# ---- design 1 ----
Fig. 1: design 1, a small window of the routed layout
Region (56, 56) to (106, 106) µm. Cells in grey, sequential cells in the stronger grey; small squares are vias.
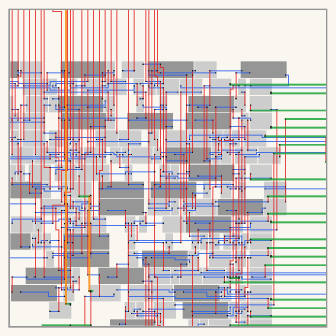

`config.mk`:
```
export PLATFORM = sky130hd
export DESIGN_NAME = bnnroll_sample_sequencer_flat
export DESIGN_NICKNAME = d
export VERILOG_FILES = /design/src/rtl/bnnroll_sample_sequencer_if.sv /design/src/rtl/bnnroll_sample_sequencer.sv /design/src/flat_wrapper.sv
export SDC_FILE = /design/constraint.sdc
export NUM_CORES = 1
export LEC_CHECK = 0
export ABC_CLOCK_PERIOD_IN_PS = 3900
export CAP_MARGIN = 20
export CORE_MARGIN = 8
export CORE_UTILIZATION = 48
export CTS_BUF_LIST = sky130_fd_sc_hd__clkbuf_8
export DETAILED_ROUTE_END_ITERATION = 10
export GPL_ROUTABILITY_DRIVEN = 1
export MAX_ROUTING_LAYER = met4
export PLACE_DENSITY = 0.88
export SYNTH_ARGS = -nofsm -noshare
export SYNTH_HDL_FRONTEND = slang
export SYNTH_SLANG_ARGS = --single-unit
```
`constraint.sdc`:
```
create_clock -name clk -period 3.9 [get_ports clk]
set_input_delay 0.39 -clock clk [delete_from_list [all_inputs] [get_ports clk]]
set_output_delay 0.39 -clock clk [all_outputs]
set_load 0.01 [all_outputs]
```
`src/rtl/bnnroll_sample_sequencer_if.sv`:
```
// Bundles the sequencer's control, sample-ROM, core and result-stream signals.
// The scoring port pair is present only when BNNROLL_SCORE_EN is defined.
interface bnnroll_sample_sequencer_if #(
    parameter int unsigned FEAT_CNT  = 16,
    parameter int unsigned FEAT_BITS = 4,
    parameter int unsigned CLASS_CNT = 10,
    parameter int unsigned TEST_CNT  = 1000
);
    localparam int unsigned CLASS_BITS = (CLASS_CNT > 1) ? $clog2(CLASS_CNT) : 1;
    localparam int unsigned IDX_BITS   = (TEST_CNT > 1) ? $clog2(TEST_CNT) : 1;
    localparam int unsigned SAMPLE_W   = FEAT_BITS * FEAT_CNT;

    logic                           start;
    logic                           busy;
    logic                           done;
    logic                           mem_rd;
    logic [IDX_BITS-1:0]            mem_addr;
    logic [SAMPLE_W-1:0]            mem_data;
    logic [SAMPLE_W-1:0]            features;
    logic                           core_rst;
    logic [CLASS_BITS-1:0]          prediction;
    logic                           res_valid;
    logic                           res_ready;
    logic [IDX_BITS+CLASS_BITS-1:0] res_data;
`ifdef BNNROLL_SCORE_EN
    localparam int unsigned SCORE_BITS = $clog2(TEST_CNT + 1);
    logic [CLASS_BITS-1:0]          mem_label;
    logic [SCORE_BITS-1:0]          correct_cnt;

    modport master (
        input  start, mem_data, prediction, res_ready, mem_label,
        output busy, done, mem_rd, mem_addr, features, core_rst, res_valid, res_data, correct_cnt
    );
    modport slave (
        output start, mem_data, prediction, res_ready, mem_label,
        input  busy, done, mem_rd, mem_addr, features, core_rst, res_valid, res_data, correct_cnt
    );
`else
    modport master (
        input  start, mem_data, prediction, res_ready,
        output busy, done, mem_rd, mem_addr, features, core_rst, res_valid, res_data
    );
    modport slave (
        output start, mem_data, prediction, res_ready,
        input  busy, done, mem_rd, mem_addr, features, core_rst, res_valid, res_data
    );
`endif
endinterface

```
`src/rtl/bnnroll_sample_sequencer.sv`:
```
// Drives a rolled BNN core through TEST_CNT ROM samples and streams {index, prediction}.
// Optional label scoring (mem_label / correct_cnt) is enabled by BNNROLL_SCORE_EN.
module bnnroll_sample_sequencer #(
    parameter int unsigned FEAT_CNT    = 16,
    parameter int unsigned FEAT_BITS   = 4,
    parameter int unsigned HIDDEN_CNT  = 40,
    parameter int unsigned CLASS_CNT   = 10,
    parameter int unsigned TEST_CNT    = 1000,
    parameter int unsigned WAIT_CYCLES = 2 * HIDDEN_CNT + 1
) (
    input logic                        clk,
    input logic                        rst,
    bnnroll_sample_sequencer_if.master bus
);
    localparam int unsigned CLASS_BITS = (CLASS_CNT > 1) ? $clog2(CLASS_CNT) : 1;
    localparam int unsigned IDX_BITS   = (TEST_CNT > 1) ? $clog2(TEST_CNT) : 1;
    localparam int unsigned SAMPLE_W   = FEAT_BITS * FEAT_CNT;
    localparam int unsigned RES_W      = IDX_BITS + CLASS_BITS;
    localparam int unsigned CNT_BITS   = $clog2(WAIT_CYCLES + 1);
    localparam logic [IDX_BITS-1:0] LAST_IDX  = IDX_BITS'(TEST_CNT - 1);
    localparam logic [CNT_BITS-1:0] CNT_START = CNT_BITS'(WAIT_CYCLES - 1);

    typedef enum logic [2:0] {IDLE, FETCH, LOAD, CRST, RUN, EMIT} state_t;

    state_t              state_q, state_d;
    logic [IDX_BITS-1:0] index_q, index_d;
    logic [CNT_BITS-1:0] cnt_q, cnt_d;
    logic                busy_q, busy_d;
    logic                done_q, done_d;
    logic                mem_rd_q, mem_rd_d;
    logic [IDX_BITS-1:0] mem_addr_q, mem_addr_d;
    logic [SAMPLE_W-1:0] features_q, features_d;
    logic                core_rst_q, core_rst_d;
    logic                res_valid_q, res_valid_d;
    logic [RES_W-1:0]    res_data_q, res_data_d;
`ifdef BNNROLL_SCORE_EN
    localparam int unsigned SCORE_BITS = $clog2(TEST_CNT + 1);
    logic [CLASS_BITS-1:0] label_q, label_d;
    logic [SCORE_BITS-1:0] correct_q, correct_d;
`endif

    // State and registered outputs
    always_ff @(posedge clk) begin
        if (rst) begin
            state_q     <= IDLE;
            index_q     <= '0;
            cnt_q       <= '0;
            busy_q      <= 1'b0;
            done_q      <= 1'b0;
            mem_rd_q    <= 1'b0;
            mem_addr_q  <= '0;
            features_q  <= '0;
            core_rst_q  <= 1'b1;
            res_valid_q <= 1'b0;
            res_data_q  <= '0;
`ifdef BNNROLL_SCORE_EN
            label_q     <= '0;
            correct_q   <= '0;
`endif
        end else begin
            state_q     <= state_d;
            index_q     <= index_d;
            cnt_q       <= cnt_d;
            busy_q      <= busy_d;
            done_q      <= done_d;
            mem_rd_q    <= mem_rd_d;
            mem_addr_q  <= mem_addr_d;
            features_q  <= features_d;
            core_rst_q  <= core_rst_d;
            res_valid_q <= res_valid_d;
            res_data_q  <= res_data_d;
`ifdef BNNROLL_SCORE_EN
            label_q     <= label_d;
            correct_q   <= correct_d;
`endif
        end
    end

    // Next state and next output values; outputs are set on entry to the state that shows them
    always_comb begin
        state_d     = state_q;
        index_d     = index_q;
        cnt_d       = cnt_q;
        busy_d      = busy_q;
        done_d      = 1'b0;
        mem_rd_d    = 1'b0;
        mem_addr_d  = mem_addr_q;
        features_d  = features_q;
        core_rst_d  = core_rst_q;
        res_valid_d = res_valid_q;
        res_data_d  = res_data_q;
`ifdef BNNROLL_SCORE_EN
        label_d     = label_q;
        correct_d   = correct_q;
`endif
        unique case (state_q)
            IDLE: begin
                core_rst_d = 1'b1;
                if (bus.start) begin
                    index_d    = '0;
                    busy_d     = 1'b1;
                    mem_rd_d   = 1'b1;
                    mem_addr_d = '0;
                    core_rst_d = 1'b0;
                    state_d    = FETCH;
`ifdef BNNROLL_SCORE_EN
                    correct_d  = '0;
`endif
                end
            end
            FETCH: state_d = LOAD;
            LOAD: begin
                features_d = bus.mem_data;
                core_rst_d = 1'b1;
`ifdef BNNROLL_SCORE_EN
                label_d    = bus.mem_label;
`endif
                state_d    = CRST;
            end
            CRST: begin
                cnt_d      = CNT_START;
                core_rst_d = 1'b0;
                state_d    = RUN;
            end
            RUN: begin
                if (cnt_q == '0) begin
                    res_data_d  = {index_q, bus.prediction};
                    res_valid_d = 1'b1;
                    state_d     = EMIT;
                end else begin
                    cnt_d = cnt_q - CNT_BITS'(1);
                end
            end
            EMIT: begin
                if (bus.res_ready) begin
                    res_valid_d = 1'b0;
`ifdef BNNROLL_SCORE_EN
                    if (res_data_q[CLASS_BITS-1:0] == label_q)
                        correct_d = correct_q + SCORE_BITS'(1);
`endif
                    if (index_q == LAST_IDX) begin
                        done_d     = 1'b1;
                        busy_d     = 1'b0;
                        core_rst_d = 1'b1;
                        state_d    = IDLE;
                    end else begin
                        index_d    = index_q + IDX_BITS'(1);
                        mem_rd_d   = 1'b1;
                        mem_addr_d = index_q + IDX_BITS'(1);
                        state_d    = FETCH;
                    end
                end
            end
            default: state_d = IDLE;
        endcase
    end

    assign bus.busy      = busy_q;
    assign bus.done      = done_q;
    assign bus.mem_rd    = mem_rd_q;
    assign bus.mem_addr  = mem_addr_q;
    assign bus.features  = features_q;
    assign bus.core_rst  = core_rst_q;
    assign bus.res_valid = res_valid_q;
    assign bus.res_data  = res_data_q;
`ifdef BNNROLL_SCORE_EN
    assign bus.correct_cnt = correct_q;
`endif
endmodule

```
`src/flat_wrapper.sv`:
```
// flat-port wrapper written by rule: the top's interface ports become plain ports
module bnnroll_sample_sequencer_flat 
#(
    parameter int unsigned FEAT_CNT    = 16,
    parameter int unsigned FEAT_BITS   = 4,
    parameter int unsigned HIDDEN_CNT  = 40,
    parameter int unsigned CLASS_CNT   = 10,
    parameter int unsigned TEST_CNT    = 1000,
    parameter int unsigned WAIT_CYCLES = 2 * HIDDEN_CNT + 1
)
  (clk, rst, bus_start, bus_mem_data, bus_prediction, bus_res_ready, bus_busy, bus_done, bus_mem_rd, bus_mem_addr, bus_features, bus_core_rst, bus_res_valid, bus_res_data);
  bnnroll_sample_sequencer_if #(.FEAT_CNT(FEAT_CNT), .FEAT_BITS(FEAT_BITS), .CLASS_CNT(CLASS_CNT), .TEST_CNT(TEST_CNT)) bus_i ();
  input logic clk;
  input logic rst;
  input wire logic [$bits(bus_i.start)-1:0] bus_start;
  input wire logic [$bits(bus_i.mem_data)-1:0] bus_mem_data;
  input wire logic [$bits(bus_i.prediction)-1:0] bus_prediction;
  input wire logic [$bits(bus_i.res_ready)-1:0] bus_res_ready;
  output wire logic [$bits(bus_i.busy)-1:0] bus_busy;
  output wire logic [$bits(bus_i.done)-1:0] bus_done;
  output wire logic [$bits(bus_i.mem_rd)-1:0] bus_mem_rd;
  output wire logic [$bits(bus_i.mem_addr)-1:0] bus_mem_addr;
  output wire logic [$bits(bus_i.features)-1:0] bus_features;
  output wire logic [$bits(bus_i.core_rst)-1:0] bus_core_rst;
  output wire logic [$bits(bus_i.res_valid)-1:0] bus_res_valid;
  output wire logic [$bits(bus_i.res_data)-1:0] bus_res_data;
  assign bus_i.start = bus_start;
  assign bus_i.mem_data = bus_mem_data;
  assign bus_i.prediction = bus_prediction;
  assign bus_i.res_ready = bus_res_ready;
  assign bus_busy = bus_i.busy;
  assign bus_done = bus_i.done;
  assign bus_mem_rd = bus_i.mem_rd;
  assign bus_mem_addr = bus_i.mem_addr;
  assign bus_features = bus_i.features;
  assign bus_core_rst = bus_i.core_rst;
  assign bus_res_valid = bus_i.res_valid;
  assign bus_res_data = bus_i.res_data;
  bnnroll_sample_sequencer #(.FEAT_CNT(FEAT_CNT), .FEAT_BITS(FEAT_BITS), .HIDDEN_CNT(HIDDEN_CNT), .CLASS_CNT(CLASS_CNT), .TEST_CNT(TEST_CNT), .WAIT_CYCLES(WAIT_CYCLES)) u_core (.clk(clk), .rst(rst), .bus(bus_i));
endmodule
```
# ---- design 2 ----
--- src/rtl/uart_top_core_if.sv ---
// uart_top_core_if : parallel TX/RX handshake plus serial pins of the UART core.
// Rev 1.0
`default_nettype none
`timescale 1ns/1ps

interface uart_top_core_if #(
  parameter int DATABITS = 8
);
  logic [DATABITS-1:0] tx_data;
  logic                tx_en;
  logic                tx_busy;
  logic [DATABITS-1:0] rx_data;
  logic                rx_valid;
  logic                rx_error;
  logic                rxd;
  logic                txd;

  modport master (
    output tx_data, tx_en, rxd,
    input  tx_busy, rx_data, rx_valid, rx_error, txd
  );

  modport slave (
    input  tx_data, tx_en, rxd,
    output tx_busy, rx_data, rx_valid, rx_error, txd
  );
endinterface

`default_nettype wire

--- src/rtl/uart_top_core.sv ---
// ------------------------------------------------------------------------
// uart_top_core : full-duplex UART, compile-time frame format.
// Optional macro UART_RX_MAJORITY_EN: 2-of-3 vote on each RX bit sample.
// Rev 1.0
// ------------------------------------------------------------------------
`default_nettype none
`timescale 1ns/1ps

module uart_top_core #(
  parameter int    FREQUENCY = 50_000_000,
  parameter int    BAUDRATE  = 115200,
  parameter int    DATABITS  = 8,
  parameter string PARITY    = "N",
  parameter real   STOPBITS  = 1.0,
  parameter string CHECKSTOP = "ENABLE"
) (
  input  logic             clk,
  input  logic             rst_n,
  uart_top_core_if.slave   bus
);

  localparam int c_bp          = FREQUENCY / BAUDRATE;
  localparam int c_half        = c_bp / 2;
  localparam int c_stop_halves = $rtoi(STOPBITS * 2.0 + 0.5);
  localparam int c_stop_clks   = (c_stop_halves * c_bp) / 2;
  localparam int c_cw          = $clog2(c_stop_clks + c_bp + 1);
  localparam int c_bw          = $clog2(DATABITS);
  localparam bit c_has_par     = (PARITY != "N");
  localparam bit c_chk_stop    = (CHECKSTOP == "ENABLE");

  localparam logic [c_cw-1:0] c_bit_last  = c_cw'(c_bp - 1);
  localparam logic [c_cw-1:0] c_half_last = c_cw'(c_half - 1);
  localparam logic [c_cw-1:0] c_stop_last = c_cw'(c_stop_clks - 1);
  localparam logic [c_bw-1:0] c_word_last = c_bw'(DATABITS - 1);

  typedef enum logic [2:0] {
    ST_IDLE   = 3'd0,
    ST_START  = 3'd1,
    ST_DATA   = 3'd2,
    ST_PARITY = 3'd3,
    ST_STOP   = 3'd4
  } state_t;

  function automatic logic parity_of(input logic [DATABITS-1:0] d);
    if (PARITY == "O")      return ~^d;
    else if (PARITY == "E") return ^d;
    else if (PARITY == "M") return 1'b1;
    else                    return 1'b0;
  endfunction

  // ---------------- transmitter ----------------
  state_t              r_tx_state;
  logic [c_cw-1:0]     r_tx_cnt;
  logic [c_bw-1:0]     r_tx_bit;
  logic [DATABITS-1:0] r_tx_shift;
  logic                r_tx_par;
  logic                r_txd;
  logic                r_busy;

  always_ff @(posedge clk or negedge rst_n) begin
    if (!rst_n) begin
      r_tx_state <= ST_IDLE;
      r_tx_cnt   <= '0;
      r_tx_bit   <= '0;
      r_tx_shift <= '0;
      r_tx_par   <= 1'b0;
      r_txd      <= 1'b1;
      r_busy     <= 1'b0;
    end else begin
      case (r_tx_state)
        ST_IDLE: begin
          if (bus.tx_en) begin
            r_tx_shift <= bus.tx_data;
            r_tx_par   <= parity_of(bus.tx_data);
            r_tx_cnt   <= c_bit_last;
            r_txd      <= 1'b0;
            r_busy     <= 1'b1;
            r_tx_state <= ST_START;
          end
        end
        ST_START: begin
          if (r_tx_cnt == '0) begin
            r_tx_cnt   <= c_bit_last;
            r_tx_bit   <= '0;
            r_txd      <= r_tx_shift[0];
            r_tx_shift <= r_tx_shift >> 1;
            r_tx_state <= ST_DATA;
          end else begin
            r_tx_cnt <= r_tx_cnt - 1'b1;
          end
        end
        ST_DATA: begin
          if (r_tx_cnt == '0) begin
            if (r_tx_bit == c_word_last) begin
              if (c_has_par) begin
                r_tx_cnt   <= c_bit_last;
                r_txd      <= r_tx_par;
                r_tx_state <= ST_PARITY;
              end else begin
                r_tx_cnt   <= c_stop_last;
                r_txd      <= 1'b1;
                r_tx_state <= ST_STOP;
              end
            end else begin
              r_tx_cnt   <= c_bit_last;
              r_tx_bit   <= r_tx_bit + 1'b1;
              r_txd      <= r_tx_shift[0];
              r_tx_shift <= r_tx_shift >> 1;
            end
          end else begin
            r_tx_cnt <= r_tx_cnt - 1'b1;
          end
        end
        ST_PARITY: begin
          if (r_tx_cnt == '0) begin
            r_tx_cnt   <= c_stop_last;
            r_txd      <= 1'b1;
            r_tx_state <= ST_STOP;
          end else begin
            r_tx_cnt <= r_tx_cnt - 1'b1;
          end
        end
        ST_STOP: begin
          // busy falls one cycle after the stop period; that cycle can accept the next word
          if (r_tx_cnt == '0) begin
            r_busy     <= 1'b0;
            r_tx_state <= ST_IDLE;
          end else begin
            r_tx_cnt <= r_tx_cnt - 1'b1;
          end
        end
        default: begin
          r_txd      <= 1'b1;
          r_busy     <= 1'b0;
          r_tx_state <= ST_IDLE;
        end
      endcase
    end
  end

  // ---------------- receiver ----------------
  // Two-flop synchronizer followed by a two-deep history; r_hist1 is the mid-bit tap
  // so the vote can use one sample on each side without shifting O_valid timing.
  logic r_sync1, r_sync2, r_hist1, r_hist2;
  logic w_fall;
  logic w_bit;

  always_ff @(posedge clk or negedge rst_n) begin
    if (!rst_n) begin
      r_sync1 <= 1'b1;
      r_sync2 <= 1'b1;
      r_hist1 <= 1'b1;
      r_hist2 <= 1'b1;
    end else begin
      r_sync1 <= bus.rxd;
      r_sync2 <= r_sync1;
      r_hist1 <= r_sync2;
      r_hist2 <= r_hist1;
    end
  end

  assign w_fall = r_hist2 & ~r_hist1;

`ifdef UART_RX_MAJORITY_EN
  assign w_bit = (r_sync2 & r_hist1) | (r_sync2 & r_hist2) | (r_hist1 & r_hist2);
`else
  assign w_bit = r_hist1;
`endif

  state_t              r_rx_state;
  logic [c_cw-1:0]     r_rx_cnt;
  logic [c_bw-1:0]     r_rx_bit;
  logic [DATABITS-1:0] r_rx_shift;
  logic                r_rx_par_err;
  logic [DATABITS-1:0] r_rx_data;
  logic                r_valid;
  logic                r_error;

  always_ff @(posedge clk or negedge rst_n) begin
    if (!rst_n) begin
      r_rx_state   <= ST_IDLE;
      r_rx_cnt     <= '0;
      r_rx_bit     <= '0;
      r_rx_shift   <= '0;
      r_rx_par_err <= 1'b0;
      r_rx_data    <= '0;
      r_valid      <= 1'b0;
      r_error      <= 1'b0;
    end else begin
      r_valid <= 1'b0;
      r_error <= 1'b0;
      case (r_rx_state)
        ST_IDLE: begin
          if (w_fall) begin
            r_rx_cnt     <= c_half_last;
            r_rx_par_err <= 1'b0;
            r_rx_state   <= ST_START;
          end
        end
        ST_START: begin
          if (r_rx_cnt == '0) begin
            if (w_bit) begin
              r_rx_state <= ST_IDLE;
            end else begin
              r_rx_cnt   <= c_bit_last;
              r_rx_bit   <= '0;
              r_rx_state <= ST_DATA;
            end
          end else begin
            r_rx_cnt <= r_rx_cnt - 1'b1;
          end
        end
        ST_DATA: begin
          if (r_rx_cnt == '0) begin
            r_rx_shift <= {w_bit, r_rx_shift[DATABITS-1:1]};
            r_rx_cnt   <= c_bit_last;
            if (r_rx_bit == c_word_last) begin
              r_rx_state <= c_has_par ? ST_PARITY : ST_STOP;
            end else begin
              r_rx_bit <= r_rx_bit + 1'b1;
            end
          end else begin
            r_rx_cnt <= r_rx_cnt - 1'b1;
          end
        end
        ST_PARITY: begin
          if (r_rx_cnt == '0) begin
            r_rx_par_err <= w_bit ^ parity_of(r_rx_shift);
            r_rx_cnt     <= c_bit_last;
            r_rx_state   <= ST_STOP;
          end else begin
            r_rx_cnt <= r_rx_cnt - 1'b1;
          end
        end
        ST_STOP: begin
          // only the first stop bit is examined; the word is delivered even when flagged
          if (r_rx_cnt == '0) begin
            r_rx_data  <= r_rx_shift;
            r_valid    <= 1'b1;
            r_error    <= r_rx_par_err | (c_chk_stop & ~w_bit);
            r_rx_state <= ST_IDLE;
          end else begin
            r_rx_cnt <= r_rx_cnt - 1'b1;
          end
        end
        default: r_rx_state <= ST_IDLE;
      endcase
    end
  end

  assign bus.txd      = r_txd;
  assign bus.tx_busy  = r_busy;
  assign bus.rx_data  = r_rx_data;
  assign bus.rx_valid = r_valid;
  assign bus.rx_error = r_error;

endmodule

`default_nettype wire

--- src/flat_wrapper.sv ---
// flat-port wrapper written by rule: the top's interface ports become plain ports
module uart_top_core_flat 
#(
  parameter int    FREQUENCY = 50_000_000,
  parameter int    BAUDRATE  = 115200,
  parameter int    DATABITS  = 8,
  parameter string PARITY    = " ",
  parameter real   STOPBITS  = 1.0,
  parameter string CHECKSTOP = "      "
)
  (clk, rst_n, bus_tx_data, bus_tx_en, bus_rxd, bus_tx_busy, bus_rx_data, bus_rx_valid, bus_rx_error, bus_txd);
  uart_top_core_if #(.DATABITS(DATABITS)) bus_i ();
  input  logic clk;
  input  logic rst_n;
  input wire logic [$bits(bus_i.tx_data)-1:0] bus_tx_data;
  input wire logic [$bits(bus_i.tx_en)-1:0] bus_tx_en;
  input wire logic [$bits(bus_i.rxd)-1:0] bus_rxd;
  output wire logic [$bits(bus_i.tx_busy)-1:0] bus_tx_busy;
  output wire logic [$bits(bus_i.rx_data)-1:0] bus_rx_data;
  output wire logic [$bits(bus_i.rx_valid)-1:0] bus_rx_valid;
  output wire logic [$bits(bus_i.rx_error)-1:0] bus_rx_error;
  output wire logic [$bits(bus_i.txd)-1:0] bus_txd;
  assign bus_i.tx_data = bus_tx_data;
  assign bus_i.tx_en = bus_tx_en;
  assign bus_i.rxd = bus_rxd;
  assign bus_tx_busy = bus_i.tx_busy;
  assign bus_rx_data = bus_i.rx_data;
  assign bus_rx_valid = bus_i.rx_valid;
  assign bus_rx_error = bus_i.rx_error;
  assign bus_txd = bus_i.txd;
  uart_top_core #(.FREQUENCY(FREQUENCY), .BAUDRATE(BAUDRATE), .DATABITS(DATABITS), .PARITY(PARITY), .STOPBITS(STOPBITS), .CHECKSTOP(CHECKSTOP)) u_core (.clk(clk), .rst_n(rst_n), .bus(bus_i));
endmodule
--- config.mk ---
export PLATFORM = sky130hd
export DESIGN_NAME = uart_top_core_flat
export DESIGN_NICKNAME = d
export VERILOG_FILES = /design/src/rtl/uart_top_core_if.sv /design/src/rtl/uart_top_core.sv /design/src/flat_wrapper.sv
export SDC_FILE = /design/constraint.sdc
export NUM_CORES = 1
export LEC_CHECK = 0
export ABC_CLOCK_PERIOD_IN_PS = 3100
export CORE_MARGIN = 10
export CORE_UTILIZATION = 25
export CTS_CLUSTER_SIZE = 28
export DETAILED_ROUTE_END_ITERATION = 8
export GPL_TIMING_DRIVEN = 1
export PLACE_DENSITY = 0.5
export SETUP_SLACK_MARGIN = 0.2
export SLEW_MARGIN = 10
export SYNTH_ARGS = -nofsm -noshare
export SYNTH_HDL_FRONTEND = slang
export SYNTH_SLANG_ARGS = --single-unit
export TNS_END_PERCENT = 100
--- constraint.sdc ---
create_clock -name clk -period 3.1 [get_ports clk]
set_input_delay 0.93 -clock clk [delete_from_list [all_inputs] [get_ports clk]]
set_output_delay 0.93 -clock clk [all_outputs]
set_load 0.005 [all_outputs]
# ---- design 3 ----
--- src/rtl/alu_muldiv_iter_exe_pkg.sv ---
// Shared types for the iterative RV32M multiply/divide execute unit.
package alu_muldiv_iter_exe_pkg;

   localparam int DEF_XLEN      = 32;
   localparam int DEF_PRF_IDX_W = 6;
   localparam int DEF_ROB_IDX_W = 5;

   typedef enum logic [2:0] {
      OP_MUL    = 3'b000,
      OP_MULH   = 3'b001,
      OP_MULHSU = 3'b010,
      OP_MULHU  = 3'b011,
      OP_DIV    = 3'b100,
      OP_DIVU   = 3'b101,
      OP_REM    = 3'b110,
      OP_REMU   = 3'b111
   } muldiv_op_t;

   typedef enum logic [1:0] {
      IDLE = 2'd0,
      CALC = 2'd1,
      DONE = 2'd2
   } muldiv_state_t;

   typedef struct packed {
      logic [DEF_XLEN-1:0]      rs1;
      logic [DEF_XLEN-1:0]      rs2;
      muldiv_op_t               op;
      logic [DEF_PRF_IDX_W-1:0] prd;
      logic [DEF_ROB_IDX_W-1:0] rob;
   } int_issue_no_csr_pack_t;

   function automatic logic op_signed_a(muldiv_op_t op);
      return op inside {OP_MULH, OP_MULHSU, OP_DIV, OP_REM};
   endfunction

   function automatic logic op_signed_b(muldiv_op_t op);
      return op inside {OP_MULH, OP_DIV, OP_REM};
   endfunction

endpackage

--- src/rtl/alu_muldiv_iter_exe_sign_adjust.sv ---
// Operand magnitude, result negation and divide fast-path detect.
module muldiv_sign_adjust
   import alu_muldiv_iter_exe_pkg::*;
#(
   parameter int XLEN = DEF_XLEN,
   parameter int W    = XLEN
) (
   input  muldiv_op_t       op,
   input  logic [W-1:0]     a,
   input  logic [XLEN-1:0]  b,
   input  logic             a_sgn,
   input  logic             b_sgn,
   output logic [W-1:0]     a_mag,
   output logic [XLEN-1:0]  b_mag,
   output logic [W-1:0]     q_adj,
   output logic [XLEN-1:0]  r_adj,
   output logic             fast,
   output logic [XLEN-1:0]  fast_data
);

   logic            neg_a;
   logic            neg_b;
   logic            div_zero;
   logic            ovf;
   logic [XLEN-1:0] min_int;

   assign neg_a   = a_sgn && op_signed_a(op);
   assign neg_b   = b_sgn && op_signed_b(op);
   assign min_int = {1'b1, {(XLEN-1){1'b0}}};

   assign a_mag = neg_a ? -a : a;
   assign b_mag = neg_b ? -b : b;

   // a carries product/quotient, b carries remainder
   assign q_adj = (neg_a ^ neg_b) ? -a : a;
   assign r_adj = neg_a ? -b : b;

   assign div_zero = op[2] && (b == '0);
   assign ovf      = (op == OP_DIV || op == OP_REM)
                  && (a[XLEN-1:0] == min_int) && (&b);
   assign fast     = div_zero || ovf;

   always_comb begin
      fast_data = '0;
      if (div_zero)
         fast_data = op[1] ? a[XLEN-1:0] : '1;
      else if (ovf)
         fast_data = op[1] ? '0 : min_int;
   end

endmodule

--- src/rtl/alu_muldiv_iter_exe.sv ---
// Iterative radix-2 RV32M execute unit: shift-add multiply,
// restoring divide, one tagged result beat per accepted op.
module alu_muldiv_iter_exe
   import alu_muldiv_iter_exe_pkg::*;
#(
   parameter int XLEN      = DEF_XLEN,
   parameter int PRF_IDX_W = DEF_PRF_IDX_W,
   parameter int ROB_IDX_W = DEF_ROB_IDX_W
) (
   input  logic                 clk,
   input  logic                 rst_n,
   input  logic                 flush,
   input  logic                 in_valid,
   input  logic [2:0]           in_op,
   input  logic [XLEN-1:0]      in_rs1,
   input  logic [XLEN-1:0]      in_rs2,
   input  logic [PRF_IDX_W-1:0] in_prd,
   input  logic [ROB_IDX_W-1:0] in_rob,
   output logic                 busy,
   output logic                 out_valid,
   output logic [XLEN-1:0]      out_data,
   output logic [PRF_IDX_W-1:0] out_prd,
   output logic [ROB_IDX_W-1:0] out_rob
);

   localparam int CW = $clog2(XLEN);

   int_issue_no_csr_pack_t pk;
   muldiv_state_t          state, state_d;
   logic [CW-1:0]          cnt;
   logic [2*XLEN:0]        sr, sr_step;
   logic [XLEN-1:0]        opnd;
   muldiv_op_t             op_q;
   logic                   sa_q, sb_q;
   logic [PRF_IDX_W-1:0]   prd_q;
   logic [ROB_IDX_W-1:0]   rob_q;
   logic [XLEN-1:0]        data_q;
   logic [XLEN-1:0]        res;
   logic                   accept, last;

   logic [XLEN-1:0]        pre_a, pre_b, pre_fd;
   logic                   pre_fast;
   logic [XLEN-1:0]        pre_q_unused, pre_r_unused;
   logic [2*XLEN-1:0]      post_in, post_q;
   logic [XLEN-1:0]        post_r;
   logic [2*XLEN-1:0]      post_a_unused;
   logic [XLEN-1:0]        post_b_unused, post_fd_unused;
   logic                   post_fast_unused;

   assign pk = '{rs1: in_rs1, rs2: in_rs2, op: muldiv_op_t'(in_op),
                 prd: in_prd, rob: in_rob};

   assign accept = in_valid && !flush && (state != CALC);
   assign last   = (cnt == CW'(XLEN-1));

   muldiv_sign_adjust #(.XLEN(XLEN), .W(XLEN)) u_pre (
      .op(pk.op), .a(pk.rs1), .b(pk.rs2),
      .a_sgn(pk.rs1[XLEN-1]), .b_sgn(pk.rs2[XLEN-1]),
      .a_mag(pre_a), .b_mag(pre_b),
      .q_adj(pre_q_unused), .r_adj(pre_r_unused),
      .fast(pre_fast), .fast_data(pre_fd)
   );

   assign post_in = op_q[2] ? {{XLEN{1'b0}}, sr_step[XLEN-1:0]}
                            : sr_step[2*XLEN-1:0];

   muldiv_sign_adjust #(.XLEN(XLEN), .W(2*XLEN)) u_post (
      .op(op_q), .a(post_in), .b(sr_step[2*XLEN-1:XLEN]),
      .a_sgn(sa_q), .b_sgn(sb_q),
      .a_mag(post_a_unused), .b_mag(post_b_unused),
      .q_adj(post_q), .r_adj(post_r),
      .fast(post_fast_unused), .fast_data(post_fd_unused)
   );

   // one radix-2 step on the shared remainder:quotient / acc:multiplier
   always_comb begin
      logic [2*XLEN:0] sh;
      logic [XLEN:0]   diff;
      logic [XLEN:0]   hi;
      sh      = '0;
      diff    = '0;
      hi      = '0;
      sr_step = sr;
      if (op_q[2]) begin
         sh   = {sr[2*XLEN-1:0], 1'b0};
         diff = sh[2*XLEN:XLEN] - {1'b0, opnd};
         sr_step = diff[XLEN] ? sh : {diff, sh[XLEN-1:1], 1'b1};
      end else begin
         hi = {1'b0, sr[2*XLEN-1:XLEN]};
         if (sr[0])
            hi = hi + {1'b0, opnd};
         sr_step = {1'b0, hi, sr[XLEN-1:1]};
      end
   end

   always_comb begin
      res = '0;
      unique case (op_q)
         OP_MUL:                       res = post_q[XLEN-1:0];
         OP_MULH, OP_MULHSU, OP_MULHU: res = post_q[2*XLEN-1:XLEN];
         OP_DIV, OP_DIVU:              res = post_q[XLEN-1:0];
         OP_REM, OP_REMU:              res = post_r;
      endcase
   end

   always_comb begin
      state_d = state;
      unique case (state)
         IDLE, DONE: state_d = accept ? (pre_fast ? DONE : CALC) : IDLE;
         CALC:       if (last) state_d = DONE;
         default:    state_d = IDLE;
      endcase
      if (flush)
         state_d = IDLE;
   end

   always_ff @(posedge clk) begin
      if (!rst_n) begin
         state  <= IDLE;
         cnt    <= '0;
         sr     <= '0;
         opnd   <= '0;
         op_q   <= OP_MUL;
         sa_q   <= 1'b0;
         sb_q   <= 1'b0;
         prd_q  <= '0;
         rob_q  <= '0;
         data_q <= '0;
      end else begin
         state <= state_d;
         if (accept) begin
            op_q  <= pk.op;
            sa_q  <= pk.rs1[XLEN-1];
            sb_q  <= pk.rs2[XLEN-1];
            prd_q <= pk.prd;
            rob_q <= pk.rob;
            cnt   <= '0;
            sr    <= {{(XLEN+1){1'b0}}, pk.op[2] ? pre_a : pre_b};
            opnd  <= pk.op[2] ? pre_b : pre_a;
            if (pre_fast)
               data_q <= pre_fd;
         end else if (state == CALC && !flush) begin
            sr  <= sr_step;
            cnt <= cnt + CW'(1);
            if (last)
               data_q <= res;
         end
      end
   end

   assign busy      = (state == CALC);
   assign out_valid = (state == DONE) && !flush;
   assign out_data  = data_q;
   assign out_prd   = prd_q;
   assign out_rob   = rob_q;

`ifndef SYNTHESIS
   always_ff @(posedge clk) begin
      if (rst_n)
         assert (!(in_valid && busy))
         else $warning("muldiv: in_valid while busy, op ignored");
   end
`endif

endmodule

--- config.mk ---
export PLATFORM = sky130hd
export DESIGN_NAME = alu_muldiv_iter_exe
export DESIGN_NICKNAME = d
export VERILOG_FILES = /design/src/rtl/alu_muldiv_iter_exe_pkg.sv /design/src/rtl/alu_muldiv_iter_exe_sign_adjust.sv /design/src/rtl/alu_muldiv_iter_exe.sv
export SDC_FILE = /design/constraint.sdc
export NUM_CORES = 1
export LEC_CHECK = 0
export CAP_MARGIN = 10
export CELL_PAD_IN_SITES_DETAIL_PLACEMENT = 1
export CELL_PAD_IN_SITES_GLOBAL_PLACEMENT = 2
export CORE_AREA = 5 5 247 249
export DETAILED_ROUTE_END_ITERATION = 10
export DIE_AREA = 0 0 252 254
export PLACE_DENSITY = 0.78
export RECOVER_POWER = 50
export SYNTH_ARGS = -nofsm -noshare
export SYNTH_HDL_FRONTEND = slang
export SYNTH_SLANG_ARGS = --single-unit
export TNS_END_PERCENT = 20
--- constraint.sdc ---
create_clock -name clk -period 6 [get_ports clk]
set_input_delay 1.2 -clock clk [delete_from_list [all_inputs] [get_ports clk]]
set_output_delay 1.2 -clock clk [all_outputs]
set_load 0.02 [all_outputs]
Fig. 2: design 3, metal 3
Scale: 2 px per µm.
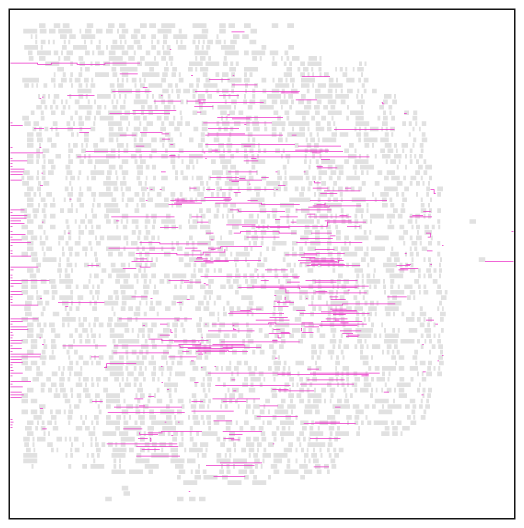
289 nets have wire on it. The layer carries 4,490 µm of wire.

==> run summary, design 3 <==
run metrics: worst min path class flop to flop, non-clock buffer count in the final layout 242, violated checks capacitance limit, slew limit, Die Height 254 µm, routing usage on met3 0.0263, Latency at later pin 0.49 ns, switching power share of the total 0.413, actual slew at the worst max-slew pin 2.79 ns, Pwr Density 196 nW/µm², Worst VDD drop 0.199 mV, outcome finished, violations left, Worst setup endpoint out_data[26], DRT met1 WL 38,500 µm, Final Hold Fails 0, Num CTS Buffers 17, comb pwr 1.65 mW, Clock Sinks 151, global route hottest layer met2, fin. max-slew vios 99, GRT overflow 0, Worst Clk Skew 0.0252 ns, Slew HR -0.861, Log Warnings 27, Leakage 7.57 nW, CORE AREA 58,500 µm², Rows 89, yosys warns 0, Placer Congestion 1.02, clock buffer count 20, total of max-cap violations 2, clock network area share 0.0316, Crit Path Category flop to flop, Hold Crit Depth 2, Psw 1.66 mW, CTS Hold Bufs 0
-- design 3: critical path, delay by kind of cell, from the launching register on --
| kind | cells | cell delay (ns) |
|---|---|---|
| adders and majority gates | 3 | 0.66 |
| DFF | 1 | 0.33 |
| buffers and inverters | 3 | 0.28 |
| xor gates and xnor gates | 1 | 0.16 |
| and+or+nand+nor | 7 | 2.53 |
| AOI/OAI and AO/OA | 9 | 1.74 |
-- design 3: logic make-up (layout without fill, tap and decap cells) --
family                     after synthesis  after routing  synth area share
and+or+nand+nor                        924            924             0.256
AOI/OAI and AO/OA                      878            878             0.347
buffers and inverters                  232            343            0.0520
xor gates and xnor gates               158            158            0.0800
DFF                                    151            151             0.175
adders and majority gates               73             73            0.0537
muxes                                   61             61            0.0360
-- design 3: cells in the mapped netlist, drive strengths merged (37+ instances only) --
library cell and instances:
a211oi 68, a21boi 57, a21oi 165, a31oi 43, clkbuf 133, dfxtp 151
ha 71, inv 66, mux2i 54, nand2 297, nand3 44, nand4 52
nor2 251, nor3 75, o211ai 102, o21ai 171, o31ai 37, xnor2 97
xor2 61
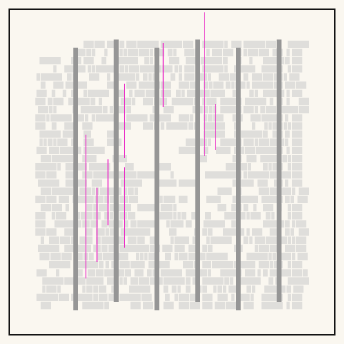
Fig. 3. Met4 routing (design 1).
Scale: 3 px per µm. Supply wires on this layer in grey.
The longest straight run is 47.6 µm. The layer holds 2.0% of the routed length. 7 nets have wire on it. The layer carries 229 µm of wire.

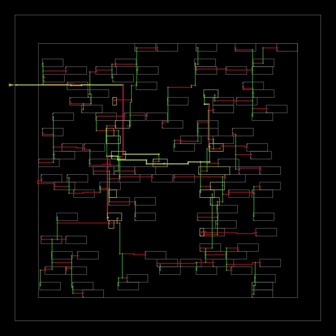
Fig. 4. Clock nets (design 1).
clock buffer count: 9
Power Clock: 638 µW

## Picture notes: Fig. 1
Orange is metal 4. Blue is metal 1. Green is metal 3. Red is metal 2.
Most frequent: clkdlybuf4s50_1 (53), nand2_1 (49), a21oi_1 (25). 153 logic cells have their middle in the window. Sequential cells in the window: 24. Netlist names of flops here include u_core.bus.features (24).

==> run summary, design 1 <==
run metrics: Flop area 2060 µm², largest net degree at the start of global routing 65, Log Warnings 27, H-tree levels 3, Hold Crit Start u_core.bus.features[17], CORE AREA 8220 µm², Mapped Cells 479, uppermost routed layer met4, DRT met1 WL 4830 µm, FF+latch count, synth 103, Worst setup endpoint u_core.bus.res_data[9], Psw 661 µW, outcome complete, no violations, FP Util 0.495, Die Height 108 µm, Final Hold Fails 0, ys async rst share 0, Comb pwr share 0.224, switching power share of the total 0.281, actual slew at the worst max-slew pin 0.979 ns, Register-to-Register Path Depth 4, number of flops mapped to enable cells by yosys 0
## design 1: layout make-up
class	instances	area share
Clock buffer	9	0.0209
Clock inverter	7	0.0112
Inverter	5	0.00317
Multi-Input combinational cell	340	0.311
Sequential cell	103	0.349
Tap cell	105	0.0222
Timing Repair Buffer	167	0.283
## design 1: Yosys cell counts, types with 4 or more instances
cell	count
nand2_1	143
dfxtp_1	103
a21oi_1	77
nor2_1	28
clkbuf_1	19
mux2i_1	11
nand3_1	9
buf_2	8
inv_1	5
o21ai_0	5
xnor2_1	5
nor3_1	4
or3_1	4
## design 1: worst max-delay path, delay by kind of cell (launching register included)
| kind | cells | cell delay (ns) |
|---|---|---|
| multiplexers | 1 | 0.30 |
| flip-flops | 1 | 0.74 |
| AND/OR/NAND/NOR | 3 | 1.16 |
## design 1: sequential cells by signal, summed over array words and instances (netlist names)
name                  flops
u_core.bus.features      64
u_core.bus.res_data      14
u_core.index_q           10
u_core.cnt_q              7
u_core.state_q            3
u_core.bus.busy           1
u_core.bus.core_rst       1
u_core.bus.done           1
u_core.bus.mem_rd         1
u_core.bus.res_valid      1
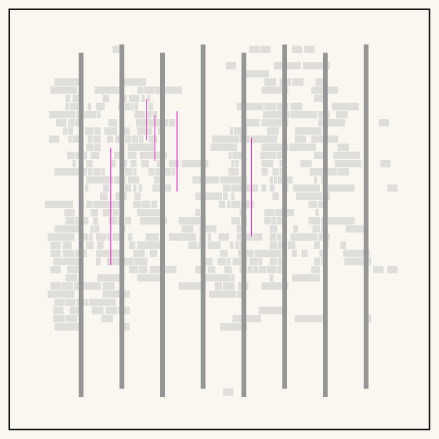
Fig. 5. Met4 routing (design 2).
Scale: 3 px per µm. Supply wires on this layer in grey.
The wires run mostly vertical. The layer holds 1.6% of the routed length.

==> run summary, design 2 <==
run metrics: routing usage on met3 0.0286, post-CTS setup buffer count 0, Initial DRC Count 245, CP endpoint kind flop, Worst setup endpoint u_core.bus.rx_data[2], DP Cell Count 533, die area 19,500 µm², met2 WL 3650 µm, fin. max-slew vios 0, critical path launch point u_core.r_rx_cnt[0], clock root buffer clkbuf_16, pre-CTS WS 0.524 ns, fin area 4290 µm², critical path's top delay family simple AND/OR/NAND/NOR gates, outcome complete, no violations, minimum clock period 2.54 ns, drt wl/cell 14.7 µm, clock buffer count 10, synth-to-layout area growth 19.9%, syn avg cell area 10.4 µm², global route hottest layer met2
-- design 2: power by group through the flow --
stage          Sequential (mW)  Clock (mW)  Combinational (mW)
2_1_floorplan             1.18           0               0.705
3_3_place_gp              1.30           0               0.774
3_5_place_dp              1.31           0               0.788
4_1_cts                   1.29       0.988               0.793
5_1_grt                   1.34        1.03               0.891
6_report                  1.30       0.955               0.786
-- design 2: cells in the mapped netlist (3+ instances only) --
library cell / count
nor3_1: 18
nor2b_1: 3
or4_1: 4
nand2b_1: 7
a211o_1: 6
o22ai_1: 3
nor2_1: 16
a211oi_1: 4
ha_1: 7
a311oi_1: 5
nor3b_1: 4
a221o_1: 3
mux2_2: 33
a31oi_1: 7
nand3_1: 4
mux2i_1: 6
nor4_1: 8
a21o_1: 3
o21ai_0: 11
a21oi_1: 11
dfstp_2: 5
nor4b_1: 3
or3b_2: 3
and3_1: 4
nand2_1: 15
clkbuf_1: 19
or3_1: 7
nand4_1: 5
dfrtp_1: 60
xnor2_1: 4
a22o_1: 3
inv_1: 15
-- design 2: worst reg2reg max path, cell delays in order, from the launching register on --
cell	delay, ns
dfrtp_1	0.40
inv_1	0.09
ha_1	0.14
or4b_1	0.55
or3_1	0.47
nor2_2	0.39
mux2_2	0.39

# ---- design 4 ----
Fig. 6: design 4, I/O pins on the die edge
Scale: 3 px per µm. Pins as bars across the die edge, other pins in grey.
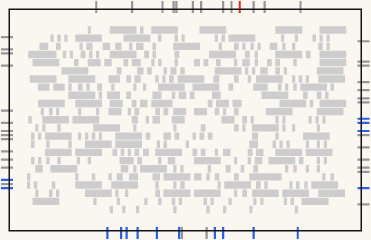

`config.mk`:
```
export PLATFORM = sky130hd
export DESIGN_NAME = cla_seq_add_ctrl
export DESIGN_NICKNAME = d
export VERILOG_FILES = /design/src/rtl/cla_seq_add_ctrl.sv
export SDC_FILE = /design/constraint.sdc
export NUM_CORES = 1
export LEC_CHECK = 0
export CAP_MARGIN = 20
export CELL_PAD_IN_SITES_DETAIL_PLACEMENT = 1
export CELL_PAD_IN_SITES_GLOBAL_PLACEMENT = 2
export CORE_ASPECT_RATIO = 0.6
export CORE_MARGIN = 4
export CORE_UTILIZATION = 39
export DETAILED_ROUTE_END_ITERATION = 10
export DONT_BUFFER_PORTS = 1
export GPL_TIMING_DRIVEN = 0
export PLACE_DENSITY_LB_ADDON = 0.1
export SLEW_MARGIN = 20
export SYNTH_ARGS = -nofsm -noshare
export SYNTH_HDL_FRONTEND = slang
export SYNTH_SLANG_ARGS = --single-unit
```
`constraint.sdc`:
```
create_clock -name clk -period 7.7 [get_ports clk]
set_input_delay 1.925 -clock clk [delete_from_list [all_inputs] [get_ports clk]]
set_output_delay 1.925 -clock clk [all_outputs]
set_load 0.005 [all_outputs]
```
`src/rtl/cla_seq_add_ctrl.sv`:
```
// cla_seq_add_ctrl: wide adder built from one 4-bit carry-lookahead slice.
// One nibble is added per clock, LSB nibble first, with the inter-nibble
// carry kept in a register. Operands arrive over a valid/ready handshake and
// the result leaves over another one.
// Optional feature: define CLA_SEQ_SUB_EN to add a 'sub' input that turns the
// operation into a - b (B inverted, carry seeded with 1).
module cla_seq_add_ctrl #(
  parameter int NIBBLES = 4
) (
  input  logic                 clk,
  input  logic                 rst_n,
  input  logic                 in_valid,
  output logic                 in_ready,
  input  logic [4*NIBBLES-1:0] a,
  input  logic [4*NIBBLES-1:0] b,
  input  logic                 cin,
`ifdef CLA_SEQ_SUB_EN
  input  logic                 sub,
`endif
  output logic                 out_valid,
  input  logic                 out_ready,
  output logic [4*NIBBLES-1:0] sum,
  output logic                 cout,
  output logic                 busy
);

  localparam int W  = 4 * NIBBLES;
  localparam int IW = (NIBBLES > 1) ? $clog2(NIBBLES) : 1;
  localparam logic [IW-1:0] LAST_IDX = IW'(NIBBLES - 1);

  typedef enum logic [1:0] {
    IDLE = 2'd0,
    RUN  = 2'd1,
    DONE = 2'd2
  } state_t;

  state_t        state;
  logic [W-1:0]  a_reg;
  logic [W-1:0]  b_reg;
  logic          carry_reg;
  logic [IW-1:0] idx;

  logic          op_sub;
  logic [3:0]    nib_a;
  logic [3:0]    nib_b;
  logic [3:0]    g;
  logic [3:0]    p;
  logic [4:0]    c;
  logic [3:0]    cla_s;

`ifdef CLA_SEQ_SUB_EN
  assign op_sub = sub;
`else
  assign op_sub = 1'b0;
`endif

  // Select the operand nibbles addressed by the current index.
  always_comb begin
    nib_a = 4'h0;
    nib_b = 4'h0;
    for (int n = 0; n < NIBBLES; n++) begin
      if (idx == IW'(n)) begin
        nib_a = a_reg[4*n +: 4];
        nib_b = b_reg[4*n +: 4];
      end
    end
  end

  // 4-bit carry-lookahead slice: all carries computed directly from g/p.
  always_comb begin
    g    = nib_a & nib_b;
    p    = nib_a ^ nib_b;
    c[0] = carry_reg;
    c[1] = g[0] | (p[0] & c[0]);
    c[2] = g[1] | (p[1] & g[0]) | (p[1] & p[0] & c[0]);
    c[3] = g[2] | (p[2] & g[1]) | (p[2] & p[1] & g[0])
         | (p[2] & p[1] & p[0] & c[0]);
    c[4] = g[3] | (p[3] & g[2]) | (p[3] & p[2] & g[1])
         | (p[3] & p[2] & p[1] & g[0]) | (p[3] & p[2] & p[1] & p[0] & c[0]);
    cla_s = p ^ c[3:0];
  end

  // Sequencing FSM with registered handshake outputs and result registers.
  always_ff @(posedge clk or negedge rst_n) begin
    if (!rst_n) begin
      state     <= IDLE;
      in_ready  <= 1'b1;
      out_valid <= 1'b0;
      busy      <= 1'b0;
      sum       <= '0;
      cout      <= 1'b0;
      idx       <= '0;
      carry_reg <= 1'b0;
      a_reg     <= '0;
      b_reg     <= '0;
    end else begin
      case (state)
        IDLE: begin
          if (in_valid) begin
            a_reg     <= a;
            b_reg     <= op_sub ? ~b : b;
            carry_reg <= op_sub ? 1'b1 : cin;
            idx       <= '0;
            sum       <= '0;
            in_ready  <= 1'b0;
            busy      <= 1'b1;
            state     <= RUN;
          end
        end
        RUN: begin
          for (int n = 0; n < NIBBLES; n++) begin
            if (idx == IW'(n)) begin
              sum[4*n +: 4] <= cla_s;
            end
          end
          carry_reg <= c[4];
          if (idx == LAST_IDX) begin
            cout      <= c[4];
            out_valid <= 1'b1;
            state     <= DONE;
          end else begin
            idx <= idx + 1'b1;
          end
        end
        DONE: begin
          if (out_ready) begin
            out_valid <= 1'b0;
            busy      <= 1'b0;
            in_ready  <= 1'b1;
            state     <= IDLE;
          end
        end
        default: begin
          state     <= IDLE;
          in_ready  <= 1'b1;
          out_valid <= 1'b0;
          busy      <= 1'b0;
        end
      endcase
    end
  end

endmodule

```
# ---- design 5 ----
===== config.mk =====
export PLATFORM = sky130hd
export DESIGN_NAME = noc_local_ni
export DESIGN_NICKNAME = d
export VERILOG_FILES = /design/src/rtl/noc_ni_pkg.sv /design/src/rtl/ni_rx_fifo.sv /design/src/rtl/noc_local_ni.sv
export SDC_FILE = /design/constraint.sdc
export NUM_CORES = 1
export LEC_CHECK = 0
export CAP_MARGIN = 20
export CORE_MARGIN = 2
export CORE_UTILIZATION = 55
export DETAILED_ROUTE_END_ITERATION = 10
export GPL_TIMING_DRIVEN = 0
export PLACE_DENSITY = 0.78
export SLEW_MARGIN = 10
export SYNTH_ARGS = -nofsm -noshare
export SYNTH_HDL_FRONTEND = slang
export SYNTH_SLANG_ARGS = --single-unit

===== constraint.sdc =====
create_clock -name clk -period 3 [get_ports clk]
set_clock_uncertainty 0.1 [all_clocks]
set_input_delay 0.6 -clock clk [delete_from_list [all_inputs] [get_ports clk]]
set_output_delay 0.6 -clock clk [all_outputs]
set_load 0.02 [all_outputs]

===== src/rtl/noc_ni_pkg.sv =====
// Shared flit layout, RX queue entry format and small helpers for the local
// network interface.
package noc_ni_pkg;

  localparam int DATA_WIDTH  = 32;
  localparam int ADDR_W      = 3;
  localparam int SEQ_W       = 4;
  localparam int PAYLOAD_W   = 22;
  localparam int NUM_NODES   = 8;
  localparam int CNT_W       = 8;

  // Field order matches the wire format: dst in the LSBs, payload on top.
  typedef struct packed {
    logic [PAYLOAD_W-1:0] payload;
    logic [SEQ_W-1:0]     seq;
    logic [ADDR_W-1:0]    src;
    logic [ADDR_W-1:0]    dst;
  } flit_t;

  typedef struct packed {
    logic [ADDR_W-1:0]    src;
    logic [SEQ_W-1:0]     seq;
    logic [PAYLOAD_W-1:0] payload;
  } rx_entry_t;

  localparam int RX_ENTRY_W = $bits(rx_entry_t);

  function automatic flit_t make_flit(input logic [PAYLOAD_W-1:0] payload,
                                      input logic [SEQ_W-1:0]     seq,
                                      input logic [ADDR_W-1:0]    src,
                                      input logic [ADDR_W-1:0]    dst);
    flit_t f;
    f.payload = payload;
    f.seq     = seq;
    f.src     = src;
    f.dst     = dst;
    return f;
  endfunction

  function automatic logic [CNT_W-1:0] sat_inc(input logic [CNT_W-1:0] cnt);
    return (cnt == {CNT_W{1'b1}}) ? cnt : cnt + 1'b1;
  endfunction

endpackage


===== src/rtl/ni_rx_fifo.sv =====
// First-word-fall-through RX queue. Push into a full queue is accepted when a
// pop happens on the same edge (the popped slot is the one being written).
module ni_rx_fifo
  import noc_ni_pkg::*;
#(
  parameter int DEPTH = 4,
  parameter int WIDTH = RX_ENTRY_W
) (
  input  logic             clk,
  input  logic             rst_n,
  input  logic             push,
  input  logic [WIDTH-1:0] din,
  input  logic             pop,
  output logic [WIDTH-1:0] dout,
  output logic             valid,
  output logic             full
);

  localparam int AW = $clog2(DEPTH);

  logic [WIDTH-1:0] mem [DEPTH];
  logic [AW-1:0]    wr_ptr, rd_ptr;
  logic [AW:0]      count;
  logic             do_push, do_pop;

  assign valid   = (count != '0);
  assign full    = (count == (AW+1)'(DEPTH));
  assign do_pop  = pop & valid;
  assign do_push = push & (~full | do_pop);
  assign dout    = valid ? mem[rd_ptr] : '0;

  always_ff @(posedge clk) begin
    if (do_push) mem[wr_ptr] <= din;
  end

  always_ff @(posedge clk or negedge rst_n) begin
    if (!rst_n) begin
      wr_ptr <= '0;
      rd_ptr <= '0;
      count  <= '0;
    end else begin
      if (do_push) wr_ptr <= wr_ptr + 1'b1;
      if (do_pop)  rd_ptr <= rd_ptr + 1'b1;
      case ({do_push, do_pop})
        2'b10:   count <= count + 1'b1;
        2'b01:   count <= count - 1'b1;
        default: count <= count;
      endcase
    end
  end

endmodule


===== src/rtl/noc_local_ni.sv =====
// PE <-> router LOCAL port network interface: single-entry TX hold register
// with per-destination sequencing, and a filtering, sequence-checking RX path.
module noc_local_ni
  import noc_ni_pkg::*;
#(
  parameter logic [2:0] NODE_ADDRESS = 3'b0,
  parameter int         RX_DEPTH     = 4
) (
  input  logic        clk,
  input  logic        rst_n,
  input  logic        pe_tx_valid,
  output logic        pe_tx_ready,
  input  logic [2:0]  pe_tx_dst,
  input  logic [21:0] pe_tx_payload,
  output logic [31:0] ni_data_out,
  output logic        ni_valid_out,
  input  logic        router_full_in,
  input  logic [31:0] router_data_in,
  input  logic        router_valid_in,
  output logic        pe_rx_valid,
  input  logic        pe_rx_ready,
  output logic [2:0]  pe_rx_src,
  output logic [3:0]  pe_rx_seq,
  output logic [21:0] pe_rx_payload,
  output logic [7:0]  rx_drop_cnt,
  output logic [7:0]  rx_misroute_cnt,
  output logic [7:0]  rx_seq_err_cnt
);

  // ---------------- TX ----------------
  logic                                hold_valid;
  flit_t                               hold_flit;
  logic [NUM_NODES-1:0][SEQ_W-1:0]     tx_seq;
  logic                                tx_hs;

  assign ni_valid_out = hold_valid & ~router_full_in;
  assign pe_tx_ready  = ~hold_valid | ni_valid_out;
  assign ni_data_out  = hold_flit;
  assign tx_hs        = pe_tx_valid & pe_tx_ready;

  always_ff @(posedge clk or negedge rst_n) begin
    if (!rst_n) begin
      hold_valid <= 1'b0;
      hold_flit  <= '0;
      tx_seq     <= '0;
    end else if (tx_hs) begin
      // A new message may replace a flit leaving on this same edge.
      hold_valid         <= 1'b1;
      hold_flit          <= make_flit(pe_tx_payload, tx_seq[pe_tx_dst], NODE_ADDRESS, pe_tx_dst);
      tx_seq[pe_tx_dst]  <= tx_seq[pe_tx_dst] + 1'b1;
    end else if (ni_valid_out) begin
      hold_valid <= 1'b0;
    end
  end

  // ---------------- RX ----------------
  logic                                s1_valid;
  flit_t                               s1_flit;
  logic [NUM_NODES-1:0][SEQ_W-1:0]     rx_exp;
  logic                                rx_hit, rx_misroute, rx_drop, rx_push, rx_seq_err;
  logic                                fifo_full, pe_pop;
  rx_entry_t                           push_entry, head;
  logic [RX_ENTRY_W-1:0]               fifo_dout;

  // No backpressure toward the router, so stage 1 samples every cycle.
  always_ff @(posedge clk or negedge rst_n) begin
    if (!rst_n) begin
      s1_valid <= 1'b0;
      s1_flit  <= '0;
    end else begin
      s1_valid <= router_valid_in;
      s1_flit  <= router_data_in;
    end
  end

  assign pe_pop      = pe_rx_valid & pe_rx_ready;
  assign rx_hit      = (s1_flit.dst == NODE_ADDRESS);
  assign rx_misroute = s1_valid & ~rx_hit;
  assign rx_drop     = s1_valid & rx_hit & fifo_full & ~pe_pop;
  assign rx_push     = s1_valid & rx_hit & ~(fifo_full & ~pe_pop);
  assign rx_seq_err  = rx_push & (s1_flit.seq != rx_exp[s1_flit.src]);

  assign push_entry.src     = s1_flit.src;
  assign push_entry.seq     = s1_flit.seq;
  assign push_entry.payload = s1_flit.payload;

  always_ff @(posedge clk or negedge rst_n) begin
    if (!rst_n) begin
      rx_exp          <= '0;
      rx_drop_cnt     <= '0;
      rx_misroute_cnt <= '0;
      rx_seq_err_cnt  <= '0;
    end else begin
      // Expected sequence resyncs on every pushed flit, error or not.
      if (rx_push)     rx_exp[s1_flit.src] <= s1_flit.seq + 1'b1;
      if (rx_seq_err)  rx_seq_err_cnt      <= sat_inc(rx_seq_err_cnt);
      if (rx_drop)     rx_drop_cnt         <= sat_inc(rx_drop_cnt);
      if (rx_misroute) rx_misroute_cnt     <= sat_inc(rx_misroute_cnt);
    end
  end

  ni_rx_fifo #(
    .DEPTH (RX_DEPTH),
    .WIDTH (RX_ENTRY_W)
  ) u_rx_fifo (
    .clk   (clk),
    .rst_n (rst_n),
    .push  (rx_push),
    .din   (push_entry),
    .pop   (pe_pop),
    .dout  (fifo_dout),
    .valid (pe_rx_valid),
    .full  (fifo_full)
  );

  assign head          = fifo_dout;
  assign pe_rx_src     = head.src;
  assign pe_rx_seq     = head.seq;
  assign pe_rx_payload = head.payload;

endmodule

Fig. 7: design 5, a small window of the routed layout
Region (84, 84) to (134, 134) µm. Cells in grey, sequential cells in the stronger grey; small squares are vias.
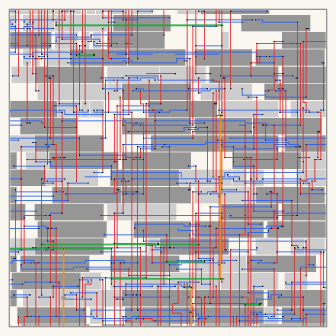
Blue is metal 1. Orange is metal 4. Red is metal 2. Green is metal 3.
Netlist names of flops here include u_rx_fifo.mem (40), push_entry (7), ni_data_out (5). 97 logic cells have their middle in the window. Most frequent: edfxtp_1 (40), dfrtp_1 (12), mux4_2 (10). Sequential cells in the window: 52.

==> run summary, design 5 <==
run metrics: FP Util 0.561, Clock power frac 0.298, Synth top cell by count dfrtp_1, synth-to-layout area growth 25.7%, DRT met1 WL 9270 µm, CP arrival 2.26 ns, outcome complete, no violations, total of max-cap violations 0, register area share after synthesis 0.681, first-pass GRT wire length 34,900 µm, Rows 51, area of the mapped netlist 10,900 µm², cycle use final 0.986, pre-CTS WS -0.247 ns, most common cell after layout, fill and taps aside dfrtp_1, syn avg cell area 15.3 µm², global route hottest layer met2, FF+latch count, synth 274, number of flops mapped to enable cells by yosys 116
design 5: cell families after synthesis:
kind of cell / count (synthesis) / share of synthesized area
flops: 274 / 0.681
simple gates: 212 / 0.0930
mux: 101 / 0.145
buf+inv: 46 / 0.0196
compound gates: 35 / 0.0197
xor+xnor: 35 / 0.0281
fa+ha+maj: 11 / 0.0133
other cells: 1 / 0.000344
design 5: metrics by stage:
stage          TNS, ns  power [mW]
5_1_grt         -0.207        12.0
4_1_cts         -0.325        11.5
6_report             0        11.5
2_1_floorplan        0        6.76
3_3_place_gp   -828.06        8.02
3_5_place_dp     -6.64        8.16
design 5: final cells by class:
cell class	instances	area [µm²]	area share
clock buffers	36	759	0.0553
repair buffers	151	1500	0.109
inverters	14	52.6	0.00383
plain buffers	32	213	0.0155
multi-input cells	397	3280	0.239
flip-flops and latches	274	7440	0.542
well taps	265	332	0.0242
clock inverters	13	154	0.0112
design 5: registers in the layout (all words and copies together) (netlist names), 3 cells and up:
signal	flops
rx_drop_cnt	8
push_entry	29
rx_exp	32
rx_misroute_cnt	8
u_rx_fifo.count	3
s1_flit	3
u_rx_fifo.mem	116
tx_seq	32
ni_data_out	29
rx_seq_err_cnt	8
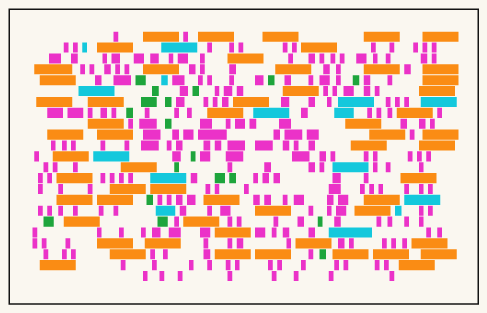
Fig. 8. Cell classes on the final placement (design 4).
Scale: 4 px per µm.
Magenta is combinational and other logic, cells 256, share of their area 40%. Cyan is clock drivers and dummy loads, cells 15, share of their area 9.7%. Orange is flops, cells 57, share of their area 47%. Green is other buffers and delay cells, cells 18, share of their area 3.3%.

## Picture notes: Fig. 6
Blue is a, pins 16, direction input, edge 10 bottom, 4 right, 2 left. Red is cout, pins 1, direction output, edge top.
All pins by edge: 17 right, 15 left, 13 top, 12 bottom.

==> run summary, design 4 <==
run metrics: DPL Wire Length 5460 µm, Pwr Density 518 nW/µm², Final ANT Viol Nets 0, fin cells 433, internal power 960 µW, Hold Crit Start a_reg[4], prevailing post-synth register cell dfrtp_1, Max Clk Rate 0.313 GHz, Synth Area in Compound Gates 0.113, Vias 2,188, synth-to-layout area growth 14.6%, Die Height 73.3 µm, outcome complete, no violations, crit-path max cell delay 0.50 ns, Log Warnings 30, M2 GR Usage 0.246, Rows 23, Latency at later pin 0.33 ns, H-tree levels 3, comb pwr 719 µW, Simple-Gate Area Share 0.266, MUX area fraction 0.00406
==> design 4: kinds of logic after synthesis <==
kind of cell	count (synthesis)
buffers and inverters	24
xor gates and xnor gates	3
DFF	57
muxes	1
adders and majority gates	10
AOI/OAI and AO/OA	56
and+or+nand+nor	180
==> design 4: final cells by class <==
class / count / area [µm²] / share of cell area
Sequential cell: 57 / 1430 / 0.449
Multi-Input combinational cell: 250 / 1220 / 0.384
Clock buffer: 12 / 256 / 0.0807
Tap cell: 87 / 109 / 0.0343
Buffer: 18 / 103 / 0.0323
Clock inverter: 3 / 40.0 / 0.0126
Inverter: 6 / 22.5 / 0.00709
==> design 4: metrics by stage <==
step	utilization	power [mW]	hold WS, ns	instance area [µm²]	worst slack (ns)
floorplan	-	1.04	0.438	2770	4.95
global placement	0.424	1.24	0.457	2880	4.66
detailed placement	0.424	1.26	0.465	2880	4.55
CTS	0.468	1.67	0.478	3180	4.51
global route	0.468	1.80	0.500	3180	4.25
finish	0.468	1.65	0.473	3180	4.50

# ---- design 6 ----
## src/rtl/rr_sel_mux_pkg.sv

```systemverilog
// Shared definitions for the round-robin / direct channel selector.
package rr_sel_mux_pkg;

  // Selection mode encoding on the mode input.
  localparam logic MODE_DIRECT = 1'b0;
  localparam logic MODE_RR     = 1'b1;

  // Wrap a channel offset back into the range 0..n-1.
  function automatic int unsigned ch_wrap(input int unsigned idx, input int unsigned n);
    return idx % n;
  endfunction

endpackage

```

## src/rtl/rr_sel_mux_arbiter.sv

```systemverilog
// Rotating-priority search: the channel just after ptr has top priority,
// continuing upward and wrapping from NUM_CH-1 to 0.
module rr_arbiter
  import rr_sel_mux_pkg::*;
#(
  parameter int NUM_CH = 4,
  parameter int SEL_W  = $clog2(NUM_CH)
) (
  input  logic [NUM_CH-1:0] req,
  input  logic [SEL_W-1:0]  ptr,
  output logic              gnt_vld,
  output logic [SEL_W-1:0]  gnt_idx
);

  // Walk offsets from farthest to nearest so the nearest requester overwrites.
  always_comb begin
    int unsigned idx;
    gnt_vld = 1'b0;
    gnt_idx = '0;
    idx     = 0;
    for (int k = NUM_CH; k >= 1; k--) begin
      idx = ch_wrap(32'(ptr) + 32'(k), 32'(NUM_CH));
      if (req[idx]) begin
        gnt_vld = 1'b1;
        gnt_idx = SEL_W'(idx);
      end
    end
  end

endmodule

```

## src/rtl/rr_sel_mux.sv

```systemverilog
// N-channel registered selector: direct or round-robin channel choice feeding
// a one-entry valid/ready output stage.
module rr_sel_mux
  import rr_sel_mux_pkg::*;
#(
  parameter int WIDTH  = 8,
  parameter int NUM_CH = 4,
  parameter int SEL_W  = $clog2(NUM_CH)
) (
  input  logic                    clk,
  input  logic                    rst_n,
  input  logic                    mode,
  input  logic [SEL_W-1:0]        sel,
  input  logic [NUM_CH*WIDTH-1:0] in_data,
  input  logic [NUM_CH-1:0]       in_valid,
  output logic [NUM_CH-1:0]       in_ready,
  output logic [WIDTH-1:0]        out_data,
  output logic [SEL_W-1:0]        out_ch,
  output logic                    out_valid,
  input  logic                    out_ready
);

  logic [WIDTH-1:0] out_data_q, out_data_d;
  logic [SEL_W-1:0] out_ch_q, out_ch_d;
  logic             out_valid_q, out_valid_d;
  logic [SEL_W-1:0] rr_ptr_q, rr_ptr_d;

  logic             load;
  logic             rr_vld;
  logic [SEL_W-1:0] rr_idx;
  logic             grant_vld;
  logic [SEL_W-1:0] grant_idx;

  rr_arbiter #(
    .NUM_CH (NUM_CH),
    .SEL_W  (SEL_W)
  ) u_arb (
    .req     (in_valid),
    .ptr     (rr_ptr_q),
    .gnt_vld (rr_vld),
    .gnt_idx (rr_idx)
  );

  // Pick the granted channel for this cycle; an out-of-range sel never grants.
  always_comb begin
    load = !out_valid_q || out_ready;
    if (mode == MODE_RR) begin
      grant_vld = rr_vld;
      grant_idx = rr_idx;
    end else begin
      grant_idx = sel;
      grant_vld = (32'(sel) < 32'(NUM_CH)) && in_valid[sel];
    end
  end

  // One-hot accept strobe, only when the output stage can take the word.
  always_comb begin
    for (int i = 0; i < NUM_CH; i++) begin
      in_ready[i] = load && grant_vld && (grant_idx == SEL_W'(i));
    end
  end

  // Next-state of the output stage and the round-robin pointer.
  always_comb begin
    out_data_d  = out_data_q;
    out_ch_d    = out_ch_q;
    out_valid_d = out_valid_q;
    rr_ptr_d    = rr_ptr_q;
    if (load) begin
      if (grant_vld) begin
        out_data_d  = in_data[32'(grant_idx)*WIDTH +: WIDTH];
        out_ch_d    = grant_idx;
        out_valid_d = 1'b1;
        // Direct-mode traffic leaves the rotation position untouched.
        if (mode == MODE_RR) begin
          rr_ptr_d = grant_idx;
        end
      end else begin
        out_valid_d = 1'b0;
      end
    end
  end

  // Output stage and pointer registers; pointer resets so channel 0 wins first.
  always_ff @(posedge clk or negedge rst_n) begin
    if (!rst_n) begin
      out_data_q  <= '0;
      out_ch_q    <= '0;
      out_valid_q <= 1'b0;
      rr_ptr_q    <= SEL_W'(NUM_CH - 1);
    end else begin
      out_data_q  <= out_data_d;
      out_ch_q    <= out_ch_d;
      out_valid_q <= out_valid_d;
      rr_ptr_q    <= rr_ptr_d;
    end
  end

  assign out_data  = out_data_q;
  assign out_ch    = out_ch_q;
  assign out_valid = out_valid_q;

endmodule
```

## config.mk

```make
export PLATFORM = sky130hd
export DESIGN_NAME = rr_sel_mux
export DESIGN_NICKNAME = d
export VERILOG_FILES = /design/src/rtl/rr_sel_mux_pkg.sv /design/src/rtl/rr_sel_mux_arbiter.sv /design/src/rtl/rr_sel_mux.sv
export SDC_FILE = /design/constraint.sdc
export NUM_CORES = 1
export LEC_CHECK = 0
export CORE_UTILIZATION = 42
export DETAILED_ROUTE_END_ITERATION = 7
export PLACE_DENSITY = 0.94
export SLEW_MARGIN = 20
export SYNTH_ARGS = -nofsm -noshare
export SYNTH_HDL_FRONTEND = slang
export SYNTH_SLANG_ARGS = --single-unit
```

## constraint.sdc

```tcl
create_clock -name clk -period 4.7 [get_ports clk]
set_clock_uncertainty 0.05 [all_clocks]
set_input_delay 0.94 -clock clk [delete_from_list [all_inputs] [get_ports clk]]
set_output_delay 0.94 -clock clk [all_outputs]
set_load 0.01 [all_outputs]
```

# ---- design 7 ----
## config.mk

```make
export PLATFORM = sky130hd
export DESIGN_NAME = timing_sequencer
export DESIGN_NICKNAME = d
export VERILOG_FILES = /design/src/rtl/timing_sequencer.sv
export SDC_FILE = /design/constraint.sdc
export NUM_CORES = 1
export LEC_CHECK = 0
export CAP_MARGIN = 20
export CELL_PAD_IN_SITES_DETAIL_PLACEMENT = 0
export CELL_PAD_IN_SITES_GLOBAL_PLACEMENT = 1
export CORE_ASPECT_RATIO = 1.1
export CORE_MARGIN = 4
export CORE_UTILIZATION = 40
export CTS_BUF_LIST = sky130_fd_sc_hd__clkbuf_4 sky130_fd_sc_hd__clkbuf_8 sky130_fd_sc_hd__clkbuf_16
export DETAILED_ROUTE_END_ITERATION = 12
export PLACE_DENSITY = 0.84
export SLEW_MARGIN = 20
export SYNTH_ARGS = -nofsm -noshare
export SYNTH_HDL_FRONTEND = slang
export SYNTH_SLANG_ARGS = --single-unit
```

## constraint.sdc

```tcl
create_clock -name clk -period 2.2 [get_ports clk]
set_clock_uncertainty 0.1 [all_clocks]
set_input_delay 0.33 -clock clk [delete_from_list [all_inputs] [get_ports clk]]
set_output_delay 0.33 -clock clk [all_outputs]
set_load 0.05 [all_outputs]
```

## src/rtl/timing_sequencer.sv

```systemverilog
// timing_sequencer: parametrised T-state generator with memory wait-state
// insertion (bounded by WAIT_LIMIT), a halt/resume state machine and a
// synchronous clear.
// Optional build macro TIMING_SEQ_SINGLE_STEP_EN adds step_mode/step ports:
// with step_mode=1 the wrap from T[NUM_T-1] enters HALT, and step resumes
// for one full instruction.
module timing_sequencer #(
    parameter int NUM_T      = 8,
    parameter int CNT_WIDTH  = 3,
    parameter int WAIT_LIMIT = 15
) (
    input  logic                 clk,
    input  logic                 reset,
    input  logic                 hlt_req,
    input  logic                 clr_timer,
    input  logic                 wait_en,
    input  logic                 mem_ready,
    input  logic                 resume,
`ifdef TIMING_SEQ_SINGLE_STEP_EN
    input  logic                 step_mode,
    input  logic                 step,
`endif
    output logic [NUM_T-1:0]     T,
    output logic [CNT_WIDTH-1:0] t_idx,
    output logic                 stalled,
    output logic                 halted,
    output logic                 wait_timeout
);

    typedef enum logic [1:0] {BOOT, RUN, WAIT, HALT} state_t;

    localparam logic [CNT_WIDTH-1:0] LAST_IDX = CNT_WIDTH'(NUM_T - 1);
    localparam logic [NUM_T-1:0]     T_ONE    = NUM_T'(1);
    localparam logic [7:0]           LIMIT    = 8'(WAIT_LIMIT);

    state_t                 state;
    logic [7:0]             wait_cnt;

    logic                   at_last;
    logic                   wrap_halt;
    logic                   go;
    logic [CNT_WIDTH-1:0]   nxt_idx;
    logic                   exit_halt;
    logic [CNT_WIDTH-1:0]   exit_idx;
    logic [NUM_T-1:0]       exit_t;

    // Target of a normal step out of RUN or WAIT: halt > clear > advance/wrap.
    // Shared by both states so a deferred halt/clear behaves exactly as in RUN.
    always_comb begin
        at_last = (t_idx == LAST_IDX);
        nxt_idx = at_last ? '0 : t_idx + 1'b1;
`ifdef TIMING_SEQ_SINGLE_STEP_EN
        wrap_halt = step_mode & at_last;
        go        = resume | step;
`else
        wrap_halt = 1'b0;
        go        = resume;
`endif
        exit_halt = hlt_req | (~clr_timer & wrap_halt);
        exit_idx  = (hlt_req | clr_timer | wrap_halt) ? '0 : nxt_idx;
        exit_t    = exit_halt ? '0 : (T_ONE << exit_idx);
    end

    // Sequencer state machine with all outputs registered.
    always_ff @(posedge clk or posedge reset) begin
        if (reset) begin
            state        <= BOOT;
            T            <= '0;
            t_idx        <= '0;
            stalled      <= 1'b0;
            halted       <= 1'b0;
            wait_timeout <= 1'b0;
            wait_cnt     <= '0;
        end else begin
            wait_timeout <= 1'b0;
            case (state)
                BOOT: begin
                    state <= RUN;
                    t_idx <= '0;
                    T     <= T_ONE;
                end
                RUN: begin
                    if (!hlt_req && !clr_timer && wait_en && !mem_ready) begin
                        state    <= WAIT;
                        stalled  <= 1'b1;
                        wait_cnt <= 8'd1;
                    end else begin
                        state  <= exit_halt ? HALT : RUN;
                        halted <= exit_halt;
                        t_idx  <= exit_idx;
                        T      <= exit_t;
                    end
                end
                WAIT: begin
                    if (mem_ready || wait_cnt >= LIMIT) begin
                        stalled      <= 1'b0;
                        wait_cnt     <= '0;
                        wait_timeout <= ~mem_ready;
                        state        <= exit_halt ? HALT : RUN;
                        halted       <= exit_halt;
                        t_idx        <= exit_idx;
                        T            <= exit_t;
                    end else begin
                        wait_cnt <= wait_cnt + 8'd1;
                    end
                end
                HALT: begin
                    if (go) begin
                        state  <= RUN;
                        halted <= 1'b0;
                        t_idx  <= '0;
                        T      <= T_ONE;
                    end
                end
                default: begin
                    state <= BOOT;
                end
            endcase
        end
    end

endmodule
```

# ---- design 8 ----
--- config.mk ---
export PLATFORM = sky130hd
export DESIGN_NAME = dtc_share_ctrl_flat
export DESIGN_NICKNAME = d
export VERILOG_FILES = /design/src/rtl/dtc_share_ctrl_pkg.sv /design/src/rtl/dtc_share_ctrl_if.sv /design/src/rtl/dtc_share_ctrl_therm_decode.sv /design/src/rtl/dtc_share_ctrl.sv /design/src/flat_wrapper.sv
export SDC_FILE = /design/constraint.sdc
export NUM_CORES = 1
export LEC_CHECK = 0
export CORE_ASPECT_RATIO = 1.5
export CORE_MARGIN = 3
export CORE_UTILIZATION = 40
export DETAILED_ROUTE_END_ITERATION = 8
export GPL_TIMING_DRIVEN = 0
export PLACE_DENSITY = 0.82
export SKIP_LAST_GASP = 1
export SLEW_MARGIN = 15
export SYNTH_ARGS = -nofsm -noshare
export SYNTH_HDL_FRONTEND = slang
export SYNTH_SLANG_ARGS = --single-unit
--- constraint.sdc ---
create_clock -name clk -period 5.6 [get_ports clk]
set_input_delay 1.68 -clock clk [delete_from_list [all_inputs] [get_ports clk]]
set_output_delay 1.68 -clock clk [all_outputs]
set_load 0.1 [all_outputs]
--- src/rtl/dtc_share_ctrl_pkg.sv ---
// dtc_share_ctrl shared types: FSM state enum, error counter width,
// and the thermometer decode helper used by therm_decode.
package dtc_ctrl_pkg;

    typedef enum logic [1:0] {
        IDLE,
        EVAL,
        RESP
    } state_t;

    localparam int ERR_CNT_W = 16;

    // Count of contiguous ones starting at bit 0 of the low ow bits.
    function automatic int therm_class(
        input logic [31:0] code,
        input int          ow
    );
        int   c;
        logic run;
        c   = 0;
        run = 1'b1;
        for (int i = 0; i < 32; i++) begin
            if (run && (i < ow) && code[i]) begin
                c = c + 1;
            end else begin
                run = 1'b0;
            end
        end
        return c;
    endfunction

endpackage

--- src/rtl/dtc_share_ctrl_if.sv ---
// Request/response handshake bundle for dtc_share_ctrl.
// master: requesters + response consumer; slave: the controller.
interface dtc_share_ctrl_if #(
    parameter int NREQ = 4,
    parameter int W    = 9,
    parameter int OW   = 9
);
    localparam int IW = $clog2(NREQ);
    localparam int CW = $clog2(OW + 1);

    logic [NREQ-1:0]   req_valid;
    logic [NREQ*W-1:0] req_data;
    logic [NREQ-1:0]   req_ready;
    logic              rsp_valid;
    logic              rsp_ready;
    logic [IW-1:0]     rsp_id;
    logic [OW-1:0]     rsp_code;
    logic [CW-1:0]     rsp_class;
    logic              rsp_err;

    modport master (
        output req_valid, req_data, rsp_ready,
        input  req_ready, rsp_valid, rsp_id,
        input  rsp_code, rsp_class, rsp_err
    );

    modport slave (
        input  req_valid, req_data, rsp_ready,
        output req_ready, rsp_valid, rsp_id,
        output rsp_code, rsp_class, rsp_err
    );

endinterface

--- src/rtl/dtc_share_ctrl_therm_decode.sv ---
// therm_decode: combinational thermometer decoder.
// in: code[OW]; out: cls (ones from LSB), err (a one above the first zero).
module therm_decode
    import dtc_ctrl_pkg::*;
#(
    parameter  int OW = 9,
    localparam int CW = $clog2(OW + 1)
) (
    input  logic [OW-1:0] code,
    output logic [CW-1:0] cls,
    output logic          err
);

    assign cls = CW'(therm_class(32'(code), OW));

    // Bit cls is the first zero, so any set bit left after the shift
    // lies above it and breaks the 0..01..1 form.
    assign err = (int'(cls) < OW) && (|(code >> cls));

endmodule

--- src/rtl/dtc_share_ctrl.sv ---
// dtc_share_ctrl: round-robin time-sharing of one decision tree among
// NREQ requesters. Ports: clk, rst, bus (slave), tree_inp/tree_outp, err_count.
module dtc_share_ctrl
    import dtc_ctrl_pkg::*;
#(
    parameter int NREQ   = 4,
    parameter int W      = 9,
    parameter int OW     = 9,
    parameter int SETTLE = 1
) (
    input  logic                 clk,
    input  logic                 rst,
    dtc_share_ctrl_if.slave      bus,
    output logic [W-1:0]         tree_inp,
    input  logic [OW-1:0]        tree_outp,
    output logic [ERR_CNT_W-1:0] err_count
);

    localparam int IW  = $clog2(NREQ);
    localparam int CW  = $clog2(OW + 1);
    localparam int SCW = (SETTLE > 1) ? $clog2(SETTLE) : 1;

    state_t               state_q;
    state_t               state_d;
    logic [IW-1:0]        ptr_q;
    logic [IW-1:0]        id_q;
    logic [SCW-1:0]       cnt_q;
    logic [W-1:0]         inp_q;
    logic [OW-1:0]        code_q;
    logic [ERR_CNT_W-1:0] err_q;

    logic                 gnt_found;
    logic [IW-1:0]        gnt;
    logic                 accept;
    logic                 capture;
    logic                 rsp_hs;
    logic [CW-1:0]        dec_cls;
    logic                 dec_err;

    // First valid requester at or after ptr, wrapping.
    always_comb begin
        int idx;
        gnt_found = 1'b0;
        gnt       = '0;
        idx       = 0;
        for (int k = 0; k < NREQ; k++) begin
            idx = (int'(ptr_q) + k) % NREQ;
            if (!gnt_found && bus.req_valid[IW'(idx)]) begin
                gnt_found = 1'b1;
                gnt       = IW'(idx);
            end
        end
    end

    always_comb begin
        state_d = state_q;
        accept  = 1'b0;
        capture = 1'b0;
        rsp_hs  = 1'b0;
        unique case (state_q)
            IDLE: begin
                if (gnt_found) begin
                    accept  = 1'b1;
                    state_d = EVAL;
                end
            end
            EVAL: begin
                if (cnt_q == '0) begin
                    capture = 1'b1;
                    state_d = RESP;
                end
            end
            RESP: begin
                if (bus.rsp_ready) begin
                    rsp_hs  = 1'b1;
                    state_d = IDLE;
                end
            end
            default: state_d = IDLE;
        endcase
    end

    always_ff @(posedge clk) begin
        if (rst) begin
            state_q <= IDLE;
            ptr_q   <= '0;
            id_q    <= '0;
            cnt_q   <= '0;
            inp_q   <= '0;
            code_q  <= '0;
            err_q   <= '0;
        end else begin
            state_q <= state_d;
            if (accept) begin
                inp_q <= bus.req_data[int'(gnt)*W +: W];
                id_q  <= gnt;
                ptr_q <= (int'(gnt) == NREQ - 1) ? '0 : gnt + 1'b1;
                cnt_q <= SCW'(SETTLE - 1);
            end else if (state_q == EVAL && cnt_q != '0) begin
                cnt_q <= cnt_q - 1'b1;
            end
            if (capture) begin
                code_q <= tree_outp;
            end
            if (rsp_hs && dec_err && err_q != '1) begin
                err_q <= err_q + 1'b1;
            end
        end
    end

    therm_decode #(.OW(OW)) u_dec (
        .code (code_q),
        .cls  (dec_cls),
        .err  (dec_err)
    );

    assign bus.req_ready = accept ? (NREQ'(1) << gnt) : '0;
    assign bus.rsp_valid = (state_q == RESP);
    assign bus.rsp_id    = id_q;
    assign bus.rsp_code  = code_q;
    assign bus.rsp_class = dec_cls;
    assign bus.rsp_err   = dec_err;
    assign tree_inp      = inp_q;
    assign err_count     = err_q;

endmodule

--- src/flat_wrapper.sv ---
// flat-port wrapper written by rule: the top's interface ports become plain ports
module dtc_share_ctrl_flat import dtc_ctrl_pkg::*;
#(
    parameter int NREQ   = 4,
    parameter int W      = 9,
    parameter int OW     = 9,
    parameter int SETTLE = 1
)
  (clk, rst, tree_inp, tree_outp, err_count, bus_req_valid, bus_req_data, bus_rsp_ready, bus_req_ready, bus_rsp_valid, bus_rsp_id, bus_rsp_code, bus_rsp_class, bus_rsp_err);
  dtc_share_ctrl_if #(.NREQ(NREQ), .W(W), .OW(OW)) bus_i ();
  input  logic clk;
  input  logic rst;
  output logic [W-1:0] tree_inp;
  input  logic [OW-1:0] tree_outp;
  output logic [ERR_CNT_W-1:0] err_count;
  input wire logic [$bits(bus_i.req_valid)-1:0] bus_req_valid;
  input wire logic [$bits(bus_i.req_data)-1:0] bus_req_data;
  input wire logic [$bits(bus_i.rsp_ready)-1:0] bus_rsp_ready;
  output wire logic [$bits(bus_i.req_ready)-1:0] bus_req_ready;
  output wire logic [$bits(bus_i.rsp_valid)-1:0] bus_rsp_valid;
  output wire logic [$bits(bus_i.rsp_id)-1:0] bus_rsp_id;
  output wire logic [$bits(bus_i.rsp_code)-1:0] bus_rsp_code;
  output wire logic [$bits(bus_i.rsp_class)-1:0] bus_rsp_class;
  output wire logic [$bits(bus_i.rsp_err)-1:0] bus_rsp_err;
  assign bus_i.req_valid = bus_req_valid;
  assign bus_i.req_data = bus_req_data;
  assign bus_i.rsp_ready = bus_rsp_ready;
  assign bus_req_ready = bus_i.req_ready;
  assign bus_rsp_valid = bus_i.rsp_valid;
  assign bus_rsp_id = bus_i.rsp_id;
  assign bus_rsp_code = bus_i.rsp_code;
  assign bus_rsp_class = bus_i.rsp_class;
  assign bus_rsp_err = bus_i.rsp_err;
  dtc_share_ctrl #(.NREQ(NREQ), .W(W), .OW(OW), .SETTLE(SETTLE)) u_core (.clk(clk), .rst(rst), .bus(bus_i), .tree_inp(tree_inp), .tree_outp(tree_outp), .err_count(err_count));
endmodule

==> layout pictures side by side <==
Metal 3.
(a)
Scale: 6 px per µm.
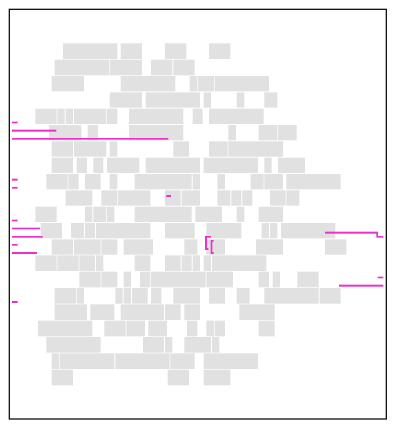
(b)
Scale: 10 px per µm.
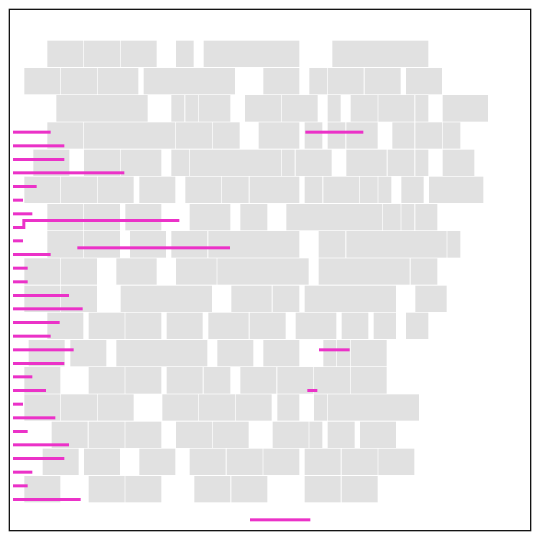
(c)
Scale: 4 px per µm.
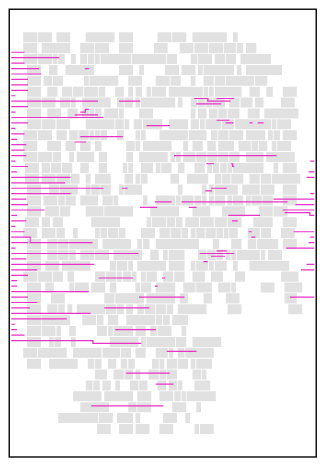
(c): design 8
(b): design 6
(a): design 7
The one with the largest die is (c).

Fig. 9: design 6, cell classes on the final placement
Scale: 12 px per µm.
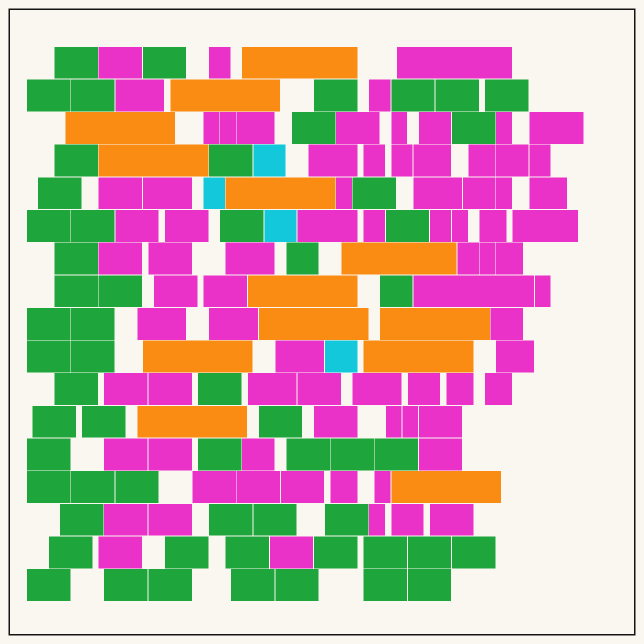
Magenta is combinational and other logic, cells 78, share of their area 42%. Green is other buffers and delay cells, cells 58, share of their area 36%. Orange is flops, cells 13, share of their area 20%. Cyan is clock drivers and dummy loads, cells 4, share of their area 1.7%.
sequential cell area share: 0.200
Rows: 17
fin area: 1640 µm²
Layout Utilization: 0.720
CORE AREA: 2280 µm²

==> run summary, design 6 <==
run metrics: clock root buffer clkbuf_4, Global Route Usage Sum 0.231, Fin Setup TNS 0 ns, First-pass DRT Iterations 4, ys async rst share 1.00, flop-to-flop setup slack 2.09 ns, H-tree levels 1, fin. max-slew vios 0, post-CTS setup buffer count 0, syn_nets 140, most used cell, CP clkdlybuf4s50_1, register area share after synthesis 0.312, MUX area fraction 0.373, prevailing post-synth register cell dfrtp_1, worst r2r dst out_data[0], Hold EP out_ch[0], CP arrival 3.22 ns, CP endpoint kind primary output, uppermost routed layer met4, CTS Hold Bufs 0, initial antenna violation count 0, Distinct cells, synth 37, Final Hold Fails 0, syn avg cell area 10.7 µm², final hold slack 0.454 ns, critical path launch point in_valid[1], # IOs 57, RSZ-0062 raised after global routing no, Adder Area Share 0.0107, outcome complete, no violations, slowest CP cell clkdlybuf4s50_1, final WL 2780 µm, Mapped Cells 98, WP depth 7, crit-path max cell delay 0.60 ns
## design 6: cell type report
type | instances | area (µm²)
inverter | 4 | 15.0
sequential | 13 | 328
fill | 154 | 638
timing repair buffer | 58 | 576
clock buffer | 3 | 22.5
multi-input combinational | 74 | 657
clock inverter | 1 | 5.00
tap | 28 | 35.0
## design 6: report_power, final
group          switching, mW  leakage (nW)  internal [mW]
logic                  0.134         0.523          0.192
clock network         0.0364        0.0177         0.0315
registers             0.0470         0.146          0.161
total                  0.218         0.687          0.385
## design 6: placed cells by master, fill, tap and decap left out, types with 2 or more instances in the layout
master	netlist	routed
a21oi_1	3	3
buf_4	1	2
clkbuf_4	0	3
clkdlybuf4s50_1	0	56
dfrtp_1	11	11
dfstp_2	2	2
inv_1	3	3
mux2_2	8	8
mux2i_1	25	25
nand2_1	5	5
nand2b_1	2	2
nor2_1	4	4
o21a_1	2	2
o21ai_0	2	2
o21ai_1	2	2
## design 6: metrics by stage
stage	std cells	worst slack [ns]	util	instance area, µm²
after CTS	181	0.494	0.720	1640
after detailed placement	177	0.509	0.708	1610
final	181	0.489	0.720	1640
after floorplan	98	1.56	-	1050
after global placement	177	0.549	0.708	1610
after global routing	181	0.335	0.720	1640
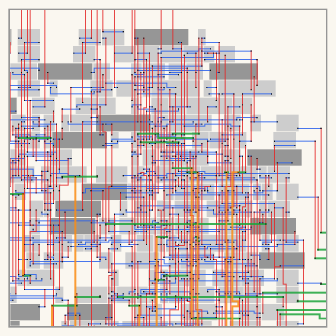
Fig. 10. A small window of the routed layout (design 8).
Region (26, 59) to (76, 109) µm. Cells in grey, sequential cells in the stronger grey; small squares are vias.
Blue is metal 1. Green is metal 3. Red is metal 2. Orange is metal 4.
Most frequent: nor2_1 (22), clkdlybuf4s50_1 (19), buf_4 (15). 173 logic cells have their middle in the window. Netlist names of flops here include u_core.bus.rsp_code (9), u_core.state_q (2). Sequential cells in the window: 13.

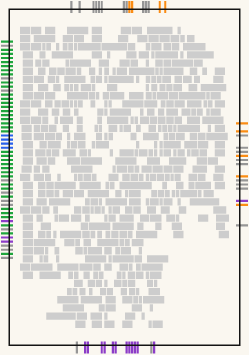
Fig. 11. I/O pins on the die edge (design 8).
Scale: 3 px per µm. Pins as bars across the die edge, other pins in grey.
Purple is err_count, pins 16, direction output, edge 12 bottom, 3 left, 1 right. Orange is bus_rsp_code, pins 9, direction output, edge 5 right, 4 top. Blue is bus_req_ready, pins 4, direction output, edge left. Green is bus_req_data, pins 36, direction input, edge left.

==> run summary, design 8 <==
run metrics: outcome finished, violations left, violated checks setup timing, # setup viols final 2, worst reg2reg startpoint u_core.bus.rsp_code[0], Vias 3,371, cycle use final 1.08, Crit Path Category flop to primary output, Distinct cells, synth 59, routing usage on met3 0.0542, Pwr Density 261 nW/µm², Worst VDD drop 0.167 mV, fin area 4500 µm², syn_nets 442, CTS clock-pin slew for the worst setup and hold paths 0.08 ns, syn avg cell area 7.84 µm², # IOs 98, Die Height 112 µm, Die Wd 76.4 µm, total of max-cap violations 0, comb pwr 589 µW, met3 routed WL 693 µm, Final WS setup -0.475 ns, clock buffer count 5, Adder Area Share 0.0463, Worst setup endpoint bus_rsp_err, worst r2r dst u_core.err_count[10]
[design 8: cells in the mapped netlist (4+ instances only)]
library cell / number / area share
nand2b_1: 6 / 0.013
dfxtp_1: 41 / 0.28
nor4_1: 4 / 0.0084
nor3_1: 5 / 0.0084
buf_4: 4 / 0.010
o31ai_1: 10 / 0.025
mux2i_1: 19 / 0.064
ha_1: 11 / 0.046
nand2_1: 27 / 0.034
clkbuf_1: 13 / 0.016
o21ai_1: 6 / 0.010
mux2_1: 4 / 0.015
nand3_1: 12 / 0.020
nor2_1: 43 / 0.054
nor2b_1: 16 / 0.034
and2_1: 8 / 0.017
buf_2: 4 / 0.0067
inv_1: 12 / 0.015
a21boi_0: 4 / 0.010
a211oi_1: 23 / 0.058
or4_1: 11 / 0.028
o21ai_0: 5 / 0.0084
or3_1: 4 / 0.0084
a21oi_1: 34 / 0.057
[design 8: worst min-delay path: cells and delay by family, from the launching register on]
family	cells	cell delay (ns)
AND/OR/NAND/NOR	1	0.05
buffers and inverters	1	0.06
flip-flops	1	0.32
[design 8: timing repair]
action | CTS | global route
endpoints found under the setup margin | 8 | 8
gates resized | 58 | 9
pin swaps | 11 | 12
setup buffers | 15 | 4
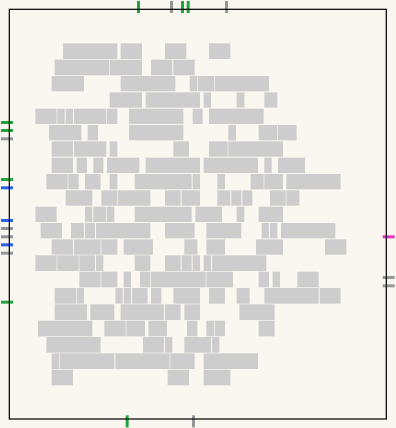
Fig. 12. I/O pins on the die edge (design 7).
Scale: 6 px per µm. Pins as bars across the die edge, other pins in grey.
Magenta is mem_ready, pins 1, direction input, edge right. Blue is t_idx, pins 3, direction output, edge left. Green is T, pins 8, direction output, edge 4 left, 3 top, 1 bottom.
All pins by edge: 11 left, 5 top, 3 right, 2 bottom.
IO buf count: 20
Die Wd: 62.6 µm
Die Height: 68.1 µm

==> run summary, design 7 <==
run metrics: FF+latch count, synth 24, Top cells excl fill/tap dfrtp_1 (22), clkdlybuf4s50_1 (20), nor2_1 (14), Psw 634 µW, worst r2r dst T[0], Placer Congestion 0.805, critical path launch point t_idx[0], cycle use final 0.949, layout cell share with drive strength beyond 1 0.223, worst min path class primary input to async pin, Yosys chip area 1310 µm², sequential cell area share 0.364, drt wl/cell 15.0 µm, Distinct cells, synth 37, Max Clk Rate 0.479 GHz, # setup viols final 0, Logic area 651 µm², crit start category flop, prevailing post-synth register cell dfrtp_1, Num CTS Buffers 3, slowest CP cell or4b_1, worst reg2reg startpoint t_idx[0], Pwr Density 938 nW/µm², Global Route Usage Sum 0.137, outcome complete, no violations, total power 1.56 mW, Latency at later pin 0.30 ns, top cells, area dfrtp_1 (46%), mux2_4 (10%), ha_1 (5.7%), nor2_1 (4.0%), inv_1 (2.9%), Mapped Cells 117, Slew HR 0.666, CP Cell Sequence ha_1 -> ha_1 -> or4b_1 -> nand2_1 -> o31ai_1 -> mux2_2, Final WS setup 0.111 ns
==> design 7: cell families (layout without fill, tap and decap cells) <==
logic type / Yosys count / in the layout / share of synthesized area
AND-OR/OR-AND: 18 / 18 / 0.119
XOR/XNOR: 2 / 2 / 0.0134
adder cells (fa/ha/maj): 6 / 6 / 0.0573
buffers and inverters: 13 / 44 / 0.0458
flip-flops: 24 / 24 / 0.458
multiplexers: 13 / 13 / 0.136
AND/OR/NAND/NOR: 41 / 41 / 0.170
==> design 7: flip-flops by register name (all words and copies together), names as in the netlist <==
name          cells
T                 8
stalled           1
wait_cnt          8
t_idx             3
wait_timeout      1
state             2
halted            1
==> design 7: power groups by stage <==
stage          Clock [mW]  Sequential, mW  Combinational, mW
3_3_place_gp            0           0.569              0.752
4_1_cts             0.235           0.565              0.768
3_5_place_dp            0           0.572              0.770
2_1_floorplan           0           0.696              0.414
5_1_grt             0.260           0.574              0.825
6_report            0.228           0.565              0.763
==> design 7: worst reg2reg max path, stage by stage (launching register included) <==
cell	delay [ns]
dfrtp_2	0.43
ha_1	0.20
ha_1	0.20
or4b_1	0.59
nand2_1	0.13
o31ai_1	0.07
mux2_2	0.27

# ---- design 9 ----
Fig. 13: design 9, a small window of the routed layout
Region (166, 167) to (216, 217) µm. Cells in grey, sequential cells in the stronger grey; small squares are vias.
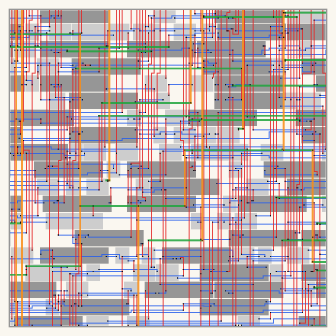

===== src/rtl/sha_msg_fetch.sv =====
// Job engine for the SHA accelerator: reads the job registers, streams the message from SRAM over OBI
// in 16-word blocks to the SHA-256 core, and posts completion status back to the register window.
module sha_msg_fetch #(
  parameter logic [31:0] REG_BASE  = 32'h2000_0000,
  parameter int          BLK_WORDS = 16
) (
  input  logic                      clk_i,
  input  logic                      rst_ni,
  output logic [31:0]               acc_addr_o,
  output logic                      acc_start_mem_addr_o,
  input  logic [31:0]               acc_rdata_i,
  input  logic                      acc_gnt_i,
  output logic                      wdata_acc_o,
  output logic                      obi_req_o,
  output logic [31:0]               obi_addr_o,
  input  logic                      obi_gnt_i,
  input  logic                      obi_rvalid_i,
  input  logic [31:0]               obi_rdata_i,
  input  logic                      obi_err_i,
  output logic [BLK_WORDS*32-1:0]   block_o,
  output logic                      block_valid_o,
  output logic                      block_last_o,
  input  logic                      block_ready_i,
  input  logic                      digest_valid_i,
  output logic                      busy_o,
  output logic                      err_o
);

  localparam int                IDX_W    = $clog2(BLK_WORDS);
  localparam logic [IDX_W-1:0]  LAST_IDX = IDX_W'(BLK_WORDS - 1);

  typedef enum logic [3:0] {
    S_IDLE, S_RD_SRC, S_RD_LEN, S_CLR, S_FETCH,
    S_WAIT_R, S_HAND, S_WAIT_CORE, S_ABORT, S_DONE
  } state_e;

  state_e           state_q, state_d;
  logic [31:0]      src_q;
  logic [31:0]      len_q;
  logic [IDX_W-1:0] widx_q;
  logic             last_q;
  logic             err_q;
  logic [31:0]      words_q [BLK_WORDS];

  always_comb begin
    state_d = state_q;
    case (state_q)
      S_IDLE:      if (acc_gnt_i) state_d = S_RD_SRC;
      S_RD_SRC:    state_d = S_RD_LEN;
      S_RD_LEN:    state_d = S_CLR;
      S_CLR: begin
        if (len_q == '0 || len_q[IDX_W-1:0] != '0) state_d = S_DONE;
        else                                       state_d = S_FETCH;
      end
      S_FETCH:     if (obi_gnt_i) state_d = S_WAIT_R;
      S_WAIT_R: begin
        if (obi_rvalid_i) begin
          if (obi_err_i)              state_d = S_ABORT;
          else if (widx_q == LAST_IDX) state_d = S_HAND;
          else                        state_d = S_FETCH;
        end
      end
      S_HAND:      if (block_ready_i) state_d = last_q ? S_WAIT_CORE : S_FETCH;
      S_WAIT_CORE: if (digest_valid_i) state_d = S_DONE;
      // ABORT is only entered on the response itself, and only one request is ever outstanding,
      // so nothing is left pending by the time we get here.
      S_ABORT:     state_d = S_DONE;
      S_DONE:      state_d = S_IDLE;
      default:     state_d = S_IDLE;
    endcase
  end

  always_ff @(posedge clk_i or negedge rst_ni) begin
    if (!rst_ni) begin
      state_q <= S_IDLE;
      src_q   <= '0;
      len_q   <= '0;
      widx_q  <= '0;
      last_q  <= 1'b0;
      err_q   <= 1'b0;
    end else begin
      state_q <= state_d;
      case (state_q)
        S_RD_SRC: src_q <= acc_rdata_i & ~32'h3;
        S_RD_LEN: len_q <= acc_rdata_i;
        S_CLR: begin
          err_q  <= (len_q[IDX_W-1:0] != '0);
          widx_q <= '0;
          last_q <= 1'b0;
        end
        S_WAIT_R: begin
          if (obi_rvalid_i) begin
            if (obi_err_i) begin
              err_q <= 1'b1;
            end else begin
              src_q  <= src_q + 32'd4;
              len_q  <= len_q - 32'd1;
              widx_q <= widx_q + 1'b1;
              if (widx_q == LAST_IDX) last_q <= (len_q == 32'd1);
            end
          end
        end
        S_HAND: if (block_ready_i) widx_q <= '0;
        default: ;
      endcase
    end
  end

  // Message words are pure data: no reset, overwritten slot by slot each block.
  always_ff @(posedge clk_i) begin
    if (state_q == S_WAIT_R && obi_rvalid_i && !obi_err_i) words_q[widx_q] <= obi_rdata_i;
  end

  always_comb begin
    acc_addr_o = REG_BASE;
    case (state_q)
      S_RD_LEN:       acc_addr_o = REG_BASE + 32'h4;
      S_CLR, S_DONE:  acc_addr_o = REG_BASE + 32'hC;
      default:        acc_addr_o = REG_BASE;
    endcase
  end

  always_comb begin
    block_o = '0;
    if (state_q == S_HAND) begin
      for (int i = 0; i < BLK_WORDS; i++) block_o[(BLK_WORDS-1-i)*32 +: 32] = words_q[i];
    end
  end

  assign acc_start_mem_addr_o = (state_q == S_CLR);
  assign wdata_acc_o          = (state_q == S_DONE);
  assign obi_req_o            = (state_q == S_FETCH);
  assign obi_addr_o           = src_q;
  assign block_valid_o        = (state_q == S_HAND);
  assign block_last_o         = (state_q == S_HAND) && last_q;
  assign busy_o               = (state_q != S_IDLE);
  assign err_o                = err_q;

endmodule


===== config.mk =====
export PLATFORM = sky130hd
export DESIGN_NAME = sha_msg_fetch
export DESIGN_NICKNAME = d
export VERILOG_FILES = /design/src/rtl/sha_msg_fetch.sv
export SDC_FILE = /design/constraint.sdc
export NUM_CORES = 1
export LEC_CHECK = 0
export CAP_MARGIN = 20
export CORE_AREA = 2 2 252 254
export DETAILED_ROUTE_END_ITERATION = 10
export DIE_AREA = 0 0 254 256
export PLACE_DENSITY_LB_ADDON = 0.25
export SLEW_MARGIN = 25
export SYNTH_ARGS = -nofsm -noshare
export SYNTH_HDL_FRONTEND = slang
export SYNTH_SLANG_ARGS = --single-unit

===== constraint.sdc =====
create_clock -name clk_i -period 8 [get_ports clk_i]
set_clock_uncertainty 0.1 [all_clocks]
set_input_delay 1.6 -clock clk_i [delete_from_list [all_inputs] [get_ports clk_i]]
set_output_delay 1.6 -clock clk_i [all_outputs]
set_load 0.01 [all_outputs]

# ---- design 10 ----
<file path="config.mk">
export PLATFORM = sky130hd
export DESIGN_NAME = wash_disp_scan_flat
export DESIGN_NICKNAME = d
export VERILOG_FILES = /design/src/rtl/wash_disp_scan_if.sv /design/src/rtl/wash_disp_scan.sv /design/src/flat_wrapper.sv
export SDC_FILE = /design/constraint.sdc
export NUM_CORES = 1
export LEC_CHECK = 0
export CORE_MARGIN = 1
export CORE_UTILIZATION = 50
export CTS_CLUSTER_DIAMETER = 150
export CTS_CLUSTER_SIZE = 28
export DETAILED_ROUTE_END_ITERATION = 8
export DONT_BUFFER_PORTS = 1
export PLACE_DENSITY = 0.71
export RECOVER_POWER = 50
export SYNTH_ARGS = -nofsm -noshare
export SYNTH_HDL_FRONTEND = slang
export SYNTH_SLANG_ARGS = --single-unit
</file>
<file path="constraint.sdc">
create_clock -name clk -period 1.99 [get_ports clk]
set_input_delay 0.398 -clock clk [delete_from_list [all_inputs] [get_ports clk]]
set_output_delay 0.398 -clock clk [all_outputs]
set_load 0.02 [all_outputs]
</file>
<file path="src/rtl/wash_disp_scan_if.sv">
// wash_disp_scan_if
//   Display bus between the wash controller and the display scanner.
//   Signals:
//     d0..d3 : 4-bit digit codes (d0 rightmost, d3 leftmost)
//     dp     : decimal-point request, bit i belongs to digit i
//     blink  : per-digit blink request (only with WASH_DISP_BLINK_EN)
//     ena    : one-hot-or-zero digit enables, active-high
//     light  : segment byte, bit0..6 = a..g, bit7 = dp, active-high
//   Modports:
//     master : controller side, drives codes, receives ena/light
//     slave  : scanner side, receives codes, drives ena/light
//   Optional feature macro: WASH_DISP_BLINK_EN
interface wash_disp_scan_if;
  logic [3:0] d0;
  logic [3:0] d1;
  logic [3:0] d2;
  logic [3:0] d3;
  logic [3:0] dp;
`ifdef WASH_DISP_BLINK_EN
  logic [3:0] blink;
`endif
  logic [3:0] ena;
  logic [7:0] light;

`ifdef WASH_DISP_BLINK_EN
  modport master (output d0, d1, d2, d3, dp, blink, input ena, light);
  modport slave  (input d0, d1, d2, d3, dp, blink, output ena, light);
`else
  modport master (output d0, d1, d2, d3, dp, input ena, light);
  modport slave  (input d0, d1, d2, d3, dp, output ena, light);
`endif
endinterface

</file>
<file path="src/rtl/wash_disp_scan.sv">
// wash_disp_scan
//   Time-multiplexed driver for the 4-digit 7-segment display of the
//   washing-machine controller. Each digit gets a slot of DIV = CLK_HZ/SLOT_HZ
//   cycles; the first BLANK_CYC cycles of every slot are dark to avoid
//   ghosting. Digit codes are snapshotted once per frame (on the slot 3->0
//   edge) so a frame never shows a mix of old and new values.
//   Ports:
//     clk : system clock
//     rst : synchronous active-high reset
//     bus : wash_disp_scan_if.slave (d0..d3, dp, [blink] in; ena, light out)
//   Optional feature macro: WASH_DISP_BLINK_EN
//     Adds per-digit blink: a frame counter toggles a phase bit every
//     BLINK_FRAMES frames; while phase=1, digits with blink set stay dark.
module wash_disp_scan #(
  parameter int unsigned CLK_HZ       = 100000000,
  parameter int unsigned SLOT_HZ      = 1000,
  parameter int unsigned BLANK_CYC    = 2000,
  parameter int unsigned BLINK_FRAMES = 125
) (
  input  logic           clk,
  input  logic           rst,
  wash_disp_scan_if.slave bus
);

  localparam int unsigned DIV = CLK_HZ / SLOT_HZ;
  localparam int unsigned CW  = (DIV > 1) ? $clog2(DIV) : 1;

  localparam logic [CW-1:0] CNT_LAST  = CW'(DIV - 1);
  localparam logic [CW-1:0] BLANK_LIM = CW'(BLANK_CYC);

  localparam logic [3:0] CODE_BLANK = 4'd11;

  // Reject configurations the slot arithmetic cannot honour.
  if (DIV < 2 || BLANK_CYC >= DIV || BLINK_FRAMES < 1) begin : g_bad_cfg
    $error("wash_disp_scan: need DIV >= 2, BLANK_CYC < DIV, BLINK_FRAMES >= 1");
  end

  function automatic logic [7:0] seg_of(input logic [3:0] code, input logic dp_bit);
    logic [6:0] s;
    case (code)
      4'd0:    s = 7'h3F;
      4'd1:    s = 7'h06;
      4'd2:    s = 7'h5B;
      4'd3:    s = 7'h4F;
      4'd4:    s = 7'h66;
      4'd5:    s = 7'h6D;
      4'd6:    s = 7'h7D;
      4'd7:    s = 7'h07;
      4'd8:    s = 7'h7F;
      4'd9:    s = 7'h6F;
      4'd10:   s = 7'h40;
      default: s = 7'h00;
    endcase
    return {dp_bit, s};
  endfunction

  logic [CW-1:0] cnt;
  logic [1:0]    slot;
  logic [3:0]    code [4];
  logic [3:0]    sdp;
  logic          slot_end;
  logic          frame_end;
  logic          dark;

  assign slot_end  = (cnt == CNT_LAST);
  assign frame_end = slot_end && (slot == 2'd3);

`ifdef WASH_DISP_BLINK_EN
  localparam int unsigned FW = $clog2(BLINK_FRAMES + 1);
  localparam logic [FW-1:0] FCNT_LAST = FW'(BLINK_FRAMES - 1);

  logic [3:0]    sblink;
  logic [FW-1:0] fcnt;
  logic          phase;

  assign dark = phase && sblink[slot];

  always_ff @(posedge clk) begin
    if (rst) begin
      sblink <= '0;
      fcnt   <= '0;
      phase  <= 1'b0;
    end else if (frame_end) begin
      sblink <= bus.blink;
      if (fcnt == FCNT_LAST) begin
        fcnt  <= '0;
        phase <= ~phase;
      end else begin
        fcnt <= fcnt + 1'b1;
      end
    end
  end
`else
  assign dark = 1'b0;
`endif

  always_ff @(posedge clk) begin
    if (rst) begin
      cnt       <= '0;
      slot      <= '0;
      sdp       <= '0;
      bus.ena   <= '0;
      bus.light <= '0;
      for (int unsigned i = 0; i < 4; i++) code[i] <= CODE_BLANK;
    end else begin
      cnt <= slot_end ? '0 : cnt + 1'b1;
      if (slot_end) slot <= slot + 2'd1;

      if (frame_end) begin
        code[0] <= bus.d0;
        code[1] <= bus.d1;
        code[2] <= bus.d2;
        code[3] <= bus.d3;
        sdp     <= bus.dp;
      end

      // Outputs reflect the (slot, cnt) state seen at this edge and the
      // shadow contents before any snapshot taken on the same edge.
      if (cnt < BLANK_LIM || dark) begin
        bus.ena   <= '0;
        bus.light <= '0;
      end else begin
        bus.ena   <= 4'b0001 << slot;
        bus.light <= seg_of(code[slot], sdp[slot]);
      end
    end
  end

endmodule

</file>
<file path="src/flat_wrapper.sv">
// flat-port wrapper written by rule: the top's interface ports become plain ports
module wash_disp_scan_flat 
#(
  parameter int unsigned CLK_HZ       = 100000000,
  parameter int unsigned SLOT_HZ      = 1000,
  parameter int unsigned BLANK_CYC    = 2000,
  parameter int unsigned BLINK_FRAMES = 125
)
  (clk, rst, bus_d0, bus_d1, bus_d2, bus_d3, bus_dp, bus_ena, bus_light);
  wash_disp_scan_if bus_i ();
  input  logic clk;
  input  logic rst;
  input wire logic [$bits(bus_i.d0)-1:0] bus_d0;
  input wire logic [$bits(bus_i.d1)-1:0] bus_d1;
  input wire logic [$bits(bus_i.d2)-1:0] bus_d2;
  input wire logic [$bits(bus_i.d3)-1:0] bus_d3;
  input wire logic [$bits(bus_i.dp)-1:0] bus_dp;
  output wire logic [$bits(bus_i.ena)-1:0] bus_ena;
  output wire logic [$bits(bus_i.light)-1:0] bus_light;
  assign bus_i.d0 = bus_d0;
  assign bus_i.d1 = bus_d1;
  assign bus_i.d2 = bus_d2;
  assign bus_i.d3 = bus_d3;
  assign bus_i.dp = bus_dp;
  assign bus_ena = bus_i.ena;
  assign bus_light = bus_i.light;
  wash_disp_scan #(.CLK_HZ(CLK_HZ), .SLOT_HZ(SLOT_HZ), .BLANK_CYC(BLANK_CYC), .BLINK_FRAMES(BLINK_FRAMES)) u_core (.clk(clk), .rst(rst), .bus(bus_i));
endmodule
</file>
# ---- design 11 ----
--- config.mk ---
export PLATFORM = sky130hd
export DESIGN_NAME = fmap_writer
export DESIGN_NICKNAME = d
export VERILOG_FILES = /design/src/rtl/fmap_writer.sv
export SDC_FILE = /design/constraint.sdc
export NUM_CORES = 1
export LEC_CHECK = 0
export ABC_AREA = 1
export CORE_MARGIN = 10
export CORE_UTILIZATION = 30
export CTS_BUF_LIST = sky130_fd_sc_hd__clkbuf_2 sky130_fd_sc_hd__clkbuf_4 sky130_fd_sc_hd__clkbuf_8
export CTS_CLUSTER_SIZE = 40
export DETAILED_ROUTE_END_ITERATION = 12
export HOLD_SLACK_MARGIN = 0.15
export PLACE_DENSITY_LB_ADDON = 0.15
export SLEW_MARGIN = 25
export SYNTH_ARGS = -nofsm -noshare
export SYNTH_HDL_FRONTEND = slang
export SYNTH_SLANG_ARGS = --single-unit
--- constraint.sdc ---
create_clock -name clk -period 3.2 [get_ports clk]
set_input_delay 0.48 -clock clk [delete_from_list [all_inputs] [get_ports clk]]
set_output_delay 0.48 -clock clk [all_outputs]
set_load 0.05 [all_outputs]
--- src/rtl/fmap_writer.sv ---
// fmap_writer
//   Write side of the feature-map memory. Accepts one output pixel per
//   handshake in raster order. It pairs each even-column pixel with the
//   odd-column pixel that follows it and issues one dual-address write per
//   pair. A full WIDTH x HEIGHT map is filled per frame.
//
// Ports
//   clk        system clock, rising edge
//   rst        asynchronous active-low reset
//   start      one-cycle pulse, begins a frame when idle
//   in_valid   pixel present on in_data
//   in_ready   writer accepts a pixel this cycle (RUN only)
//   in_data    OC+1 channels, channel c at [c*DW +: DW]
//   wr_en      write strobe for both addresses (registered)
//   wr_addr1   address of even-column pixel (registered)
//   wr_addr2   wr_addr1 + 1 (registered)
//   wr_data1   even-column pixel data (registered)
//   wr_data2   odd-column pixel data (registered)
//   busy       frame in progress (RUN / FLUSH)
//   done       one-cycle pulse after the last pair is written
//
// Build option
//   FMAP_WRITER_RELU_EN  when defined, negative channel values are clamped
//                        to 0 at acceptance. Otherwise data is written
//                        bit-exact.

module fmap_writer #(
  parameter int OC     = 15,
  parameter int DW     = 8,
  parameter int WIDTH  = 14,
  parameter int HEIGHT = 14,
  parameter int ADDR_W = 8
) (
  input  logic                 clk,
  input  logic                 rst,
  input  logic                 start,
  input  logic                 in_valid,
  output logic                 in_ready,
  input  logic [(OC+1)*DW-1:0] in_data,
  output logic                 wr_en,
  output logic [ADDR_W-1:0]    wr_addr1,
  output logic [ADDR_W-1:0]    wr_addr2,
  output logic [(OC+1)*DW-1:0] wr_data1,
  output logic [(OC+1)*DW-1:0] wr_data2,
  output logic                 busy,
  output logic                 done
);

  localparam int PW = (OC + 1) * DW;
  localparam int CW = (WIDTH  > 1) ? $clog2(WIDTH)  : 1;
  localparam int RW = (HEIGHT > 1) ? $clog2(HEIGHT) : 1;

  localparam logic [CW-1:0] COL_LAST = CW'(WIDTH - 1);
  localparam logic [RW-1:0] ROW_LAST = RW'(HEIGHT - 1);

  typedef enum logic [1:0] {
    S_IDLE  = 2'd0,
    S_RUN   = 2'd1,
    S_FLUSH = 2'd2,
    S_DONE  = 2'd3
  } state_t;

  state_t          state;
  logic [RW-1:0]   row;
  logic [CW-1:0]   col;
  logic [PW-1:0]   hold;

  logic            accept;
  logic [PW-1:0]   px;
  logic [31:0]     addr_full;

  assign in_ready = (state == S_RUN);
  assign busy     = (state == S_RUN) || (state == S_FLUSH);
  assign done     = (state == S_DONE);
  assign accept   = in_valid & in_ready;

  // Channel filter applied once at acceptance, so the hold and direct
  // paths see identical treatment.
  always_comb begin
    px = in_data;
`ifdef FMAP_WRITER_RELU_EN
    for (int unsigned c = 0; c <= OC; c++) begin
      if (in_data[c*DW + DW - 1])
        px[c*DW +: DW] = '0;
    end
`endif
  end

  // The even-column partner sits at col-1. Compute at full width, then
  // truncate to the port width.
  always_comb begin
    addr_full = 32'(row) * 32'(WIDTH) + 32'(col) - 32'd1;
  end

  always_ff @(posedge clk or negedge rst) begin
    if (!rst) begin
      state    <= S_IDLE;
      row      <= '0;
      col      <= '0;
      hold     <= '0;
      wr_en    <= 1'b0;
      wr_addr1 <= '0;
      wr_addr2 <= '0;
      wr_data1 <= '0;
      wr_data2 <= '0;
    end else begin
      wr_en <= 1'b0;
      case (state)
        S_IDLE: begin
          if (start) begin
            row   <= '0;
            col   <= '0;
            state <= S_RUN;
          end
        end
        S_RUN: begin
          if (accept) begin
            if (!col[0]) begin
              hold <= px;
            end else begin
              wr_en    <= 1'b1;
              wr_addr1 <= ADDR_W'(addr_full);
              wr_addr2 <= ADDR_W'(addr_full + 32'd1);
              wr_data1 <= hold;
              wr_data2 <= px;
            end
            if (col == COL_LAST) begin
              col <= '0;
              row <= row + RW'(1);
              if (row == ROW_LAST)
                state <= S_FLUSH;
            end else begin
              col <= col + CW'(1);
            end
          end
        end
        S_FLUSH: state <= S_DONE;
        S_DONE:  state <= S_IDLE;
        default: state <= S_IDLE;
      endcase
    end
  end

endmodule

# ---- design 12 ----
`src/rtl/arb_mux_pkg.sv`:
```
// Shared defaults and mode encodings for the arb_mux registered N-channel multiplexer.
// The round-robin arbiter is built only when ARB_MUX_RR_EN is defined.
package arb_mux_pkg;

    localparam int DEF_WIDTH    = 32;
    localparam int DEF_CHANNELS = 4;
    localparam int DEF_SEL_W    = 2;

    typedef enum logic {
        MODE_SEL = 1'b0,
        MODE_RR  = 1'b1
    } mode_e;

    // Next channel index after idx, wrapping from n-1 back to 0.
    function automatic int wrap_inc(input int idx, input int n);
        return (idx + 1 >= n) ? 0 : idx + 1;
    endfunction

endpackage

```
`src/rtl/arb_mux_rr_arbiter.sv`:
```
// Round-robin arbiter for arb_mux: scans requests starting at the pointer and owns
// the pointer register. Instantiated only when ARB_MUX_RR_EN is defined.
module rr_arbiter
    import arb_mux_pkg::*;
#(
    parameter int CHANNELS = DEF_CHANNELS,
    parameter int SEL_W    = DEF_SEL_W
) (
    input  logic                clk,
    input  logic                rst,
    input  logic [CHANNELS-1:0] req_i,
    input  logic                advance_i,
    output logic [CHANNELS-1:0] gnt_o,
    output logic [SEL_W-1:0]    gnt_idx_o
);

    logic [SEL_W-1:0]      ptr_q, ptr_d;
    logic [2*CHANNELS-1:0] req_dbl;
    logic [CHANNELS-1:0]   req_rot;
    logic                  found;
    logic [SEL_W-1:0]      offset;
    logic [SEL_W:0]        idx_sum;

    // Rotating a doubled copy puts the pointer's channel at bit 0 of req_rot.
    assign req_dbl = {req_i, req_i};
    assign req_rot = CHANNELS'(req_dbl >> ptr_q);

    always_comb begin
        // NOTE: every variable gets a default before any branch, so no latch can be inferred.
        found     = 1'b0;
        offset    = '0;
        idx_sum   = '0;
        gnt_idx_o = '0;
        gnt_o     = '0;
        for (int k = 0; k < CHANNELS; k++) begin
            if (!found && req_rot[k]) begin
                found  = 1'b1;
                offset = SEL_W'(k);
            end
        end
        idx_sum = {1'b0, ptr_q} + {1'b0, offset};
        if (idx_sum >= (SEL_W+1)'(CHANNELS)) begin
            idx_sum = idx_sum - (SEL_W+1)'(CHANNELS);
        end
        gnt_idx_o = idx_sum[SEL_W-1:0];
        if (found) begin
            gnt_o = CHANNELS'(1) << gnt_idx_o;
        end
    end

    always_comb begin
        ptr_d = ptr_q;
        if (advance_i) begin
            ptr_d = SEL_W'(wrap_inc(int'(gnt_idx_o), CHANNELS));
        end
    end

    // NOTE: state uses non-blocking assignments; reset is synchronous and sampled on the clock edge.
    always_ff @(posedge clk) begin
        if (rst) begin
            ptr_q <= '0;
        end else begin
            ptr_q <= ptr_d;
        end
    end

endmodule

```
`src/rtl/arb_mux.sv`:
```
// Registered N-channel valid/ready multiplexer with explicit select or round-robin grant.
// Define ARB_MUX_RR_EN to build the round-robin arbiter; otherwise select mode is always used.
module arb_mux
    import arb_mux_pkg::*;
#(
    parameter int WIDTH    = DEF_WIDTH,
    parameter int CHANNELS = DEF_CHANNELS,
    parameter int SEL_W    = DEF_SEL_W
) (
    input  logic                      clk,
    input  logic                      rst,
    input  logic [CHANNELS*WIDTH-1:0] in_data,
    input  logic [CHANNELS-1:0]       in_valid,
    output logic [CHANNELS-1:0]       in_ready,
    input  logic [SEL_W-1:0]          sel,
    input  logic                      rr_mode,
    output logic [WIDTH-1:0]          out_data,
    output logic [SEL_W-1:0]          out_chan,
    output logic                      out_valid,
    input  logic                      out_ready
);

    logic                out_valid_q, out_valid_d;
    logic [WIDTH-1:0]    out_data_q, out_data_d;
    logic [SEL_W-1:0]    out_chan_q, out_chan_d;

    logic                can_accept;
    logic                xfer;
    logic [CHANNELS-1:0] sel_gnt;
    logic [CHANNELS-1:0] gnt_vec;
    logic [SEL_W-1:0]    gnt_idx;
    logic [WIDTH-1:0]    gnt_data;

    // An out-of-range sel matches no channel, so it grants nothing.
    always_comb begin
        sel_gnt = '0;
        for (int i = 0; i < CHANNELS; i++) begin
            sel_gnt[i] = in_valid[i] && (sel == SEL_W'(i));
        end
    end

`ifdef ARB_MUX_RR_EN
    mode_e               mode;
    logic                rr_adv;
    logic [CHANNELS-1:0] rr_gnt;
    logic [SEL_W-1:0]    rr_idx;

    assign mode   = mode_e'(rr_mode);
    assign rr_adv = xfer && (mode == MODE_RR);

    rr_arbiter #(
        .CHANNELS (CHANNELS),
        .SEL_W    (SEL_W)
    ) u_rr_arbiter (
        .clk       (clk),
        .rst       (rst),
        .req_i     (in_valid),
        .advance_i (rr_adv),
        .gnt_o     (rr_gnt),
        .gnt_idx_o (rr_idx)
    );

    assign gnt_vec = (mode == MODE_RR) ? rr_gnt : sel_gnt;
    assign gnt_idx = (mode == MODE_RR) ? rr_idx : sel;
`else
    logic unused_rr_mode;

    assign unused_rr_mode = rr_mode;
    assign gnt_vec        = sel_gnt;
    assign gnt_idx        = sel;
`endif

    assign can_accept = !out_valid_q || out_ready;
    assign in_ready   = can_accept ? gnt_vec : '0;
    assign xfer       = |(in_valid & in_ready);

    // Grant vector is one-hot, so an OR of the gated channels is the selected word.
    always_comb begin
        gnt_data = '0;
        for (int i = 0; i < CHANNELS; i++) begin
            if (gnt_vec[i]) begin
                gnt_data = gnt_data | in_data[i*WIDTH +: WIDTH];
            end
        end
    end

    always_comb begin
        out_valid_d = out_valid_q;
        out_data_d  = out_data_q;
        out_chan_d  = out_chan_q;
        if (xfer) begin
            out_valid_d = 1'b1;
            out_data_d  = gnt_data;
            out_chan_d  = gnt_idx;
        end else if (out_ready) begin
            out_valid_d = 1'b0;
        end
    end

    always_ff @(posedge clk) begin
        if (rst) begin
            out_valid_q <= 1'b0;
            out_data_q  <= '0;
            out_chan_q  <= '0;
        end else begin
            out_valid_q <= out_valid_d;
            out_data_q  <= out_data_d;
            out_chan_q  <= out_chan_d;
        end
    end

    assign out_valid = out_valid_q;
    assign out_data  = out_data_q;
    assign out_chan  = out_chan_q;

endmodule
```
`config.mk`:
```
export PLATFORM = sky130hd
export DESIGN_NAME = arb_mux
export DESIGN_NICKNAME = d
export VERILOG_FILES = /design/src/rtl/arb_mux_pkg.sv /design/src/rtl/arb_mux_rr_arbiter.sv /design/src/rtl/arb_mux.sv
export SDC_FILE = /design/constraint.sdc
export NUM_CORES = 1
export LEC_CHECK = 0
export CAP_MARGIN = 5
export CELL_PAD_IN_SITES_DETAIL_PLACEMENT = 0
export CELL_PAD_IN_SITES_GLOBAL_PLACEMENT = 2
export CORE_AREA = 2 2 130 145
export DETAILED_ROUTE_END_ITERATION = 10
export DIE_AREA = 0 0 132 147
export HOLD_SLACK_MARGIN = 0.02
export PLACE_DENSITY = 0.74
export SLEW_MARGIN = 20
export SYNTH_ARGS = -nofsm -noshare
export SYNTH_HDL_FRONTEND = slang
export SYNTH_SLANG_ARGS = --single-unit
```
`constraint.sdc`:
```
create_clock -name clk -period 1.3 [get_ports clk]
set_clock_uncertainty 0.1 [all_clocks]
set_input_delay 0.13 -clock clk [delete_from_list [all_inputs] [get_ports clk]]
set_output_delay 0.13 -clock clk [all_outputs]
set_load 0.005 [all_outputs]
```
Fig. 14: design 12, cell classes on the final placement
Scale: 4 px per µm.
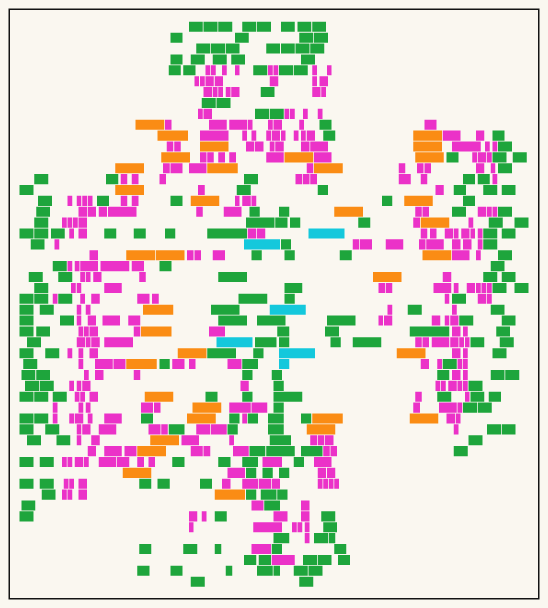
Cyan is clock drivers and dummy loads, cells 6, share of their area 2.6%. Green is other buffers and delay cells, cells 229, share of their area 46%. Orange is flops, cells 35, share of their area 14%. Magenta is combinational and other logic, cells 314, share of their area 38%.
Layout Utilization: 0.300
Rows: 52

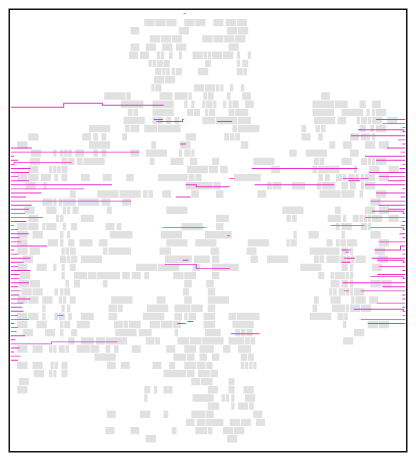
Fig. 15. Metal 3 (design 12).
Scale: 3 px per µm.
The longest straight run is 42.5 µm. The layer carries 996 µm of wire.

==> run summary, design 12 <==
run metrics: critical path's top delay family AND-OR/OR-AND gates, total of max-cap violations 0, layout cell share with drive strength beyond 1 0.229, clock buffer count 5, WP depth 7, clock network area share 0.0246, XOR/XNOR Area Share 0, cycle use final 1.23, # setup viols final 39, Num CTS Buffers 5, Initial DRC Count 131, DP Cell Count 806, violated checks setup timing, most used cell, CP buf_6, Placement Cell Area 4820 µm², first-pass GRT wire length 22,300 µm, vias in the first global route 3,756, n_taps 243, die area 19,400 µm², CTS Hold Bufs 0, Die Height 147 µm, slowest CP cell dfxtp_2, Slew HR 0.746, fin. max-slew vios 0, CTS tree built, Final ANT Viol Nets 0, pre-CTS WS -0.756 ns, M2 GR Usage 0.278, ant diodes 2, met3 routed WL 995 µm, Final WS setup -0.302 ns, worst min path class primary input to flop, non-clock buffer count in the final layout 229, outcome finished, violations left, drt via density 4.38, Simple-Gate Area Share 0.287, Yosys chip area 2640 µm²
[design 12: worst min-delay path by stage]
stage                       startpoint      endpoint  depth (start not counted)
final                              rst   out_data[6]                          3
after global routing               rst   out_data[5]                          3
after CTS                          rst   out_data[1]                          3
after floorplan                 sel[0]   in_ready[2]                          2
after detailed placement   out_chan[0]   out_chan[0]                          2
after global placement    out_data[12]  out_data[12]                          2
[design 12: synthesized netlist by cell type]
cell	count	area, µm²
clkbuf_2	1	5.00
buf_6	8	90.1
and2b_1	1	7.51
mux2_4	1	15.0
a31oi_1	1	6.26
nor2_1	2	7.51
nand2b_1	3	18.8
or2_2	1	6.26
a211oi_4	1	20.0
o22ai_1	86	538
a21oi_2	10	87.6
nor3_1	3	15.0
nor3b_1	1	7.51
nand3_2	1	10.0
o22ai_2	10	125
nand2_1	132	495
o21ai_1	1	5.00
a21oi_1	23	115
a211o_1	1	8.76
nand2b_4	1	13.8
buf_2	11	55.1
and3_4	1	11.3
buf_1	1	3.75
clkbuf_1	28	105
nand3_1	33	165
dfxtp_1	35	701
[design 12: flip-flops by register name (all words and copies together), names as in the netlist]
signal / count
out_valid: 1
out_chan: 2
out_data: 32
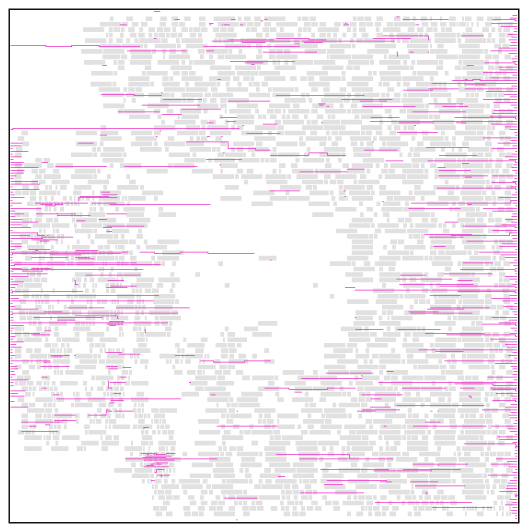
Fig. 16. Metal 3 (design 9).
Scale: 2 px per µm.
The longest straight run is 113 µm. The wires run mostly horizontal.
final WL: 79,500 µm
routing usage on met3: 0.0540
Vias: 16,400

Notes on Fig. 13 above:
Red is metal 2. Orange is metal 4. Blue is metal 1. Green is metal 3.
100 logic cells have their middle in the window. Netlist names of flops here include words_q (36). Most frequent: edfxtp_1 (36), clkdlybuf4s50_1 (29), and2_1 (28). Sequential cells in the window: 36.

==> run summary, design 9 <==
run metrics: flop-to-flop setup slack 4.17 ns, H-tree levels 2, IO buf count 622, Pwr Density 229 nW/µm², Die Height 256 µm, non-clock buffer count in the final layout 661, Latency at later pin 0.61 ns, Fillers 5,273, most common cell after layout, fill and taps aside clkdlybuf4s50_1, top cells, area edfxtp_1 (64%), and2_1 (14%), dfrtp_1 (7.5%), clkbuf_1 (1.5%), a21oi_1 (1.2%), Crit Path Category flop to primary output, Die Wd 254 µm, outcome complete, no violations, final hold slack 0.424 ns, Hold EP len_q[20], Total Nets Final 2,423
design 9: cells by family after synthesis:
group,Yosys count,synth area share
simple gates,772,0.188
fa+ha+maj,8,0.00419
compound gates,210,0.0577
other cells,2,0.000315
mux,5,0.00220
buf+inv,146,0.0280
flops,584,0.720
design 9: sequential cells by signal, indices dropped and copies added, names as in the netlist:
signal / count
words_q: 512
state_q: 4
len_q: 32
obi_addr_o: 30
last_q: 1
widx_q: 4
err_o: 1
design 9: layer usage:
layer	GRT usage	up-vias	share of wire
li1	-	7356	-
met1	0.295	8133	0.39
met2	0.416	757	0.51
met3	0.0540	119	0.082
met4	0.0606	4	0.025
met5	0	-	0.00029
design 9: power by group:
group / leakage, nW / internal [mW] / switching (mW)
clock network: 0.905 / 1.48 / 1.18
registers: 5.44 / 3.49 / 0.253
logic: 4.92 / 0.556 / 0.644
total: 11.3 / 5.53 / 2.08
design 9: worst max-delay path, cell delays in order, from the launching register on:
cell,delay (ns)
dfrtp_1,0.72
nor4bb_4,0.91
buf_12,0.34
buf_16,0.42
and2_1,0.23
clkdlybuf4s50_1,0.68
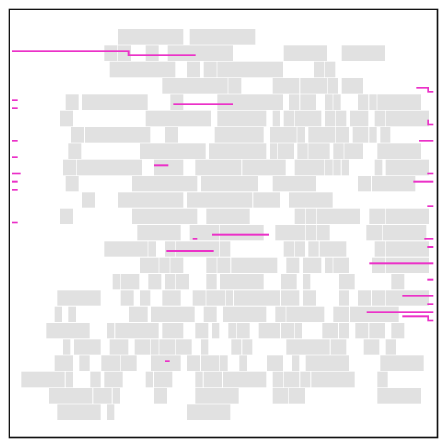
Fig. 17. Metal 3 (design 10).
Scale: 6 px per µm.
The layer holds 2.9% of the routed length. 25 nets have wire on it. The wires run mostly horizontal. The longest straight run is 19.3 µm. The layer carries 112 µm of wire.
final WL: 3890 µm
routing usage on met3: 0.0328

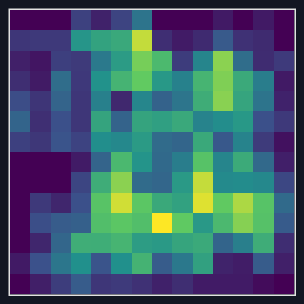
Fig. 18. Signal metal coverage by tile (design 10).
Scale: 4 px per µm. 14 x 14 tiles, from dark purple (low) to yellow (high), scaled to the fullest tile. Values are wire area over tile area, all layers added.
The mean over all tiles is 0.12. The fullest tile reaches 0.34. 10% of the tiles are nearly empty. 31% of the tiles are over half the peak.
drt wl/cell: 13.9 µm
Global Route Usage Sum: 0.173
Vias: 1,538

==> run summary, design 10 <==
run metrics: flop-to-flop setup slack 0.20 ns, cycle use final 0.901, internal power 1.37 mW, largest net degree at the start of global routing 17, first-pass GRT wire length 6760 µm, outcome finished, violations left, Latency at later pin 0.30 ns, # setup viols final 0, worst r2r dst u_core.bus.light[0], Synth top cell by count dfxtp_1, Simple-Gate Area Share 0.215, fin cells 279, Psw 365 µW, DRC 6, global-route track usage on met1 0.250, initial antenna violation count 0, prevailing post-synth register cell dfxtp_1, GRT overflow 0, DRT met1 WL 2020 µm, drt via density 5.51, Power Clock 582 µW, Slew HR 0.689, XOR/XNOR Area Share 0.0403, CP arrival 2.03 ns, Mapped Cells 219, CTS clock-pin slew for the worst setup and hold paths 0.09 ns, crit start category flop, violated checks DRC, comb pwr 34.1 µW, FF+latch count, synth 53, yosys warns 0, Synth Area in Compound Gates 0.0953, Yosys chip area 2390 µm², DP Cell Count 271, layout cell share with drive strength beyond 1 0.115, switching power share of the total 0.210, MUX area fraction 0.0587, area leader, netlist dfxtp_1, WP depth 3, comb area leader simple AND/OR/NAND/NOR gates, RSZ-0062 raised after global routing no, Leakage 0.876 nW, Distinct cells, synth 38
[design 10: sequential cells by signal, summed over array words and instances (netlist names), named ones only]
name,cells
u_core.bus.ena,4
u_core.bus.light,8
u_core.cnt,17
u_core.code,16
u_core.sdp,4
u_core.slot,2
[design 10: worst reg2reg max path: cells and delay by family (launching register included)]
kind / cells / cell delay [ns]
compound gates: 1 / 0.14
flops: 1 / 0.39
mux: 1 / 0.80
simple gates: 1 / 0.40
[design 10: final cells by class]
cell class	instances	area, µm²	area share
flip-flops and latches	53	1220	0.475
multi-input cells	148	1080	0.418
repair buffers	11	100	0.0389
clock buffers	5	68.8	0.0267
well taps	52	65.1	0.0253
inverters	7	26.3	0.0102
clock inverters	3	17.5	0.00680
[design 10: layout by cell type, fill, tap and decap left out, types with 3 or more instances in the layout]
cell      netlist  routed
edfxtp_1       16      16
nand2_1         5       5
nand3_1         9       9
buf_4           1       7
a21oi_1        19      19
and3_1          5       5
nand2b_1       12      12
xor2_1          9       9
nor3b_1         3       3
nor2_1         19      19
o31ai_1         6       6
clkbuf_8        0       5
and2_1          6       5
inv_1           7       7
ha_1            8       8
or3_1           5       5
mux4_2          3       3
dfxtp_1        37      36
o21ai_0         6       6
nand4_1        10      10
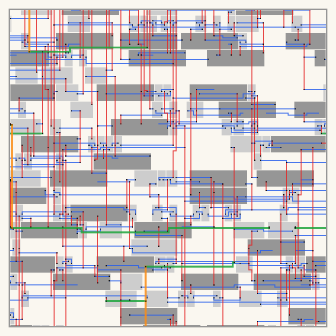
Fig. 19. A small window of the routed layout (design 11).
Region (163, 163) to (213, 213) µm. Cells in grey, sequential cells in the stronger grey; small squares are vias.
Blue is metal 1. Red is metal 2. Green is metal 3. Orange is metal 4.
Most frequent: nand2_1 (53), dfrtp_1 (32), clkdlybuf4s50_1 (11). 120 logic cells have their middle in the window. Netlist names of flops here include wr_data1 (16), hold (13), wr_data2 (3). Sequential cells in the window: 32.

==> run summary, design 11 <==
run metrics: outcome complete, no violations, drt via density 4.32, Adder Area Share 0.0234, met2 WL 21,600 µm, Synth top area share 0.641, Yosys chip area 16,000 µm², Total Nets Final 2,320, Mapped Cells 1,731, Die Wd 251 µm, Pwr Density 1270 nW/µm², clock network area share 0.0702, worst reg2reg startpoint row[0], yosys warns 0, switching power share of the total 0.466, FF+latch count, synth 411, GRT overflow 0, flop-to-flop setup slack 0.26 ns, mi-comb count 1,064, Distinct cells, synth 27, total of max-cap violations 0, layout cell share with drive strength beyond 1 0.0781, top cell category flip-flops and latches, Log Warnings 39
==> design 11: flip-flops by register name, indices dropped and copies added, names as in the netlist <==
signal	count
wr_data1	128
wr_addr2	8
hold	128
col	4
state	2
row	4
wr_data2	128
wr_addr1	8
wr_en	1
==> design 11: what timing repair did <==
action                                  in CTS  in global routing
endpoints found under the setup margin       1                  3
setup buffers                                1                  1
gates resized                                0                  4
endpoints found under the hold margin       55                  0
pin swaps                                    0                  0
hold buffers                                 1                  0
==> design 11: through the flow <==
stage               cells  setup WS, ns  utilization  cell area [µm²]  hold slack (ns)
floorplan            1731         0.294            -            16000            0.184
global placement     2769         0.125        0.398            21000            0.451
detailed placement   2769       0.00724        0.398            21000            0.457
CTS                  2901        0.0513        0.428            22600            0.320
global route         2902        0.0653        0.428            22600            0.348
finish               2902         0.263        0.428            22600            0.400
==> design 11: layout by cell type, fill, tap and decap left out, types with 3 or more instances in the layout <==
master	instances
fa_1	5
clkbuf_4	28
dfrtp_1	411
inv_2	4
a21oi_1	8
ha_1	21
clkbuf_8	94
buf_12	13
nand2_1	710
inv_1	164
nand4_1	3
o21ai_1	135
o21ai_0	127
clkdlybuf4s50_1	406
buf_4	19
nand3_1	24
nor2_1	11
o22ai_1	4


## Gallery

I/O pins on the die edge.
panel A
Scale: 1.5 px per µm. Pins as bars across the die edge, other pins in grey.
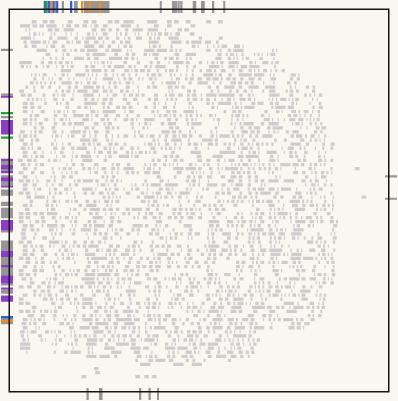
panel B
Scale: 2 px per µm. Pins as bars across the die edge, other pins in grey.
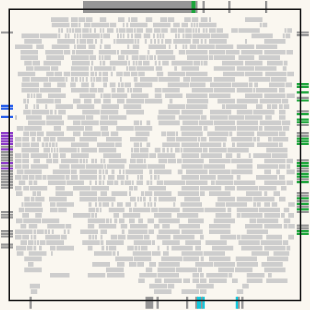
panel C
Scale: 3 px per µm. Pins as bars across the die edge, other pins in grey.
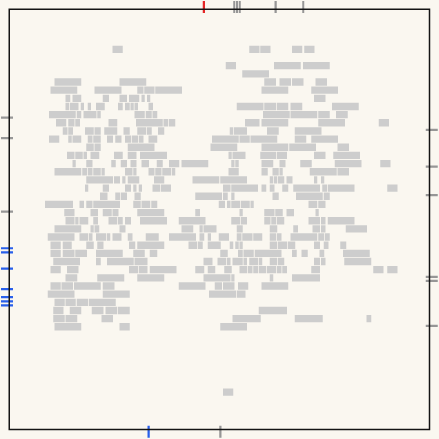
panel D
Scale: 3 px per µm. Pins as bars across the die edge, other pins in grey.
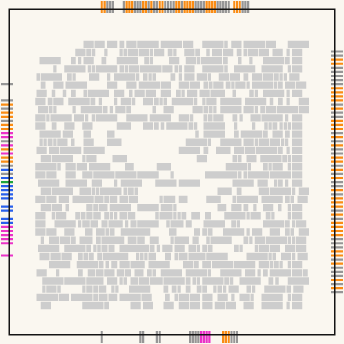
panel E
Scale: 6 px per µm. Pins as bars across the die edge, other pins in grey.
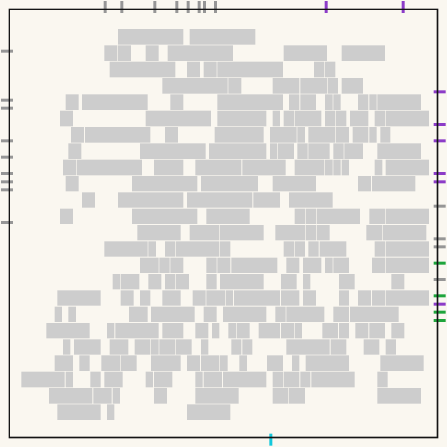
panel F
Scale: 2 px per µm. Pins as bars across the die edge, other pins in grey.
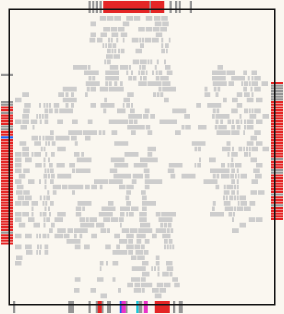
Of these, smallest die: panel E
Of these, largest die: panel A
panel F: design 12
panel E: design 10
panel D: design 1
panel A: design 3
panel B: design 5
panel C: design 2

Key to panel B:
Green is pe_rx_payload, pins 22, direction output, edge 20 right, 2 top. Blue is pe_tx_dst, pins 3, direction input, edge left. Cyan is pe_rx_seq, pins 4, direction output, edge bottom. Purple is rx_drop_cnt, pins 8, direction output, edge left.


==> notes/layouts.md <==
Pictures saved along the way, in no particular order.

Metal 3.
image #1
Scale: 3 px per µm.
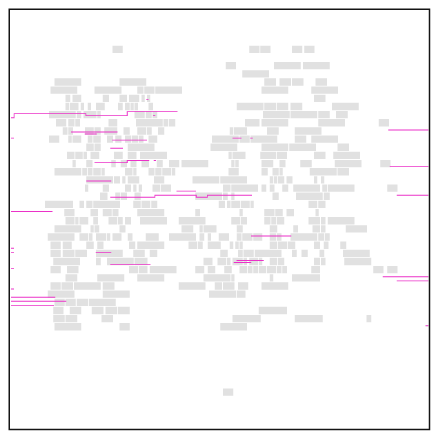
image #2
Scale: 4 px per µm.
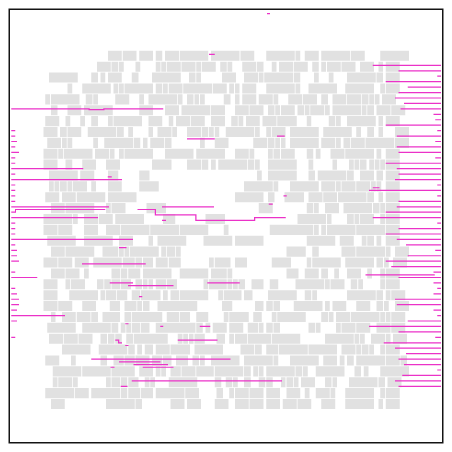
image #3
Scale: 3 px per µm.
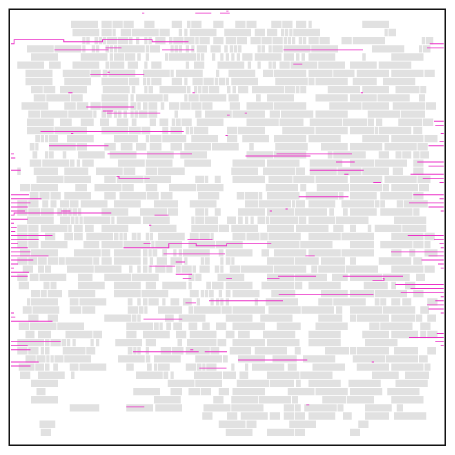
image #4
Scale: 2 px per µm.
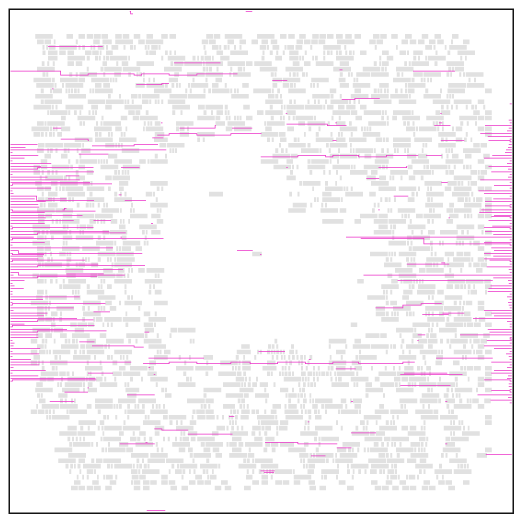
image #5
Scale: 4 px per µm.
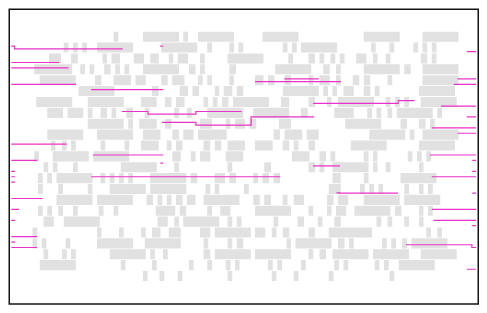
- largest die: image #4
- smallest die: image #5
image #3 -> design 5
image #5 -> design 4
image #4 -> design 11
image #2 -> design 1
image #1 -> design 2

Power and IR drop assume default switching activity.
